# ---- lc3_pipeline_ctrl ----
lc3_pipeline_ctrl/layer_met3.png
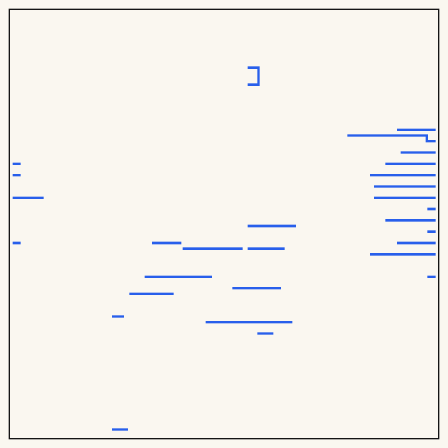

<file path="config.mk">
export PLATFORM = sky130hd
export DESIGN_NAME = lc3_pipeline_ctrl
export DESIGN_NICKNAME = d
export VERILOG_FILES = /design/src/rtl/lc3_pkg.sv /design/src/rtl/lc3_pipeline_ctrl_bypass.sv /design/src/rtl/lc3_pipeline_ctrl.sv
export SDC_FILE = /design/constraint.sdc
export NUM_CORES = 1
export LEC_CHECK = 0
export CORE_UTILIZATION = 35
export DETAILED_ROUTE_END_ITERATION = 10
export PLACE_DENSITY = 0.86
export SYNTH_ARGS = -nofsm -noshare
export SYNTH_HDL_FRONTEND = slang
export SYNTH_SLANG_ARGS = --single-unit
</file>
<file path="constraint.sdc">
create_clock -name clk -period 4.3 [get_ports clk]
set_clock_uncertainty 0.15 [all_clocks]
set_input_delay 0.43 -clock clk [delete_from_list [all_inputs] [get_ports clk]]
set_output_delay 0.43 -clock clk [all_outputs]
set_load 0.03 [all_outputs]
</file>
<file path="src/rtl/lc3_pkg.sv">
// lc3_pkg: shared types and decode helpers for the LC3 pipeline controller.
//   lc3_op_e      - 4-bit opcode field IR[15:12]
//   MEM_*         - data-memory phase encodings driven on mem_state
//   ctrl_state_e  - sequencing FSM states
//   is_alu / is_load / is_store / is_indirect / is_mem / is_ctrl
//   reads_sr1 / reads_sr2 - which source-register fields a Decode op reads
package lc3_pkg;

  typedef enum logic [3:0] {
    OP_BR   = 4'b0000, OP_ADD  = 4'b0001, OP_LD   = 4'b0010, OP_ST   = 4'b0011,
    OP_JSR  = 4'b0100, OP_AND  = 4'b0101, OP_LDR  = 4'b0110, OP_STR  = 4'b0111,
    OP_RTI  = 4'b1000, OP_NOT  = 4'b1001, OP_LDI  = 4'b1010, OP_STI  = 4'b1011,
    OP_JMP  = 4'b1100, OP_RES  = 4'b1101, OP_LEA  = 4'b1110, OP_TRAP = 4'b1111
  } lc3_op_e;

  localparam logic [1:0] MEM_RD   = 2'd0;
  localparam logic [1:0] MEM_IND  = 2'd1;
  localparam logic [1:0] MEM_WR   = 2'd2;
  localparam logic [1:0] MEM_IDLE = 2'd3;

  typedef enum logic [2:0] {
    S_FILL, S_RUN, S_DETECT_MEM, S_MEM_IND, S_MEM_RD, S_MEM_WR, S_BR_EXEC
  } ctrl_state_e;

  function automatic logic is_alu(input lc3_op_e op);
    return (op == OP_ADD) || (op == OP_AND) || (op == OP_NOT) || (op == OP_LEA);
  endfunction

  function automatic logic is_load(input lc3_op_e op);
    return (op == OP_LD) || (op == OP_LDR) || (op == OP_LDI);
  endfunction

  function automatic logic is_store(input lc3_op_e op);
    return (op == OP_ST) || (op == OP_STR) || (op == OP_STI);
  endfunction

  function automatic logic is_indirect(input lc3_op_e op);
    return (op == OP_LDI) || (op == OP_STI);
  endfunction

  function automatic logic is_mem(input lc3_op_e op);
    return is_load(op) || is_store(op);
  endfunction

  function automatic logic is_ctrl(input lc3_op_e op);
    return (op == OP_BR) || (op == OP_JMP);
  endfunction

  function automatic logic reads_sr1(input lc3_op_e op);
    return (op == OP_ADD) || (op == OP_AND) || (op == OP_NOT) ||
           (op == OP_LDR) || (op == OP_STR) || (op == OP_JMP);
  endfunction

  // imm_flag is IR[5]: ADD/AND only use a second register when it is clear.
  function automatic logic reads_sr2(input lc3_op_e op, input logic imm_flag);
    return (((op == OP_ADD) || (op == OP_AND)) && !imm_flag) || is_store(op);
  endfunction

endpackage

</file>
<file path="src/rtl/lc3_pipeline_ctrl_bypass.sv">
// lc3_bypass_unit: combinational operand-forwarding selects.
//   IR        in  16  instruction in Decode
//   IR_Exec   in  16  instruction in Execute
//   mem_exit  in  1   strobe: the load in Execute completes this cycle
//   bypass_alu_1/2, bypass_mem_1/2  out  forwarding selects for SR1 / SR2
module lc3_bypass_unit
  import lc3_pkg::*;
(
  input  logic [15:0] IR,
  input  logic [15:0] IR_Exec,
  input  logic        mem_exit,
  output logic        bypass_alu_1,
  output logic        bypass_alu_2,
  output logic        bypass_mem_1,
  output logic        bypass_mem_2
);

  lc3_op_e    id_op, ex_op;
  logic [2:0] ex_dr, sr2_sel;
  logic       sr1_match, sr2_match;
  logic       unused_bits;

  assign id_op = lc3_op_e'(IR[15:12]);
  assign ex_op = lc3_op_e'(IR_Exec[15:12]);
  assign ex_dr = IR_Exec[11:9];

  // Stores carry their data register in the DR slot, not in IR[2:0].
  assign sr2_sel   = is_store(id_op) ? IR[11:9] : IR[2:0];
  assign sr1_match = reads_sr1(id_op) && (IR[8:6] == ex_dr);
  assign sr2_match = reads_sr2(id_op, IR[5]) && (sr2_sel == ex_dr);

  assign bypass_alu_1 = is_alu(ex_op) && sr1_match;
  assign bypass_alu_2 = is_alu(ex_op) && sr2_match;
  assign bypass_mem_1 = mem_exit && is_load(ex_op) && sr1_match;
  assign bypass_mem_2 = mem_exit && is_load(ex_op) && sr2_match;

  assign unused_bits = ^{IR[4:3], IR_Exec[8:0]};

endmodule

</file>
<file path="src/rtl/lc3_pipeline_ctrl.sv">
// lc3_pipeline_ctrl: sequencing controller for the 5-stage LC3 pipeline.
//   clk, reset (sync, active-high)
//   complete_instr / complete_data  memory handshakes
//   IR, IR_Exec, Instr_dout, NZP, psr  instruction and condition inputs
//   enable_updatePC/fetch/decode/execute/writeback  stage enables
//   bypass_alu_1/2, bypass_mem_1/2  forwarding selects
//   mem_state  data-memory phase (3 = idle), br_taken  PC loads target
// All outputs are combinational from state_q, fill_cnt_q and the inputs.
module lc3_pipeline_ctrl
  import lc3_pkg::*;
(
  input  logic        clk,
  input  logic        reset,
  input  logic        complete_instr,
  input  logic        complete_data,
  input  logic [15:0] IR,
  input  logic [15:0] IR_Exec,
  input  logic [15:0] Instr_dout,
  input  logic [2:0]  NZP,
  input  logic [2:0]  psr,
  output logic        enable_updatePC,
  output logic        enable_fetch,
  output logic        enable_decode,
  output logic        enable_execute,
  output logic        enable_writeback,
  output logic        bypass_alu_1,
  output logic        bypass_alu_2,
  output logic        bypass_mem_1,
  output logic        bypass_mem_2,
  output logic [1:0]  mem_state,
  output logic        br_taken
);

  ctrl_state_e state_q, state_d;
  logic [1:0]  fill_cnt_q, fill_cnt_d;
  logic        en_pc, en_fetch, en_dec, en_exe, en_wb, br, mem_exit;
  logic [1:0]  mem_st;
  logic        alu_1, alu_2, mem_1, mem_2;
  lc3_op_e     id_op, ex_op;
  logic        unused_instr;

  assign id_op = lc3_op_e'(IR[15:12]);
  assign ex_op = lc3_op_e'(IR_Exec[15:12]);
  assign unused_instr = ^Instr_dout;

  always_ff @(posedge clk) begin
    if (reset) begin
      state_q    <= S_FILL;
      fill_cnt_q <= 2'd0;
    end else begin
      state_q    <= state_d;
      fill_cnt_q <= fill_cnt_d;
    end
  end

  always_comb begin
    state_d    = state_q;
    fill_cnt_d = fill_cnt_q;
    en_pc      = 1'b0;
    en_fetch   = 1'b0;
    en_dec     = 1'b0;
    en_exe     = 1'b0;
    en_wb      = 1'b0;
    br         = 1'b0;
    mem_exit   = 1'b0;
    mem_st     = MEM_IDLE;
    case (state_q)
      S_FILL: begin
        // Enables accumulate as valid instructions reach each stage.
        if (complete_instr) begin
          en_pc    = 1'b1;
          en_fetch = 1'b1;
          en_dec   = (fill_cnt_q >= 2'd1);
          en_exe   = (fill_cnt_q >= 2'd2);
          en_wb    = (fill_cnt_q == 2'd3);
          if (fill_cnt_q == 2'd3) state_d = S_RUN;
          else                    fill_cnt_d = fill_cnt_q + 2'd1;
        end
      end
      S_RUN: begin
        // Memory op in Execute freezes the whole pipe, even over a fetch wait.
        if (is_mem(ex_op)) begin
          state_d = S_DETECT_MEM;
        end else if (complete_instr) begin
          en_exe = 1'b1;
          en_wb  = 1'b1;
          // Control op: let it advance into Execute, hold the front end.
          if (is_ctrl(id_op)) begin
            state_d = S_BR_EXEC;
          end else begin
            en_pc    = 1'b1;
            en_fetch = 1'b1;
            en_dec   = 1'b1;
          end
        end
      end
      S_DETECT_MEM: begin
        if (is_indirect(ex_op))  state_d = S_MEM_IND;
        else if (is_load(ex_op)) state_d = S_MEM_RD;
        else                     state_d = S_MEM_WR;
      end
      S_MEM_IND: begin
        mem_st = MEM_IND;
        if (complete_data) state_d = is_load(ex_op) ? S_MEM_RD : S_MEM_WR;
      end
      S_MEM_RD: begin
        mem_st = MEM_RD;
        if (complete_data) begin
          {en_pc, en_fetch, en_dec, en_exe, en_wb} = 5'b11111;
          mem_exit = 1'b1;
          state_d  = S_RUN;
        end
      end
      S_MEM_WR: begin
        mem_st = MEM_WR;
        if (complete_data) begin
          {en_pc, en_fetch, en_dec, en_exe} = 4'b1111;
          state_d = S_RUN;
        end
      end
      S_BR_EXEC: begin
        en_pc  = 1'b1;
        en_exe = 1'b1;
        en_wb  = 1'b1;
        br     = (ex_op == OP_JMP) ? 1'b1 : |(NZP & psr);
        // Refill from count 1: the slot at count 0 is the resolved fetch itself.
        state_d    = S_FILL;
        fill_cnt_d = 2'd1;
      end
      default: begin
        state_d    = S_FILL;
        fill_cnt_d = 2'd0;
      end
    endcase
  end

  lc3_bypass_unit u_bypass (
    .IR           (IR),
    .IR_Exec      (IR_Exec),
    .mem_exit     (mem_exit),
    .bypass_alu_1 (alu_1),
    .bypass_alu_2 (alu_2),
    .bypass_mem_1 (mem_1),
    .bypass_mem_2 (mem_2)
  );

  // Reset forces the idle output pattern while it is held.
  assign enable_updatePC  = ~reset & en_pc;
  assign enable_fetch     = ~reset & en_fetch;
  assign enable_decode    = ~reset & en_dec;
  assign enable_execute   = ~reset & en_exe;
  assign enable_writeback = ~reset & en_wb;
  assign br_taken         = ~reset & br;
  assign bypass_alu_1     = ~reset & alu_1;
  assign bypass_alu_2     = ~reset & alu_2;
  assign bypass_mem_1     = ~reset & mem_1;
  assign bypass_mem_2     = ~reset & mem_2;
  assign mem_state        = reset ? MEM_IDLE : mem_st;

endmodule

</file>
# ---- quick_spi_master ----
`config.mk`:
```
export PLATFORM = sky130hd
export DESIGN_NAME = quick_spi_master
export DESIGN_NICKNAME = d
export VERILOG_FILES = /design/src/rtl/quick_spi_master.sv
export SDC_FILE = /design/constraint.sdc
export NUM_CORES = 1
export LEC_CHECK = 0
export CORE_MARGIN = 3
export CORE_UTILIZATION = 51
export CTS_BUF_LIST = sky130_fd_sc_hd__clkbuf_4 sky130_fd_sc_hd__clkbuf_8
export CTS_CLUSTER_SIZE = 40
export DETAILED_ROUTE_END_ITERATION = 8
export PLACE_DENSITY = 0.8
export SYNTH_ARGS = -nofsm -noshare
export SYNTH_HDL_FRONTEND = slang
export SYNTH_SLANG_ARGS = --single-unit
```
`constraint.sdc`:
```
create_clock -name clk -period 2 [get_ports clk]
set_input_delay 0.4 -clock clk [delete_from_list [all_inputs] [get_ports clk]]
set_output_delay 0.4 -clock clk [all_outputs]
set_load 0.01 [all_outputs]
```
`src/rtl/quick_spi_master.sv`:
```
// -----------------------------------------------------------------------------
// quick_spi_master
//   Parametrised full-duplex SPI master. One accepted request shifts
//   DATA_WIDTH bits out on mosi while capturing DATA_WIDTH bits from miso.
//   Each transfer latches its own CPOL/CPHA mode, bit order and target slave.
//   A new request for the same slave at the completion edge chains a burst
//   word with chip select held low.
//
// Ports
//   clk                 system clock, rising edge
//   reset_n             asynchronous active-low reset
//   start_transaction   transfer request, sampled on clk edges
//   slave               target chip-select index
//   cpol / cpha         SPI mode for the requested word
//   lsb_first           1 = shift least significant bit first
//   outgoing_data       word to transmit
//   incoming_data       last received word, held until the next completion
//   end_of_transaction  one-cycle pulse per completed word
//   busy                high from accept until the word completes
//   mosi / miso         serial data out / in
//   sclk                SPI clock
//   ss_n                active-low chip selects
// -----------------------------------------------------------------------------
module quick_spi_master #(
  parameter int DATA_WIDTH = 8,
  parameter int NUM_SLAVES = 2,
  parameter int SEL_WIDTH  = 1,
  parameter int CLK_DIV    = 2
) (
  input  logic                  clk,
  input  logic                  reset_n,
  input  logic                  start_transaction,
  input  logic [SEL_WIDTH-1:0]  slave,
  input  logic                  cpol,
  input  logic                  cpha,
  input  logic                  lsb_first,
  input  logic [DATA_WIDTH-1:0] outgoing_data,
  output logic [DATA_WIDTH-1:0] incoming_data,
  output logic                  end_of_transaction,
  output logic                  busy,
  output logic                  mosi,
  input  logic                  miso,
  output logic                  sclk,
  output logic [NUM_SLAVES-1:0] ss_n
);

  localparam int DIV_W  = (CLK_DIV > 1) ? $clog2(CLK_DIV) : 1;
  localparam int EDGE_W = $clog2(2 * DATA_WIDTH + 1);
  localparam logic [DIV_W-1:0]  DIV_LAST = DIV_W'(CLK_DIV - 1);
  // Edge count value just before the final (2*DATA_WIDTH-th) SCLK edge.
  localparam logic [EDGE_W-1:0] EDGE_PEN = EDGE_W'(2 * DATA_WIDTH - 1);

  typedef enum logic [1:0] {
    IDLE     = 2'd0,
    SETUP    = 2'd1,
    TRANSFER = 2'd2,
    HOLD     = 2'd3
  } state_t;

  state_t                  state_q, state_d;
  logic [DIV_W-1:0]        div_cnt_q, div_cnt_d;
  logic [EDGE_W-1:0]       edge_cnt_q, edge_cnt_d;
  logic [DATA_WIDTH-1:0]   tx_q, tx_d;
  logic [DATA_WIDTH-1:0]   rx_q, rx_d;
  logic [DATA_WIDTH-1:0]   incoming_q, incoming_d;
  logic                    mosi_q, mosi_d;
  logic                    sclk_q, sclk_d;
  logic [NUM_SLAVES-1:0]   ss_n_q, ss_n_d;
  logic                    eot_q, eot_d;
  logic [SEL_WIDTH-1:0]    slave_q, slave_d;
  logic                    cpol_q, cpol_d;
  logic                    cpha_q, cpha_d;
  logic                    lsb_q, lsb_d;

  logic tick;
  logic slave_ok;
  logic done;
  logic burst;
  logic load;
  logic leading;

  function automatic logic head_bit(input logic [DATA_WIDTH-1:0] v, input logic lsb);
    return lsb ? v[0] : v[DATA_WIDTH-1];
  endfunction

  function automatic logic [DATA_WIDTH-1:0] shift_out(input logic [DATA_WIDTH-1:0] v,
                                                      input logic lsb);
    return lsb ? (v >> 1) : (v << 1);
  endfunction

  // The first received bit ends up where the peer transmitted it from:
  // the MSB end when shifting MSB first, the LSB end otherwise.
  function automatic logic [DATA_WIDTH-1:0] shift_in(input logic [DATA_WIDTH-1:0] v,
                                                     input logic b, input logic lsb);
    return lsb ? {b, v[DATA_WIDTH-1:1]} : {v[DATA_WIDTH-2:0], b};
  endfunction

  assign tick     = (div_cnt_q == DIV_LAST);
  assign slave_ok = (32'(slave) < 32'(NUM_SLAVES));
  assign done     = (state_q == HOLD) && tick;
  assign burst    = done && start_transaction && (slave == slave_q);
  assign load     = ((state_q == IDLE) && start_transaction && slave_ok) || burst;
  // Edge k = edge_cnt_q + 1; odd k (even count) is a leading edge.
  assign leading  = ~edge_cnt_q[0];

  always_comb begin
    state_d    = state_q;
    div_cnt_d  = div_cnt_q;
    edge_cnt_d = edge_cnt_q;
    tx_d       = tx_q;
    rx_d       = rx_q;
    incoming_d = incoming_q;
    mosi_d     = mosi_q;
    sclk_d     = sclk_q;
    ss_n_d     = ss_n_q;
    eot_d      = 1'b0;
    slave_d    = slave_q;
    cpol_d     = cpol_q;
    cpha_d     = cpha_q;
    lsb_d      = lsb_q;

    if (state_q != IDLE) begin
      div_cnt_d = tick ? '0 : div_cnt_q + 1'b1;
    end

    unique case (state_q)
      IDLE: begin
        sclk_d = cpol;
        mosi_d = 1'b0;
        ss_n_d = '1;
      end
      SETUP: begin
        if (tick) state_d = TRANSFER;
      end
      TRANSFER: begin
        if (tick) begin
          sclk_d     = ~sclk_q;
          edge_cnt_d = edge_cnt_q + 1'b1;
          if (leading ^ cpha_q) begin
            rx_d = shift_in(rx_q, miso, lsb_q);
          end else if (cpha_q || (edge_cnt_q != EDGE_PEN)) begin
            // CPHA=0 already presented bit 0 at accept, so its last
            // trailing edge has nothing left to shift.
            mosi_d = head_bit(tx_q, lsb_q);
            tx_d   = shift_out(tx_q, lsb_q);
          end
          if (edge_cnt_q == EDGE_PEN) state_d = HOLD;
        end
      end
      HOLD: begin
        if (done) begin
          incoming_d = rx_q;
          eot_d      = 1'b1;
          state_d    = IDLE;
          mosi_d     = 1'b0;
          ss_n_d     = '1;
          sclk_d     = cpol_q;
        end
      end
      default: state_d = IDLE;
    endcase

    // Accept from IDLE or chain a burst word; overrides the completion
    // defaults above so ss_n stays low for the same slave.
    if (load) begin
      state_d    = SETUP;
      div_cnt_d  = '0;
      edge_cnt_d = '0;
      rx_d       = '0;
      slave_d    = slave;
      cpol_d     = cpol;
      cpha_d     = cpha;
      lsb_d      = lsb_first;
      sclk_d     = cpol;
      for (int i = 0; i < NUM_SLAVES; i++) begin
        ss_n_d[i] = (slave != SEL_WIDTH'(i));
      end
      if (cpha) begin
        mosi_d = 1'b0;
        tx_d   = outgoing_data;
      end else begin
        mosi_d = head_bit(outgoing_data, lsb_first);
        tx_d   = shift_out(outgoing_data, lsb_first);
      end
    end
  end

  always_ff @(posedge clk or negedge reset_n) begin
    if (!reset_n) begin
      state_q    <= IDLE;
      div_cnt_q  <= '0;
      edge_cnt_q <= '0;
      tx_q       <= '0;
      rx_q       <= '0;
      incoming_q <= '0;
      mosi_q     <= 1'b0;
      sclk_q     <= 1'b0;
      ss_n_q     <= '1;
      eot_q      <= 1'b0;
      slave_q    <= '0;
      cpol_q     <= 1'b0;
      cpha_q     <= 1'b0;
      lsb_q      <= 1'b0;
    end else begin
      state_q    <= state_d;
      div_cnt_q  <= div_cnt_d;
      edge_cnt_q <= edge_cnt_d;
      tx_q       <= tx_d;
      rx_q       <= rx_d;
      incoming_q <= incoming_d;
      mosi_q     <= mosi_d;
      sclk_q     <= sclk_d;
      ss_n_q     <= ss_n_d;
      eot_q      <= eot_d;
      slave_q    <= slave_d;
      cpol_q     <= cpol_d;
      cpha_q     <= cpha_d;
      lsb_q      <= lsb_d;
    end
  end

  assign incoming_data      = incoming_q;
  assign end_of_transaction = eot_q;
  assign busy               = (state_q != IDLE);
  assign mosi               = mosi_q;
  assign sclk               = sclk_q;
  assign ss_n               = ss_n_q;

endmodule

```
# ---- core_apb_arb_flat ----
## src/rtl/core_apb_arb_if.sv

```systemverilog
// APB bus bundle shared by the two requesting masters and the core-local
// register fabric port. The master modport drives the command fields, the
// slave modport returns the response.
interface core_apb_arb_if #(
   parameter int ADDR_WIDTH = 32,
   parameter int DATA_WIDTH = 32
) ();

   logic                      psel;
   logic                      penable;
   logic [ADDR_WIDTH-1:0]     paddr;
   logic                      pwrite;
   logic [DATA_WIDTH/8-1:0]   pstrb;
   logic [2:0]                pprot;
   logic [DATA_WIDTH-1:0]     pwdata;
   logic [DATA_WIDTH-1:0]     prdata;
   logic                      pready;
   logic                      pslverr;

   modport master (
      output psel, penable, paddr, pwrite, pstrb, pprot, pwdata,
      input  prdata, pready, pslverr
   );

   modport slave (
      input  psel, penable, paddr, pwrite, pstrb, pprot, pwdata,
      output prdata, pready, pslverr
   );

endinterface

```

## src/rtl/core_apb_arb.sv

```systemverilog
// Two-master APB arbiter in front of the core-local register fabric.
// Master 0 is the hart load/store path, master 1 the debug/system path.
// Contention is resolved round-robin, every shared transfer is followed by
// one IDLE cycle, and an optional watchdog terminates stalled transfers.
//
// state  | meaning
// -------+-----------------------------------------------------------
// IDLE   | shared port idle; arbitrate between pending requests
// SETUP  | setup phase for the granted master (psel=1, penable=0)
// ACCESS | access phase; wait for slave pready or watchdog expiry
module core_apb_arb #(
   parameter int ADDR_WIDTH = 32,
   parameter int DATA_WIDTH = 32,
   parameter int TIMEOUT    = 256
) (
   input  logic           clk,
   input  logic           rst,
   core_apb_arb_if.slave  m0,
   core_apb_arb_if.slave  m1,
   core_apb_arb_if.master s,
   output logic           to_evt
);

   typedef enum logic [1:0] {
      ST_IDLE   = 2'd0,
      ST_SETUP  = 2'd1,
      ST_ACCESS = 2'd2
   } state_t;

   state_t                  state;
   state_t                  state_nxt;
   logic                    grant;
   logic                    grant_nxt;
   logic                    last_grant;
   logic                    last_grant_nxt;
   logic                    wd_expire;
   logic                    xfer_end;

   logic [ADDR_WIDTH-1:0]   cmd_addr;
   logic                    cmd_write;
   logic [DATA_WIDTH/8-1:0] cmd_strb;
   logic [2:0]              cmd_prot;
   logic [DATA_WIDTH-1:0]   cmd_wdata;

   logic [DATA_WIDTH-1:0]   rsp_data;
   logic                    rsp_err;

   // The master access-phase flag carries nothing the arbiter needs: the
   // shared port's own SETUP/ACCESS sequencing is generated here.
   logic                    unused_penable;
   assign unused_penable = m0.penable ^ m1.penable;

   // A transfer ends on slave ready or, failing that, on watchdog expiry.
   assign xfer_end = (state == ST_ACCESS) && (s.pready || wd_expire);
   assign to_evt   = wd_expire;

   // Watchdog: cleared during SETUP, counts stalled ACCESS cycles. Expiry
   // is flagged on the TIMEOUT-th stalled cycle; a same-cycle pready wins.
   generate
      if (TIMEOUT > 0) begin : g_wdog
         localparam int            CW   = $clog2(TIMEOUT + 1);
         localparam logic [CW-1:0] LAST = CW'(TIMEOUT - 1);

         logic [CW-1:0] wd_cnt;

         // Stall counter for the current access phase.
         always_ff @(posedge clk) begin
            if (rst) begin
               wd_cnt <= '0;
            end else if (state == ST_SETUP) begin
               wd_cnt <= '0;
            end else if ((state == ST_ACCESS) && !s.pready) begin
               wd_cnt <= wd_cnt + CW'(1);
            end
         end

         assign wd_expire = (state == ST_ACCESS) && !s.pready && (wd_cnt == LAST);
      end else begin : g_no_wdog
         assign wd_expire = 1'b0;
      end
   endgenerate

   // State, grant and round-robin history registers.
   always_ff @(posedge clk) begin
      if (rst) begin
         state      <= ST_IDLE;
         grant      <= 1'b0;
         last_grant <= 1'b1;
      end else begin
         state      <= state_nxt;
         grant      <= grant_nxt;
         last_grant <= last_grant_nxt;
      end
   end

   // Next-state and arbitration decision; grant only changes leaving IDLE.
   always_comb begin
      state_nxt      = state;
      grant_nxt      = grant;
      last_grant_nxt = last_grant;
      unique case (state)
         ST_IDLE: begin
            if (m0.psel || m1.psel) begin
               state_nxt = ST_SETUP;
               if (m0.psel && m1.psel) begin
                  grant_nxt = ~last_grant;
               end else begin
                  grant_nxt = m1.psel;
               end
            end
         end
         ST_SETUP: begin
            state_nxt = ST_ACCESS;
         end
         ST_ACCESS: begin
            if (xfer_end) begin
               state_nxt      = ST_IDLE;
               last_grant_nxt = grant;
            end
         end
         default: begin
            state_nxt = ST_IDLE;
         end
      endcase
   end

   // Command mux: granted master's fields while the port is busy, else zero.
   always_comb begin
      cmd_addr  = '0;
      cmd_write = 1'b0;
      cmd_strb  = '0;
      cmd_prot  = 3'b000;
      cmd_wdata = '0;
      if (state != ST_IDLE) begin
         if (grant) begin
            cmd_addr  = m1.paddr;
            cmd_write = m1.pwrite;
            cmd_strb  = m1.pstrb;
            cmd_prot  = m1.pprot;
            cmd_wdata = m1.pwdata;
         end else begin
            cmd_addr  = m0.paddr;
            cmd_write = m0.pwrite;
            cmd_strb  = m0.pstrb;
            cmd_prot  = m0.pprot;
            cmd_wdata = m0.pwdata;
         end
      end
   end

   // Shared-port outputs: select/enable decoded from registered state only.
   always_comb begin
      s.psel    = (state != ST_IDLE);
      s.penable = (state == ST_ACCESS);
      s.paddr   = cmd_addr;
      s.pwrite  = cmd_write;
      s.pstrb   = cmd_strb;
      s.pprot   = cmd_prot;
      s.pwdata  = cmd_wdata;
   end

   // Response routing: only the granted master, only in the completion cycle,
   // and only while it still holds psel (a dropped request is discarded).
   always_comb begin
      rsp_data   = s.pready ? s.prdata  : '0;
      rsp_err    = s.pready ? s.pslverr : 1'b1;
      m0.pready  = 1'b0;
      m0.pslverr = 1'b0;
      m0.prdata  = '0;
      m1.pready  = 1'b0;
      m1.pslverr = 1'b0;
      m1.prdata  = '0;
      if (xfer_end) begin
         if (!grant && m0.psel) begin
            m0.pready  = 1'b1;
            m0.pslverr = rsp_err;
            m0.prdata  = rsp_data;
         end
         if (grant && m1.psel) begin
            m1.pready  = 1'b1;
            m1.pslverr = rsp_err;
            m1.prdata  = rsp_data;
         end
      end
   end

endmodule
```

## src/flat_wrapper.sv

```systemverilog
// flat-port wrapper written by rule: the top's interface ports become plain ports
module core_apb_arb_flat 
#(
   parameter int ADDR_WIDTH = 32,
   parameter int DATA_WIDTH = 32,
   parameter int TIMEOUT    = 256
)
  (clk, rst, to_evt, m0_psel, m0_penable, m0_paddr, m0_pwrite, m0_pstrb, m0_pprot, m0_pwdata, m0_prdata, m0_pready, m0_pslverr, m1_psel, m1_penable, m1_paddr, m1_pwrite, m1_pstrb, m1_pprot, m1_pwdata, m1_prdata, m1_pready, m1_pslverr, s_psel, s_penable, s_paddr, s_pwrite, s_pstrb, s_pprot, s_pwdata, s_prdata, s_pready, s_pslverr);
  core_apb_arb_if #(.ADDR_WIDTH(ADDR_WIDTH), .DATA_WIDTH(DATA_WIDTH)) m0_i ();
  core_apb_arb_if #(.ADDR_WIDTH(ADDR_WIDTH), .DATA_WIDTH(DATA_WIDTH)) m1_i ();
  core_apb_arb_if #(.ADDR_WIDTH(ADDR_WIDTH), .DATA_WIDTH(DATA_WIDTH)) s_i ();
  input  logic clk;
  input  logic rst;
  output logic to_evt;
  input wire logic [$bits(m0_i.psel)-1:0] m0_psel;
  input wire logic [$bits(m0_i.penable)-1:0] m0_penable;
  input wire logic [$bits(m0_i.paddr)-1:0] m0_paddr;
  input wire logic [$bits(m0_i.pwrite)-1:0] m0_pwrite;
  input wire logic [$bits(m0_i.pstrb)-1:0] m0_pstrb;
  input wire logic [$bits(m0_i.pprot)-1:0] m0_pprot;
  input wire logic [$bits(m0_i.pwdata)-1:0] m0_pwdata;
  output wire logic [$bits(m0_i.prdata)-1:0] m0_prdata;
  output wire logic [$bits(m0_i.pready)-1:0] m0_pready;
  output wire logic [$bits(m0_i.pslverr)-1:0] m0_pslverr;
  input wire logic [$bits(m1_i.psel)-1:0] m1_psel;
  input wire logic [$bits(m1_i.penable)-1:0] m1_penable;
  input wire logic [$bits(m1_i.paddr)-1:0] m1_paddr;
  input wire logic [$bits(m1_i.pwrite)-1:0] m1_pwrite;
  input wire logic [$bits(m1_i.pstrb)-1:0] m1_pstrb;
  input wire logic [$bits(m1_i.pprot)-1:0] m1_pprot;
  input wire logic [$bits(m1_i.pwdata)-1:0] m1_pwdata;
  output wire logic [$bits(m1_i.prdata)-1:0] m1_prdata;
  output wire logic [$bits(m1_i.pready)-1:0] m1_pready;
  output wire logic [$bits(m1_i.pslverr)-1:0] m1_pslverr;
  output wire logic [$bits(s_i.psel)-1:0] s_psel;
  output wire logic [$bits(s_i.penable)-1:0] s_penable;
  output wire logic [$bits(s_i.paddr)-1:0] s_paddr;
  output wire logic [$bits(s_i.pwrite)-1:0] s_pwrite;
  output wire logic [$bits(s_i.pstrb)-1:0] s_pstrb;
  output wire logic [$bits(s_i.pprot)-1:0] s_pprot;
  output wire logic [$bits(s_i.pwdata)-1:0] s_pwdata;
  input wire logic [$bits(s_i.prdata)-1:0] s_prdata;
  input wire logic [$bits(s_i.pready)-1:0] s_pready;
  input wire logic [$bits(s_i.pslverr)-1:0] s_pslverr;
  assign m0_i.psel = m0_psel;
  assign m0_i.penable = m0_penable;
  assign m0_i.paddr = m0_paddr;
  assign m0_i.pwrite = m0_pwrite;
  assign m0_i.pstrb = m0_pstrb;
  assign m0_i.pprot = m0_pprot;
  assign m0_i.pwdata = m0_pwdata;
  assign m0_prdata = m0_i.prdata;
  assign m0_pready = m0_i.pready;
  assign m0_pslverr = m0_i.pslverr;
  assign m1_i.psel = m1_psel;
  assign m1_i.penable = m1_penable;
  assign m1_i.paddr = m1_paddr;
  assign m1_i.pwrite = m1_pwrite;
  assign m1_i.pstrb = m1_pstrb;
  assign m1_i.pprot = m1_pprot;
  assign m1_i.pwdata = m1_pwdata;
  assign m1_prdata = m1_i.prdata;
  assign m1_pready = m1_i.pready;
  assign m1_pslverr = m1_i.pslverr;
  assign s_psel = s_i.psel;
  assign s_penable = s_i.penable;
  assign s_paddr = s_i.paddr;
  assign s_pwrite = s_i.pwrite;
  assign s_pstrb = s_i.pstrb;
  assign s_pprot = s_i.pprot;
  assign s_pwdata = s_i.pwdata;
  assign s_i.prdata = s_prdata;
  assign s_i.pready = s_pready;
  assign s_i.pslverr = s_pslverr;
  core_apb_arb #(.ADDR_WIDTH(ADDR_WIDTH), .DATA_WIDTH(DATA_WIDTH), .TIMEOUT(TIMEOUT)) u_core (.clk(clk), .rst(rst), .m0(m0_i), .m1(m1_i), .s(s_i), .to_evt(to_evt));
endmodule
```

## config.mk

```make
export PLATFORM = sky130hd
export DESIGN_NAME = core_apb_arb_flat
export DESIGN_NICKNAME = d
export VERILOG_FILES = /design/src/rtl/core_apb_arb_if.sv /design/src/rtl/core_apb_arb.sv /design/src/flat_wrapper.sv
export SDC_FILE = /design/constraint.sdc
export NUM_CORES = 1
export LEC_CHECK = 0
export ABC_AREA = 1
export ABC_CLOCK_PERIOD_IN_PS = 2950
export CAP_MARGIN = 10
export CORE_AREA = 2 2 128 130
export DETAILED_ROUTE_END_ITERATION = 8
export DIE_AREA = 0 0 130 132
export GPL_TIMING_DRIVEN = 1
export HOLD_SLACK_MARGIN = 0.1
export REMOVE_ABC_BUFFERS = 1
export SLEW_MARGIN = 40
export SYNTH_ARGS = -nofsm -noshare
export SYNTH_HDL_FRONTEND = slang
export SYNTH_SLANG_ARGS = --single-unit
export TNS_END_PERCENT = 10
```

## constraint.sdc

```tcl
create_clock -name clk -period 2.95 [get_ports clk]
set_clock_uncertainty 0.1 [all_clocks]
set_input_delay 0.7375 -clock clk [delete_from_list [all_inputs] [get_ports clk]]
set_output_delay 0.7375 -clock clk [all_outputs]
set_load 0.02 [all_outputs]
```


==> screenshots <==
Metal layers overlaid.
Two of the layers only.
panel A
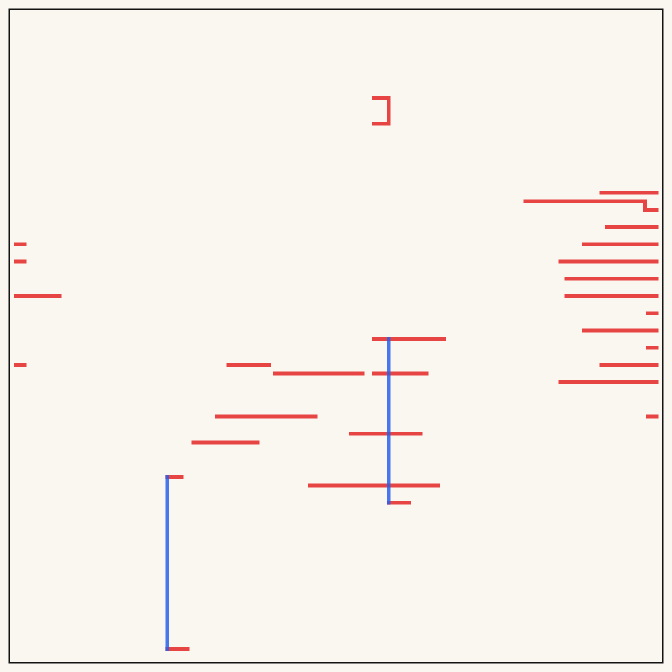
panel B
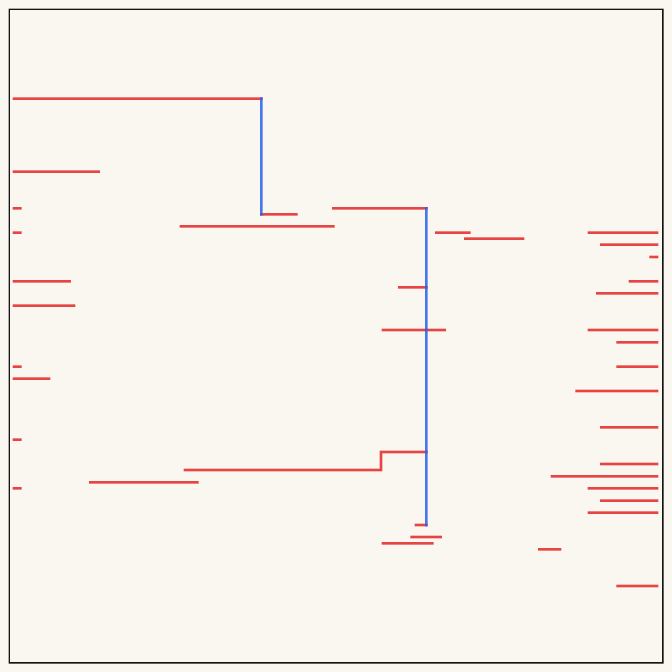
panel C
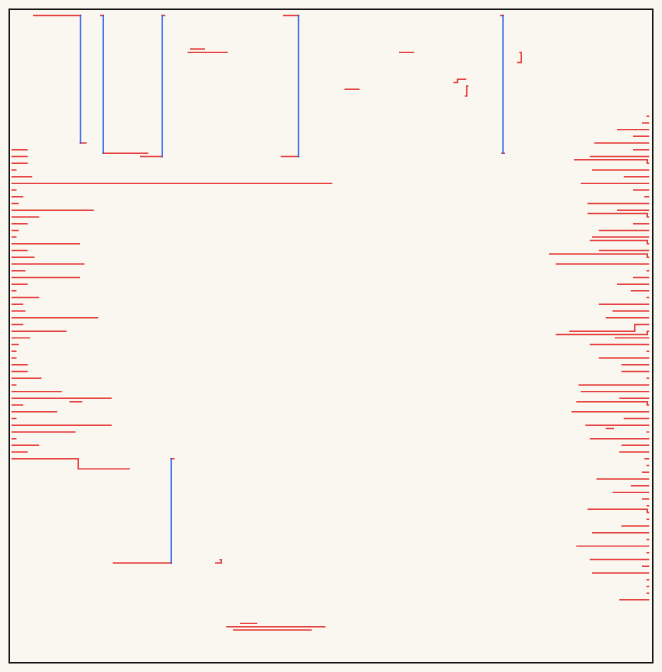
panel C: core_apb_arb_flat
panel B: quick_spi_master
panel A: lc3_pipeline_ctrl

Key to panel C:
- metal 3: red (wire length 964 um)
- metal 4: blue (wire length 160 um)

core_apb_arb_flat/congestion.png
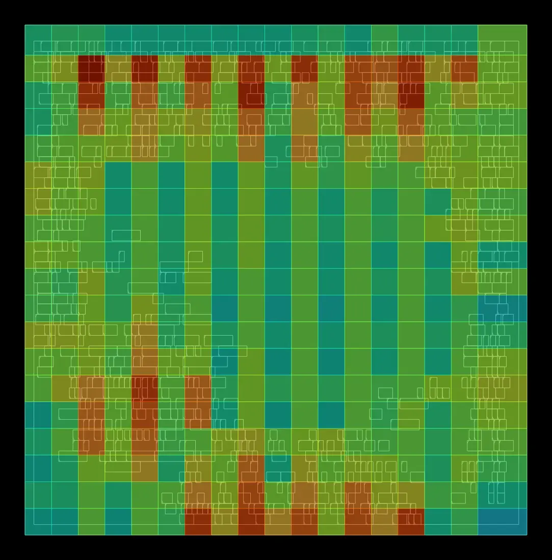
met2 capacity usage during global routing: 23.8%
met3 global-route usage: 2.72%
global routing usage summed across all routing layers: 13.1%
Routed WL per cell: 12.6 um
met1 track demand over resource in global routing: 15.8%

==> out/summary.json, core_apb_arb_flat <==
{
  "status": "completed",
  "synth_chip_area_um2": 2170,
  "drive_gt1_share_pct": 15.0,
  "num_antenna_cells": 1,
  "leading_cell_kind": "non-clock buffers",
  "layout.nonclk_buf_share_pct": 58.0,
  "via_count_of_the_first_global_routing_pass": 3448,
  "setup-violations-final": 0,
  "tap-cell-count": 216,
  "synth-seq-cells": 13,
  "power.share.clock_pct": 19.8,
  "timing.critical_path.max_delay_family": "buffers and inverters",
  "fp_util_pct": 13.8,
  "route.met2.wl_um": 6320,
  "worst_setup_path_startpoint": "m1_paddr[20]",
  "p_sw_mw": 0.485,
  "vdd.ir_drop.worst_v": 0.000170,
  "worst_skew_late_latency_ns": 0.24,
  "synthSimpleGateAreaFrac_pct": 53.7,
  "layout_stage_area_growth_over_the_synthesis_result_pct": 159,
  "combPwrFrac_pct": 65.8,
  "post-cts-setup-buffer-count": 0,
  "ctsLongestPathBuffers": 2,
  "grt_start_max_net_pins": 65,
  "wire_length_of_the_first_global_routing_pass_um": 18500,
  "p_seq_share_pct": 14.4,
  "cell_by_cell_trace_of_the_critical_path": "clkdlybuf4s50_1 > nand2_1 > a21oi_1 > clkdlybuf4s50_1",
  "postCtsHoldBufs": 0,
  "finalHoldViolCount": 0,
  "number_of_non_clock_inverters": 19,
  "clock_buffers": 4,
  "yosys.area_share.adder_pct": 1.15,
  "power.clock.total_mw": 0.260,
  "yosysTopAreaCell": "sky130_fd_sc_hd__nand2_1",
  "final_period_util_pct": 98.7,
  "worstRegToRegCells": 8,
  "nets": 955,
  "critical_path.reg2reg.startpoint": "u_core.g_wdog.wd_cnt[0]$_SDFFE_PP0P_",
  "max_freq_mhz": 343
}
## core_apb_arb_flat: metrics by stage
step	power [mW]	setup TNS (ns)	worst slack [ns]	std cells	hold WS, ns
2_1_floorplan	0.524	-131.15	-1.38	416	0.336
3_3_place_gp	1.07	-23.37	-0.389	980	0.356
3_5_place_dp	1.07	-23.98	-0.393	980	0.370
4_1_cts	1.33	-0.116	-0.0517	984	0.389
5_1_grt	1.40	-0.651	-0.0366	985	0.446
6_report	1.31	0	0.0375	985	0.382
## core_apb_arb_flat: cell families (layout without fill, tap and decap cells)
group,count (synthesis),in the layout
flip-flops,13,13
AND/OR/NAND/NOR,296,296
AND-OR/OR-AND,86,86
buffers and inverters,54,371
adder cells (fa/ha/maj),2,2
other,0,1
## core_apb_arb_flat: placed cells by master, fill, tap and decap left out, drive strengths merged
cell | netlist | final
ha | 2 | 2
o21ai | 5 | 5
a21oi | 81 | 81
inv | 19 | 19
buf | 31 | 90
nand2 | 201 | 201
dlymetal6s2s | 0 | 10
nand3 | 10 | 10
clkbuf | 4 | 6
nand4 | 1 | 1
nor4 | 1 | 1
dfxtp | 13 | 13
dlygate4sd2 | 0 | 4
clkdlybuf4s50 | 0 | 242
diode | 0 | 1
nor2 | 83 | 83
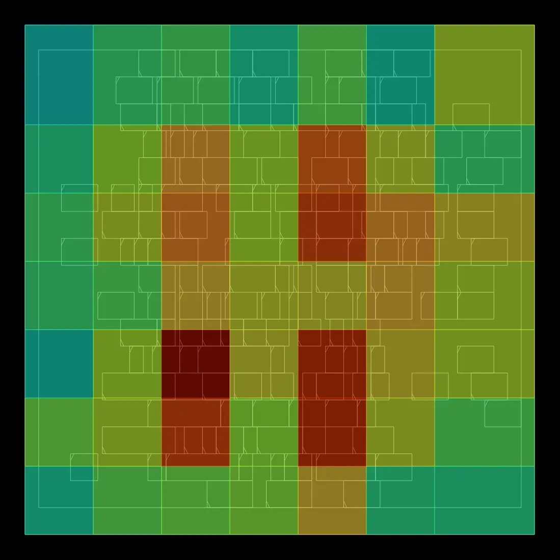
lc3_pipeline_ctrl/congestion.png
utilization after layout: 58.3%
Routed WL per cell: 13.9 um
met2 capacity usage during global routing: 36.8%

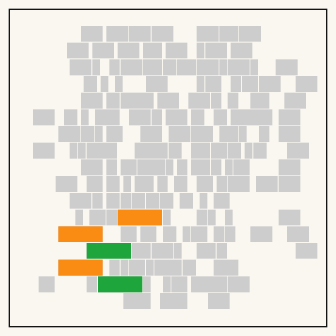
lc3_pipeline_ctrl/flops_by_reg.png
Other cells in grey.
- `fill_cnt_q`: green (placed flops 2)
- `state_q`: orange (placed flops 3)
sequential cell area: 100 um2
reported sequential group power: 0.0772 mW
sequential portion of the cell area: 7.62%

## Picture notes: lc3_pipeline_ctrl/layer_met3.png
- main direction: horizontal
- nets with wire on the layer: 26
- wire length on this layer: 129 um
- longest straight run: 10.1 um
- share of all routed wire: 5.0%
met3 global-route usage: 2.98%
Post-Route WL: 2590 um
via total after detailed routing: 1081

==> out/summary.json, lc3_pipeline_ctrl <==
{
  "logic_gates": 100,
  "tool_warning_count": 55,
  "hold_depth": 2,
  "via_count_of_the_first_global_routing_pass": 976,
  "number_of_non_clock_inverters": 7,
  "route.met3.wl_um": 129,
  "tap-cell-count": 28,
  "worstSetupEndpoint": "bypass_alu_2",
  "path_max_fanout": 6,
  "final.fill_count": 222,
  "dp_cells": 182,
  "leakage_component_of_the_power_nw": 0.481,
  "synth_warnings": 0,
  "cp.arrival_ns": 2.77,
  "instance_area_at_placement_um2": 1290,
  "critPathSlowestCell": "sky130_fd_sc_hd__clkdlybuf4s50_1",
  "grt_start_max_net_pins": 20,
  "finalWorstSetupSlack_ns": 0.953,
  "setup_total_negative_slack_ns": 0,
  "fp_util_pct": 38.0,
  "row_count": 17,
  "status": "completed",
  "setup_repair_after_global_routing_missed_its_margin": "false",
  "power.switching_fraction_pct": 42.2,
  "critical-path-max-stage-delay_ns": 0.70,
  "fp.coreArea_um2": 2250,
  "p_int_mw": 0.175,
  "worstRegToRegCells": 4,
  "grt_most_used_layer": "met2"
}
## lc3_pipeline_ctrl: logic make-up after synthesis
group | after synthesis | synth area share, %
adders and majority gates | 3 | 4.38
muxes | 2 | 2.34
buffers and inverters | 13 | 6.13
xor gates and xnor gates | 5 | 5.11
DFF | 5 | 11.7
AOI/OAI and AO/OA | 41 | 35.2
and+or+nand+nor | 49 | 35.2
## lc3_pipeline_ctrl: worst reg2reg max path: cells and delay by family, from the launching register on
| kind | cells | cell delay (ns) |
|---|---|---|
| DFF | 1 | 0.76 |
| and+or+nand+nor | 2 | 0.42 |
| AOI/OAI and AO/OA | 2 | 0.33 |
## lc3_pipeline_ctrl: power by group through the flow
stage | clock network (mW) | registers, mW | logic, mW
floorplan | 0 | 0.0650 | 0.116
global placement | 0 | 0.0768 | 0.164
detailed placement | 0 | 0.0779 | 0.170
CTS | 0.0577 | 0.0767 | 0.170
global route | 0.0621 | 0.0803 | 0.188
finish | 0.0550 | 0.0772 | 0.171
## lc3_pipeline_ctrl: state kept, by name (all words and copies together), names as in the netlist
signal	cells
state_q	3
fill_cnt_q	2
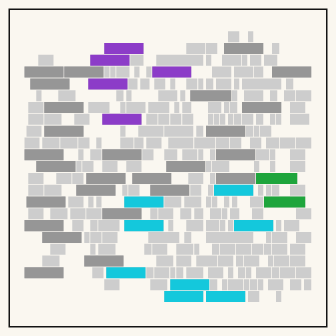
quick_spi_master/flops_by_reg.png
Other sequential cells in the stronger grey, the rest of the logic in the fainter grey.
- `tx_q`: cyan (placed flops 8; where south)
- `edge_cnt_q`: purple (placed flops 5)
- `ss_n`: green (placed flops 2)
- not coloured: 26
reported sequential group power: 1.49 mW
utilization after layout: 68.3%
sequential cell area: 1030 um2

==> out/summary.json, quick_spi_master <==
{
  "status": "completed",
  "tool_warning_count": 31,
  "via_count_of_the_first_global_routing_pass": 1782,
  "cts_resized": 1,
  "top_cell_area_share_pct": 42.9,
  "cp.arrival_ns": 2.11,
  "power.density_cell_area_nw_per_um2": 1540,
  "final_layout_top_logic_cell": "sky130_fd_sc_hd__dfrtp_1",
  "design.die.area_um2": 5300,
  "num_antenna_cells": 0,
  "cp_common_cell": "sky130_fd_sc_hd__ha_1",
  "timing.critical_path.max_delay_family": "simple AND/OR/NAND/NOR gates",
  "setup-violations-final": 0,
  "hold_ws_ns": 0.0564,
  "yosysTopAreaCell": "sky130_fd_sc_hd__dfrtp_1",
  "final_period_util_pct": 94.3,
  "flop_cell": "sky130_fd_sc_hd__dfrtp_1",
  "detail-route-antenna-nets": 0,
  "yosys.stat.seqShare_pct": 45.2,
  "ys_top_logic_family": "multiplexers",
  "synth_chip_area_um2": 2270,
  "nets": 286,
  "drt-initial-drc-count": 144,
  "timing.critical_path.depth": 7,
  "row_count": 23,
  "fin_area_um2": 2830,
  "post_synth_num_cell_types": 42,
  "worstPathBufferInverterCount": 0,
  "synth-edff-count": 0,
  "fp_util_pct": 54.9,
  "synth_nets": 249,
  "drv.max_cap_violation_count": 0,
  "setup_total_negative_slack_ns": 0
}
-- quick_spi_master: power groups by stage --
stage	combinational [mW]	clock [mW]	sequential (mW)
floorplan	1.37	0	1.48
global placement	1.93	0	1.51
detailed placement	1.99	0	1.52
CTS	2.06	0.803	1.48
global route	2.33	0.842	1.54
finish	2.08	0.788	1.49
-- quick_spi_master: cell type report --
class                   instances  share of cell area [%]
clock buffers                   5                    2.43
clock inverters                 3                    2.30
inverters                       6                   0.795
multi-input cells             165                    41.6
flip-flops and latches         41                    36.4
well taps                      50                    2.21
repair buffers                 43                    14.3
-- quick_spi_master: per-stage QoR --
stage / setup slack [ns] / cells
2_1_floorplan: 0.0176 / 225
3_3_place_gp: 0.116 / 303
3_5_place_dp: 0.0671 / 303
4_1_cts: 0.0227 / 313
5_1_grt: 0.0217 / 313
6_report: 0.114 / 313
-- quick_spi_master: routing by layer --
| metal | part of all wire [%] | vias up | GRT usage (%) |
|---|---|---|---|
| met5 | 0 | - | 0 |
| met4 | 1.0 | 0 | 4.71 |
| met3 | 5.6 | 6 | 5.37 |
| met2 | 46 | 46 | 30.8 |
| met1 | 47 | 855 | 26.0 |
| li1 | - | 856 | - |

# ---- led_pattern_gen ----
led_pattern_gen/flops_by_reg.png
Other sequential cells in the stronger grey, the rest of the logic in the fainter grey.
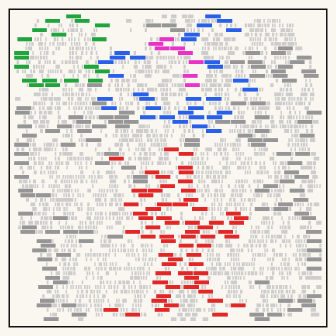

**src/rtl/led_pattern_gen.sv**
```systemverilog
// Multi-channel LED pattern driver: per-channel OFF/ON/BLINK/BREATHE with PWM brightness.
// A shared prescaler produces pattern ticks; a shared free-running counter drives the PWM compare.
module led_pattern_gen #(
  parameter int                  NUM_LEDS     = 4,
  parameter int                  TICK_DIV     = 450000,
  parameter int                  PWM_BITS     = 8,
  parameter int                  PERIOD_W     = 16,
  parameter bit                  ACTIVE_HIGH  = 1'b1,
  parameter int                  RESET_MODE   = 2,
  parameter int                  RESET_PERIOD = 400,
  parameter logic [PWM_BITS-1:0] RESET_DUTY   = '1
) (
  input  logic                osc_clk,
  input  logic                gsrn,
  input  logic                cfg_we,
  input  logic [3:0]          cfg_sel,
  input  logic [1:0]          cfg_mode,
  input  logic [PERIOD_W-1:0] cfg_period,
  input  logic [PWM_BITS-1:0] cfg_duty,
  input  logic                sync_restart,
  output logic                tick,
  output logic [NUM_LEDS-1:0] led
);

  typedef enum logic [1:0] {
    MODE_OFF     = 2'd0,
    MODE_ON      = 2'd1,
    MODE_BLINK   = 2'd2,
    MODE_BREATHE = 2'd3
  } mode_t;

  localparam int                  PRE_W    = $clog2(TICK_DIV);
  localparam logic [PRE_W-1:0]    PRE_LAST = PRE_W'(TICK_DIV - 1);
  localparam logic [PWM_BITS-1:0] PWM_TOP  = '1;
  localparam logic [NUM_LEDS-1:0] INV_MASK = ACTIVE_HIGH ? '0 : '1;
  localparam mode_t               MODE_RST = mode_t'(2'(RESET_MODE));

  logic [PRE_W-1:0]    presc_reg, presc_next;
  logic                tick_reg, tick_next;
  logic [PWM_BITS-1:0] pwm_reg, pwm_next;
  logic [NUM_LEDS-1:0] lit_raw;
  logic [NUM_LEDS-1:0] led_reg;

  // tick is registered so that it is high exactly while the prescaler sits on its last count
  always_comb begin
    presc_next = presc_reg + 1'b1;
    if (sync_restart || (presc_reg == PRE_LAST)) begin
      presc_next = '0;
    end
    tick_next = (presc_next == PRE_LAST);
    pwm_next  = sync_restart ? '0 : pwm_reg + 1'b1;
  end

  always_ff @(posedge osc_clk or negedge gsrn) begin
    if (!gsrn) begin
      presc_reg <= '0;
      tick_reg  <= 1'b0;
      pwm_reg   <= '0;
      led_reg   <= INV_MASK;
    end else begin
      presc_reg <= presc_next;
      tick_reg  <= tick_next;
      pwm_reg   <= pwm_next;
      led_reg   <= lit_raw ^ INV_MASK;
    end
  end

  assign tick = tick_reg;
  assign led  = led_reg;

  generate
    for (genvar gi = 0; gi < NUM_LEDS; gi++) begin : g_chan
      mode_t               mode_reg, mode_next;
      logic [PERIOD_W-1:0] period_reg, period_next;
      logic [PWM_BITS-1:0] duty_reg, duty_next;
      logic [PERIOD_W-1:0] phase_reg, phase_next;
      logic                blink_on_reg, blink_on_next;
      logic [PWM_BITS-1:0] level_reg, level_next;
      logic                dir_down_reg, dir_down_next;
      logic [PERIOD_W-1:0] phase_last;
      logic                wr_sel;
      logic                step;
      logic [PWM_BITS-1:0] eff;

      // cfg_sel values >= NUM_LEDS match no channel, so such writes fall through untouched
      assign wr_sel     = cfg_we && (cfg_sel == 4'(gi));
      assign phase_last = (period_reg == '0) ? '0 : period_reg - 1'b1;
      assign step       = tick_reg && (phase_reg == phase_last);

      always_comb begin
        mode_next     = mode_reg;
        period_next   = period_reg;
        duty_next     = duty_reg;
        phase_next    = phase_reg;
        blink_on_next = blink_on_reg;
        level_next    = level_reg;
        dir_down_next = dir_down_reg;
        if (wr_sel) begin
          mode_next   = mode_t'(cfg_mode);
          period_next = cfg_period;
          duty_next   = cfg_duty;
        end
        // a write or restart realigns the channel and overrides any step due this cycle
        if (wr_sel || sync_restart) begin
          phase_next    = '0;
          blink_on_next = 1'b1;
          level_next    = '0;
          dir_down_next = 1'b0;
        end else if (tick_reg) begin
          phase_next = step ? '0 : phase_reg + 1'b1;
          if (step) begin
            blink_on_next = ~blink_on_reg;
            if (!dir_down_reg) begin
              level_next = level_reg + 1'b1;
              if (level_next == PWM_TOP) dir_down_next = 1'b1;
            end else begin
              level_next = level_reg - 1'b1;
              if (level_next == '0) dir_down_next = 1'b0;
            end
          end
        end
      end

      always_ff @(posedge osc_clk or negedge gsrn) begin
        if (!gsrn) begin
          mode_reg     <= MODE_RST;
          period_reg   <= PERIOD_W'(RESET_PERIOD);
          duty_reg     <= RESET_DUTY;
          phase_reg    <= '0;
          blink_on_reg <= 1'b1;
          level_reg    <= '0;
          dir_down_reg <= 1'b0;
        end else begin
          mode_reg     <= mode_next;
          period_reg   <= period_next;
          duty_reg     <= duty_next;
          phase_reg    <= phase_next;
          blink_on_reg <= blink_on_next;
          level_reg    <= level_next;
          dir_down_reg <= dir_down_next;
        end
      end

      always_comb begin
        eff = '0;
        case (mode_reg)
          MODE_OFF:     eff = '0;
          MODE_ON:      eff = duty_reg;
          MODE_BLINK:   eff = blink_on_reg ? duty_reg : '0;
          MODE_BREATHE: eff = level_reg;
          default:      eff = '0;
        endcase
      end

      // full-scale brightness bypasses the compare so the LED never drops out
      assign lit_raw[gi] = (eff == PWM_TOP) || (pwm_reg < eff);
    end
  endgenerate

endmodule
```
**config.mk**
```make
export PLATFORM = sky130hd
export DESIGN_NAME = led_pattern_gen
export DESIGN_NICKNAME = d
export VERILOG_FILES = /design/src/rtl/led_pattern_gen.sv
export SDC_FILE = /design/constraint.sdc
export NUM_CORES = 1
export LEC_CHECK = 0
export ABC_AREA = 1
export ABC_CLOCK_PERIOD_IN_PS = 3350
export CORE_MARGIN = 2
export CORE_UTILIZATION = 50
export CTS_BUF_LIST = sky130_fd_sc_hd__clkbuf_2
export DETAILED_ROUTE_END_ITERATION = 7
export PLACE_DENSITY_LB_ADDON = 0.08
export SLEW_MARGIN = 0
export SYNTH_ARGS = -nofsm -noshare
export SYNTH_HDL_FRONTEND = slang
export SYNTH_SLANG_ARGS = --single-unit
```
**constraint.sdc**
```tcl
create_clock -name osc_clk -period 3.35 [get_ports osc_clk]
set_input_delay 0.335 -clock osc_clk [delete_from_list [all_inputs] [get_ports osc_clk]]
set_output_delay 0.335 -clock osc_clk [all_outputs]
set_load 0.01 [all_outputs]
```
# ---- ram_rr_arbiter_flat ----
`config.mk`:
```
export PLATFORM = sky130hd
export DESIGN_NAME = ram_rr_arbiter_flat
export DESIGN_NICKNAME = d
export VERILOG_FILES = /design/src/rtl/ram_rr_arbiter_if.sv /design/src/rtl/ram_rr_arbiter.sv /design/src/flat_wrapper.sv
export SDC_FILE = /design/constraint.sdc
export NUM_CORES = 1
export LEC_CHECK = 0
export ABC_CLOCK_PERIOD_IN_PS = 1800
export CORE_MARGIN = 4
export CORE_UTILIZATION = 30
export DETAILED_ROUTE_END_ITERATION = 10
export PLACE_DENSITY = 0.7
export SETUP_SLACK_MARGIN = 0.2
export SYNTH_ARGS = -nofsm -noshare
export SYNTH_HDL_FRONTEND = slang
export SYNTH_SLANG_ARGS = --single-unit
```
`constraint.sdc`:
```
create_clock -name iClk -period 1.8 [get_ports iClk]
set_clock_uncertainty 0.05 [all_clocks]
set_input_delay 0.36 -clock iClk [delete_from_list [all_inputs] [get_ports iClk]]
set_output_delay 0.36 -clock iClk [all_outputs]
set_load 0.01 [all_outputs]
```
`src/rtl/ram_rr_arbiter_if.sv`:
```
// Request/response bundle for ram_rr_arbiter plus the ram-side command/return bus.
// The slave modport is the arbiter's view; master is the requester/ram environment.
interface ram_rr_arbiter_if #(
  parameter int cNumReq = 2,
  parameter int cDataW  = 8,
  parameter int cAddrW  = 4
);
  logic [cNumReq-1:0]        iReqVld;
  logic [cNumReq-1:0]        iReqWEn;
  logic [cNumReq*cAddrW-1:0] iReqAddr;
  logic [cNumReq*cDataW-1:0] iReqData;
  logic [cNumReq-1:0]        oReqRdy;
  logic [cNumReq-1:0]        oRspVld;
  logic [cDataW-1:0]         oRspData;
  logic [cAddrW-1:0]         oRspAddr;
  logic [cDataW-1:0]         oRamData;
  logic [cAddrW-1:0]         oRamAddr;
  logic                      oRamEn;
  logic                      oRamWEn;
  logic [cDataW-1:0]         iRamData;
  logic [cAddrW-1:0]         iRamAddr;
  logic                      iRamDv;
  logic                      oTagErr;

  modport master (
    output iReqVld, iReqWEn, iReqAddr, iReqData,
    output iRamData, iRamAddr, iRamDv,
    input  oReqRdy, oRspVld, oRspData, oRspAddr,
    input  oRamData, oRamAddr, oRamEn, oRamWEn, oTagErr
  );

  modport slave (
    input  iReqVld, iReqWEn, iReqAddr, iReqData,
    input  iRamData, iRamAddr, iRamDv,
    output oReqRdy, oRspVld, oRspData, oRspAddr,
    output oRamData, oRamAddr, oRamEn, oRamWEn, oTagErr
  );
endinterface

```
`src/rtl/ram_rr_arbiter.sv`:
```
// Round-robin arbiter sharing one single-port ram between cNumReq requesters,
// routing read returns back to their issuer through an in-flight tag pipeline.
module ram_rr_arbiter #(
  parameter int cNumReq = 2,
  parameter int cRamLat = 3,
  parameter int cDataW  = 8,
  parameter int cAddrW  = 4
) (
  input  logic            iClk,
  input  logic            iRstN,
  ram_rr_arbiter_if.slave bus
);

  localparam int cIdW  = (cNumReq > 1) ? $clog2(cNumReq) : 1;
  localparam int cCntW = $clog2(cRamLat + 1);

  typedef enum logic {sDrain, sRun} tState;

  tState            r_state;
  tState            w_state_next;
  logic [cCntW-1:0] r_drain_cnt;
  logic [cCntW-1:0] w_drain_cnt_next;
  logic             w_run;

  logic [cIdW-1:0]    r_ptr;
  logic [cIdW-1:0]    w_ptr_next;
  logic [cNumReq-1:0] w_hi_mask;
  logic [cNumReq-1:0] w_req_hi;
  logic [cNumReq-1:0] w_req_sel;
  logic [cNumReq-1:0] w_gnt;
  logic               w_accept;

  logic [cNumReq-1:0] w_id_t   [cIdW];
  logic [cNumReq-1:0] w_addr_t [cAddrW];
  logic [cNumReq-1:0] w_data_t [cDataW];
  logic [cNumReq-1:0] w_wen_t;
  logic [cIdW-1:0]    w_gnt_id;
  logic [cAddrW-1:0]  w_sel_addr;
  logic [cDataW-1:0]  w_sel_data;
  logic               w_sel_wen;

  logic              r_ram_en;
  logic              r_ram_wen;
  logic [cAddrW-1:0] r_ram_addr;
  logic [cDataW-1:0] r_ram_data;
  logic [cIdW-1:0]   r_ram_id;

  logic [cRamLat-1:0]             r_tag_vld;
  logic [cRamLat-1:0][cIdW-1:0]   r_tag_id;
  logic [cRamLat-1:0][cAddrW-1:0] r_tag_addr;
  logic                           w_head_vld;
  logic [cIdW-1:0]                w_head_id;
  logic [cAddrW-1:0]              w_head_addr;

  logic               w_ret;
  logic               w_err;
  logic [cNumReq-1:0] r_rsp_vld;
  logic [cDataW-1:0]  r_rsp_data;
  logic [cAddrW-1:0]  r_rsp_addr;
  logic               r_tag_err;

  // Drain: wait out returns of reads the unreset ram may still have in flight.
  always_ff @(posedge iClk or negedge iRstN) begin
    if (!iRstN) begin
      r_state     <= sDrain;
      r_drain_cnt <= cCntW'(cRamLat);
    end else begin
      r_state     <= w_state_next;
      r_drain_cnt <= w_drain_cnt_next;
    end
  end

  always_comb begin
    w_state_next     = r_state;
    w_drain_cnt_next = r_drain_cnt;
    w_run            = 1'b0;
    case (r_state)
      sDrain: begin
        if (r_drain_cnt != '0) begin
          w_drain_cnt_next = r_drain_cnt - cCntW'(1);
        end
        if (r_drain_cnt <= cCntW'(1)) begin
          w_state_next = sRun;
        end
      end
      sRun: begin
        w_run = 1'b1;
      end
      default: begin
        w_state_next = sDrain;
      end
    endcase
  end

  // Search from the pointer upward; fall back to the lowest index to wrap.
  assign w_req_hi  = bus.iReqVld & w_hi_mask;
  assign w_req_sel = (|w_req_hi) ? w_req_hi : bus.iReqVld;
  assign w_gnt     = w_run ? (w_req_sel & (~w_req_sel + cNumReq'(1))) : '0;
  assign w_accept  = |w_gnt;

  genvar gi, gj;
  generate
    for (gi = 0; gi < cNumReq; gi++) begin : g_req
      localparam logic [cIdW-1:0] cId = cIdW'(gi);
      assign w_hi_mask[gi] = (cId >= r_ptr);
      assign w_wen_t[gi]   = w_gnt[gi] & bus.iReqWEn[gi];
      for (gj = 0; gj < cIdW; gj++) begin : g_id
        assign w_id_t[gj][gi] = w_gnt[gi] & cId[gj];
      end
      for (gj = 0; gj < cAddrW; gj++) begin : g_addr
        assign w_addr_t[gj][gi] = w_gnt[gi] & bus.iReqAddr[gi*cAddrW + gj];
      end
      for (gj = 0; gj < cDataW; gj++) begin : g_data
        assign w_data_t[gj][gi] = w_gnt[gi] & bus.iReqData[gi*cDataW + gj];
      end
    end
    for (gj = 0; gj < cIdW; gj++) begin : g_id_or
      assign w_gnt_id[gj] = |w_id_t[gj];
    end
    for (gj = 0; gj < cAddrW; gj++) begin : g_addr_or
      assign w_sel_addr[gj] = |w_addr_t[gj];
    end
    for (gj = 0; gj < cDataW; gj++) begin : g_data_or
      assign w_sel_data[gj] = |w_data_t[gj];
    end
  endgenerate

  assign w_sel_wen  = |w_wen_t;
  assign w_ptr_next = (w_gnt_id == cIdW'(cNumReq - 1)) ? '0 : w_gnt_id + cIdW'(1);

  assign w_head_vld  = r_tag_vld[cRamLat-1];
  assign w_head_id   = r_tag_id[cRamLat-1];
  assign w_head_addr = r_tag_addr[cRamLat-1];

  // A mismatched address with a live head is still routed; an orphan dv is dropped.
  assign w_ret = w_run & w_head_vld & bus.iRamDv;
  assign w_err = w_run & ((bus.iRamDv & ~w_head_vld) |
                          (w_head_vld & ~bus.iRamDv) |
                          (w_head_vld & bus.iRamDv & (bus.iRamAddr != w_head_addr)));

  always_ff @(posedge iClk or negedge iRstN) begin
    if (!iRstN) begin
      r_ptr      <= '0;
      r_ram_en   <= 1'b0;
      r_ram_wen  <= 1'b0;
      r_ram_addr <= '0;
      r_ram_data <= '0;
      r_ram_id   <= '0;
      r_tag_vld  <= '0;
      r_tag_id   <= '0;
      r_tag_addr <= '0;
      r_rsp_vld  <= '0;
      r_rsp_data <= '0;
      r_rsp_addr <= '0;
      r_tag_err  <= 1'b0;
    end else begin
      if (w_accept) begin
        r_ptr <= w_ptr_next;
      end
      r_ram_en   <= w_accept;
      r_ram_wen  <= w_sel_wen;
      r_ram_addr <= w_sel_addr;
      r_ram_data <= w_sel_data;
      r_ram_id   <= w_gnt_id;
      r_tag_vld  <= {r_tag_vld[cRamLat-2:0], r_ram_en & ~r_ram_wen};
      r_tag_id   <= {r_tag_id[cRamLat-2:0], r_ram_id};
      r_tag_addr <= {r_tag_addr[cRamLat-2:0], r_ram_addr};
      r_rsp_vld  <= w_ret ? (cNumReq'(1) << w_head_id) : '0;
      if (w_ret) begin
        r_rsp_data <= bus.iRamData;
        r_rsp_addr <= bus.iRamAddr;
      end
      if (w_err) begin
        r_tag_err <= 1'b1;
      end
    end
  end

  assign bus.oReqRdy  = w_gnt;
  assign bus.oRamEn   = r_ram_en;
  assign bus.oRamWEn  = r_ram_wen;
  assign bus.oRamAddr = r_ram_addr;
  assign bus.oRamData = r_ram_data;
  assign bus.oRspVld  = r_rsp_vld;
  assign bus.oRspData = r_rsp_data;
  assign bus.oRspAddr = r_rsp_addr;
  assign bus.oTagErr  = r_tag_err;

endmodule

```
`src/flat_wrapper.sv`:
```
// flat-port wrapper written by rule: the top's interface ports become plain ports
module ram_rr_arbiter_flat 
#(
  parameter int cNumReq = 2,
  parameter int cRamLat = 3,
  parameter int cDataW  = 8,
  parameter int cAddrW  = 4
)
  (iClk, iRstN, bus_iReqVld, bus_iReqWEn, bus_iReqAddr, bus_iReqData, bus_iRamData, bus_iRamAddr, bus_iRamDv, bus_oReqRdy, bus_oRspVld, bus_oRspData, bus_oRspAddr, bus_oRamData, bus_oRamAddr, bus_oRamEn, bus_oRamWEn, bus_oTagErr);
  ram_rr_arbiter_if #(.cNumReq(cNumReq), .cDataW(cDataW), .cAddrW(cAddrW)) bus_i ();
  input  logic iClk;
  input  logic iRstN;
  input wire logic [$bits(bus_i.iReqVld)-1:0] bus_iReqVld;
  input wire logic [$bits(bus_i.iReqWEn)-1:0] bus_iReqWEn;
  input wire logic [$bits(bus_i.iReqAddr)-1:0] bus_iReqAddr;
  input wire logic [$bits(bus_i.iReqData)-1:0] bus_iReqData;
  input wire logic [$bits(bus_i.iRamData)-1:0] bus_iRamData;
  input wire logic [$bits(bus_i.iRamAddr)-1:0] bus_iRamAddr;
  input wire logic [$bits(bus_i.iRamDv)-1:0] bus_iRamDv;
  output wire logic [$bits(bus_i.oReqRdy)-1:0] bus_oReqRdy;
  output wire logic [$bits(bus_i.oRspVld)-1:0] bus_oRspVld;
  output wire logic [$bits(bus_i.oRspData)-1:0] bus_oRspData;
  output wire logic [$bits(bus_i.oRspAddr)-1:0] bus_oRspAddr;
  output wire logic [$bits(bus_i.oRamData)-1:0] bus_oRamData;
  output wire logic [$bits(bus_i.oRamAddr)-1:0] bus_oRamAddr;
  output wire logic [$bits(bus_i.oRamEn)-1:0] bus_oRamEn;
  output wire logic [$bits(bus_i.oRamWEn)-1:0] bus_oRamWEn;
  output wire logic [$bits(bus_i.oTagErr)-1:0] bus_oTagErr;
  assign bus_i.iReqVld = bus_iReqVld;
  assign bus_i.iReqWEn = bus_iReqWEn;
  assign bus_i.iReqAddr = bus_iReqAddr;
  assign bus_i.iReqData = bus_iReqData;
  assign bus_i.iRamData = bus_iRamData;
  assign bus_i.iRamAddr = bus_iRamAddr;
  assign bus_i.iRamDv = bus_iRamDv;
  assign bus_oReqRdy = bus_i.oReqRdy;
  assign bus_oRspVld = bus_i.oRspVld;
  assign bus_oRspData = bus_i.oRspData;
  assign bus_oRspAddr = bus_i.oRspAddr;
  assign bus_oRamData = bus_i.oRamData;
  assign bus_oRamAddr = bus_i.oRamAddr;
  assign bus_oRamEn = bus_i.oRamEn;
  assign bus_oRamWEn = bus_i.oRamWEn;
  assign bus_oTagErr = bus_i.oTagErr;
  ram_rr_arbiter #(.cNumReq(cNumReq), .cRamLat(cRamLat), .cDataW(cDataW), .cAddrW(cAddrW)) u_core (.iClk(iClk), .iRstN(iRstN), .bus(bus_i));
endmodule
```
ram_rr_arbiter_flat/wires.png
Two of the layers only.
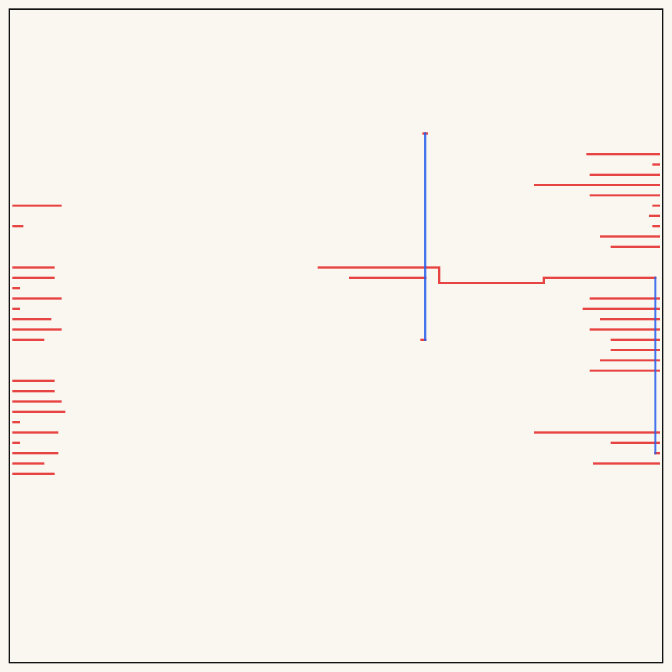
- metal 4: blue (wire length 50.3 um)
- metal 3: red (wire length 301 um)
via total after detailed routing: 1153
Routed WL per cell: 13.2 um
Post-Route WL: 3560 um

==> out/summary.json, ram_rr_arbiter_flat <==
{
  "grt_most_used_layer": "met2",
  "route.met3.wl_um": 300,
  "grt_overflow": 0,
  "drive_gt1_share_pct": 25.1,
  "critical_path_required_ns": 1.39,
  "setup_total_negative_slack_ns": 0,
  "worst_skew_late_latency_ns": 0.29,
  "via_count_of_the_first_global_routing_pass": 1241,
  "postCtsHoldBufs": 1,
  "antenna_found_initial": 0,
  "yosys.stat.seqShare_pct": 71.5,
  "grtUsageTotal_pct": 10.3,
  "leakage_component_of_the_power_nw": 1.36,
  "dp_slack_ns": -0.313,
  "max_freq_mhz": 637,
  "met1Wirelength_um": 1400,
  "row_count": 28,
  "final_period_util_pct": 87.2,
  "nets": 240,
  "num_antenna_cells": 0,
  "status": "completed",
  "detail-route-antenna-nets": 0,
  "fin_area_um2": 2780
}
ram_rr_arbiter_flat: where the power goes:
group | internal, mW | switching [mW] | leakage [nW]
clock | 0.411 | 0.351 | 0.0541
sequential | 1.30 | 0.0481 | 0.623
combinational | 0.283 | 0.188 | 0.683
ram_rr_arbiter_flat: kinds of logic after synthesis:
family	synth area share, %
AOI/OAI and AO/OA	9.74
buffers and inverters	3.29
DFF	71.5
adders and majority gates	2.06
xor gates and xnor gates	2.40
and+or+nand+nor	3.64
muxes	7.41
ram_rr_arbiter_flat: layout make-up:
type                       instances  area, um2
clock inverter                     3       42.5
fill                             561       3140
timing repair buffer              80        792
multi-input combinational         51        468
sequential                        52       1300
tap                               75       93.8
clock buffer                       5       68.8
inverter                           4       15.0
ram_rr_arbiter_flat: state kept, by name (all words and copies together), names as in the netlist, 2 cells and up:
register / cells
u_core.r_tag_id: 2
u_core.bus.oRamAddr: 4
u_core.bus.oRspAddr: 4
u_core.r_tag_addr: 8
u_core.r_tag_vld: 3
u_core.r_drain_cnt: 2
u_core.w_head_addr: 4
u_core.bus.oRspVld: 2
u_core.bus.oRamData: 8
u_core.bus.oRspData: 8
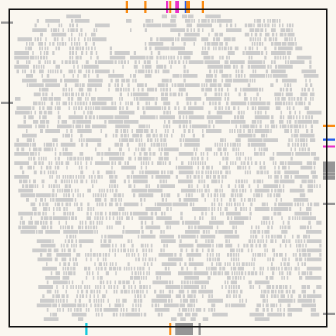
led_pattern_gen/io_placement.png
Pins as bars across the die edge, other pins in grey.
- `cfg_mode`: blue (pins 2; direction input; edge 1 north, 1 east)
- `led`: magenta (pins 4; direction output; edge 3 north, 1 east)
- `cfg_duty`: orange (pins 8; direction input; edge 6 north, 1 south, 1 east)
- `tick`: cyan (pins 1; direction output; edge south)
- all pins by edge: 14 south, 13 east, 10 north, 2 west
Die Span Y: 187 um
quantity of I/O buffers inserted on ports: 38
overall die width: 187 um

About led_pattern_gen/flops_by_reg.png:
- `pwm_reg`: magenta (placed flops 8; where north)
- `presc_reg`: green (placed flops 19; where north-west)
- `g_chan.period_reg`: red (placed flops 64)
- `g_chan.duty_reg`: blue (placed flops 32)
- not coloured: 117
utilization after layout: 55.0%
sequential cell area: 6070 um2
reported sequential group power: 3.59 mW
sequential portion of the cell area: 33.2%

==> out/summary.json, led_pattern_gen <==
{
  "status": "completed",
  "period_needed_ns": 2.89,
  "detailedRoute.firstPassIterationCount": 5,
  "post_synth_num_cell_types": 41,
  "worstMarginPinSlew_ns": 0.666,
  "nets": 2580,
  "cell_by_cell_trace_of_the_critical_path": "inv_1 > ha_1 > nand2_1 > nor2_1 > nand2_2 > nand3b_1 > nand3_1 > nor2_1 > nand2_1 > nor2_1 > nand3_2 > nand2_2 > nand2_1 > nand2_1",
  "synth.area.top_cells": "sky130_fd_sc_hd__dfrtp_1, sky130_fd_sc_hd__nand2_1, sky130_fd_sc_hd__dfstp_2",
  "ctsLongestPathBuffers": 3,
  "critPathLaunchType": "register",
  "synthXorXnorAreaFrac_pct": 5.47,
  "p_sw_mw": 3.27,
  "post-cts-setup-buffer-count": 0,
  "vdd.ir_drop.worst_v": 0.000271,
  "detail-route-antenna-nets": 0,
  "wire_length_of_the_first_global_routing_pass_um": 74900,
  "clock_buffers": 105,
  "top_power_group": "registers",
  "wire_per_inst_um": 14.9,
  "gp_congestion": 0.900,
  "critical_path_required_ns": 4.20,
  "flop_cell": "sky130_fd_sc_hd__dfrtp_1",
  "drt-total-wl_um": 44600,
  "grt_overflow": 0,
  "final-instance-count-excl-fill": 2994,
  "sequential_cell_total": 240
}
==> led_pattern_gen: worst reg2reg max path, stage by stage, from the launching register on <==
cell                       delay (ns)
sky130_fd_sc_hd__dfrtp_1         0.40
sky130_fd_sc_hd__inv_1           0.12
sky130_fd_sc_hd__ha_1            0.21
sky130_fd_sc_hd__nand2_1         0.13
sky130_fd_sc_hd__nor2_1          0.15
sky130_fd_sc_hd__nand2_2         0.31
sky130_fd_sc_hd__nand3b_1        0.20
sky130_fd_sc_hd__nand3_1         0.09
sky130_fd_sc_hd__nor2_1          0.12
sky130_fd_sc_hd__nand2_1         0.06
sky130_fd_sc_hd__nor2_1          0.13
sky130_fd_sc_hd__nand3_2         0.26
sky130_fd_sc_hd__nand2_2         0.47
sky130_fd_sc_hd__nand2_1         0.11
sky130_fd_sc_hd__nand2_1         0.07
==> led_pattern_gen: metal layers <==
metal / global-route usage [%] / vias to the layer above / wire [um]
met1: 37.3 / 7316 / 21800
met3: 4.50 / 85 / 2240
li1: - / 7967 / -
met4: 8.27 / 0 / 1030
met2: 40.4 / 337 / 19600
met5: 0 / - / 0

# ---- frame_pacer ----
frame_pacer/flops_by_reg.png
Other sequential cells in the stronger grey, the rest of the logic in the fainter grey.
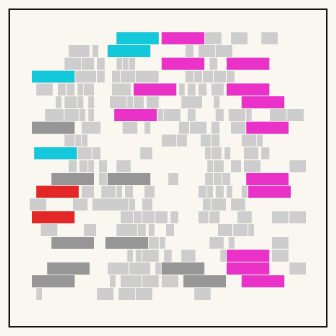

### src/rtl/frame_pacer.sv
// -----------------------------------------------------------------------------
// frame_pacer
//
// Playback scheduler for the video path. It turns the synchronized vsync level
// and the play button level into edge events. It then paces frame advance at
// one frame every VSYNC_PER_FRAME vsync rises. Each next frame is requested
// from the frame loader over a req/ack handshake into the back buffer, and the
// front/back buffers are swapped on a frame boundary.
//
// Optional build macro: FRAME_PACER_LATE_CNT_EN
//   When this macro is defined, the block adds the late_cnt output. late_cnt
//   counts the pace points that were reached before the loader had finished.
//
// Ports:
//   sample_clk  in   system clock
//   reset       in   asynchronous, active-high reset
//   vsync_in    in   vsync level (synchronized); a rising edge is a frame boundary
//   play_btn    in   play/pause level (synchronized, debounced); a rise is a press
//   load_ack    in   loader finished writing the requested frame
//   load_req    out  request to load frame load_idx into buffer ~buf_sel
//   load_idx    out  index of the frame being requested
//   buf_sel     out  front buffer currently scanned out
//   playing     out  high while advancing (LOAD/WAIT and not paused)
//   done        out  last frame has been shown
//   late_cnt    out  [15:0] late pace points, saturating (macro builds only)
// -----------------------------------------------------------------------------
module frame_pacer #(
  parameter int VSYNC_PER_FRAME = 2,
  parameter int FRAME_COUNT     = 6572,
  parameter int FRAME_W         = 13
) (
  input  logic               sample_clk,
  input  logic               reset,
  input  logic               vsync_in,
  input  logic               play_btn,
  input  logic               load_ack,
  output logic               load_req,
  output logic [FRAME_W-1:0] load_idx,
  output logic               buf_sel,
  output logic               playing,
  output logic               done
`ifdef FRAME_PACER_LATE_CNT_EN
  ,
  output logic [15:0]        late_cnt
`endif
);

  typedef enum logic [1:0] {
    S_IDLE = 2'd0,
    S_LOAD = 2'd1,
    S_WAIT = 2'd2,
    S_DONE = 2'd3
  } state_t;

  localparam logic [3:0]         VS_LAST  = 4'(VSYNC_PER_FRAME - 1);
  localparam logic [FRAME_W-1:0] LAST_IDX = FRAME_W'(FRAME_COUNT - 1);

  state_t             state_q, state_d;
  logic [1:0]         vs_hist_q;
  logic [1:0]         pl_hist_q;
  logic [1:0]         prime_q;
  logic [3:0]         vs_cnt_q, vs_cnt_d;
  logic               loaded_q, loaded_d;
  logic               pause_q, pause_d;
  logic [FRAME_W-1:0] idx_q, idx_d;
  logic               buf_q, buf_d;

  logic primed;
  logic vs_rise;
  logic play_rise;
  logic active;
  logic pause_eff;
  logic ack_now;
  logic loaded_eff;
  logic pace;
  logic start;

  // ---------------------------------------------------------------------------
  // Edge detection. prime_q fills with ones during the first two cycles after
  // reset. Until it is full, all edges are masked, so an input that is already
  // high when reset is released produces no edge.
  // ---------------------------------------------------------------------------
  always_ff @(posedge sample_clk or posedge reset) begin
    if (reset) begin
      vs_hist_q <= 2'b00;
      pl_hist_q <= 2'b00;
      prime_q   <= 2'b00;
    end else begin
      vs_hist_q <= {vs_hist_q[0], vsync_in};
      pl_hist_q <= {pl_hist_q[0], play_btn};
      prime_q   <= {prime_q[0], 1'b1};
    end
  end

  assign primed    = prime_q[1];
  assign vs_rise   = primed && (vs_hist_q == 2'b01);
  assign play_rise = primed && (pl_hist_q == 2'b01);

  // Vsync pacing runs in both LOAD and WAIT. This lets a late loader be
  // detected while its request is still outstanding.
  assign active     = (state_q == S_LOAD) || (state_q == S_WAIT);

  // A play press in the same cycle as a pace point acts on pause first.
  assign pause_eff  = pause_q ^ (active && play_rise);
  assign ack_now    = (state_q == S_LOAD) && load_ack;

  // An ack that coincides with the pace point already counts as loaded.
  assign loaded_eff = loaded_q || ack_now;
  assign pace       = active && vs_rise && !pause_eff && (vs_cnt_q == VS_LAST);
  assign start      = play_rise && ((state_q == S_IDLE) || (state_q == S_DONE));

  // ---------------------------------------------------------------------------
  // FSM: state register
  // ---------------------------------------------------------------------------
  always_ff @(posedge sample_clk or posedge reset) begin
    if (reset) begin
      state_q <= S_IDLE;
    end else begin
      state_q <= state_d;
    end
  end

  // ---------------------------------------------------------------------------
  // FSM: next state
  // ---------------------------------------------------------------------------
  always_comb begin
    state_d = state_q;
    unique case (state_q)
      S_IDLE: if (play_rise) state_d = S_LOAD;
      S_LOAD: begin
        if (pace && loaded_eff) begin
          state_d = (idx_q == LAST_IDX) ? S_DONE : S_LOAD;
        end else if (ack_now) begin
          state_d = S_WAIT;
        end
      end
      S_WAIT: begin
        if (pace && loaded_q) begin
          state_d = (idx_q == LAST_IDX) ? S_DONE : S_LOAD;
        end
      end
      S_DONE: if (play_rise) state_d = S_LOAD;
      default: state_d = S_IDLE;
    endcase
  end

  // ---------------------------------------------------------------------------
  // FSM: outputs
  // ---------------------------------------------------------------------------
  always_comb begin
    load_req = (state_q == S_LOAD);
    done     = (state_q == S_DONE);
    playing  = active && !pause_q;
    load_idx = idx_q;
    buf_sel  = buf_q;
  end

  // ---------------------------------------------------------------------------
  // Datapath: vsync counter, loaded/pause flags, frame index and buffer select
  // ---------------------------------------------------------------------------
  always_comb begin
    vs_cnt_d = vs_cnt_q;
    loaded_d = loaded_q;
    pause_d  = pause_q;
    idx_d    = idx_q;
    buf_d    = buf_q;
    if (start) begin
      idx_d    = '0;
      vs_cnt_d = 4'd0;
      pause_d  = 1'b0;
      loaded_d = 1'b0;
    end else if (active) begin
      pause_d = pause_eff;
      if (ack_now) loaded_d = 1'b1;
      if (vs_rise && !pause_eff) begin
        if (vs_cnt_q != VS_LAST) begin
          vs_cnt_d = vs_cnt_q + 4'd1;
        end else if (loaded_eff) begin
          buf_d    = !buf_q;
          loaded_d = 1'b0;
          vs_cnt_d = 4'd0;
          if (idx_q != LAST_IDX) idx_d = idx_q + FRAME_W'(1);
        end
        // If the frame is not loaded yet, vs_cnt stays at VS_LAST. The next
        // vsync rise after the ack then swaps.
      end
    end
  end

  always_ff @(posedge sample_clk or posedge reset) begin
    if (reset) begin
      vs_cnt_q <= 4'd0;
      loaded_q <= 1'b0;
      pause_q  <= 1'b0;
      idx_q    <= '0;
      buf_q    <= 1'b0;
    end else begin
      vs_cnt_q <= vs_cnt_d;
      loaded_q <= loaded_d;
      pause_q  <= pause_d;
      idx_q    <= idx_d;
      buf_q    <= buf_d;
    end
  end

`ifdef FRAME_PACER_LATE_CNT_EN
  // ---------------------------------------------------------------------------
  // Late-loader counter: counts pace points reached before the frame was loaded.
  // ---------------------------------------------------------------------------
  logic [15:0] late_q, late_d;

  always_comb begin
    late_d = late_q;
    if (start) begin
      late_d = 16'd0;
    end else if (pace && !loaded_eff && (late_q != 16'hFFFF)) begin
      late_d = late_q + 16'd1;
    end
  end

  always_ff @(posedge sample_clk or posedge reset) begin
    if (reset) begin
      late_q <= 16'd0;
    end else begin
      late_q <= late_d;
    end
  end

  assign late_cnt = late_q;
`endif

endmodule

### config.mk
export PLATFORM = sky130hd
export DESIGN_NAME = frame_pacer
export DESIGN_NICKNAME = d
export VERILOG_FILES = /design/src/rtl/frame_pacer.sv
export SDC_FILE = /design/constraint.sdc
export NUM_CORES = 1
export LEC_CHECK = 0
export CAP_MARGIN = 10
export CORE_MARGIN = 4
export CORE_UTILIZATION = 45
export DETAILED_ROUTE_END_ITERATION = 6
export PLACE_DENSITY_LB_ADDON = 0.08
export SYNTH_ARGS = -nofsm -noshare
export SYNTH_HDL_FRONTEND = slang
export SYNTH_SLANG_ARGS = --single-unit
### constraint.sdc
create_clock -name sample_clk -period 6.5 [get_ports sample_clk]
set_clock_uncertainty 0.2 [all_clocks]
set_input_delay 1.3 -clock sample_clk [delete_from_list [all_inputs] [get_ports sample_clk]]
set_output_delay 1.3 -clock sample_clk [all_outputs]
set_load 0.05 [all_outputs]
# ---- apb_gpio_arb_flat ----
<file path="src/rtl/apb_gpio_arb_if.sv">
// APB bus bundle shared by both master ports and the GPIO slave port of apb_gpio_arb.
// The master modport is the initiator's view; the slave modport is the target's view.
interface apb_gpio_arb_if #(
    parameter int unsigned APB_ADDR_WIDTH = 12
) ();
    localparam int unsigned DATA_W = 32;

    logic [APB_ADDR_WIDTH-1:0] PADDR;
    logic [DATA_W-1:0]         PWDATA;
    logic                      PWRITE;
    logic                      PSEL;
    logic                      PENABLE;
    logic [DATA_W-1:0]         PRDATA;
    logic                      PREADY;
    logic                      PSLVERR;

    modport master (
        output PADDR, PWDATA, PWRITE, PSEL, PENABLE,
        input  PRDATA, PREADY, PSLVERR
    );

    modport slave (
        input  PADDR, PWDATA, PWRITE, PSEL, PENABLE,
        output PRDATA, PREADY, PSLVERR
    );
endinterface

</file>
<file path="src/rtl/apb_gpio_arb.sv">
// Round-robin arbiter sharing one APB GPIO slave between two APB masters.
// Whole transfers are serialised so each granted transfer makes exactly one slave access.
module apb_gpio_arb #(
    parameter int unsigned APB_ADDR_WIDTH = 12
) (
    input  logic                HCLK,
    input  logic                HRESETn,
    apb_gpio_arb_if.slave       m0,
    apb_gpio_arb_if.slave       m1,
    apb_gpio_arb_if.master      s,
    output logic [1:0]          grant
);
    localparam int unsigned DATA_W = 32;

    typedef enum logic [1:0] {IDLE, SETUP, ACCESS} state_e;

    typedef struct packed {
        logic [APB_ADDR_WIDTH-1:0] addr;
        logic [DATA_W-1:0]         wdata;
        logic                      write;
    } req_t;

    state_e     state_q, state_d;
    logic       last_q, last_d;
    logic       owner_q, owner_d;
    logic [1:0] grant_q, grant_d;
    req_t       req_q, req_d;
    logic       psel_q, psel_d;
    logic       penable_q, penable_d;
    logic       pick_c;
    logic       done_c;

    // Master PENABLE is deliberately ignored; the SETUP cycle covers the access phase.
    logic unused_penable_c;
    assign unused_penable_c = m0.PENABLE ^ m1.PENABLE;

    always_ff @(posedge HCLK or negedge HRESETn) begin
        if (!HRESETn) begin
            state_q   <= IDLE;
            last_q    <= 1'b1;
            owner_q   <= 1'b0;
            grant_q   <= 2'b00;
            req_q     <= '0;
            psel_q    <= 1'b0;
            penable_q <= 1'b0;
        end else begin
            state_q   <= state_d;
            last_q    <= last_d;
            owner_q   <= owner_d;
            grant_q   <= grant_d;
            req_q     <= req_d;
            psel_q    <= psel_d;
            penable_q <= penable_d;
        end
    end

    always_comb begin
        state_d   = state_q;
        last_d    = last_q;
        owner_d   = owner_q;
        grant_d   = grant_q;
        req_d     = req_q;
        psel_d    = psel_q;
        penable_d = penable_q;
        pick_c    = 1'b0;
        done_c    = 1'b0;

        case (state_q)
            IDLE: begin
                // On a tie the master that was not served last wins.
                pick_c = (m0.PSEL && m1.PSEL) ? ~last_q : m1.PSEL;
                if (m0.PSEL || m1.PSEL) begin
                    owner_d   = pick_c;
                    grant_d   = pick_c ? 2'b10 : 2'b01;
                    if (pick_c) begin
                        req_d = '{addr: m1.PADDR, wdata: m1.PWDATA, write: m1.PWRITE};
                    end else begin
                        req_d = '{addr: m0.PADDR, wdata: m0.PWDATA, write: m0.PWRITE};
                    end
                    psel_d    = 1'b1;
                    penable_d = 1'b0;
                    state_d   = SETUP;
                end
            end
            SETUP: begin
                penable_d = 1'b1;
                state_d   = ACCESS;
            end
            ACCESS: begin
                if (s.PREADY) begin
                    done_c    = 1'b1;
                    last_d    = owner_q;
                    grant_d   = 2'b00;
                    psel_d    = 1'b0;
                    penable_d = 1'b0;
                    state_d   = IDLE;
                end
            end
            default: state_d = IDLE;
        endcase
    end

    // Completion is routed combinationally to the owner only; the other port reads zero.
    assign m0.PREADY  = done_c && !owner_q;
    assign m0.PRDATA  = (done_c && !owner_q) ? s.PRDATA : '0;
    assign m0.PSLVERR = done_c && !owner_q && s.PSLVERR;
    assign m1.PREADY  = done_c && owner_q;
    assign m1.PRDATA  = (done_c && owner_q) ? s.PRDATA : '0;
    assign m1.PSLVERR = done_c && owner_q && s.PSLVERR;

    assign s.PADDR   = req_q.addr;
    assign s.PWDATA  = req_q.wdata;
    assign s.PWRITE  = req_q.write;
    assign s.PSEL    = psel_q;
    assign s.PENABLE = penable_q;
    assign grant     = grant_q;
endmodule

</file>
<file path="src/flat_wrapper.sv">
// flat-port wrapper written by rule: the top's interface ports become plain ports
module apb_gpio_arb_flat 
#(
    parameter int unsigned APB_ADDR_WIDTH = 12
)
  (HCLK, HRESETn, grant, m0_PADDR, m0_PWDATA, m0_PWRITE, m0_PSEL, m0_PENABLE, m0_PRDATA, m0_PREADY, m0_PSLVERR, m1_PADDR, m1_PWDATA, m1_PWRITE, m1_PSEL, m1_PENABLE, m1_PRDATA, m1_PREADY, m1_PSLVERR, s_PADDR, s_PWDATA, s_PWRITE, s_PSEL, s_PENABLE, s_PRDATA, s_PREADY, s_PSLVERR);
  apb_gpio_arb_if #(.APB_ADDR_WIDTH(APB_ADDR_WIDTH)) m0_i ();
  apb_gpio_arb_if #(.APB_ADDR_WIDTH(APB_ADDR_WIDTH)) m1_i ();
  apb_gpio_arb_if #(.APB_ADDR_WIDTH(APB_ADDR_WIDTH)) s_i ();
  input  logic HCLK;
  input  logic HRESETn;
  output logic [1:0] grant;
  input wire logic [$bits(m0_i.PADDR)-1:0] m0_PADDR;
  input wire logic [$bits(m0_i.PWDATA)-1:0] m0_PWDATA;
  input wire logic [$bits(m0_i.PWRITE)-1:0] m0_PWRITE;
  input wire logic [$bits(m0_i.PSEL)-1:0] m0_PSEL;
  input wire logic [$bits(m0_i.PENABLE)-1:0] m0_PENABLE;
  output wire logic [$bits(m0_i.PRDATA)-1:0] m0_PRDATA;
  output wire logic [$bits(m0_i.PREADY)-1:0] m0_PREADY;
  output wire logic [$bits(m0_i.PSLVERR)-1:0] m0_PSLVERR;
  input wire logic [$bits(m1_i.PADDR)-1:0] m1_PADDR;
  input wire logic [$bits(m1_i.PWDATA)-1:0] m1_PWDATA;
  input wire logic [$bits(m1_i.PWRITE)-1:0] m1_PWRITE;
  input wire logic [$bits(m1_i.PSEL)-1:0] m1_PSEL;
  input wire logic [$bits(m1_i.PENABLE)-1:0] m1_PENABLE;
  output wire logic [$bits(m1_i.PRDATA)-1:0] m1_PRDATA;
  output wire logic [$bits(m1_i.PREADY)-1:0] m1_PREADY;
  output wire logic [$bits(m1_i.PSLVERR)-1:0] m1_PSLVERR;
  output wire logic [$bits(s_i.PADDR)-1:0] s_PADDR;
  output wire logic [$bits(s_i.PWDATA)-1:0] s_PWDATA;
  output wire logic [$bits(s_i.PWRITE)-1:0] s_PWRITE;
  output wire logic [$bits(s_i.PSEL)-1:0] s_PSEL;
  output wire logic [$bits(s_i.PENABLE)-1:0] s_PENABLE;
  input wire logic [$bits(s_i.PRDATA)-1:0] s_PRDATA;
  input wire logic [$bits(s_i.PREADY)-1:0] s_PREADY;
  input wire logic [$bits(s_i.PSLVERR)-1:0] s_PSLVERR;
  assign m0_i.PADDR = m0_PADDR;
  assign m0_i.PWDATA = m0_PWDATA;
  assign m0_i.PWRITE = m0_PWRITE;
  assign m0_i.PSEL = m0_PSEL;
  assign m0_i.PENABLE = m0_PENABLE;
  assign m0_PRDATA = m0_i.PRDATA;
  assign m0_PREADY = m0_i.PREADY;
  assign m0_PSLVERR = m0_i.PSLVERR;
  assign m1_i.PADDR = m1_PADDR;
  assign m1_i.PWDATA = m1_PWDATA;
  assign m1_i.PWRITE = m1_PWRITE;
  assign m1_i.PSEL = m1_PSEL;
  assign m1_i.PENABLE = m1_PENABLE;
  assign m1_PRDATA = m1_i.PRDATA;
  assign m1_PREADY = m1_i.PREADY;
  assign m1_PSLVERR = m1_i.PSLVERR;
  assign s_PADDR = s_i.PADDR;
  assign s_PWDATA = s_i.PWDATA;
  assign s_PWRITE = s_i.PWRITE;
  assign s_PSEL = s_i.PSEL;
  assign s_PENABLE = s_i.PENABLE;
  assign s_i.PRDATA = s_PRDATA;
  assign s_i.PREADY = s_PREADY;
  assign s_i.PSLVERR = s_PSLVERR;
  apb_gpio_arb #(.APB_ADDR_WIDTH(APB_ADDR_WIDTH)) u_core (.HCLK(HCLK), .HRESETn(HRESETn), .m0(m0_i), .m1(m1_i), .s(s_i), .grant(grant));
endmodule
</file>
<file path="config.mk">
export PLATFORM = sky130hd
export DESIGN_NAME = apb_gpio_arb_flat
export DESIGN_NICKNAME = d
export VERILOG_FILES = /design/src/rtl/apb_gpio_arb_if.sv /design/src/rtl/apb_gpio_arb.sv /design/src/flat_wrapper.sv
export SDC_FILE = /design/constraint.sdc
export NUM_CORES = 1
export LEC_CHECK = 0
export ABC_AREA = 0
export CAP_MARGIN = 20
export CORE_MARGIN = 5
export CORE_UTILIZATION = 32
export DETAILED_ROUTE_END_ITERATION = 8
export PLACE_DENSITY = 0.81
export SETUP_SLACK_MARGIN = 0.05
export SLEW_MARGIN = 10
export SYNTH_ARGS = -nofsm -noshare
export SYNTH_HDL_FRONTEND = slang
export SYNTH_SLANG_ARGS = --single-unit
</file>
<file path="constraint.sdc">
create_clock -name HCLK -period 1.78 [get_ports HCLK]
set_input_delay 0.178 -clock HCLK [delete_from_list [all_inputs] [get_ports HCLK]]
set_output_delay 0.178 -clock HCLK [all_outputs]
set_load 0.005 [all_outputs]
</file>
# ---- term_frame_pipe ----
`config.mk`:
```
export PLATFORM = sky130hd
export DESIGN_NAME = term_frame_pipe
export DESIGN_NICKNAME = d
export VERILOG_FILES = /design/src/rtl/term_frame_pipe.sv
export SDC_FILE = /design/constraint.sdc
export NUM_CORES = 1
export LEC_CHECK = 0
export ABC_CLOCK_PERIOD_IN_PS = 4800
export CORE_ASPECT_RATIO = 1.5
export CORE_MARGIN = 5
export CORE_UTILIZATION = 39
export CTS_BUF_LIST = sky130_fd_sc_hd__clkbuf_8
export DETAILED_ROUTE_END_ITERATION = 8
export PLACE_DENSITY_LB_ADDON = 0.15
export SKIP_CTS_REPAIR_TIMING = 1
export SLEW_MARGIN = 20
export SYNTH_ARGS = -nofsm -noshare
export SYNTH_HDL_FRONTEND = slang
export SYNTH_SLANG_ARGS = --single-unit
export TNS_END_PERCENT = 30
```
`constraint.sdc`:
```
create_clock -name UserCLK -period 4.8 [get_ports UserCLK]
set_clock_uncertainty 0.15 [all_clocks]
set_input_delay 0.96 -clock UserCLK [delete_from_list [all_inputs] [get_ports UserCLK]]
set_output_delay 0.96 -clock UserCLK [all_outputs]
set_load 0.05 [all_outputs]
```
`src/rtl/term_frame_pipe.sv`:
```
// term_frame_pipe: passes frame data and strobes on to the next tile after a
// fixed register delay, and captures the frames addressed to this tile.
//
// Ports:
//   UserCLK       in   clock, rising edge
//   resetn        in   synchronous active-low reset
//   FrameData     in   [FrameBitsPerRow]  incoming frame data
//   FrameStrobe   in   [MaxFramesPerCol]  incoming frame strobes
//   FrameData_O   out  [FrameBitsPerRow]  FrameData delayed by PIPE_STAGES
//   FrameStrobe_O out  [MaxFramesPerCol]  FrameStrobe delayed by PIPE_STAGES
//   UserCLKo      out  UserCLK forwarded combinationally
//   ConfigBits    out  [LOCAL_FRAMES*FrameBitsPerRow] captured local frames
//                      (one dummy zero bit when LOCAL_FRAMES = 0)
//   cfg_err       out  sticky flag: several strobes rose in the same cycle
//   cfg_wr_count  out  [8] accepted local frame writes, saturating at 255
module term_frame_pipe #(
  parameter int unsigned MaxFramesPerCol = 20,
  parameter int unsigned FrameBitsPerRow = 32,
  parameter int unsigned PIPE_STAGES     = 2,
  parameter int unsigned LOCAL_FRAMES    = 2
) (
  input  logic                       UserCLK,
  input  logic                       resetn,
  input  logic [FrameBitsPerRow-1:0] FrameData,
  input  logic [MaxFramesPerCol-1:0] FrameStrobe,
  output logic [FrameBitsPerRow-1:0] FrameData_O,
  output logic [MaxFramesPerCol-1:0] FrameStrobe_O,
  output logic                       UserCLKo,
  output logic [((LOCAL_FRAMES > 0) ? LOCAL_FRAMES * FrameBitsPerRow : 1)-1:0] ConfigBits,
  output logic                       cfg_err,
  output logic [7:0]                 cfg_wr_count
);

  // Clock forwarding is a plain wire so reset never touches it.
  assign UserCLKo = UserCLK;

  // Frame path: data and strobe travel together through the same stages.
  if (PIPE_STAGES == 0) begin : gNoPipe
    assign FrameData_O   = FrameData;
    assign FrameStrobe_O = FrameStrobe;
  end else begin : gPipe
    logic [FrameBitsPerRow-1:0] dataQ   [PIPE_STAGES];
    logic [MaxFramesPerCol-1:0] strobeQ [PIPE_STAGES];

    always_ff @(posedge UserCLK) begin
      if (!resetn) begin
        for (int i = 0; i < PIPE_STAGES; i++) begin
          dataQ[i]   <= '0;
          strobeQ[i] <= '0;
        end
      end else begin
        dataQ[0]   <= FrameData;
        strobeQ[0] <= FrameStrobe;
        for (int i = 1; i < PIPE_STAGES; i++) begin
          dataQ[i]   <= dataQ[i-1];
          strobeQ[i] <= strobeQ[i-1];
        end
      end
    end

    assign FrameData_O   = dataQ[PIPE_STAGES-1];
    assign FrameStrobe_O = strobeQ[PIPE_STAGES-1];
  end

  // Rising-edge detection on the raw strobes, across every strobe line.
  logic [MaxFramesPerCol-1:0] strobePrev;
  logic [MaxFramesPerCol-1:0] rise;
  logic                       multiRise;
  logic                       singleRise;

  always_comb begin
    rise       = FrameStrobe & ~strobePrev;
    // x & (x-1) clears the lowest set bit; anything left means two or more rose.
    multiRise  = (rise & (rise - MaxFramesPerCol'(1))) != '0;
    singleRise = (rise != '0) && !multiRise;
  end

  // Previous-strobe copy resets to 0, so a strobe held through reset release
  // is seen as a fresh edge.
  always_ff @(posedge UserCLK) begin
    if (!resetn) begin
      strobePrev <= '0;
      cfg_err    <= 1'b0;
    end else begin
      strobePrev <= FrameStrobe;
      if (multiRise) begin
        cfg_err <= 1'b1;
      end
    end
  end

  // Local capture: only a lone rising strobe that addresses this tile writes.
  if (LOCAL_FRAMES == 0) begin : gNoLocal
    assign ConfigBits   = '0;
    assign cfg_wr_count = '0;
  end else begin : gLocal
    logic [LOCAL_FRAMES-1:0] wrEn;

    assign wrEn = rise[LOCAL_FRAMES-1:0] & {LOCAL_FRAMES{singleRise}};

    always_ff @(posedge UserCLK) begin
      if (!resetn) begin
        ConfigBits   <= '0;
        cfg_wr_count <= '0;
      end else begin
        for (int k = 0; k < LOCAL_FRAMES; k++) begin
          if (wrEn[k]) begin
            ConfigBits[k*FrameBitsPerRow +: FrameBitsPerRow] <= FrameData;
          end
        end
        if ((wrEn != '0) && (cfg_wr_count != 8'hFF)) begin
          cfg_wr_count <= cfg_wr_count + 8'd1;
        end
      end
    end
  end

endmodule
```

## Gallery

M3 wires.
picture 1
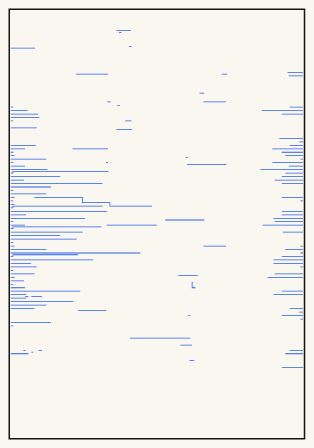
picture 2
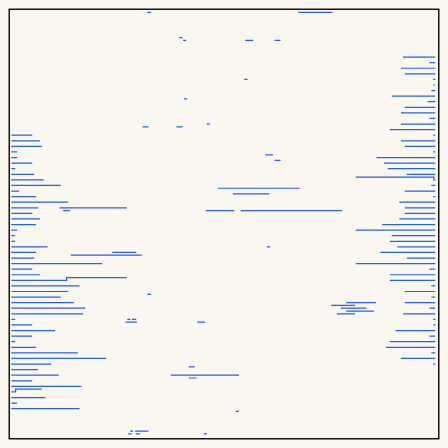
picture 3
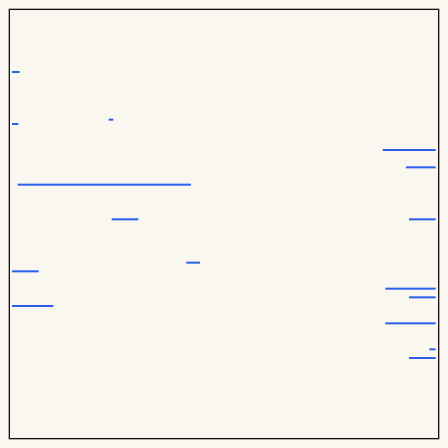
picture 2: apb_gpio_arb_flat
picture 1: term_frame_pipe
picture 3: frame_pacer

apb_gpio_arb_flat/flops_by_reg.png
Other sequential cells in the stronger grey, the rest of the logic in the fainter grey.
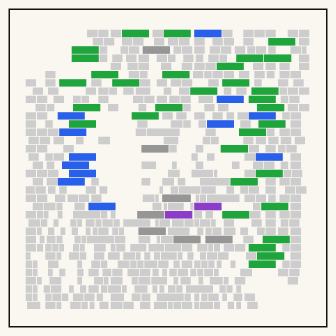
- `u_core.state_q`: purple (placed flops 2)
- `u_core.s.PWDATA`: green (placed flops 32)
- `u_core.s.PADDR`: blue (placed flops 12)
reported sequential group power: 2.09 mW
utilization after layout: 65.8%
sequential cell area: 1330 um2
sequential portion of the cell area: 23.2%

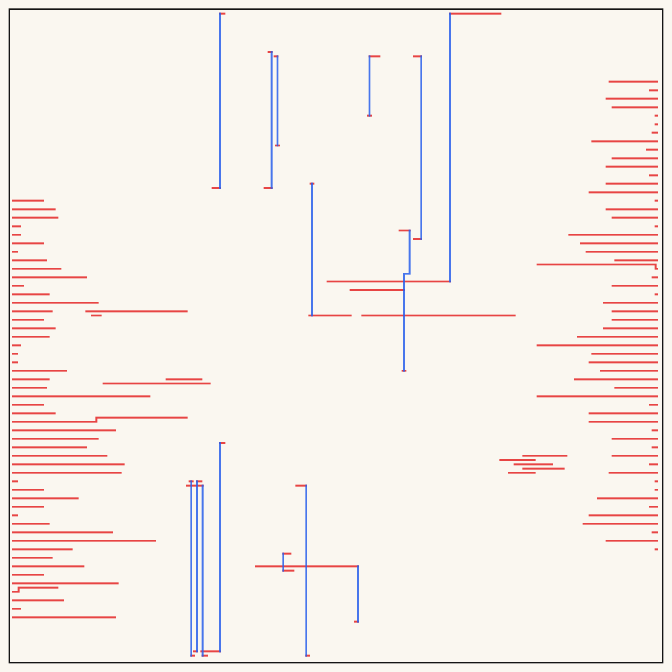
apb_gpio_arb_flat/wires.png
Two of the layers only.
- metal 4: blue (wire length 344 um)
- metal 3: red (wire length 975 um)
via total after detailed routing: 3176
Post-Route WL: 12400 um

==> out/summary.json, apb_gpio_arb_flat <==
{
  "status": "finished, violations left",
  "violations": "negative setup slack",
  "flop_cell": "sky130_fd_sc_hd__dfrtp_1",
  "setup-violations-final": 44,
  "setup_total_negative_slack_ns": -1.26,
  "area.share.combinational_pct": 24.5,
  "synth.area.top_cells": "sky130_fd_sc_hd__dfrtp_1, sky130_fd_sc_hd__a221o_1, sky130_fd_sc_hd__and2_1",
  "die_w_um": 104,
  "row_count": 34,
  "port_buffers": 244,
  "worstSetupEndpoint": "m0_PRDATA[20]",
  "wire_per_inst_um": 19.6,
  "final-max-slew-violation-count": 0,
  "leakage_component_of_the_power_nw": 2.70,
  "cts_resized": 148,
  "drive_gt1_share_pct": 23.9,
  "top_cell_area_share_pct": 45.7,
  "routed_via_density": 5.04,
  "grt_start_max_net_pins": 36,
  "syn_area_per_cell_um2": 11.0,
  "num_ports": 247,
  "synth-compound-area-share_pct": 29.7,
  "synthSimpleGateAreaFrac_pct": 16.9,
  "min-delay-path-class": "in -> async",
  "finalWorstSetupSlack_ns": -0.113,
  "drt-initial-drc-count": 107,
  "antenna_found_initial": 0,
  "mappedNetlistArea_um2": 2850,
  "synth-async-reset-ratio_pct": 100,
  "pg_comb_mw": 4.08,
  "gr-usage-met1_pct": 24.4,
  "slew-limit-headroom_pct": 70.4,
  "postCtsHoldBufs": 1,
  "critical_path.endpoint_type": "output port",
  "synth-edff-count": 0,
  "design_power_total_mw": 7.15,
  "vdd.ir_drop.worst_v": 0.000609
}
[apb_gpio_arb_flat: critical path: stages (launching register included)]
cell	delay, ns
sky130_fd_sc_hd__dfrtp_1	0.39
sky130_fd_sc_hd__nand3b_4	0.18
sky130_fd_sc_hd__buf_6	0.13
sky130_fd_sc_hd__nor2_4	0.10
sky130_fd_sc_hd__buf_12	0.14
sky130_fd_sc_hd__clkbuf_16	0.14
sky130_fd_sc_hd__buf_6	0.10
sky130_fd_sc_hd__and2_1	0.11
sky130_fd_sc_hd__buf_2	0.12
[apb_gpio_arb_flat: flip-flops by register name, summed over array words and instances, names as in the netlist]
signal / cells
u_core.state_q: 2
u_core.s.PSEL: 1
u_core.last_q: 1
u_core.s.PWRITE: 1
u_core.s.PWDATA: 32
u_core.owner_q: 1
u_core.s.PADDR: 12
u_core.s.PENABLE: 1
u_core.grant: 2
[apb_gpio_arb_flat: metal layers]
layer	vias up	part of all wire [%]
met4	0	2.8
met3	31	7.9
met2	160	50
met5	-	0
li1	1481	-
met1	1504	39
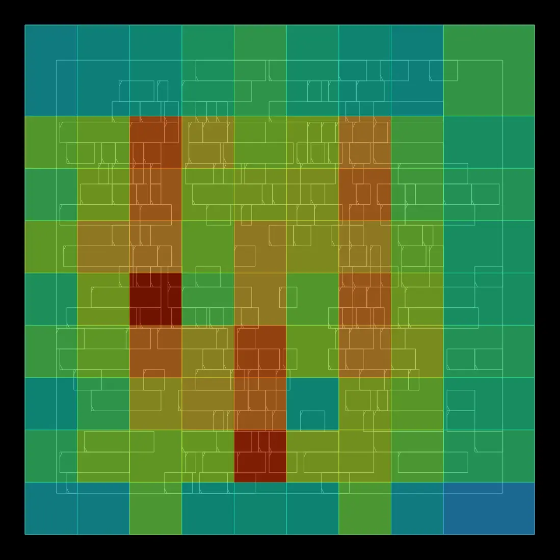
frame_pacer/congestion.png
met1 track demand over resource in global routing: 19.2%
utilization after layout: 55.2%
met3 global-route usage: 2.00%
Routed WL per cell: 13.4 um
global routing usage summed across all routing layers: 15.7%

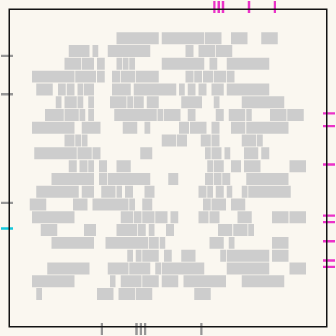
frame_pacer/io_placement.png
Pins as bars across the die edge, other pins in grey.
- `load_idx`: magenta (pins 13; direction output; edge 8 east, 5 north)
- `play_btn`: cyan (pins 1; direction input; edge west)
quantity of I/O buffers inserted on ports: 21
overall die width: 67.2 um
Die Span Y: 67.2 um

About frame_pacer/flops_by_reg.png:
- `vs_hist_q`: red (placed flops 2)
- `vs_cnt_q`: cyan (placed flops 4; where north-west)
- `load_idx`: magenta (placed flops 13)
sequential cell area: 701 um2
reported sequential group power: 0.249 mW
sequential portion of the cell area: 37.7%

==> out/summary.json, frame_pacer <==
{
  "top_cell_area_share_pct": 44.4,
  "dp_hpwl_um": 2310,
  "period_needed_ns": 3.90,
  "mappedNetlistArea_um2": 1580,
  "critical-path-max-stage-delay_ns": 0.86,
  "status": "completed",
  "hold_ws_ns": 0.175,
  "grt_start_max_net_pins": 29,
  "critPathSlowestCell": "sky130_fd_sc_hd__clkdlybuf4s50_1",
  "power.density_cell_area_nw_per_um2": 371,
  "clk_pin_slew_ns": 0.16,
  "power.share.clock_pct": 12.5,
  "setup_total_negative_slack_ns": 0,
  "final-max-slew-violation-count": 0,
  "p_seq_share_pct": 36.1,
  "row_count": 21,
  "worstRegToRegCells": 5,
  "ys_top_logic_family": "simple AND/OR/NAND/NOR gates",
  "worst_hold_startpoint": "prime_q[0]$_DFF_PP0_",
  "detail-route-antenna-nets": 0,
  "design.die.area_um2": 4520,
  "final.fill_count": 320,
  "route.met3.wl_um": 84,
  "critPathLaunchType": "register",
  "fin_area_um2": 1860,
  "ctsLongestPathBuffers": 2,
  "highest_layer": "met4",
  "setup-violations-final": 0,
  "synth-async-reset-ratio_pct": 100,
  "post_synth_inst_count": 167
}
frame_pacer: how the worst max path moves through the flow:
stage                                       from                       to  slack (ns)
final                     state_q[0]$_DFFE_PP0P_                  playing        2.60
after global routing      state_q[0]$_DFFE_PP0P_                  playing        2.46
after CTS                 state_q[0]$_DFFE_PP0P_                  playing        2.60
after detailed placement                load_ack  load_idx[5]$_DFFE_PP0P_        2.76
after global placement                  load_ack  load_idx[5]$_DFFE_PP0P_        2.83
after floorplan           state_q[0]$_DFFE_PP0P_                  playing        3.33
frame_pacer: placed cells by master, fill, tap and decap left out, drive strengths merged, types with 2 or more instances in the layout:
cell type and instances:
a21oi 8, a22o 3, a31oi 2, and2 2, and4b 2, clkbuf 4, clkdlybuf4s50 21, dfrtp 28
ha 7, inv 10, mux2 2, mux2i 3, nand2 10, nand2b 2, nand3 15, nand3b 2
nand4 5, nor2 17, nor3 3, nor3b 3, nor4 3, o21ai 9, o32a 2, or3 2
xnor2 2, xor2 9
frame_pacer: cell type report:
class | instances | share of cell area (%)
clock buffer | 4 | 1.95
inverter | 10 | 2.02
multi-input combinational | 123 | 43.9
sequential | 28 | 37.7
tap | 46 | 3.10
timing repair buffer | 21 | 11.3
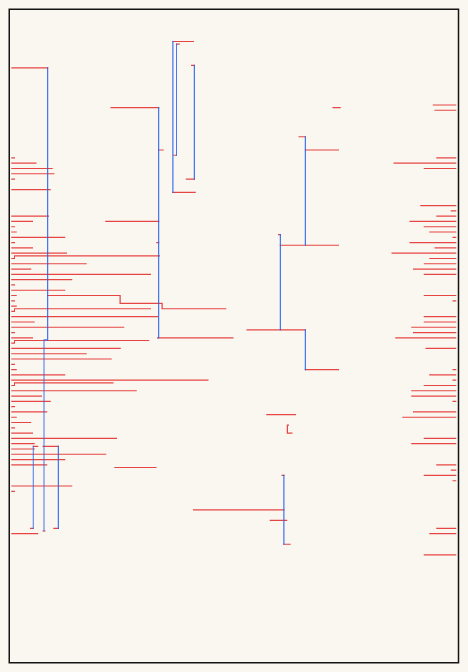
term_frame_pipe/wires.png
Two of the layers only.
- metal 4: blue (wire length 398 um)
- metal 3: red (wire length 1280 um)
Post-Route WL: 14400 um
global routing usage summed across all routing layers: 15.6%
via total after detailed routing: 4507
Routed WL per cell: 14.6 um

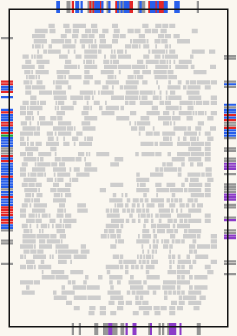
term_frame_pipe/io_placement.png
Pins as bars across the die edge, other pins in grey.
- `resetn`: green (pins 1; direction input; edge west)
- `FrameData`: red (pins 32; direction input; edge 17 west, 12 north, 3 east)
- `ConfigBits`: blue (pins 64; direction output; edge 31 west, 25 north, 8 east)
- `FrameStrobe`: purple (pins 20; direction input; edge 11 south, 9 east)
overall die width: 115 um
quantity of I/O buffers inserted on ports: 179
Die Span Y: 168 um

==> out/summary.json, term_frame_pipe <==
{
  "status": "completed",
  "cell_by_cell_trace_of_the_critical_path": "clkbuf_8 > clkbuf_8 > clkdlybuf4s50_1",
  "worst_skew_late_latency_ns": 0.56,
  "synthXorXnorAreaFrac_pct": 0,
  "detail_route.drc_violations": 0,
  "power.density_cell_area_nw_per_um2": 346,
  "nets": 821,
  "ranking_of_synthesized_cells_by_instance_count": "sky130_fd_sc_hd__dfxtp_1, sky130_fd_sc_hd__nand2_1, sky130_fd_sc_hd__and2_1",
  "tool_warning_count": 29,
  "whs_endpoint": "gPipe.dataQ[0][50]$_SDFF_PN0_",
  "synth.area.top_cells": "sky130_fd_sc_hd__dfxtp_1, sky130_fd_sc_hd__mux2i_1, sky130_fd_sc_hd__and2_1",
  "critPathSlowestCell": "sky130_fd_sc_hd__clkdlybuf4s50_1",
  "leakage_component_of_the_power_nw": 3.83,
  "critical-path-max-stage-delay_ns": 0.69,
  "worstRegToRegCells": 7,
  "path_class": "clk -> out",
  "cp.arrival_ns": 3.32,
  "synth-async-reset-ratio_pct": 0,
  "post_synth_num_cell_types": 36,
  "critPathLaunchType": "clock port",
  "synth-edff-count": 0,
  "timing.critical_path.max_delay_family": "buffers and inverters",
  "flop_cell": "sky130_fd_sc_hd__dfxtp_1",
  "grt_overflow": 0,
  "hold_depth": 1,
  "path_max_fanout": 2,
  "layout.area.comb_um2": 2230,
  "synth_warnings": 0,
  "yosys.area_share.adder_pct": 0.194,
  "muxShareOfSynthArea_pct": 10.7
}
## term_frame_pipe: flip-flops by register name, indices dropped and copies added (netlist names)
signal         count
gPipe.dataQ       64
gPipe.strobeQ     21
cfg_wr_count       8
strobePrev        19
cfg_err            1
ConfigBits        64
## term_frame_pipe: metrics by stage
stage	power, mW	cell area [um2]	utilization [%]	setup WS [ns]
6_report	2.91	8420	51.8	0.366
4_1_cts	2.96	8420	51.8	0.355
3_5_place_dp	1.85	7980	49.0	0.601
2_1_floorplan	1.77	6450	-	1.12
3_3_place_gp	1.85	7980	49.0	0.618
5_1_grt	3.04	8420	51.8	0.349
## term_frame_pipe: per-layer routing
layer  vias to the layer above  wire length (um)  GRT usage [%]
li1                       2242                 -              -
met1                      2096              5460           15.8
met2                       140              7230           26.1
met3                        29              1280           7.22
met4                         0               398           8.89
met5                         -                 0              0
## term_frame_pipe: cell type report
cell class / count / area share, %
clock buffer: 21 / 3.39
clock inverter: 15 / 2.01
inverter: 38 / 1.69
tap: 206 / 3.06
timing repair buffer: 180 / 21.3
sequential: 177 / 42.1
multi-input combinational: 348 / 26.5

# ---- lj16_tx ----
lj16_tx/flops_by_reg.png
Other sequential cells in the stronger grey, the rest of the logic in the fainter grey.
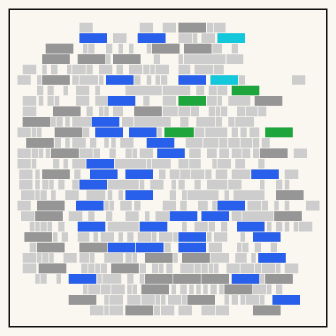

$ cat src/rtl/lj16_pkg.sv
// Shared widths, frame layout and sample-pair type for the LJ16 serial-audio transmitter.
package lj16_pkg;

    localparam int SAMPLE_W   = 16;
    localparam int FRAME_BITS = 32;
    localparam int BIT_CNT_W  = $clog2(FRAME_BITS);

    localparam logic LRCK_LEFT = 1'b0;

    typedef struct packed {
        logic [SAMPLE_W-1:0] left;
        logic [SAMPLE_W-1:0] right;
    } sample_pair_t;

endpackage

$ cat src/rtl/lj16_bck_gen.sv
// Bit-clock divider: bck toggles every CLK_DIV clks; strobes fire in the clk whose edge toggles bck.
// No backpressure; free-running while out of reset.
module lj16_bck_gen #(
    parameter int CLK_DIV = 4
) (
    input  logic clk,
    input  logic rst,
    output logic bck,
    output logic bck_rise,
    output logic bck_fall
);

    localparam int DIV_W = (CLK_DIV > 1) ? $clog2(CLK_DIV) : 1;

    logic [DIV_W-1:0] div_cnt;
    logic             tc;

    // Strobes are combinational so consumers update on the same edge that toggles bck.
    assign tc       = (div_cnt == DIV_W'(CLK_DIV - 1));
    assign bck_rise = tc & ~bck;
    assign bck_fall = tc & bck;

    always_ff @(posedge clk) begin
        if (rst) begin
            div_cnt <= '0;
            bck     <= 1'b0;
        end else if (tc) begin
            div_cnt <= '0;
            bck     <= ~bck;
        end else begin
            div_cnt <= div_cnt + DIV_W'(1);
        end
    end

endmodule

$ cat src/rtl/lj16_tx.sv
// LJ16 transmitter: one-deep holding register feeds a 32-bit frame on BCK falls; in_ready = hold empty.
// Macro LJ16_TX_HOLD_LAST_EN: underrun frames repeat the last loaded pair instead of sending zeros.
module lj16_tx
    import lj16_pkg::*;
#(
    parameter int CLK_DIV = 4
) (
    input  logic                clk,
    input  logic                rst,
    input  logic                in_valid,
    output logic                in_ready,
    input  logic [SAMPLE_W-1:0] in_left,
    input  logic [SAMPLE_W-1:0] in_right,
    output logic                bck,
    output logic                lrck,
    output logic                sdata,
    output logic                frame_start,
    output logic                underrun
);

    logic                  bck_rise_unused;
    logic                  bck_fall;
    logic [BIT_CNT_W-1:0]  bit_cnt;
    logic [BIT_CNT_W-1:0]  bit_nxt;
    logic [FRAME_BITS-1:0] shifter;
    logic [FRAME_BITS-1:0] load_val;
    sample_pair_t          hold;
    logic                  hold_full;
    logic                  load;

    lj16_bck_gen #(
        .CLK_DIV (CLK_DIV)
    ) u_bck_gen (
        .clk      (clk),
        .rst      (rst),
        .bck      (bck),
        .bck_rise (bck_rise_unused),
        .bck_fall (bck_fall)
    );

    assign bit_nxt  = bit_cnt + BIT_CNT_W'(1);
    assign load     = bck_fall && (bit_nxt == '0);
    assign in_ready = ~hold_full;

`ifdef LJ16_TX_HOLD_LAST_EN
    sample_pair_t last_pair;

    assign load_val = hold_full ? hold : last_pair;

    always_ff @(posedge clk) begin
        if (rst) begin
            last_pair <= '0;
        end else if (load && hold_full) begin
            last_pair <= hold;
        end
    end
`else
    assign load_val = hold_full ? hold : '0;
`endif

    always_ff @(posedge clk) begin
        if (rst) begin
            bit_cnt     <= '1;
            shifter     <= '0;
            hold        <= '0;
            hold_full   <= 1'b0;
            lrck        <= ~LRCK_LEFT;
            sdata       <= 1'b0;
            frame_start <= 1'b0;
            underrun    <= 1'b0;
        end else begin
            frame_start <= 1'b0;
            underrun    <= 1'b0;
            if (bck_fall) begin
                bit_cnt <= bit_nxt;
                lrck    <= bit_nxt[BIT_CNT_W-1];
                if (load) begin
                    shifter     <= load_val;
                    sdata       <= load_val[FRAME_BITS-1];
                    frame_start <= 1'b1;
                    underrun    <= ~hold_full;
                    hold_full   <= 1'b0;
                end else begin
                    // With a 32-bit frame, MSB-first position 31-n is simply ~n.
                    sdata <= shifter[~bit_nxt];
                end
            end
            // Placed after the load so a same-clk accept refills hold for the next frame.
            if (in_valid && !hold_full) begin
                hold.left  <= in_left;
                hold.right <= in_right;
                hold_full  <= 1'b1;
            end
        end
    end

endmodule

$ cat config.mk
export PLATFORM = sky130hd
export DESIGN_NAME = lj16_tx
export DESIGN_NICKNAME = d
export VERILOG_FILES = /design/src/rtl/lj16_pkg.sv /design/src/rtl/lj16_bck_gen.sv /design/src/rtl/lj16_tx.sv
export SDC_FILE = /design/constraint.sdc
export NUM_CORES = 1
export LEC_CHECK = 0
export CAP_MARGIN = 40
export CORE_MARGIN = 1.5
export CORE_UTILIZATION = 56
export DETAILED_ROUTE_END_ITERATION = 12
export PLACE_DENSITY = 0.86
export RECOVER_POWER = 100
export SETUP_SLACK_MARGIN = 0.2
export SYNTH_ARGS = -nofsm -noshare
export SYNTH_HDL_FRONTEND = slang
export SYNTH_HIERARCHICAL = 1
export SYNTH_SLANG_ARGS = --single-unit
$ cat constraint.sdc
create_clock -name clk -period 2.42 [get_ports clk]
set_input_delay 0.363 -clock clk [delete_from_list [all_inputs] [get_ports clk]]
set_output_delay 0.363 -clock clk [all_outputs]
set_load 0.03 [all_outputs]
# ---- sc_stream_encoder ----
## src/rtl/sc_pkg.sv

```systemverilog
// Shared types and constants for the stochastic-computing stream blocks.
//
// Contents:
//   sc_enc_state_e  - encoder FSM states (IDLE, STREAM, DONE)
//   SC_WIDTH        - default magnitude / LFSR width
//   SC_DEFAULT_TAPS - Fibonacci feedback mask for x^8+x^6+x^5+x^4+1
//   sc_stream_len() - stream length for a given width (2^width - 1)

package sc_pkg;

    localparam int unsigned SC_WIDTH = 8;
    localparam logic [SC_WIDTH-1:0] SC_DEFAULT_TAPS = 8'hB8;

    typedef enum logic [1:0] {
        IDLE,
        STREAM,
        DONE
    } sc_enc_state_e;

    // A maximal-length LFSR of this width visits every nonzero state once.
    function automatic int unsigned sc_stream_len(input int unsigned width);
        return (32'd1 << width) - 32'd1;
    endfunction

endpackage

```

## src/rtl/sc_lfsr.sv

```systemverilog
// Fibonacci LFSR with synchronous seed load and step enable.
//
// Ports:
//   clk   - clock
//   rst   - synchronous active-high reset, loads SEED
//   load  - load SEED (priority over step)
//   step  - advance one position: {state[W-2:0], ^(state & TAPS)}
//   state - current LFSR register

module sc_lfsr
    import sc_pkg::*;
#(
    parameter int unsigned       WIDTH = SC_WIDTH,
    parameter logic [WIDTH-1:0] SEED  = WIDTH'(1),
    parameter logic [WIDTH-1:0] TAPS  = WIDTH'(SC_DEFAULT_TAPS)
) (
    input  logic             clk,
    input  logic             rst,
    input  logic             load,
    input  logic             step,
    output logic [WIDTH-1:0] state
);

    logic [WIDTH-1:0] state_q;
    logic [WIDTH-1:0] state_d;

    always_comb begin
        state_d = state_q;
        if (load) begin
            state_d = SEED;
        end else if (step) begin
            state_d = {state_q[WIDTH-2:0], ^(state_q & TAPS)};
        end
    end

    always_ff @(posedge clk) begin
        if (rst) begin
            state_q <= SEED;
        end else begin
            state_q <= state_d;
        end
    end

    assign state = state_q;

endmodule

```

## src/rtl/sc_stream_encoder.sv

```systemverilog
// Binary-to-stochastic serial encoder.
//
// Latches an unsigned WIDTH-bit magnitude on start and emits 2^WIDTH-1 bits
// over a valid/ready handshake. Each bit is (lfsr <= value); because the LFSR
// is maximal-length the stream carries exactly `value` ones.
//
// Ports:
//   clk        - clock
//   rst        - synchronous active-high reset
//   start      - request a new stream (only honoured in IDLE)
//   value      - magnitude, latched when start is accepted
//   busy       - high in STREAM and DONE
//   bit_out    - current stochastic bit (valid with bit_valid)
//   bit_valid  - high in STREAM
//   out_ready  - consumer accepts bit_out when high with bit_valid
//   ones_count - ones emitted so far (only with SC_ONES_COUNT_EN defined)
//   done       - one-cycle pulse after the last transfer
//
// Build option: define SC_ONES_COUNT_EN to add the ones_count output.

module sc_stream_encoder
    import sc_pkg::*;
#(
    parameter int unsigned       WIDTH     = SC_WIDTH,
    parameter logic [WIDTH-1:0] LFSR_SEED = WIDTH'(1),
    parameter logic [WIDTH-1:0] TAPS      = WIDTH'(SC_DEFAULT_TAPS)
) (
    input  logic             clk,
    input  logic             rst,
    input  logic             start,
    input  logic [WIDTH-1:0] value,
    output logic             busy,
    output logic             bit_out,
    output logic             bit_valid,
    input  logic             out_ready,
`ifdef SC_ONES_COUNT_EN
    output logic [WIDTH-1:0] ones_count,
`endif
    output logic             done
);

    localparam int unsigned STREAM_LEN = sc_stream_len(WIDTH);
    localparam logic [WIDTH-1:0] LAST_CNT = WIDTH'(STREAM_LEN - 1);

    // An all-zero seed locks the LFSR at zero forever.
    if (LFSR_SEED == '0) begin : g_seed_check
        $error("sc_stream_encoder: LFSR_SEED must be nonzero");
    end

    sc_enc_state_e    state_q, state_d;
    logic [WIDTH-1:0] value_q, value_d;
    logic [WIDTH-1:0] cnt_q, cnt_d;
    logic [WIDTH-1:0] lfsr_state;
    logic             lfsr_load;
    logic             lfsr_step;
    logic             cmp_bit;
    logic             transfer;

    sc_lfsr #(
        .WIDTH (WIDTH),
        .SEED  (LFSR_SEED),
        .TAPS  (TAPS)
    ) u_lfsr (
        .clk   (clk),
        .rst   (rst),
        .load  (lfsr_load),
        .step  (lfsr_step),
        .state (lfsr_state)
    );

    // Outputs depend on registered state only; out_ready never reaches them.
    assign cmp_bit   = (lfsr_state <= value_q);
    assign bit_valid = (state_q == STREAM);
    assign busy      = (state_q != IDLE);
    assign done      = (state_q == DONE);
    assign bit_out   = bit_valid & cmp_bit;
    assign transfer  = bit_valid & out_ready;

    always_comb begin
        state_d   = state_q;
        value_d   = value_q;
        cnt_d     = cnt_q;
        lfsr_load = 1'b0;
        lfsr_step = 1'b0;
        case (state_q)
            IDLE: begin
                if (start) begin
                    value_d   = value;
                    cnt_d     = '0;
                    lfsr_load = 1'b1;
                    state_d   = STREAM;
                end
            end
            STREAM: begin
                if (transfer) begin
                    lfsr_step = 1'b1;
                    if (cnt_q == LAST_CNT) begin
                        state_d = DONE;
                    end else begin
                        cnt_d = cnt_q + 1'b1;
                    end
                end
            end
            DONE: begin
                state_d = IDLE;
            end
            default: begin
                state_d = IDLE;
            end
        endcase
    end

    always_ff @(posedge clk) begin
        if (rst) begin
            state_q <= IDLE;
            value_q <= '0;
            cnt_q   <= '0;
        end else begin
            state_q <= state_d;
            value_q <= value_d;
            cnt_q   <= cnt_d;
        end
    end

`ifdef SC_ONES_COUNT_EN
    logic [WIDTH-1:0] ones_q, ones_d;

    always_comb begin
        ones_d = ones_q;
        if (state_q == IDLE && start) begin
            ones_d = '0;
        end else if (transfer && cmp_bit) begin
            ones_d = ones_q + 1'b1;
        end
    end

    always_ff @(posedge clk) begin
        if (rst) begin
            ones_q <= '0;
        end else begin
            ones_q <= ones_d;
        end
    end

    assign ones_count = ones_q;
`endif

endmodule

```

## config.mk

```make
export PLATFORM = sky130hd
export DESIGN_NAME = sc_stream_encoder
export DESIGN_NICKNAME = d
export VERILOG_FILES = /design/src/rtl/sc_pkg.sv /design/src/rtl/sc_lfsr.sv /design/src/rtl/sc_stream_encoder.sv
export SDC_FILE = /design/constraint.sdc
export NUM_CORES = 1
export LEC_CHECK = 0
export CAP_MARGIN = 20
export CORE_AREA = 2 2 59 61
export CTS_CLUSTER_SIZE = 40
export DETAILED_ROUTE_END_ITERATION = 6
export DIE_AREA = 0 0 61 63
export PLACE_DENSITY = 0.74
export SETUP_SLACK_MARGIN = 0.5
export SLEW_MARGIN = 20
export SYNTH_ARGS = -nofsm -noshare
export SYNTH_HDL_FRONTEND = slang
export SYNTH_SLANG_ARGS = --single-unit
```

## constraint.sdc

```tcl
create_clock -name clk -period 2 [get_ports clk]
set_input_delay 0.2 -clock clk [delete_from_list [all_inputs] [get_ports clk]]
set_output_delay 0.2 -clock clk [all_outputs]
set_load 0.01 [all_outputs]
```

# ---- mc_control_fsm ----
$ cat config.mk
export PLATFORM = sky130hd
export DESIGN_NAME = mc_control_fsm
export DESIGN_NICKNAME = d
export VERILOG_FILES = /design/src/rtl/mc_ctrl_pkg.sv /design/src/rtl/mc_control_fsm.sv
export SDC_FILE = /design/constraint.sdc
export NUM_CORES = 1
export LEC_CHECK = 0
export ABC_AREA = 0
export CELL_PAD_IN_SITES_DETAIL_PLACEMENT = 0
export CELL_PAD_IN_SITES_GLOBAL_PLACEMENT = 1
export CORE_ASPECT_RATIO = 0.8
export CORE_MARGIN = 8
export CORE_UTILIZATION = 27
export DETAILED_ROUTE_END_ITERATION = 12
export PLACE_DENSITY_LB_ADDON = 0.1
export SLEW_MARGIN = 30
export SYNTH_ARGS = -nofsm -noshare
export SYNTH_HDL_FRONTEND = slang
export SYNTH_SLANG_ARGS = --single-unit
$ cat constraint.sdc
create_clock -name CLK -period 1.6 [get_ports CLK]
set_input_delay 0.32 -clock CLK [delete_from_list [all_inputs] [get_ports CLK]]
set_output_delay 0.32 -clock CLK [all_outputs]
set_load 0.01 [all_outputs]
$ cat src/rtl/mc_ctrl_pkg.sv
// Shared encodings for the multi-cycle MIPS control unit: state enum,
// supported opcodes and the datapath mux select codes.
// Pure declarations; no logic lives here beyond the opcode legality helper.
`timescale 1ns/1ps
package mc_ctrl_pkg;

    // Twelve states fit in 4 bits; the four spare codes are unreachable and
    // the next-state logic steers them back to S_FETCH.
    typedef enum logic [3:0] {
        S_FETCH   = 4'd0,
        S_DECODE  = 4'd1,
        S_MEMADR  = 4'd2,
        S_MEMRD   = 4'd3,
        S_MEMWB   = 4'd4,
        S_MEMWR   = 4'd5,
        S_EXECUTE = 4'd6,
        S_ALUWB   = 4'd7,
        S_BRANCH  = 4'd8,
        S_ADDIEX  = 4'd9,
        S_ADDIWB  = 4'd10,
        S_JUMP    = 4'd11
    } state_t;

    // Opcodes, instruction bits [31:26]
    localparam logic [5:0] OP_RTYPE = 6'b000000;
    localparam logic [5:0] OP_LW    = 6'b100011;
    localparam logic [5:0] OP_SW    = 6'b101011;
    localparam logic [5:0] OP_BEQ   = 6'b000100;
    localparam logic [5:0] OP_BNE   = 6'b000101;
    localparam logic [5:0] OP_ADDI  = 6'b001000;
    localparam logic [5:0] OP_J     = 6'b000010;

    // ALU B operand select
    localparam logic [1:0] SRCB_B     = 2'b00;
    localparam logic [1:0] SRCB_FOUR  = 2'b01;
    localparam logic [1:0] SRCB_IMM   = 2'b10;
    localparam logic [1:0] SRCB_IMMSH = 2'b11;

    // ALU operation
    localparam logic [1:0] ALUOP_ADD   = 2'b00;
    localparam logic [1:0] ALUOP_SUB   = 2'b01;
    localparam logic [1:0] ALUOP_FUNCT = 2'b10;

    // PC source select
    localparam logic [1:0] PCSRC_ALU    = 2'b00;
    localparam logic [1:0] PCSRC_ALUOUT = 2'b01;
    localparam logic [1:0] PCSRC_JUMP   = 2'b10;

    function automatic logic is_legal_op(input logic [5:0] op);
        return (op == OP_RTYPE) || (op == OP_LW)  || (op == OP_SW)  ||
               (op == OP_BEQ)   || (op == OP_BNE) || (op == OP_ADDI) ||
               (op == OP_J);
    endfunction

endpackage

$ cat src/rtl/mc_control_fsm.sv
// Multi-cycle MIPS control FSM: sequences fetch/decode/execute/memory/writeback.
// Latency: outputs are a combinational decode of the current state (plus Op/Zero/mem_ready).
// Backpressure: mem_ready=0 holds FETCH, MEMRD and MEMWR with outputs unchanged.
//
// Ports:
//   CLK, RST        clock and synchronous active-low reset
//   Op, Zero        opcode from IR, ALU zero flag
//   mem_ready       memory completes the current access this cycle
//   IorD..PCEn      datapath enables and mux selects
//   illegal_op      one-cycle pulse in DECODE on an unsupported opcode
`timescale 1ns/1ps
module mc_control_fsm
    import mc_ctrl_pkg::*;
(
    input  logic       CLK,
    input  logic       RST,
    input  logic [5:0] Op,
    input  logic       Zero,
    input  logic       mem_ready,
    output logic       IorD,
    output logic       MemRead,
    output logic       MemWrite,
    output logic       IRWrite,
    output logic       RegDst,
    output logic       MemtoReg,
    output logic       RegWrite,
    output logic       ALUSrcA,
    output logic [1:0] ALUSrcB,
    output logic [1:0] ALUOp,
    output logic [1:0] PCSrc,
    output logic       PCEn,
    output logic       illegal_op
);

    state_t r_state;
    state_t w_next;

    // State register
    always_ff @(posedge CLK) begin
        if (!RST) begin
            r_state <= S_FETCH;
        end else begin
            r_state <= w_next;
        end
    end

    // Next-state logic. Every branch yields a named state, so the register can
    // only ever load a used encoding; spare codes fall to S_FETCH.
    always_comb begin
        w_next = S_FETCH;
        case (r_state)
            S_FETCH:   w_next = mem_ready ? S_DECODE : S_FETCH;
            S_DECODE: begin
                case (Op)
                    OP_LW, OP_SW:    w_next = S_MEMADR;
                    OP_RTYPE:        w_next = S_EXECUTE;
                    OP_BEQ, OP_BNE:  w_next = S_BRANCH;
                    OP_ADDI:         w_next = S_ADDIEX;
                    OP_J:            w_next = S_JUMP;
                    default:         w_next = S_FETCH;
                endcase
            end
            S_MEMADR:  w_next = (Op == OP_SW) ? S_MEMWR : S_MEMRD;
            S_MEMRD:   w_next = mem_ready ? S_MEMWB : S_MEMRD;
            S_MEMWB:   w_next = S_FETCH;
            S_MEMWR:   w_next = mem_ready ? S_FETCH : S_MEMWR;
            S_EXECUTE: w_next = S_ALUWB;
            S_ALUWB:   w_next = S_FETCH;
            S_BRANCH:  w_next = S_FETCH;
            S_ADDIEX:  w_next = S_ADDIWB;
            S_ADDIWB:  w_next = S_FETCH;
            S_JUMP:    w_next = S_FETCH;
            default:   w_next = S_FETCH;
        endcase
    end

    // Output decoder. RST gates everything so that a reset landing in a
    // writeback or store state never leaks a partial write.
    always_comb begin
        IorD       = 1'b0;
        MemRead    = 1'b0;
        MemWrite   = 1'b0;
        IRWrite    = 1'b0;
        RegDst     = 1'b0;
        MemtoReg   = 1'b0;
        RegWrite   = 1'b0;
        ALUSrcA    = 1'b0;
        ALUSrcB    = SRCB_B;
        ALUOp      = ALUOP_ADD;
        PCSrc      = PCSRC_ALU;
        PCEn       = 1'b0;
        illegal_op = 1'b0;
        if (RST) begin
            case (r_state)
                S_FETCH: begin
                    MemRead = 1'b1;
                    ALUSrcB = SRCB_FOUR;
                    // PC+4 and the new instruction latch on the edge closing
                    // the cycle in which memory delivers.
                    IRWrite = mem_ready;
                    PCEn    = mem_ready;
                end
                S_DECODE: begin
                    // Branch target computed speculatively into ALUOut.
                    ALUSrcB    = SRCB_IMMSH;
                    illegal_op = ~is_legal_op(Op);
                end
                S_MEMADR: begin
                    ALUSrcA = 1'b1;
                    ALUSrcB = SRCB_IMM;
                end
                S_MEMRD: begin
                    IorD    = 1'b1;
                    MemRead = 1'b1;
                end
                S_MEMWB: begin
                    MemtoReg = 1'b1;
                    RegWrite = 1'b1;
                end
                S_MEMWR: begin
                    IorD     = 1'b1;
                    MemWrite = 1'b1;
                end
                S_EXECUTE: begin
                    ALUSrcA = 1'b1;
                    ALUOp   = ALUOP_FUNCT;
                end
                S_ALUWB: begin
                    RegDst   = 1'b1;
                    RegWrite = 1'b1;
                end
                S_BRANCH: begin
                    ALUSrcA = 1'b1;
                    ALUOp   = ALUOP_SUB;
                    PCSrc   = PCSRC_ALUOUT;
                    // Only output that depends on Zero.
                    PCEn    = (Op == OP_BNE) ? ~Zero : Zero;
                end
                S_ADDIEX: begin
                    ALUSrcA = 1'b1;
                    ALUSrcB = SRCB_IMM;
                end
                S_ADDIWB: begin
                    RegWrite = 1'b1;
                end
                S_JUMP: begin
                    PCSrc = PCSRC_JUMP;
                    PCEn  = 1'b1;
                end
                default: begin
                end
            endcase
        end
    end

endmodule

# ---- ysyx_23060025_axi_arbiter ----
$ cat src/rtl/ysyx_23060025_axi_arbiter_pkg.sv
// Shared definitions for the IFU/LSU AXI arbiter: FSM encoding, owner ids
// and the AXI burst/response constants used around it.
package ysyx_23060025_axi_arbiter_pkg;

    typedef enum logic [2:0] {
        ST_IDLE    = 3'd0,
        ST_RD_ADDR = 3'd1,
        ST_RD_DATA = 3'd2,
        ST_WR_ADDR = 3'd3,
        ST_WR_DATA = 3'd4,
        ST_WR_RESP = 3'd5
    } arb_state_e;

    localparam logic OWNER_IFU = 1'b0;
    localparam logic OWNER_LSU = 1'b1;

    localparam logic [1:0] AXI_BURST_FIXED = 2'b00;
    localparam logic [1:0] AXI_BURST_INCR  = 2'b01;
    localparam logic [1:0] AXI_BURST_WRAP  = 2'b10;

    localparam logic [1:0] AXI_RESP_OKAY   = 2'b00;
    localparam logic [1:0] AXI_RESP_EXOKAY = 2'b01;
    localparam logic [1:0] AXI_RESP_SLVERR = 2'b10;
    localparam logic [1:0] AXI_RESP_DECERR = 2'b11;

    function automatic logic resp_is_err(input logic [1:0] resp);
        return resp != AXI_RESP_OKAY;
    endfunction

endpackage

$ cat src/rtl/ysyx_23060025_rr_arb2.sv
// Two-way round-robin picker: bit 0 is the IFU, bit 1 the LSU. On a conflict
// the side that did not win last time is granted; a lone request wins at once.
module ysyx_23060025_rr_arb2
    import ysyx_23060025_axi_arbiter_pkg::*;
(
    input  logic       clock,
    input  logic       reset,
    input  logic [1:0] req,
    input  logic       update,
    output logic [1:0] grant,
    output logic       last_grant
);

    always_comb begin
        grant = req;
        if (req == 2'b11) begin
            grant = (last_grant == OWNER_LSU) ? 2'b01 : 2'b10;
        end
    end

    always_ff @(posedge clock or posedge reset) begin
        if (reset) begin
            last_grant <= OWNER_LSU;
        end else if (update && (grant != 2'b00)) begin
            last_grant <= grant[1];
        end
    end

endmodule

$ cat src/rtl/ysyx_23060025_axi_arbiter.sv
// Single-outstanding AXI arbiter merging IFU reads and LSU reads/writes onto
// one downstream master port toward the xbar.
module ysyx_23060025_axi_arbiter
    import ysyx_23060025_axi_arbiter_pkg::*;
#(
    parameter int ADDR_LEN = 32,
    parameter int DATA_LEN = 32
) (
    input  logic                clock,
    input  logic                reset,

    input  logic                ifu_ar_valid,
    output logic                ifu_ar_ready,
    input  logic [ADDR_LEN-1:0] ifu_ar_addr,
    input  logic [7:0]          ifu_ar_len,
    input  logic [2:0]          ifu_ar_size,
    output logic                ifu_r_valid,
    input  logic                ifu_r_ready,
    output logic [DATA_LEN-1:0] ifu_r_data,
    output logic [1:0]          ifu_r_resp,
    output logic                ifu_r_last,

    input  logic                lsu_ar_valid,
    output logic                lsu_ar_ready,
    input  logic [ADDR_LEN-1:0] lsu_ar_addr,
    input  logic [7:0]          lsu_ar_len,
    input  logic [2:0]          lsu_ar_size,
    output logic                lsu_r_valid,
    input  logic                lsu_r_ready,
    output logic [DATA_LEN-1:0] lsu_r_data,
    output logic [1:0]          lsu_r_resp,
    output logic                lsu_r_last,

    input  logic                lsu_aw_valid,
    output logic                lsu_aw_ready,
    input  logic [ADDR_LEN-1:0] lsu_aw_addr,
    input  logic [7:0]          lsu_aw_len,
    input  logic [2:0]          lsu_aw_size,
    input  logic                lsu_w_valid,
    output logic                lsu_w_ready,
    input  logic [DATA_LEN-1:0] lsu_w_data,
    input  logic [3:0]          lsu_w_strb,
    input  logic                lsu_w_last,
    output logic                lsu_b_valid,
    input  logic                lsu_b_ready,
    output logic [1:0]          lsu_b_resp,

    output logic                m_ar_valid,
    input  logic                m_ar_ready,
    output logic [ADDR_LEN-1:0] m_ar_addr,
    output logic [7:0]          m_ar_len,
    output logic [2:0]          m_ar_size,
    input  logic                m_r_valid,
    output logic                m_r_ready,
    input  logic [DATA_LEN-1:0] m_r_data,
    input  logic [1:0]          m_r_resp,
    input  logic                m_r_last,

    output logic                m_aw_valid,
    input  logic                m_aw_ready,
    output logic [ADDR_LEN-1:0] m_aw_addr,
    output logic [7:0]          m_aw_len,
    output logic [2:0]          m_aw_size,
    output logic                m_w_valid,
    input  logic                m_w_ready,
    output logic [DATA_LEN-1:0] m_w_data,
    output logic [3:0]          m_w_strb,
    output logic                m_w_last,
    input  logic                m_b_valid,
    output logic                m_b_ready,
    input  logic [1:0]          m_b_resp,

    output logic                busy,
    output logic                owner_lsu,
    output logic                err,
    output logic [2:0]          dbg_state
);

    // Handshakes: a beat transfers on a rising edge where valid and ready are
    // both 1; valid never waits on ready, and the arbiter only forwards ready
    // from the side that currently owns the channel.

    arb_state_e          state, state_nxt;
    logic [ADDR_LEN-1:0] addr_q;
    logic [7:0]          len_q;
    logic [2:0]          size_q;
    logic                err_q;
    logic [1:0]          req, grant;
    logic                last_grant;
    logic                idle, rd_data, wr_data, wr_resp;
    logic                grant_ifu, grant_lsu_rd, grant_lsu_wr;

    assign idle    = (state == ST_IDLE);
    assign rd_data = (state == ST_RD_DATA);
    assign wr_data = (state == ST_WR_DATA);
    assign wr_resp = (state == ST_WR_RESP);

    // A pending LSU write shadows a pending LSU read.
    assign req = {lsu_aw_valid | lsu_ar_valid, ifu_ar_valid};

    ysyx_23060025_rr_arb2 u_rr_arb2 (
        .clock      (clock),
        .reset      (reset),
        .req        (req),
        .update     (idle),
        .grant      (grant),
        .last_grant (last_grant)
    );

    assign grant_ifu    = idle & grant[0];
    assign grant_lsu_wr = idle & grant[1] & lsu_aw_valid;
    assign grant_lsu_rd = idle & grant[1] & ~lsu_aw_valid;

    always_ff @(posedge clock or posedge reset) begin
        if (reset) begin
            state <= ST_IDLE;
        end else begin
            state <= state_nxt;
        end
    end

    always_comb begin
        state_nxt = state;
        unique case (state)
            ST_IDLE: begin
                if (grant_lsu_wr) begin
                    state_nxt = ST_WR_ADDR;
                end else if (grant_ifu || grant_lsu_rd) begin
                    state_nxt = ST_RD_ADDR;
                end
            end
            ST_RD_ADDR: if (m_ar_ready) state_nxt = ST_RD_DATA;
            ST_RD_DATA: if (m_r_valid && m_r_ready && m_r_last) state_nxt = ST_IDLE;
            ST_WR_ADDR: if (m_aw_ready) state_nxt = ST_WR_DATA;
            ST_WR_DATA: if (lsu_w_valid && m_w_ready && lsu_w_last) state_nxt = ST_WR_RESP;
            ST_WR_RESP: if (m_b_valid && lsu_b_ready) state_nxt = ST_IDLE;
            default:    state_nxt = ST_IDLE;
        endcase
    end

    always_ff @(posedge clock or posedge reset) begin
        if (reset) begin
            addr_q <= '0;
            len_q  <= '0;
            size_q <= '0;
        end else if (grant_ifu) begin
            addr_q <= ifu_ar_addr;
            len_q  <= ifu_ar_len;
            size_q <= ifu_ar_size;
        end else if (grant_lsu_rd) begin
            addr_q <= lsu_ar_addr;
            len_q  <= lsu_ar_len;
            size_q <= lsu_ar_size;
        end else if (grant_lsu_wr) begin
            addr_q <= lsu_aw_addr;
            len_q  <= lsu_aw_len;
            size_q <= lsu_aw_size;
        end
    end

    always_ff @(posedge clock or posedge reset) begin
        if (reset) begin
            err_q <= 1'b0;
        end else if ((m_r_valid && m_r_ready && resp_is_err(m_r_resp)) ||
                     (m_b_valid && m_b_ready && resp_is_err(m_b_resp))) begin
            err_q <= 1'b1;
        end
    end

    assign ifu_ar_ready = grant_ifu;
    assign lsu_ar_ready = grant_lsu_rd;
    assign lsu_aw_ready = grant_lsu_wr;

    assign m_ar_valid = (state == ST_RD_ADDR);
    assign m_ar_addr  = addr_q;
    assign m_ar_len   = len_q;
    assign m_ar_size  = size_q;
    assign m_aw_valid = (state == ST_WR_ADDR);
    assign m_aw_addr  = addr_q;
    assign m_aw_len   = len_q;
    assign m_aw_size  = size_q;

    // Read data goes to whichever side won the grant for this transaction.
    assign m_r_ready   = rd_data & ((last_grant == OWNER_LSU) ? lsu_r_ready : ifu_r_ready);
    assign ifu_r_valid = rd_data & (last_grant == OWNER_IFU) & m_r_valid;
    assign lsu_r_valid = rd_data & (last_grant == OWNER_LSU) & m_r_valid;
    assign ifu_r_data  = m_r_data;
    assign ifu_r_resp  = m_r_resp;
    assign ifu_r_last  = m_r_last;
    assign lsu_r_data  = m_r_data;
    assign lsu_r_resp  = m_r_resp;
    assign lsu_r_last  = m_r_last;

    assign m_w_valid   = wr_data & lsu_w_valid;
    assign lsu_w_ready = wr_data & m_w_ready;
    assign m_w_data    = lsu_w_data;
    assign m_w_strb    = lsu_w_strb;
    assign m_w_last    = lsu_w_last;

    assign lsu_b_valid = wr_resp & m_b_valid;
    assign m_b_ready   = wr_resp & lsu_b_ready;
    assign lsu_b_resp  = m_b_resp;

    assign busy      = ~idle;
    assign owner_lsu = last_grant;
    assign err       = err_q;
    assign dbg_state = state;

endmodule

$ cat config.mk
export PLATFORM = sky130hd
export DESIGN_NAME = ysyx_23060025_axi_arbiter
export DESIGN_NICKNAME = d
export VERILOG_FILES = /design/src/rtl/ysyx_23060025_axi_arbiter_pkg.sv /design/src/rtl/ysyx_23060025_rr_arb2.sv /design/src/rtl/ysyx_23060025_axi_arbiter.sv
export SDC_FILE = /design/constraint.sdc
export NUM_CORES = 1
export LEC_CHECK = 0
export ABC_CLOCK_PERIOD_IN_PS = 3000
export CORE_AREA = 2 2 168 170
export CTS_CLUSTER_DIAMETER = 150
export DETAILED_ROUTE_END_ITERATION = 10
export DIE_AREA = 0 0 170 172
export HOLD_SLACK_MARGIN = 0.02
export SYNTH_ARGS = -nofsm -noshare
export SYNTH_HDL_FRONTEND = slang
export SYNTH_SLANG_ARGS = --single-unit
export TNS_END_PERCENT = 10
$ cat constraint.sdc
create_clock -name clock -period 3 [get_ports clock]
set_input_delay 0.45 -clock clock [delete_from_list [all_inputs] [get_ports clock]]
set_output_delay 0.45 -clock clock [all_outputs]
set_load 0.005 [all_outputs]
lj16_tx/congestion.png
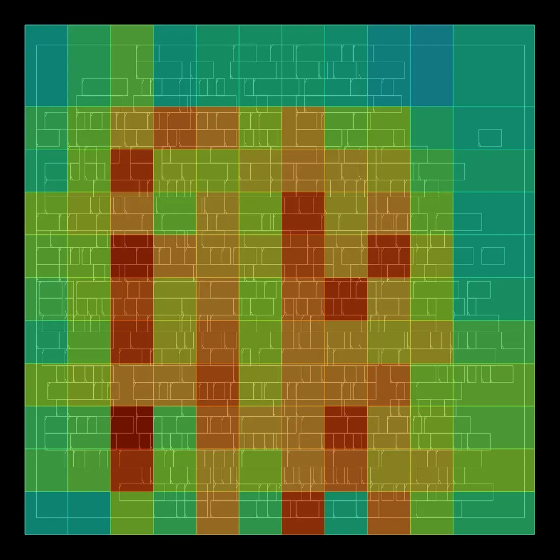
global routing's busiest layer: met2
met2 capacity usage during global routing: 38.8%
Routed WL per cell: 14.0 um

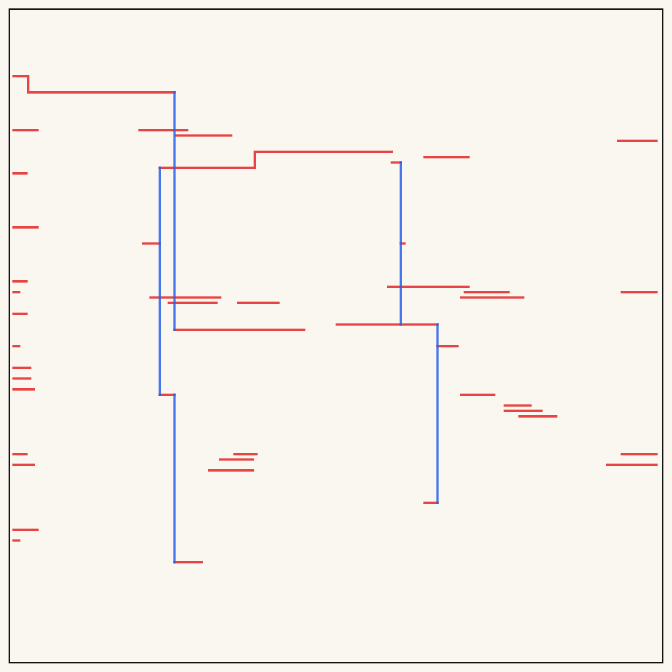
lj16_tx/wires.png
Two of the layers only.
- metal 4: blue (wire length 122 um)
- metal 3: red (wire length 233 um)
Post-Route WL: 6680 um
via total after detailed routing: 2649

Notes on lj16_tx/flops_by_reg.png above:
- `u_bck_gen/div_cnt`: cyan (placed flops 2)
- `bit_cnt`: green (placed flops 4)
- `shifter`: blue (placed flops 32)
- not coloured: 38
sequential portion of the cell area: 38.6%
reported sequential group power: 1.32 mW

==> out/summary.json, lj16_tx <==
{
  "final-max-slew-violation-count": 0,
  "design_power_total_mw": 2.50,
  "fin_skew_ns": 0.00537,
  "fp.coreArea_um2": 5990,
  "critical_path_required_ns": 2.63,
  "tool_warning_count": 27,
  "mappedNetlistArea_um2": 3500,
  "cp.arrival_ns": 2.32,
  "nets": 437,
  "tritoncts": "done",
  "critical_path.endpoint_type": "register",
  "status": "completed",
  "hold_depth": 1,
  "finalHoldViolCount": 0,
  "hold_ws_ns": 0.422,
  "setup-violations-final": 0,
  "period_needed_ns": 2.11,
  "die_y_um": 82.1,
  "numClockSinks": 76,
  "setup_total_negative_slack_ns": 0,
  "detailedRoute.firstPassIterationCount": 4,
  "drv.max_cap_violation_count": 0
}
[lj16_tx: registers in the layout (all words and copies together), names as in the netlist]
name	cells
u_bck_gen/div_cnt	2
hold	32
lrck	1
shifter	32
frame_start	1
underrun	1
hold_full	1
bit_cnt	4
u_bck_gen/bck	1
sdata	1
[lj16_tx: cell type report]
type / instances / area, um2
fillers: 511 / 2050
multi-input cells: 259 / 1640
flip-flops and latches: 76 / 1520
repair buffers: 52 / 488
clock buffers: 10 / 138
well taps: 75 / 93.8
clock inverters: 6 / 63.8
inverters: 1 / 3.75
[lj16_tx: metal layers]
layer | global-route usage [%] | vias up
li1 | - | 1323
met1 | 29.1 | 1249
met2 | 38.8 | 64
met3 | 4.62 | 13
met4 | 9.66 | 0
met5 | 0 | -
[lj16_tx: power by group through the flow]
stage                     logic [mW]  clock network (mW)  registers (mW)
after floorplan                0.142                   0            1.34
after global placement         0.217                   0            1.35
after detailed placement       0.222                   0            1.35
after CTS                      0.224               0.983            1.32
after global routing           0.239                1.03            1.32
final                          0.215               0.970            1.32
[lj16_tx: repair_timing]
item                       in CTS  in global routing
gates resized                   2                  1
pin swaps                       0                  0
setup endpoints to repair      18                 17
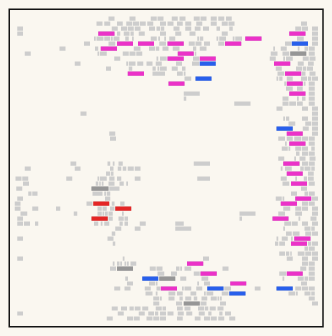
ysyx_23060025_axi_arbiter/flops_by_reg.png
Other sequential cells in the stronger grey, the rest of the logic in the fainter grey.
- `dbg_state`: red (placed flops 3)
- `m_ar_len`: blue (placed flops 8)
- `m_ar_addr`: magenta (placed flops 32)
sequential portion of the cell area: 21.0%
utilization after layout: 20.9%
reported sequential group power: 1.31 mW

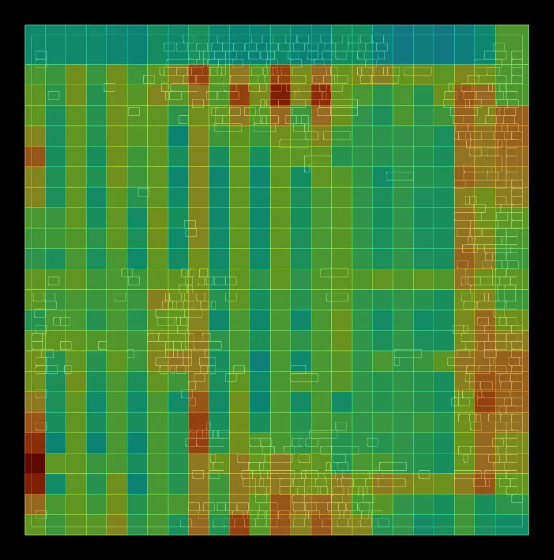
ysyx_23060025_axi_arbiter/congestion.png
met1 track demand over resource in global routing: 10.7%
Routed WL per cell: 21.6 um
global routing's busiest layer: met2

==> out/summary.json, ysyx_23060025_axi_arbiter <==
{
  "final_layout_top_logic_cell": "sky130_fd_sc_hd__clkdlybuf4s50_1",
  "drive_gt1_share_pct": 12.0,
  "final-instance-count-excl-fill": 853,
  "power.share.clock_pct": 12.6,
  "muxShareOfSynthArea_pct": 0.300,
  "fin_area_um2": 5740,
  "cp.arrival_ns": 2.17,
  "synth_warnings": 0,
  "timing.critical_path.max_delay_family": "buffers and inverters",
  "fp.coreArea_um2": 27500,
  "design.die.area_um2": 29200,
  "drv.max_cap_violation_count": 0,
  "grt.met3_usage_pct": 5.61,
  "slew-limit-headroom_pct": 21.3,
  "status": "completed",
  "path_class": "reg -> out",
  "num_antenna_cells": 0,
  "post-cts-setup-buffer-count": 0,
  "worstSetupEndpoint": "m_w_valid",
  "p_sw_mw": 1.63,
  "synth.yosys.num_cells": 406,
  "final.fill_count": 3003,
  "postCtsHoldBufs": 0,
  "setup_total_negative_slack_ns": 0,
  "final_period_util_pct": 87.3,
  "cell_by_cell_trace_of_the_critical_path": "buf_4 > nand2b_1 > nor2_1 > and2_1 > clkdlybuf4s50_1",
  "critical_path.endpoint_type": "output port",
  "numClockSinks": 48,
  "design_power_total_mw": 4.75,
  "tool_warning_count": 26,
  "drt-total-wl_um": 18500,
  "period_needed_ns": 2.62
}
[ysyx_23060025_axi_arbiter: metal layers]
metal	wire (um)	up-vias
li1	-	1505
met1	5890	1507
met2	9800	251
met3	2320	39
met4	459	0
met5	0	-
[ysyx_23060025_axi_arbiter: area by class of cell]
cell class                 instances  share of cell area, %
sequential                        48                   21.0
inverter                           4                  0.262
multi-input combinational        179                   21.8
clock inverter                     2                  0.174
timing repair buffer             268                   46.9
clock buffer                       6                   2.42
tap                              346                   7.54
[ysyx_23060025_axi_arbiter: sequential cells by signal (all words and copies together) (netlist names)]
signal                cells
u_rr_arb2.last_grant      1
err                       1
m_ar_len                  8
m_ar_size                 3
m_ar_addr                32
dbg_state                 3
[ysyx_23060025_axi_arbiter: synth_stat cells, drive strengths merged (2+ instances only)]
master	number	area (um2)
and3	3	18.8
a21oi	2	21.3
nand2	50	188
o21a	2	15.0
dfrtp	47	1180
o21ai	4	20.0
o221a	43	484
o22ai	43	269
nand3	3	15.0
nor2b	3	18.8
inv	4	15.0
o31ai	2	15.0
nor3	2	21.3
nor3b	2	15.0
and2	3	18.8
nand2b	2	12.5
clkbuf	6	22.5
nor2	5	26.3
buf	169	1270
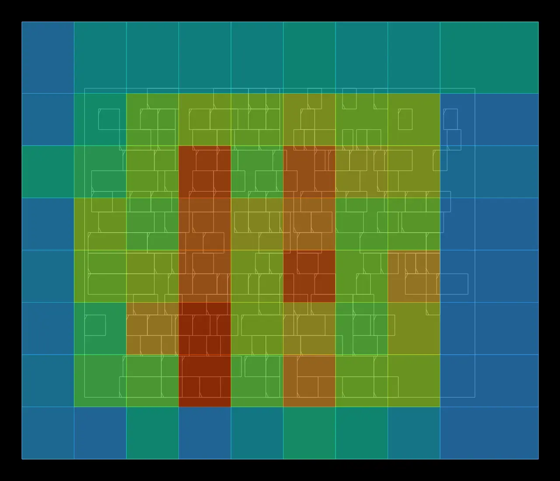
mc_control_fsm/congestion.png
global routing's busiest layer: met2
Routed WL per cell: 14.1 um
met2 capacity usage during global routing: 19.5%

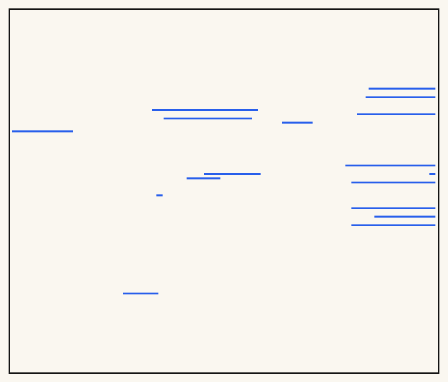
mc_control_fsm/layer_met3.png
- share of all routed wire: 6.7%
- longest straight run: 16.6 um
Post-Route WL: 2410 um
met3 global-route usage: 1.54%
via total after detailed routing: 875

==> out/summary.json, mc_control_fsm <==
{
  "status": "finished, violations left",
  "violations": "negative setup slack",
  "path_max_fanout": 6,
  "grt_overflow": 0,
  "yosysTopAreaCell": "sky130_fd_sc_hd__dfxtp_1",
  "critical-path-max-stage-delay_ns": 0.34,
  "detail-route-antenna-nets": 0,
  "finalWorstSetupSlack_ns": -0.0274,
  "drt-initial-drc-count": 18,
  "clock_tree.htree_level_count": 1,
  "met1Wirelength_um": 1090,
  "synth.area.top_cells": "sky130_fd_sc_hd__dfxtp_1, sky130_fd_sc_hd__a21oi_1, sky130_fd_sc_hd__nor4b_1",
  "setup-violations-final": 3,
  "synth_nets": 97,
  "critical_path_required_ns": 1.28,
  "fin_area_um2": 1220
}
## mc_control_fsm: kinds of logic after synthesis
| group | after synthesis | synth area share [%] |
|---|---|---|
| AND/OR/NAND/NOR | 47 | 48.3 |
| AND-OR/OR-AND | 24 | 26.0 |
| buffers and inverters | 10 | 9.15 |
| flip-flops | 4 | 13.6 |
| XOR/XNOR | 2 | 2.98 |
## mc_control_fsm: worst register-to-register path, delay by kind of cell, from the launching register on
kind	cells	cell delay, ns
flip-flops	1	0.34
buffers and inverters	3	0.39
AND/OR/NAND/NOR	1	0.09
AND-OR/OR-AND	3	0.42
## mc_control_fsm: report_power, final
part / leakage [nW] / total (mW) / internal, mW / switching [mW]
Clock: 0.0138 / 0.120 / 0.0835 / 0.0363
Sequential: 0.0352 / 0.107 / 0.101 / 0.00578
Combinational: 0.504 / 0.247 / 0.134 / 0.112
## mc_control_fsm: repair_timing
action                                  in CTS  in global routing
gates resized                              106                 19
endpoints found under the setup margin      17                 14
pin swaps                                   11                 11
buffers inserted                             2                  5
## mc_control_fsm: cell type report
type,instances,area (um2)
sequential,4,92.6
fill,204,881
timing repair buffer,66,498
multi-input combinational,73,577
tap,25,31.3
clock buffer,3,22.5
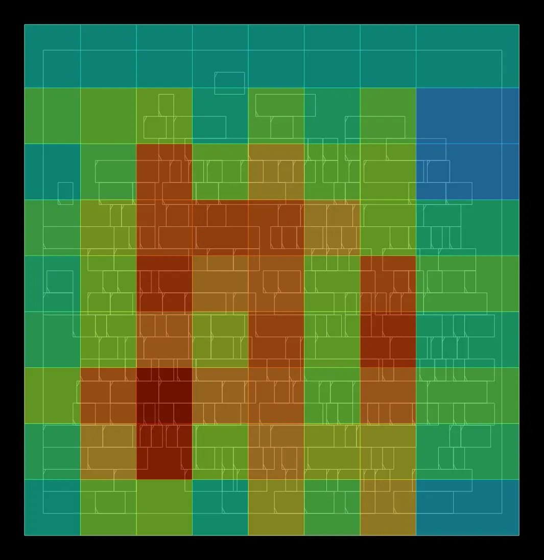
sc_stream_encoder/congestion.png
met2 capacity usage during global routing: 30.6%
utilization after layout: 59.5%
global routing usage summed across all routing layers: 17.4%

==> out/summary.json, sc_stream_encoder <==
{
  "period_needed_ns": 1.92,
  "cts-buffers-inserted": 3,
  "vdd.ir_drop.worst_v": 0.000462,
  "die_w_um": 61,
  "postCtsHoldBufs": 0,
  "nets": 229,
  "dp_hpwl_um": 2110,
  "synth-compound-area-share_pct": 18.7,
  "hold_ws_ns": 0.371,
  "synth-edff-count": 0,
  "dr_total_vias": 1333,
  "via_count_of_the_first_global_routing_pass": 1221,
  "port_buffers": 15,
  "combPwrFrac_pct": 19.1,
  "status": "completed",
  "logic_gates": 123,
  "leakage_component_of_the_power_nw": 0.766,
  "wire_per_inst_um": 14.2,
  "worstMarginPinSlew_ns": 0.330,
  "row_count": 21,
  "synth-async-reset-ratio_pct": 0,
  "timing.critical_path.max_delay_family": "AND-OR/OR-AND gates",
  "post_synth_num_cell_types": 37,
  "ranking_of_synthesized_cells_by_instance_count": "sky130_fd_sc_hd__nand2_1, sky130_fd_sc_hd__dfxtp_1, sky130_fd_sc_hd__a21oi_1",
  "final.fill_count": 294,
  "power.share.clock_pct": 33.0,
  "clock_tree.htree_level_count": 1,
  "final-instance-count-excl-fill": 252,
  "syn_area_per_cell_um2": 7.99,
  "antenna_found_initial": 0,
  "sequential_cell_total": 26,
  "max_freq_mhz": 520,
  "routed_via_density": 5.29,
  "top_power_group": "registers",
  "pg_comb_mw": 0.219,
  "muxShareOfSynthArea_pct": 0.728,
  "synthSimpleGateAreaFrac_pct": 23.0
}
## sc_stream_encoder: through the flow
stage                     worst slack (ns)  setup TNS (ns)  cell area, um2
after floorplan                      0.457               0            1380
after global placement              0.0331               0            1600
after detailed placement            0.0364               0            1600
after CTS                           0.0661               0            1740
after global routing              -0.00582        -0.00582            1920
final                               0.0787               0            1920
## sc_stream_encoder: routing by layer
layer | GRT usage, % | vias to the layer above | routed length [um]
met3 | 3.93 | 9 | 132
met5 | 0 | - | 0
met2 | 30.6 | 33 | 1880
met1 | 20.1 | 616 | 1480
met4 | 5.43 | 0 | 76
li1 | - | 675 | -
## sc_stream_encoder: path summary, 6_finish.rpt
kind                      startpoint                 endpoint  slack, ns  cells past startpoint
max          value_q[2]$_SDFFE_PP0P_                  bit_out       0.08                      7
min                         value[1]  value_q[1]$_SDFFE_PP0P_       0.37                      3
max reg2reg    cnt_q[0]$_SDFFE_PP0P_    cnt_q[3]$_SDFFE_PP0P_       0.45                      7
min reg2reg  value_q[5]$_SDFFE_PP0P_  value_q[5]$_SDFFE_PP0P_       0.47                      2
## sc_stream_encoder: sequential cells by signal, indices dropped and copies added, names as in the netlist
name	flops
u_lfsr.state	8
state_q	2
cnt_q	8
value_q	8

# ---- seg7_num_formatter_flat ----
seg7_num_formatter_flat/congestion.png
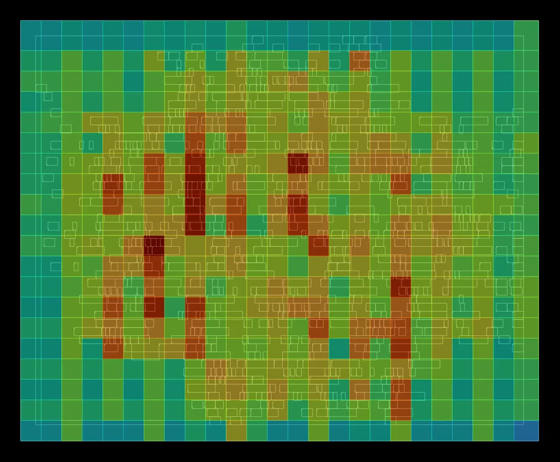

==> src/rtl/seg7_num_formatter_if.sv <==
// Request/result bundle between a producer of numbers and the 7-segment formatter.
// The master side requests a conversion; the slave side returns eight digit codes.
interface seg7_num_formatter_if;
  logic        start;
  logic [31:0] value;
  logic        hex_mode;
  logic        blank_lz;
  logic        busy;
  logic        done;
  logic        overflow;
  logic [7:0]  p0, p1, p2, p3, p4, p5, p6, p7;

  modport master (
    output start, value, hex_mode, blank_lz,
    input  busy, done, overflow, p0, p1, p2, p3, p4, p5, p6, p7
  );

  modport slave (
    input  start, value, hex_mode, blank_lz,
    output busy, done, overflow, p0, p1, p2, p3, p4, p5, p6, p7
  );
endinterface

==> src/rtl/seg7_num_formatter.sv <==
// Formats a 32-bit value into eight tube-driver digit codes, either as hex nibbles or
// as decimal via a one-bit-per-clock double-dabble; results are double-buffered.
module seg7_num_formatter #(
  parameter logic [7:0] BLANK_CODE = 8'hFF,
  parameter logic [7:0] ERR_CODE   = 8'h0E
) (
  input  logic                  clk,
  input  logic                  rst_n,
  seg7_num_formatter_if.slave   bus
);

  typedef enum logic [1:0] {IDLE, CONV, FMT} state_t;

  state_t      state;
  logic [31:0] shift_q;
  logic [39:0] bcd_q;
  logic [4:0]  iter_q;
  logic        hex_q;
  logic        blz_q;
  logic        done_q;
  logic        ovf_q;
  logic [7:0]  p_q [8];

  logic [39:0] bcd_adj;
  logic [3:0]  digit [8];
  logic [7:0]  code [8];
  logic        ovf_next;
  logic        keep_blank;

  always_comb begin
    bcd_adj = bcd_q;
    for (int n = 0; n < 10; n++) begin
      if (bcd_q[4*n +: 4] >= 4'd5)
        bcd_adj[4*n +: 4] = bcd_q[4*n +: 4] + 4'd3;
    end
  end

  // In hex mode the shift register still holds the captured value, so it doubles as the nibble source.
  always_comb begin
    ovf_next   = !hex_q && (bcd_q[39:32] != 8'h00);
    keep_blank = blz_q;
    code       = '{default: BLANK_CODE};
    for (int n = 0; n < 8; n++)
      digit[n] = hex_q ? shift_q[4*n +: 4] : bcd_q[4*n +: 4];
    for (int n = 7; n >= 0; n--) begin
      if (digit[n] != 4'h0 || n == 0)
        keep_blank = 1'b0;
      if (ovf_next)
        code[n] = ERR_CODE;
      else if (keep_blank)
        code[n] = BLANK_CODE;
      else
        code[n] = {4'h0, digit[n]};
    end
  end

  always_ff @(posedge clk or negedge rst_n) begin
    if (!rst_n) begin
      state   <= IDLE;
      shift_q <= '0;
      bcd_q   <= '0;
      iter_q  <= '0;
      hex_q   <= 1'b0;
      blz_q   <= 1'b0;
      done_q  <= 1'b0;
      ovf_q   <= 1'b0;
      p_q     <= '{default: BLANK_CODE};
    end else begin
      done_q <= 1'b0;
      case (state)
        IDLE: begin
          if (bus.start) begin
            shift_q <= bus.value;
            hex_q   <= bus.hex_mode;
            blz_q   <= bus.blank_lz;
            bcd_q   <= '0;
            iter_q  <= '0;
            state   <= bus.hex_mode ? FMT : CONV;
          end
        end
        CONV: begin
          {bcd_q, shift_q} <= {bcd_adj[38:0], shift_q, 1'b0};
          iter_q           <= iter_q + 5'd1;
          if (iter_q == 5'd31)
            state <= FMT;
        end
        FMT: begin
          p_q    <= code;
          ovf_q  <= ovf_next;
          done_q <= 1'b1;
          state  <= IDLE;
        end
        default: state <= IDLE;
      endcase
    end
  end

  assign bus.busy     = (state != IDLE);
  assign bus.done     = done_q;
  assign bus.overflow = ovf_q;
  assign bus.p0       = p_q[0];
  assign bus.p1       = p_q[1];
  assign bus.p2       = p_q[2];
  assign bus.p3       = p_q[3];
  assign bus.p4       = p_q[4];
  assign bus.p5       = p_q[5];
  assign bus.p6       = p_q[6];
  assign bus.p7       = p_q[7];

endmodule
==> src/flat_wrapper.sv <==
// flat-port wrapper written by rule: the top's interface ports become plain ports
module seg7_num_formatter_flat 
#(
  parameter logic [7:0] BLANK_CODE = 8'hFF,
  parameter logic [7:0] ERR_CODE   = 8'h0E
)
  (clk, rst_n, bus_start, bus_value, bus_hex_mode, bus_blank_lz, bus_busy, bus_done, bus_overflow, bus_p0, bus_p1, bus_p2, bus_p3, bus_p4, bus_p5, bus_p6, bus_p7);
  seg7_num_formatter_if bus_i ();
  input  logic clk;
  input  logic rst_n;
  input wire logic [$bits(bus_i.start)-1:0] bus_start;
  input wire logic [$bits(bus_i.value)-1:0] bus_value;
  input wire logic [$bits(bus_i.hex_mode)-1:0] bus_hex_mode;
  input wire logic [$bits(bus_i.blank_lz)-1:0] bus_blank_lz;
  output wire logic [$bits(bus_i.busy)-1:0] bus_busy;
  output wire logic [$bits(bus_i.done)-1:0] bus_done;
  output wire logic [$bits(bus_i.overflow)-1:0] bus_overflow;
  output wire logic [$bits(bus_i.p0)-1:0] bus_p0;
  output wire logic [$bits(bus_i.p1)-1:0] bus_p1;
  output wire logic [$bits(bus_i.p2)-1:0] bus_p2;
  output wire logic [$bits(bus_i.p3)-1:0] bus_p3;
  output wire logic [$bits(bus_i.p4)-1:0] bus_p4;
  output wire logic [$bits(bus_i.p5)-1:0] bus_p5;
  output wire logic [$bits(bus_i.p6)-1:0] bus_p6;
  output wire logic [$bits(bus_i.p7)-1:0] bus_p7;
  assign bus_i.start = bus_start;
  assign bus_i.value = bus_value;
  assign bus_i.hex_mode = bus_hex_mode;
  assign bus_i.blank_lz = bus_blank_lz;
  assign bus_busy = bus_i.busy;
  assign bus_done = bus_i.done;
  assign bus_overflow = bus_i.overflow;
  assign bus_p0 = bus_i.p0;
  assign bus_p1 = bus_i.p1;
  assign bus_p2 = bus_i.p2;
  assign bus_p3 = bus_i.p3;
  assign bus_p4 = bus_i.p4;
  assign bus_p5 = bus_i.p5;
  assign bus_p6 = bus_i.p6;
  assign bus_p7 = bus_i.p7;
  seg7_num_formatter #(.BLANK_CODE(BLANK_CODE), .ERR_CODE(ERR_CODE)) u_core (.clk(clk), .rst_n(rst_n), .bus(bus_i));
endmodule
==> config.mk <==
export PLATFORM = sky130hd
export DESIGN_NAME = seg7_num_formatter_flat
export DESIGN_NICKNAME = d
export VERILOG_FILES = /design/src/rtl/seg7_num_formatter_if.sv /design/src/rtl/seg7_num_formatter.sv /design/src/flat_wrapper.sv
export SDC_FILE = /design/constraint.sdc
export NUM_CORES = 1
export LEC_CHECK = 0
export CORE_ASPECT_RATIO = 0.8
export CORE_MARGIN = 5
export CORE_UTILIZATION = 30
export CTS_CLUSTER_SIZE = 20
export DETAILED_ROUTE_END_ITERATION = 12
export PLACE_DENSITY = 0.5
export SETUP_SLACK_MARGIN = 0.05
export SYNTH_ARGS = -nofsm -noshare
export SYNTH_HDL_FRONTEND = slang
export SYNTH_SLANG_ARGS = --single-unit
==> constraint.sdc <==
create_clock -name clk -period 2.85 [get_ports clk]
set_clock_uncertainty 0.2 [all_clocks]
set_input_delay 0.4275 -clock clk [delete_from_list [all_inputs] [get_ports clk]]
set_output_delay 0.4275 -clock clk [all_outputs]
set_load 0.02 [all_outputs]
# ---- ctrl_alu_sched ----
===== src/rtl/ctrl_alu_sched_pkg.sv =====
// ctrl_alu_sched_pkg -- shared execute-side definitions for the control-ALU scheduler.
//   * SIZE_* datapath widths and the execution-flag width
//   * control opcodes understood by the control ALU
//   * scheduler state encoding (RUN / RECOVER)
//   * S1 (issue) and S2 (result) packet structs
//   * branch_target(): pc-relative target with delay slot (pc + 8 + immd*4)
// No ports (package).
package ctrl_alu_sched_pkg;

  localparam int SIZE_DATA           = 32;
  localparam int SIZE_PC             = 32;
  localparam int SIZE_IMMEDIATE      = 16;
  localparam int SIZE_OPCODE_I       = 8;
  localparam int SIZE_ACTIVELIST_LOG = 7;
  localparam int EXECUTION_FLAGS     = 6;

  localparam logic [SIZE_OPCODE_I-1:0] OP_J    = 8'h02;
  localparam logic [SIZE_OPCODE_I-1:0] OP_JAL  = 8'h03;
  localparam logic [SIZE_OPCODE_I-1:0] OP_BEQ  = 8'h04;
  localparam logic [SIZE_OPCODE_I-1:0] OP_BNE  = 8'h05;
  localparam logic [SIZE_OPCODE_I-1:0] OP_JR   = 8'h08;
  localparam logic [SIZE_OPCODE_I-1:0] OP_BC1F = 8'h10;
  localparam logic [SIZE_OPCODE_I-1:0] OP_BC1T = 8'h11;

  // Execution flag bit positions
  localparam int FLAG_MISPRED = 0;  // resolved outcome differs from prediction
  localparam int FLAG_KNOWN   = 1;  // opcode decoded as a control op
  localparam int FLAG_TAKEN   = 2;  // resolved direction
  localparam int FLAG_LINK    = 3;  // op writes the link value
  localparam int FLAG_FPBR    = 4;  // FP-condition branch, resolved elsewhere

  typedef enum logic {
    RUN     = 1'b0,
    RECOVER = 1'b1
  } sched_state_e;

  typedef struct packed {
    logic [SIZE_DATA-1:0]           data1;
    logic [SIZE_DATA-1:0]           data2;
    logic [SIZE_IMMEDIATE-1:0]      immd;
    logic [SIZE_OPCODE_I-1:0]       opcode;
    logic [SIZE_PC-1:0]             pc;
    logic [SIZE_PC-1:0]             pred_target;
    logic                           pred_dir;
    logic [SIZE_ACTIVELIST_LOG-1:0] tag;
  } s1_pkt_t;

  typedef struct packed {
    logic [SIZE_PC-1:0]             result;
    logic [SIZE_PC-1:0]             next_pc;
    logic                           direction;
    logic [EXECUTION_FLAGS-1:0]     flags;
    logic [SIZE_ACTIVELIST_LOG-1:0] tag;
  } s2_pkt_t;

  function automatic logic [SIZE_PC-1:0] branch_target(
    input logic [SIZE_PC-1:0]        pc,
    input logic [SIZE_IMMEDIATE-1:0] immd
  );
    logic [SIZE_PC-1:0] offset;
    offset = {{(SIZE_PC-SIZE_IMMEDIATE-2){immd[SIZE_IMMEDIATE-1]}}, immd, 2'b00};
    return pc + SIZE_PC'(8) + offset;
  endfunction

endpackage


===== src/rtl/ctrl_alu_sched_alu.sv =====
// ctrl_alu_sched_alu -- combinational control ALU (branches and jumps).
// Ports:
//   data1, data2  in  operands (data1 is the JR target)
//   immd          in  branch offset in words
//   opcode        in  control opcode
//   pc            in  op pc
//   pred_target   in  predicted target
//   pred_dir      in  predicted direction
//   result        out link value (pc + 8)
//   next_pc       out resolved next pc
//   direction     out resolved direction
//   flags         out execution flags (bit layout in ctrl_alu_sched_pkg)
module ctrl_alu_sched_alu
  import ctrl_alu_sched_pkg::*;
(
  input  logic [SIZE_DATA-1:0]       data1,
  input  logic [SIZE_DATA-1:0]       data2,
  input  logic [SIZE_IMMEDIATE-1:0]  immd,
  input  logic [SIZE_OPCODE_I-1:0]   opcode,
  input  logic [SIZE_PC-1:0]         pc,
  input  logic [SIZE_PC-1:0]         pred_target,
  input  logic                       pred_dir,
  output logic [SIZE_PC-1:0]         result,
  output logic [SIZE_PC-1:0]         next_pc,
  output logic                       direction,
  output logic [EXECUTION_FLAGS-1:0] flags
);

  logic               taken;
  logic               known;
  logic               link;
  logic               fp_branch;
  logic [SIZE_PC-1:0] target;
  logic               mispred;

  always_comb begin
    taken     = 1'b0;
    known     = 1'b1;
    link      = 1'b0;
    fp_branch = 1'b0;
    target    = branch_target(pc, immd);
    case (opcode)
      OP_J:    taken = 1'b1;
      OP_JAL:  begin taken = 1'b1; link = 1'b1; end
      OP_JR:   begin taken = 1'b1; target = data1[SIZE_PC-1:0]; end
      OP_BEQ:  taken = (data1 == data2);
      OP_BNE:  taken = (data1 != data2);
      // FP condition is not visible here: keep the prediction, never mispredict
      OP_BC1F, OP_BC1T: begin
        fp_branch = 1'b1;
        taken     = pred_dir;
        target    = pred_target;
      end
      default: known = 1'b0;
    endcase
    mispred = !fp_branch &&
              ((taken != pred_dir) || (taken && (target != pred_target)));
  end

  assign result    = pc + SIZE_PC'(8);
  assign next_pc   = taken ? target : pc + SIZE_PC'(8);
  assign direction = taken;

  always_comb begin
    flags               = '0;
    flags[FLAG_MISPRED] = mispred;
    flags[FLAG_KNOWN]   = known;
    flags[FLAG_TAKEN]   = taken;
    flags[FLAG_LINK]    = link;
    flags[FLAG_FPBR]    = fp_branch;
  end

endmodule


===== src/rtl/ctrl_alu_sched.sv =====
// ctrl_alu_sched -- two-lane round-robin issue into a two-stage control ALU
// pipeline (S1 issue register -> control ALU -> S2 result register) with
// mispredict redirect, stage-1 squash and a fixed recovery window.
// Optional feature: define CTRL_SCHED_STATS_EN to add saturating 32-bit
// counters stat_branches_o (S2 loads) and stat_mispred_o (redirects).
// Ports:
//   clk, reset_n                 clock, asynchronous active-low reset
//   flush_i                      pipeline flush from commit (highest priority)
//   reqN_valid_i / reqN_ready_o  lane handshake, N = 0,1
//   reqN_data1_i/_data2_i/_immd_i/_opcode_i/_pc_i/_predTarget_i/_predDir_i/_tag_i
//                                lane op fields
//   out_valid_o / out_ready_i    result handshake
//   out_result_o, out_nextPC_o, out_direction_o, out_flags_o, out_tag_o
//   redirect_valid_o, redirect_pc_o   one-cycle fetch redirect
//   squash_valid_o, squash_tag_o      one-cycle notice of a dropped S1 op
module ctrl_alu_sched
  import ctrl_alu_sched_pkg::*;
#(
  parameter int RECOVER_CYCLES = 2
) (
  input  logic                           clk,
  input  logic                           reset_n,
  input  logic                           flush_i,
  input  logic                           req0_valid_i,
  input  logic                           req1_valid_i,
  output logic                           req0_ready_o,
  output logic                           req1_ready_o,
  input  logic [SIZE_DATA-1:0]           req0_data1_i,
  input  logic [SIZE_DATA-1:0]           req0_data2_i,
  input  logic [SIZE_IMMEDIATE-1:0]      req0_immd_i,
  input  logic [SIZE_OPCODE_I-1:0]       req0_opcode_i,
  input  logic [SIZE_PC-1:0]             req0_pc_i,
  input  logic [SIZE_PC-1:0]             req0_predTarget_i,
  input  logic                           req0_predDir_i,
  input  logic [SIZE_ACTIVELIST_LOG-1:0] req0_tag_i,
  input  logic [SIZE_DATA-1:0]           req1_data1_i,
  input  logic [SIZE_DATA-1:0]           req1_data2_i,
  input  logic [SIZE_IMMEDIATE-1:0]      req1_immd_i,
  input  logic [SIZE_OPCODE_I-1:0]       req1_opcode_i,
  input  logic [SIZE_PC-1:0]             req1_pc_i,
  input  logic [SIZE_PC-1:0]             req1_predTarget_i,
  input  logic                           req1_predDir_i,
  input  logic [SIZE_ACTIVELIST_LOG-1:0] req1_tag_i,
  output logic                           out_valid_o,
  input  logic                           out_ready_i,
  output logic [SIZE_PC-1:0]             out_result_o,
  output logic [SIZE_PC-1:0]             out_nextPC_o,
  output logic                           out_direction_o,
  output logic [EXECUTION_FLAGS-1:0]     out_flags_o,
  output logic [SIZE_ACTIVELIST_LOG-1:0] out_tag_o,
  output logic                           redirect_valid_o,
  output logic [SIZE_PC-1:0]             redirect_pc_o,
  output logic                           squash_valid_o,
  output logic [SIZE_ACTIVELIST_LOG-1:0] squash_tag_o
`ifdef CTRL_SCHED_STATS_EN
  ,
  output logic [31:0]                    stat_branches_o,
  output logic [31:0]                    stat_mispred_o
`endif
);

  localparam logic [3:0] RECOVER_LOAD = 4'(RECOVER_CYCLES - 1);

  sched_state_e state_reg, state_next;
  logic [3:0]   cnt_reg, cnt_next;
  logic         rr_reg;

  logic    s1_valid_reg;
  s1_pkt_t s1_pkt_reg;
  logic    s2_valid_reg;
  s2_pkt_t s2_pkt_reg;

  logic                           redirect_valid_reg;
  logic [SIZE_PC-1:0]             redirect_pc_reg;
  logic                           squash_valid_reg;
  logic [SIZE_ACTIVELIST_LOG-1:0] squash_tag_reg;

  s1_pkt_t lane0_pkt, lane1_pkt, issue_pkt;
  s2_pkt_t alu_pkt;
  logic    s1_adv_ok, s1_free, issue_ok;
  logic    gnt0, gnt1, accept;
  logic    s2_load, mispred_load;

  assign lane0_pkt = '{req0_data1_i, req0_data2_i, req0_immd_i, req0_opcode_i,
                       req0_pc_i, req0_predTarget_i, req0_predDir_i, req0_tag_i};
  assign lane1_pkt = '{req1_data1_i, req1_data2_i, req1_immd_i, req1_opcode_i,
                       req1_pc_i, req1_predTarget_i, req1_predDir_i, req1_tag_i};

  // S1 may move on when S2 is empty or S2 is being consumed this cycle
  assign s1_adv_ok = !s2_valid_reg || out_ready_i;
  assign s1_free   = !s1_valid_reg || s1_adv_ok;
  assign issue_ok  = (state_reg == RUN) && !flush_i && s1_free;

  // rr names the preferred lane; a lone requester wins regardless
  assign gnt1 = req1_valid_i && (!req0_valid_i || rr_reg);
  assign gnt0 = req0_valid_i && !gnt1;

  assign req0_ready_o = issue_ok && gnt0;
  assign req1_ready_o = issue_ok && gnt1;
  assign accept       = req0_ready_o || req1_ready_o;
  assign issue_pkt    = gnt1 ? lane1_pkt : lane0_pkt;

  ctrl_alu_sched_alu u_alu (
    .data1       (s1_pkt_reg.data1),
    .data2       (s1_pkt_reg.data2),
    .immd        (s1_pkt_reg.immd),
    .opcode      (s1_pkt_reg.opcode),
    .pc          (s1_pkt_reg.pc),
    .pred_target (s1_pkt_reg.pred_target),
    .pred_dir    (s1_pkt_reg.pred_dir),
    .result      (alu_pkt.result),
    .next_pc     (alu_pkt.next_pc),
    .direction   (alu_pkt.direction),
    .flags       (alu_pkt.flags)
  );
  assign alu_pkt.tag = s1_pkt_reg.tag;

  assign s2_load      = s1_valid_reg && s1_adv_ok && !flush_i;
  assign mispred_load = s2_load && alu_pkt.flags[FLAG_MISPRED];

  always_comb begin
    state_next = state_reg;
    cnt_next   = cnt_reg;
    if (flush_i) begin
      state_next = RUN;
      cnt_next   = '0;
    end else if (mispred_load) begin
      state_next = RECOVER;
      cnt_next   = RECOVER_LOAD;
    end else if (state_reg == RECOVER) begin
      if (cnt_reg == '0) state_next = RUN;
      else               cnt_next   = cnt_reg - 4'd1;
    end
  end

  always_ff @(posedge clk or negedge reset_n) begin
    if (!reset_n) begin
      state_reg <= RUN;
      cnt_reg   <= '0;
    end else begin
      state_reg <= state_next;
      cnt_reg   <= cnt_next;
    end
  end

  always_ff @(posedge clk or negedge reset_n) begin
    if (!reset_n) begin
      rr_reg             <= 1'b0;
      s1_valid_reg       <= 1'b0;
      s1_pkt_reg         <= '0;
      s2_valid_reg       <= 1'b0;
      s2_pkt_reg         <= '0;
      redirect_valid_reg <= 1'b0;
      redirect_pc_reg    <= '0;
      squash_valid_reg   <= 1'b0;
      squash_tag_reg     <= '0;
    end else begin
      if (accept) rr_reg <= req0_ready_o;

      // The op accepted alongside a mispredicting S2 load is younger than the
      // branch: drop it instead of letting it enter S1, and report it.
      if (flush_i || mispred_load) begin
        s1_valid_reg <= 1'b0;
      end else if (accept) begin
        s1_valid_reg <= 1'b1;
        s1_pkt_reg   <= issue_pkt;
      end else if (s1_adv_ok) begin
        s1_valid_reg <= 1'b0;
      end

      if (flush_i) begin
        s2_valid_reg <= 1'b0;
      end else if (s1_adv_ok) begin
        s2_valid_reg <= s1_valid_reg;
        if (s1_valid_reg) s2_pkt_reg <= alu_pkt;
      end

      redirect_valid_reg <= mispred_load;
      if (mispred_load) redirect_pc_reg <= alu_pkt.next_pc;
      squash_valid_reg <= mispred_load && accept;
      if (mispred_load && accept) squash_tag_reg <= issue_pkt.tag;
    end
  end

  assign out_valid_o      = s2_valid_reg;
  assign out_result_o     = s2_pkt_reg.result;
  assign out_nextPC_o     = s2_pkt_reg.next_pc;
  assign out_direction_o  = s2_pkt_reg.direction;
  assign out_flags_o      = s2_pkt_reg.flags;
  assign out_tag_o        = s2_pkt_reg.tag;
  assign redirect_valid_o = redirect_valid_reg;
  assign redirect_pc_o    = redirect_pc_reg;
  assign squash_valid_o   = squash_valid_reg;
  assign squash_tag_o     = squash_tag_reg;

`ifdef CTRL_SCHED_STATS_EN
  logic [31:0] stat_branches_reg, stat_mispred_reg;

  // Counters survive flush; only reset clears them
  always_ff @(posedge clk or negedge reset_n) begin
    if (!reset_n) begin
      stat_branches_reg <= '0;
      stat_mispred_reg  <= '0;
    end else begin
      if (s2_load && (stat_branches_reg != '1))
        stat_branches_reg <= stat_branches_reg + 32'd1;
      if (mispred_load && (stat_mispred_reg != '1))
        stat_mispred_reg <= stat_mispred_reg + 32'd1;
    end
  end

  assign stat_branches_o = stat_branches_reg;
  assign stat_mispred_o  = stat_mispred_reg;
`endif

endmodule


===== config.mk =====
export PLATFORM = sky130hd
export DESIGN_NAME = ctrl_alu_sched
export DESIGN_NICKNAME = d
export VERILOG_FILES = /design/src/rtl/ctrl_alu_sched_pkg.sv /design/src/rtl/ctrl_alu_sched_alu.sv /design/src/rtl/ctrl_alu_sched.sv
export SDC_FILE = /design/constraint.sdc
export NUM_CORES = 1
export LEC_CHECK = 0
export CAP_MARGIN = 40
export CORE_AREA = 2 2 184 222
export DETAILED_ROUTE_END_ITERATION = 8
export DIE_AREA = 0 0 186 224
export PLACE_DENSITY_LB_ADDON = 0.08
export SLEW_MARGIN = 5
export SYNTH_ARGS = -nofsm -noshare
export SYNTH_HDL_FRONTEND = slang
export SYNTH_SLANG_ARGS = --single-unit

===== constraint.sdc =====
create_clock -name clk -period 10.9 [get_ports clk]
set_clock_uncertainty 0.1 [all_clocks]
set_input_delay 2.18 -clock clk [delete_from_list [all_inputs] [get_ports clk]]
set_output_delay 2.18 -clock clk [all_outputs]
set_load 0.02 [all_outputs]

# ---- capture_bank ----
File: config.mk
export PLATFORM = sky130hd
export DESIGN_NAME = capture_bank
export DESIGN_NICKNAME = d
export VERILOG_FILES = /design/src/rtl/capture_bank.sv
export SDC_FILE = /design/constraint.sdc
export NUM_CORES = 1
export LEC_CHECK = 0
export CORE_UTILIZATION = 45
export DETAILED_ROUTE_END_ITERATION = 8
export GPL_TIMING_DRIVEN = 0
export PLACE_DENSITY = 0.77
export SETUP_SLACK_MARGIN = 0.2
export SLEW_MARGIN = 20
export SYNTH_ARGS = -nofsm -noshare
export SYNTH_HDL_FRONTEND = slang
export SYNTH_SLANG_ARGS = --single-unit
File: constraint.sdc
create_clock -name clk -period 2.2 [get_ports clk]
set_clock_uncertainty 0.2 [all_clocks]
set_input_delay 0.33 -clock clk [delete_from_list [all_inputs] [get_ports clk]]
set_output_delay 0.33 -clock clk [all_outputs]
set_load 0.01 [all_outputs]
File: src/rtl/capture_bank.sv
// Bank of CHANNELS independent WIDTH-bit sample registers with a shared
// capture discipline: track, edge-capture, one-shot or peak-hold.
module capture_bank #(
    parameter int WIDTH    = 8,
    parameter int CHANNELS = 4
) (
    input  logic                      clk,
    input  logic                      rst,
    input  logic [1:0]                mode,
    input  logic [CHANNELS-1:0]       enable,
    input  logic [CHANNELS-1:0]       clear,
    input  logic [CHANNELS*WIDTH-1:0] d,
    output logic [CHANNELS*WIDTH-1:0] q,
    output logic [CHANNELS-1:0]       valid,
    output logic [CHANNELS-1:0]       missed
);

    typedef enum logic [1:0] {
        MODE_TRACK   = 2'b00,
        MODE_EDGE    = 2'b01,
        MODE_ONESHOT = 2'b10,
        MODE_PEAK    = 2'b11
    } mode_e;

    typedef enum logic {
        OS_IDLE = 1'b0,
        OS_DONE = 1'b1
    } os_state_e;

    logic [WIDTH-1:0]    q_r         [CHANNELS];
    logic [WIDTH-1:0]    q_nxt_s     [CHANNELS];
    logic [WIDTH-1:0]    d_s         [CHANNELS];
    os_state_e           state_r     [CHANNELS];
    os_state_e           state_nxt_s [CHANNELS];
    logic [CHANNELS-1:0] valid_r;
    logic [CHANNELS-1:0] valid_nxt_s;
    logic [CHANNELS-1:0] missed_r;
    logic [CHANNELS-1:0] missed_nxt_s;
    logic [CHANNELS-1:0] en_prev_r;
    logic [1:0]          mode_prev_r;
    logic                mode_chg_s;

    assign mode_chg_s = (mode != mode_prev_r);

    // Split the packed data bus into per-channel words.
    always_comb begin
        for (int i = 0; i < CHANNELS; i++) begin
            d_s[i] = d[i*WIDTH +: WIDTH];
        end
    end

    // Per-channel next state: clear beats mode change beats the capture rule.
    always_comb begin
        for (int i = 0; i < CHANNELS; i++) begin
            q_nxt_s[i]      = q_r[i];
            valid_nxt_s[i]  = valid_r[i];
            missed_nxt_s[i] = missed_r[i];
            state_nxt_s[i]  = state_r[i];
            if (clear[i]) begin
                q_nxt_s[i]      = {WIDTH{1'b0}};
                valid_nxt_s[i]  = 1'b0;
                missed_nxt_s[i] = 1'b0;
                state_nxt_s[i]  = OS_IDLE;
            end else if (mode_chg_s) begin
                valid_nxt_s[i]  = 1'b0;
                missed_nxt_s[i] = 1'b0;
                state_nxt_s[i]  = OS_IDLE;
            end else begin
                case (mode)
                    MODE_TRACK: begin
                        if (enable[i]) begin
                            q_nxt_s[i]     = d_s[i];
                            valid_nxt_s[i] = 1'b1;
                        end else begin
                            q_nxt_s[i] = q_r[i];
                        end
                    end
                    MODE_EDGE: begin
                        if (enable[i] && !en_prev_r[i]) begin
                            q_nxt_s[i]     = d_s[i];
                            valid_nxt_s[i] = 1'b1;
                        end else begin
                            q_nxt_s[i] = q_r[i];
                        end
                    end
                    MODE_ONESHOT: begin
                        case (state_r[i])
                            OS_IDLE: begin
                                if (enable[i]) begin
                                    q_nxt_s[i]     = d_s[i];
                                    valid_nxt_s[i] = 1'b1;
                                    state_nxt_s[i] = OS_DONE;
                                end else begin
                                    state_nxt_s[i] = OS_IDLE;
                                end
                            end
                            OS_DONE: begin
                                if (enable[i]) begin
                                    missed_nxt_s[i] = 1'b1;
                                end else begin
                                    missed_nxt_s[i] = missed_r[i];
                                end
                            end
                            default: state_nxt_s[i] = OS_IDLE;
                        endcase
                    end
                    MODE_PEAK: begin
                        // First sample after (re)arm is taken unconditionally.
                        if (enable[i] && (!valid_r[i] || (d_s[i] > q_r[i]))) begin
                            q_nxt_s[i]     = d_s[i];
                            valid_nxt_s[i] = 1'b1;
                        end else begin
                            q_nxt_s[i] = q_r[i];
                        end
                    end
                    default: q_nxt_s[i] = q_r[i];
                endcase
            end
        end
    end

    // State registers; reset discards all held data.
    always_ff @(posedge clk) begin
        if (rst) begin
            for (int i = 0; i < CHANNELS; i++) begin
                q_r[i]     <= {WIDTH{1'b0}};
                state_r[i] <= OS_IDLE;
            end
            valid_r     <= {CHANNELS{1'b0}};
            missed_r    <= {CHANNELS{1'b0}};
            en_prev_r   <= {CHANNELS{1'b0}};
            mode_prev_r <= 2'b00;
        end else begin
            for (int i = 0; i < CHANNELS; i++) begin
                q_r[i]     <= q_nxt_s[i];
                state_r[i] <= state_nxt_s[i];
            end
            valid_r     <= valid_nxt_s;
            missed_r    <= missed_nxt_s;
            en_prev_r   <= enable;
            mode_prev_r <= mode;
        end
    end

    for (genvar g = 0; g < CHANNELS; g++) begin : g_pack
        assign q[g*WIDTH +: WIDTH] = q_r[g];
    end

    assign valid  = valid_r;
    assign missed = missed_r;

endmodule

# ---- led_level_meter ----
## src/rtl/led_level_meter.sv

```systemverilog
// -----------------------------------------------------------------------------
// led_level_meter
//
// Log2 LED level meter for offset-binary audio samples. Each valid sample is
// folded to a magnitude about mid-scale. The top NLEDS magnitude bits are
// priority-encoded into a level from 0 to NLEDS, which drives either a bar
// display or a dot display. A peak marker is held for HOLD_CYCLES and then
// decays one LED every DECAY_CYCLES. It never drops below the current level.
// A full-scale sample lights the clip indicator for HOLD_CYCLES.
//
// Ports
//   dclk       sample clock; all state updates on its rising edge
//   rst        asynchronous, active-high reset
//   din        offset-binary sample (mid-scale = 2^(DW-1))
//   din_valid  din is captured on an edge where this is 1
//   dot_mode   0 = bar display, 1 = dot display (applied at the leds register)
//   leds       registered LED drive
//   peak_out   registered current peak level (0..NLEDS)
//   clip       registered clip indicator
// -----------------------------------------------------------------------------
module led_level_meter #(
  parameter int unsigned DW           = 12,
  parameter int unsigned NLEDS        = 8,
  parameter int unsigned HOLD_CYCLES  = 44100,
  parameter int unsigned DECAY_CYCLES = 4410
) (
  input  logic                             dclk,
  input  logic                             rst,
  input  logic [DW-1:0]                    din,
  input  logic                             din_valid,
  input  logic                             dot_mode,
  output logic [NLEDS-1:0]                 leds,
  output logic [$clog2(NLEDS+1)-1:0]       peak_out,
  output logic                             clip
);

  localparam int unsigned PW  = $clog2(NLEDS + 1);
  localparam int unsigned HW  = $clog2(HOLD_CYCLES + 1);
  localparam int unsigned DCW = $clog2(DECAY_CYCLES + 1);

  localparam logic [HW-1:0]  HOLD_INIT  = HW'(HOLD_CYCLES - 1);
  localparam logic [DCW-1:0] DECAY_INIT = DCW'(DECAY_CYCLES - 1);

  // ---------------------------------------------------------------------------
  // State
  // ---------------------------------------------------------------------------
  logic [PW-1:0]    level_q,     level_d;
  logic [PW-1:0]    peak_q,      peak_d;
  logic [HW-1:0]    hold_cnt_q,  hold_cnt_d;
  logic [DCW-1:0]   decay_cnt_q, decay_cnt_d;
  logic [HW-1:0]    clip_cnt_q,  clip_cnt_d;
  logic             clip_q,      clip_d;
  logic [NLEDS-1:0] leds_q,      leds_d;

  // ---------------------------------------------------------------------------
  // Magnitude and level
  // ---------------------------------------------------------------------------
  logic [DW-2:0]    mag;
  logic [NLEDS-1:0] win;
  logic [PW-1:0]    new_level;
  logic             clip_hit;

  // Below mid-scale, 2^(DW-1)-1-din equals the bitwise inverse of the low bits.
  // At or above mid-scale, din-2^(DW-1) equals the low bits unchanged.
  always_comb begin
    mag = din[DW-1] ? din[DW-2:0] : ~din[DW-2:0];
  end

  assign win      = mag[DW-2 -: NLEDS];
  assign clip_hit = &mag;

  // Priority encoder. The highest set bit is written last, so it wins.
  always_comb begin
    new_level = '0;
    for (int unsigned i = 0; i < NLEDS; i++) begin
      if (win[i]) begin
        new_level = PW'(i + 1);
      end
    end
  end

  // ---------------------------------------------------------------------------
  // Level capture, peak hold/decay, clip
  // ---------------------------------------------------------------------------
  always_comb begin
    level_d     = level_q;
    peak_d      = peak_q;
    hold_cnt_d  = hold_cnt_q;
    decay_cnt_d = decay_cnt_q;
    clip_d      = clip_q;
    clip_cnt_d  = clip_cnt_q;

    if (din_valid) begin
      level_d = new_level;
    end

    // Compare against the level that is already registered. A sample landing
    // on this edge raises the peak through the first branch.
    if (din_valid && (new_level >= peak_q)) begin
      peak_d      = new_level;
      hold_cnt_d  = HOLD_INIT;
      decay_cnt_d = DECAY_INIT;
    end else if (hold_cnt_q != '0) begin
      hold_cnt_d = hold_cnt_q - HW'(1);
    end else if (peak_q > level_q) begin
      if (decay_cnt_q == '0) begin
        peak_d      = peak_q - PW'(1);
        decay_cnt_d = DECAY_INIT;
      end else begin
        decay_cnt_d = decay_cnt_q - DCW'(1);
      end
    end

    if (din_valid && clip_hit) begin
      clip_d     = 1'b1;
      clip_cnt_d = HOLD_INIT;
    end else if (clip_cnt_q != '0) begin
      clip_cnt_d = clip_cnt_q - HW'(1);
    end else begin
      clip_d = 1'b0;
    end
  end

  // ---------------------------------------------------------------------------
  // LED mapping, built from the registered level and peak
  // ---------------------------------------------------------------------------
  always_comb begin
    leds_d = '0;
    for (int unsigned i = 0; i < NLEDS; i++) begin
      if (dot_mode) begin
        leds_d[i] = (PW'(i + 1) == level_q);
      end else begin
        leds_d[i] = (PW'(i) < level_q);
      end
      if (PW'(i + 1) == peak_q) begin
        leds_d[i] = 1'b1;
      end
    end
  end

  // ---------------------------------------------------------------------------
  // Registers
  // ---------------------------------------------------------------------------
  always_ff @(posedge dclk or posedge rst) begin
    if (rst) begin
      level_q     <= '0;
      peak_q      <= '0;
      hold_cnt_q  <= '0;
      decay_cnt_q <= '0;
      clip_q      <= 1'b0;
      clip_cnt_q  <= '0;
      leds_q      <= '0;
    end else begin
      level_q     <= level_d;
      peak_q      <= peak_d;
      hold_cnt_q  <= hold_cnt_d;
      decay_cnt_q <= decay_cnt_d;
      clip_q      <= clip_d;
      clip_cnt_q  <= clip_cnt_d;
      leds_q      <= leds_d;
    end
  end

  assign leds     = leds_q;
  assign peak_out = peak_q;
  assign clip     = clip_q;

endmodule

```

## config.mk

```make
export PLATFORM = sky130hd
export DESIGN_NAME = led_level_meter
export DESIGN_NICKNAME = d
export VERILOG_FILES = /design/src/rtl/led_level_meter.sv
export SDC_FILE = /design/constraint.sdc
export NUM_CORES = 1
export LEC_CHECK = 0
export CORE_MARGIN = 3
export CORE_UTILIZATION = 25
export CTS_CLUSTER_DIAMETER = 40
export CTS_CLUSTER_SIZE = 25
export DETAILED_ROUTE_END_ITERATION = 10
export PLACE_DENSITY = 0.42
export SKIP_CTS_REPAIR_TIMING = 1
export SLEW_MARGIN = 20
export SYNTH_ARGS = -nofsm -noshare
export SYNTH_HDL_FRONTEND = slang
export SYNTH_SLANG_ARGS = --single-unit
```

## constraint.sdc

```tcl
create_clock -name dclk -period 7.3 [get_ports dclk]
set_clock_uncertainty 0.2 [all_clocks]
set_input_delay 1.46 -clock dclk [delete_from_list [all_inputs] [get_ports dclk]]
set_output_delay 1.46 -clock dclk [all_outputs]
set_load 0.1 [all_outputs]
```

ctrl_alu_sched/io_placement.png
Pins as bars across the die edge, other pins in grey.
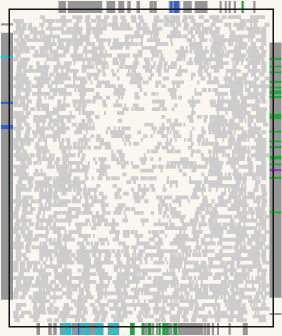
- `redirect_pc_o`: green (pins 32; direction output; edge 19 east, 12 south, 1 north)
- `req1_opcode_i`: blue (pins 8; direction input; edge 4 north, 3 west, 1 south)
- `req1_immd_i`: cyan (pins 16; direction input; edge 15 south, 1 west)
- `req0_predDir_i`: purple (pins 1; direction input; edge east)
- all pins by edge: 140 west, 134 east, 96 south, 78 north
Die Span Y: 224 um
quantity of I/O buffers inserted on ports: 446
overall die width: 186 um

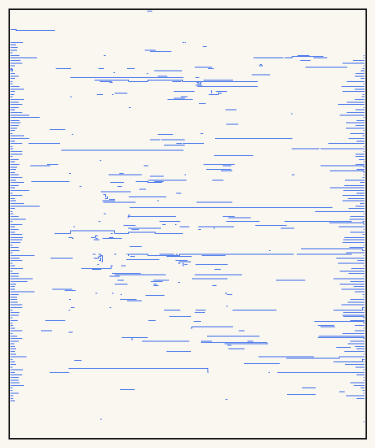
ctrl_alu_sched/layer_met3.png
- share of all routed wire: 5.9%
- wire length on this layer: 3760 um
via total after detailed routing: 16442
met3 global-route usage: 3.63%
Post-Route WL: 63500 um

==> out/summary.json, ctrl_alu_sched <==
{
  "status": "completed",
  "max_freq_mhz": 137,
  "critical_path.endpoint_type": "register",
  "cts-buffers-inserted": 28,
  "finalWorstSetupSlack_ns": 3.60,
  "grt_most_used_layer": "met2",
  "synth-compound-area-share_pct": 18.0,
  "seq_area_um2": 7130,
  "syn_area_per_cell_um2": 9.17,
  "route.met2.wl_um": 31000,
  "path_class": "reg -> reg",
  "worstRegToRegCells": 22,
  "design_power_total_mw": 4.92,
  "setup-violations-final": 0,
  "timing.critical_path.max_delay_family": "simple AND/OR/NAND/NOR gates",
  "area.share.combinational_pct": 41.2,
  "clock_tree.htree_level_count": 1,
  "combPwrFrac_pct": 46.6,
  "row_count": 80,
  "wire_per_inst_um": 22.3,
  "finalHoldViolCount": 0,
  "fin_area_um2": 23600,
  "cell_by_cell_trace_of_the_critical_path": "and3_1 > nand3_1 > nor2_1 > nand2_1 > nor4_1 > and2_1 > nand3_1 > xor2_1 > inv_1 > ha_1 > nand4_1 > nor3_1 > a221o_1 > or3_1 > a2111o_1 > a32oi_1 > o2111ai_1 > or4_4 > a21oi_4 > buf_4 > buf_4 > mux2_1",
  "tap-cell-count": 533,
  "timing.critical_path.depth": 22
}
ctrl_alu_sched: power by group through the flow:
stage	logic, mW	clock network, mW	registers (mW)
after floorplan	1.18	0	1.74
after global placement	2.25	0	1.63
after detailed placement	2.28	0	1.64
after CTS	2.29	1.02	1.62
after global routing	2.47	1.06	1.66
final	2.29	1.00	1.62
ctrl_alu_sched: worst reg2reg max path: cells and delay by family (launching register included):
| kind | cells | cell delay (ns) |
|---|---|---|
| multiplexers | 1 | 0.39 |
| AND/OR/NAND/NOR | 11 | 2.94 |
| buffers and inverters | 3 | 1.14 |
| adder cells (fa/ha/maj) | 1 | 0.48 |
| AND-OR/OR-AND | 5 | 1.37 |
| flip-flops | 1 | 0.53 |
| XOR/XNOR | 1 | 0.25 |
ctrl_alu_sched: worst min-delay path by stage:
stage	cells past startpoint	end
4_1_cts	2	out_flags_o[3]$_DFFE_PN0P_
6_report	2	out_flags_o[3]$_DFFE_PN0P_
2_1_floorplan	2	out_tag_o[0]$_DFFE_PN0P_
5_1_grt	2	out_tag_o[5]$_DFFE_PN0P_
3_5_place_dp	2	out_tag_o[5]$_DFFE_PN0P_
3_3_place_gp	2	out_tag_o[4]$_DFFE_PN0P_
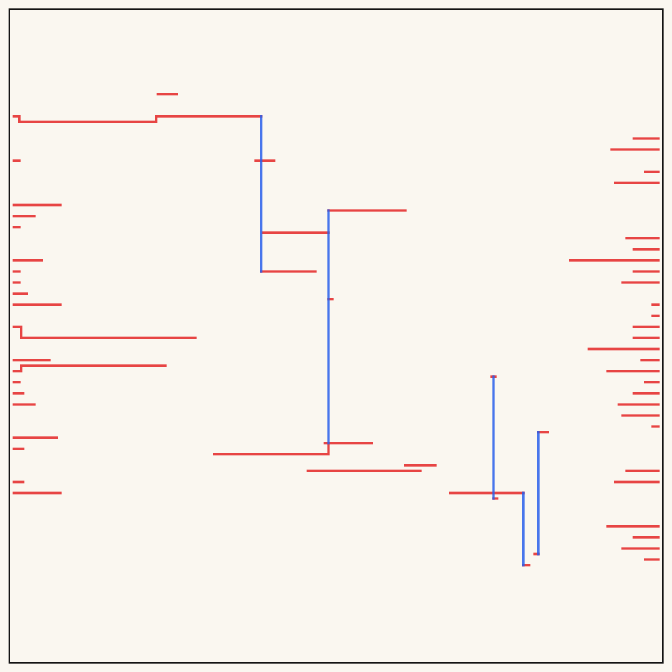
capture_bank/wires.png
Two of the layers only.
- metal 4: blue (wire length 86.4 um)
- metal 3: red (wire length 301 um)
via total after detailed routing: 2608
Post-Route WL: 7170 um
Routed WL per cell: 14.2 um
global routing usage summed across all routing layers: 22.5%

==> out/summary.json, capture_bank <==
{
  "utilization_after_layout_pct": 73.5,
  "power.switching_fraction_pct": 27.2,
  "setup_repair_after_global_routing_missed_its_margin": "true",
  "synth.yosys.num_cells": 319,
  "synth-async-reset-ratio_pct": 0,
  "top_power_group": "registers",
  "p_seq_share_pct": 48.7,
  "grt_overflow": 0,
  "grt_most_used_layer": "met2",
  "whs_endpoint": "q_r[2][4]$_SDFFE_PP0P_",
  "root_buffer": "sky130_fd_sc_hd__clkbuf_8",
  "synthXorXnorAreaFrac_pct": 0.639,
  "drv.max_cap_violation_count": 0,
  "detailedRoute.firstPassIterationCount": 4,
  "power.share.clock_pct": 29.4,
  "status": "completed",
  "reg2reg_setup_slack_ns": 0.18,
  "row_count": 28
}
-- capture_bank: critical path, cell delays in order, from the launching register on --
cell and delay [ns]:
sky130_fd_sc_hd__dfxtp_2 0.34, sky130_fd_sc_hd__inv_1 0.05, sky130_fd_sc_hd__ha_1 0.31, sky130_fd_sc_hd__nand4_1 0.20, sky130_fd_sc_hd__buf_4 0.15, sky130_fd_sc_hd__a21oi_2 0.04
sky130_fd_sc_hd__o21ai_4 0.23, sky130_fd_sc_hd__buf_6 0.15, sky130_fd_sc_hd__mux2i_4 0.20, sky130_fd_sc_hd__nor2_1 0.05
-- capture_bank: timing repair --
action	in CTS	in global routing
hold buffers	0	0
buffers inserted	15	7
gates resized	68	53
setup endpoints to repair	32	36
pin swaps	37	34
-- capture_bank: logic make-up after synthesis --
| group | Yosys count |
|---|---|
| flops | 50 |
| simple gates | 120 |
| fa+ha+maj | 32 |
| buf+inv | 41 |
| mux | 32 |
| xor+xnor | 2 |
| compound gates | 42 |
-- capture_bank: cell type report --
class	instances	area [um2]
clock inverter	1	5.00
clock buffer	7	86.3
inverter	33	124
buffer	8	42.5
fill	426	1560
sequential	50	1030
multi-input combinational	228	1930
timing repair buffer	104	1010
tap	75	93.8
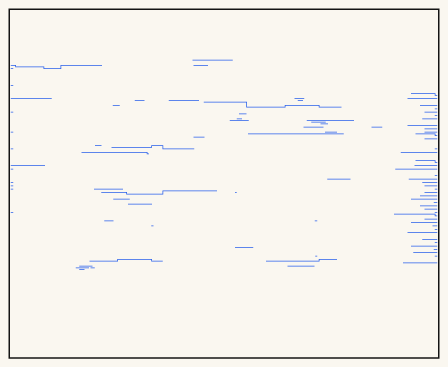
seg7_num_formatter_flat/layer_met3.png
- share of all routed wire: 4.4%
- nets with wire on the layer: 83
- wire length on this layer: 800 um
- main direction: horizontal
met3 global-route usage: 3.97%
Post-Route WL: 18400 um

Notes on seg7_num_formatter_flat/congestion.png above:
Routed WL per cell: 17.4 um
utilization after layout: 38.9%
met2 capacity usage during global routing: 24.4%
global routing usage summed across all routing layers: 15.3%
global routing's busiest layer: met2

==> out/summary.json, seg7_num_formatter_flat <==
{
  "post_synth_inst_count": 691,
  "worstMarginPinSlew_ns": 0.660,
  "critPathSlowestCell": "sky130_fd_sc_hd__dfrtp_2",
  "status": "completed",
  "fp_util_pct": 30.1,
  "die_y_um": 141,
  "layout.area.comb_um2": 2910,
  "cts-buffers-inserted": 17,
  "worstRegToRegCells": 5,
  "power.switching_fraction_pct": 41.2,
  "worst_setup_path_startpoint": "u_core.hex_q$_DFFE_PN0P_",
  "num_ports": 104,
  "crit-reg2reg-capture": "u_core.bus.p3[3]$_DFFE_PN1P_",
  "final.fill_count": 2096,
  "path_class": "reg -> reg",
  "synth_chip_area_um2": 6450,
  "synthSimpleGateAreaFrac_pct": 16.1,
  "drv.max_cap_violation_count": 0,
  "yosysTopAreaCell": "sky130_fd_sc_hd__dfrtp_1",
  "drt-initial-drc-count": 387,
  "dr_total_vias": 5366,
  "fp.coreArea_um2": 21400,
  "yosys.stat.seqShare_pct": 48.5,
  "die_w_um": 174,
  "worstSetupEndpoint": "u_core.bus.p3[3]$_DFFE_PN1P_",
  "wire_length_of_the_first_global_routing_pass_um": 30000,
  "synthXorXnorAreaFrac_pct": 2.45
}
## seg7_num_formatter_flat: power by group through the flow
stage,clock network [mW],registers [mW],logic [mW]
after floorplan,0,3.50,2.63
final,2.31,3.46,4.37
after global placement,0,3.46,4.33
after CTS,2.35,3.46,4.42
after detailed placement,0,3.48,4.41
after global routing,2.44,3.58,4.81
## seg7_num_formatter_flat: state kept, by name, summed over array words and instances (netlist names)
name                 count
u_core.hex_q             1
u_core.shift_q          32
u_core.state             2
u_core.bcd_q            40
u_core.bus.p6            5
u_core.iter_q            5
u_core.bus.done          1
u_core.bus.p2            5
u_core.blz_q             1
u_core.bus.overflow      1
u_core.bus.p1            5
u_core.bus.p5            5
u_core.bus.p7            5
u_core.bus.p0            5
u_core.bus.p3            5
u_core.bus.p4            5
## seg7_num_formatter_flat: routing by layer
layer  vias up  track usage [%]
li1       2589                -
met1      2636             20.6
met2       128             24.4
met3        13             3.97
met4         0             4.54
met5         -                0
## seg7_num_formatter_flat: tightest hold or removal path, delay by kind of cell, from the launching register on
| family | cells | cell delay, ns |
|---|---|---|
| and+or+nand+nor | 2 | 0.08 |
| DFF | 1 | 0.37 |
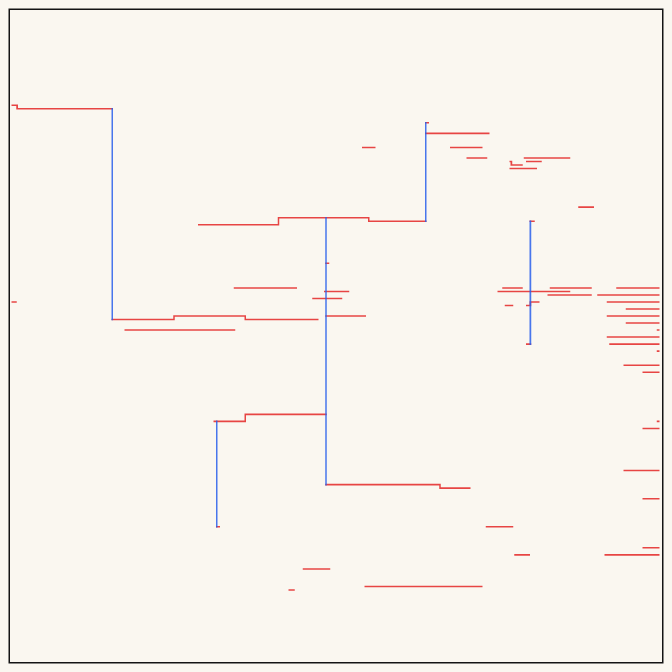
led_level_meter/wires.png
Two of the layers only.
- metal 4: blue (wire length 156 um)
- metal 3: red (wire length 440 um)
via total after detailed routing: 3129
Post-Route WL: 8970 um

==> out/summary.json, led_level_meter <==
{
  "highest_layer": "met4",
  "routed_via_density": 5.05,
  "dp_cells": 603,
  "antenna_found_initial": 0,
  "port_buffers": 28,
  "status": "completed",
  "clock_buffers": 13,
  "drv.max_cap_violation_count": 0,
  "die_w_um": 126,
  "gp_congestion": 0.753,
  "final.fill_count": 1457,
  "detailedRoute.firstPassIterationCount": 5,
  "synth.area.top_cells": "sky130_fd_sc_hd__dfrtp_1, sky130_fd_sc_hd__ha_1, sky130_fd_sc_hd__nor2_1",
  "hold_depth": 2,
  "seq_area_share_pct": 35.0,
  "worstMarginPinSlew_ns": 1.00,
  "whs_endpoint": "clip$_DFFE_PP0P_",
  "fin_area_um2": 4430,
  "grt_most_used_layer": "met1",
  "critPathLaunchType": "primary input",
  "synthSimpleGateAreaFrac_pct": 27.8,
  "worst_setup_path_startpoint": "din[11]",
  "post_synth_inst_count": 406,
  "top_cell_area_share_pct": 42.9,
  "syn_area_per_cell_um2": 8.90,
  "worstSetupEndpoint": "peak_out[1]$_DFFE_PP0P_",
  "root_buffer": "sky130_fd_sc_hd__clkbuf_16",
  "vdd.ir_drop.worst_v": 0.000166,
  "worst_hold_startpoint": "clip$_DFFE_PP0P_",
  "synth_warnings": 0,
  "utilization_after_layout_pct": 31.6,
  "ys_top_logic_family": "simple AND/OR/NAND/NOR gates",
  "grt_start_max_net_pins": 63,
  "drive_gt1_share_pct": 6.15,
  "yosysTopAreaCell": "sky130_fd_sc_hd__dfrtp_1",
  "ctsLongestPathBuffers": 2
}
-- led_level_meter: logic make-up after synthesis --
| kind of cell | count (synthesis) |
|---|---|
| AOI/OAI and AO/OA | 70 |
| DFF | 62 |
| adders and majority gates | 15 |
| and+or+nand+nor | 194 |
| muxes | 4 |
| buffers and inverters | 33 |
| xor gates and xnor gates | 28 |
-- led_level_meter: critical path: stages --
cell	delay (ns)
sky130_fd_sc_hd__clkdlybuf4s50_1	0.62
sky130_fd_sc_hd__nor2b_1	0.25
sky130_fd_sc_hd__nor2b_1	0.12
sky130_fd_sc_hd__a311oi_1	0.41
sky130_fd_sc_hd__ha_1	0.32
sky130_fd_sc_hd__a2111oi_0	0.57
sky130_fd_sc_hd__or2_2	0.43
sky130_fd_sc_hd__o21ai_1	0.25
sky130_fd_sc_hd__a21oi_1	0.17
-- led_level_meter: report_power, final --
group          internal [mW]  switching, mW  total, mW  leakage (nW)
clock                  0.326          0.157      0.483         0.166
sequential             0.414         0.0866      0.500         0.703
combinational          0.177          0.373      0.549         0.842
-- led_level_meter: sequential cells by signal, summed over array words and instances (netlist names) --
signal	count
peak_out	4
level_q	4
leds	8
clip	1
decay_cnt_q	13
hold_cnt_q	16
clip_cnt_q	16


## Gallery

Metal layers overlaid.
Two of the layers only.
Plate I
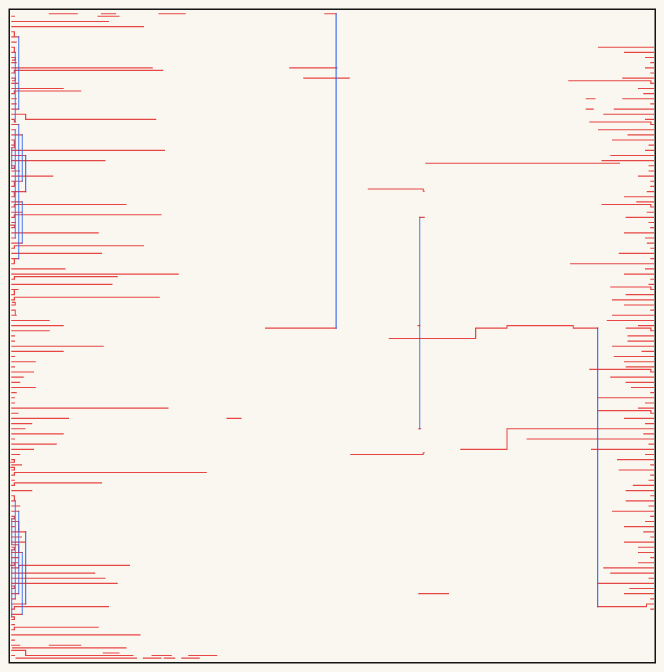
Plate II
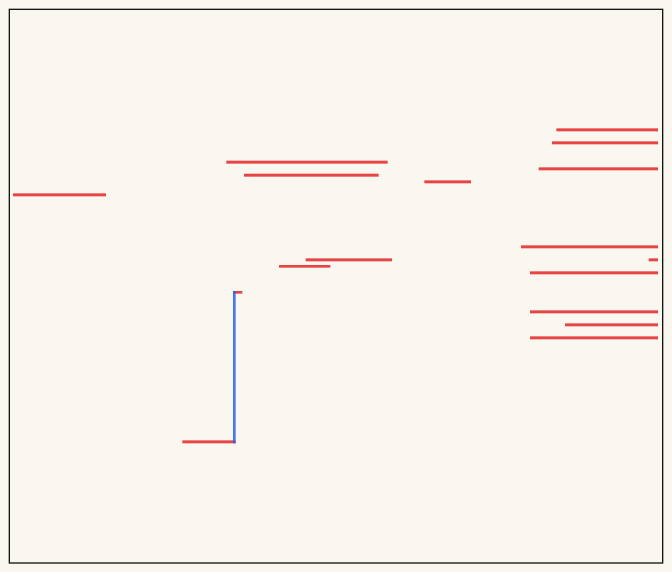
Plate III
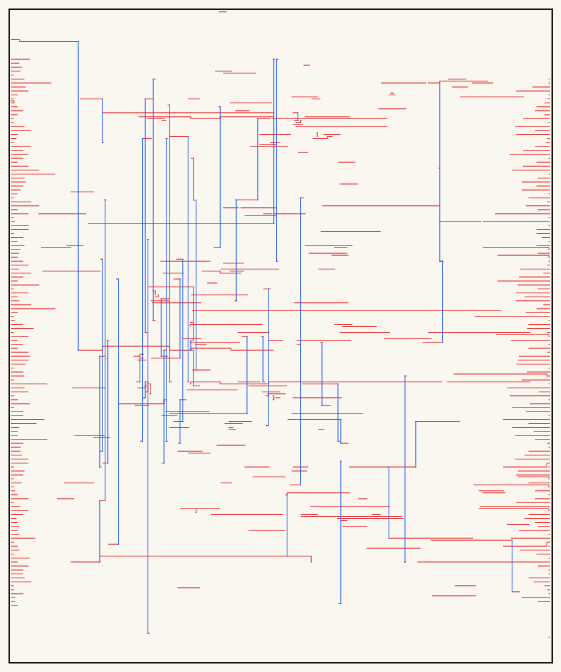
Plate IV
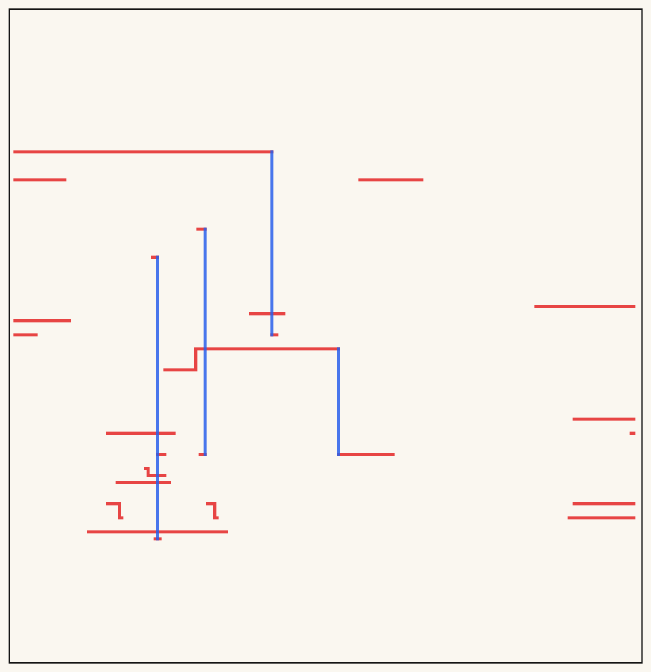
Plate V
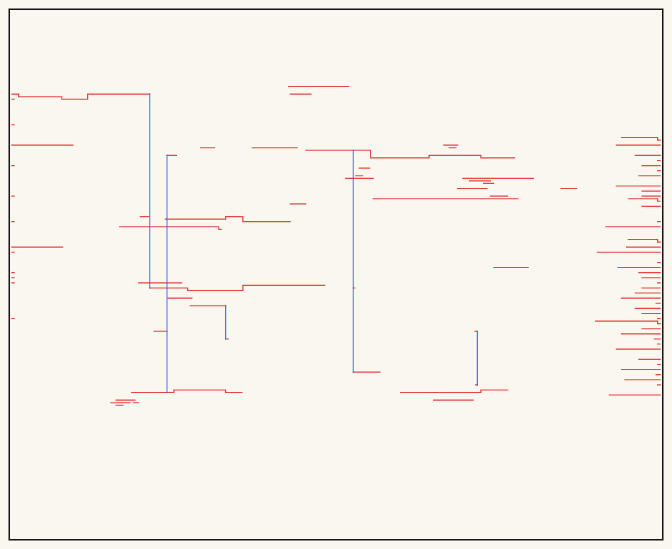
Plate VI
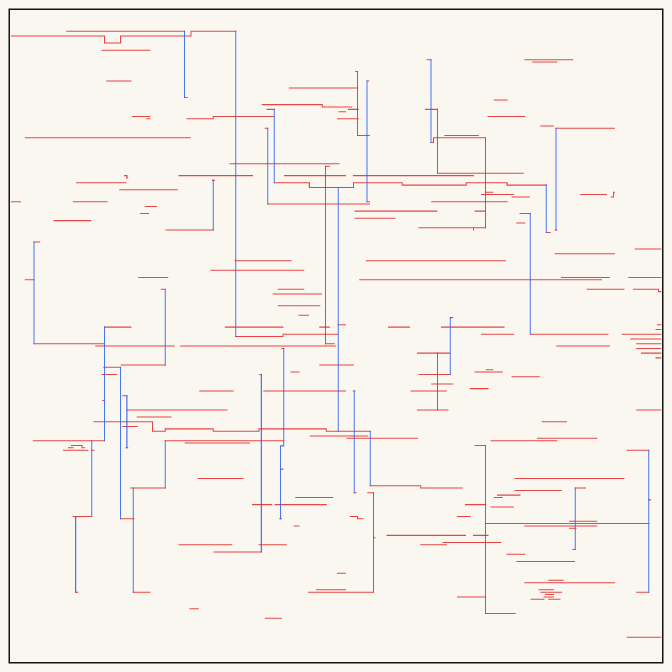
seg7_num_formatter_flat is Plate V.
mc_control_fsm is Plate II.
led_pattern_gen is Plate VI.
ysyx_23060025_axi_arbiter is Plate I.
ctrl_alu_sched is Plate III.
sc_stream_encoder is Plate IV.

Key to Plate IV:
- metal 4: blue (wire length 76.8 um)
- metal 3: red (wire length 132 um)


==> layout pictures side by side <==
I/O pins on the die edge.
Pins as bars across the die edge, other pins in grey.
(a)
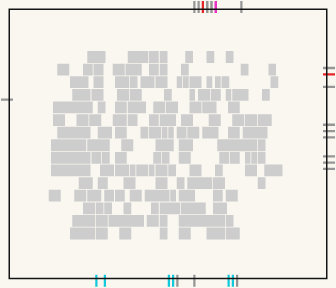
(b)
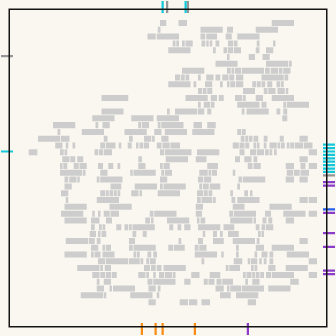
(c)
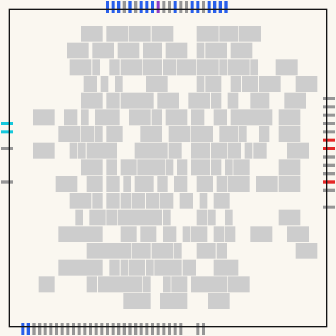
(d)
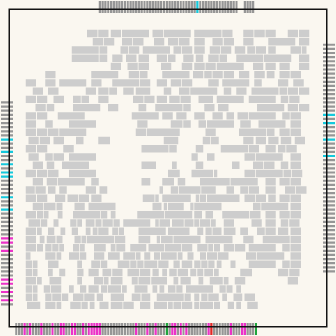
(e)
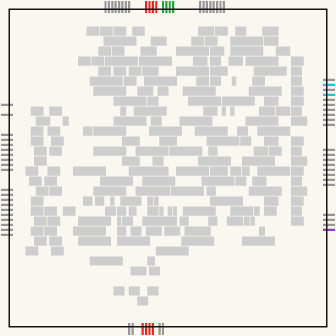
(f)
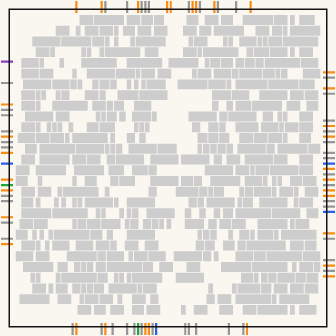
- (f) = capture_bank
- (e) = ram_rr_arbiter_flat
- (a) = mc_control_fsm
- (c) = lc3_pipeline_ctrl
- (d) = apb_gpio_arb_flat
- (b) = led_level_meter
- most pins: (d)

Key to (f):
- `missed`: blue (pins 4; direction output; edge 2 east, 1 west, 1 south)
- `clk`: purple (pins 1; direction input; edge west)
- `mode`: green (pins 2; direction input; edge 1 west, 1 south)
- `q`: orange (pins 32; direction output; edge 11 east, 9 north, 7 west, 5 south)

Power figures rest on the tool's default switching activity, not on a simulated workload.
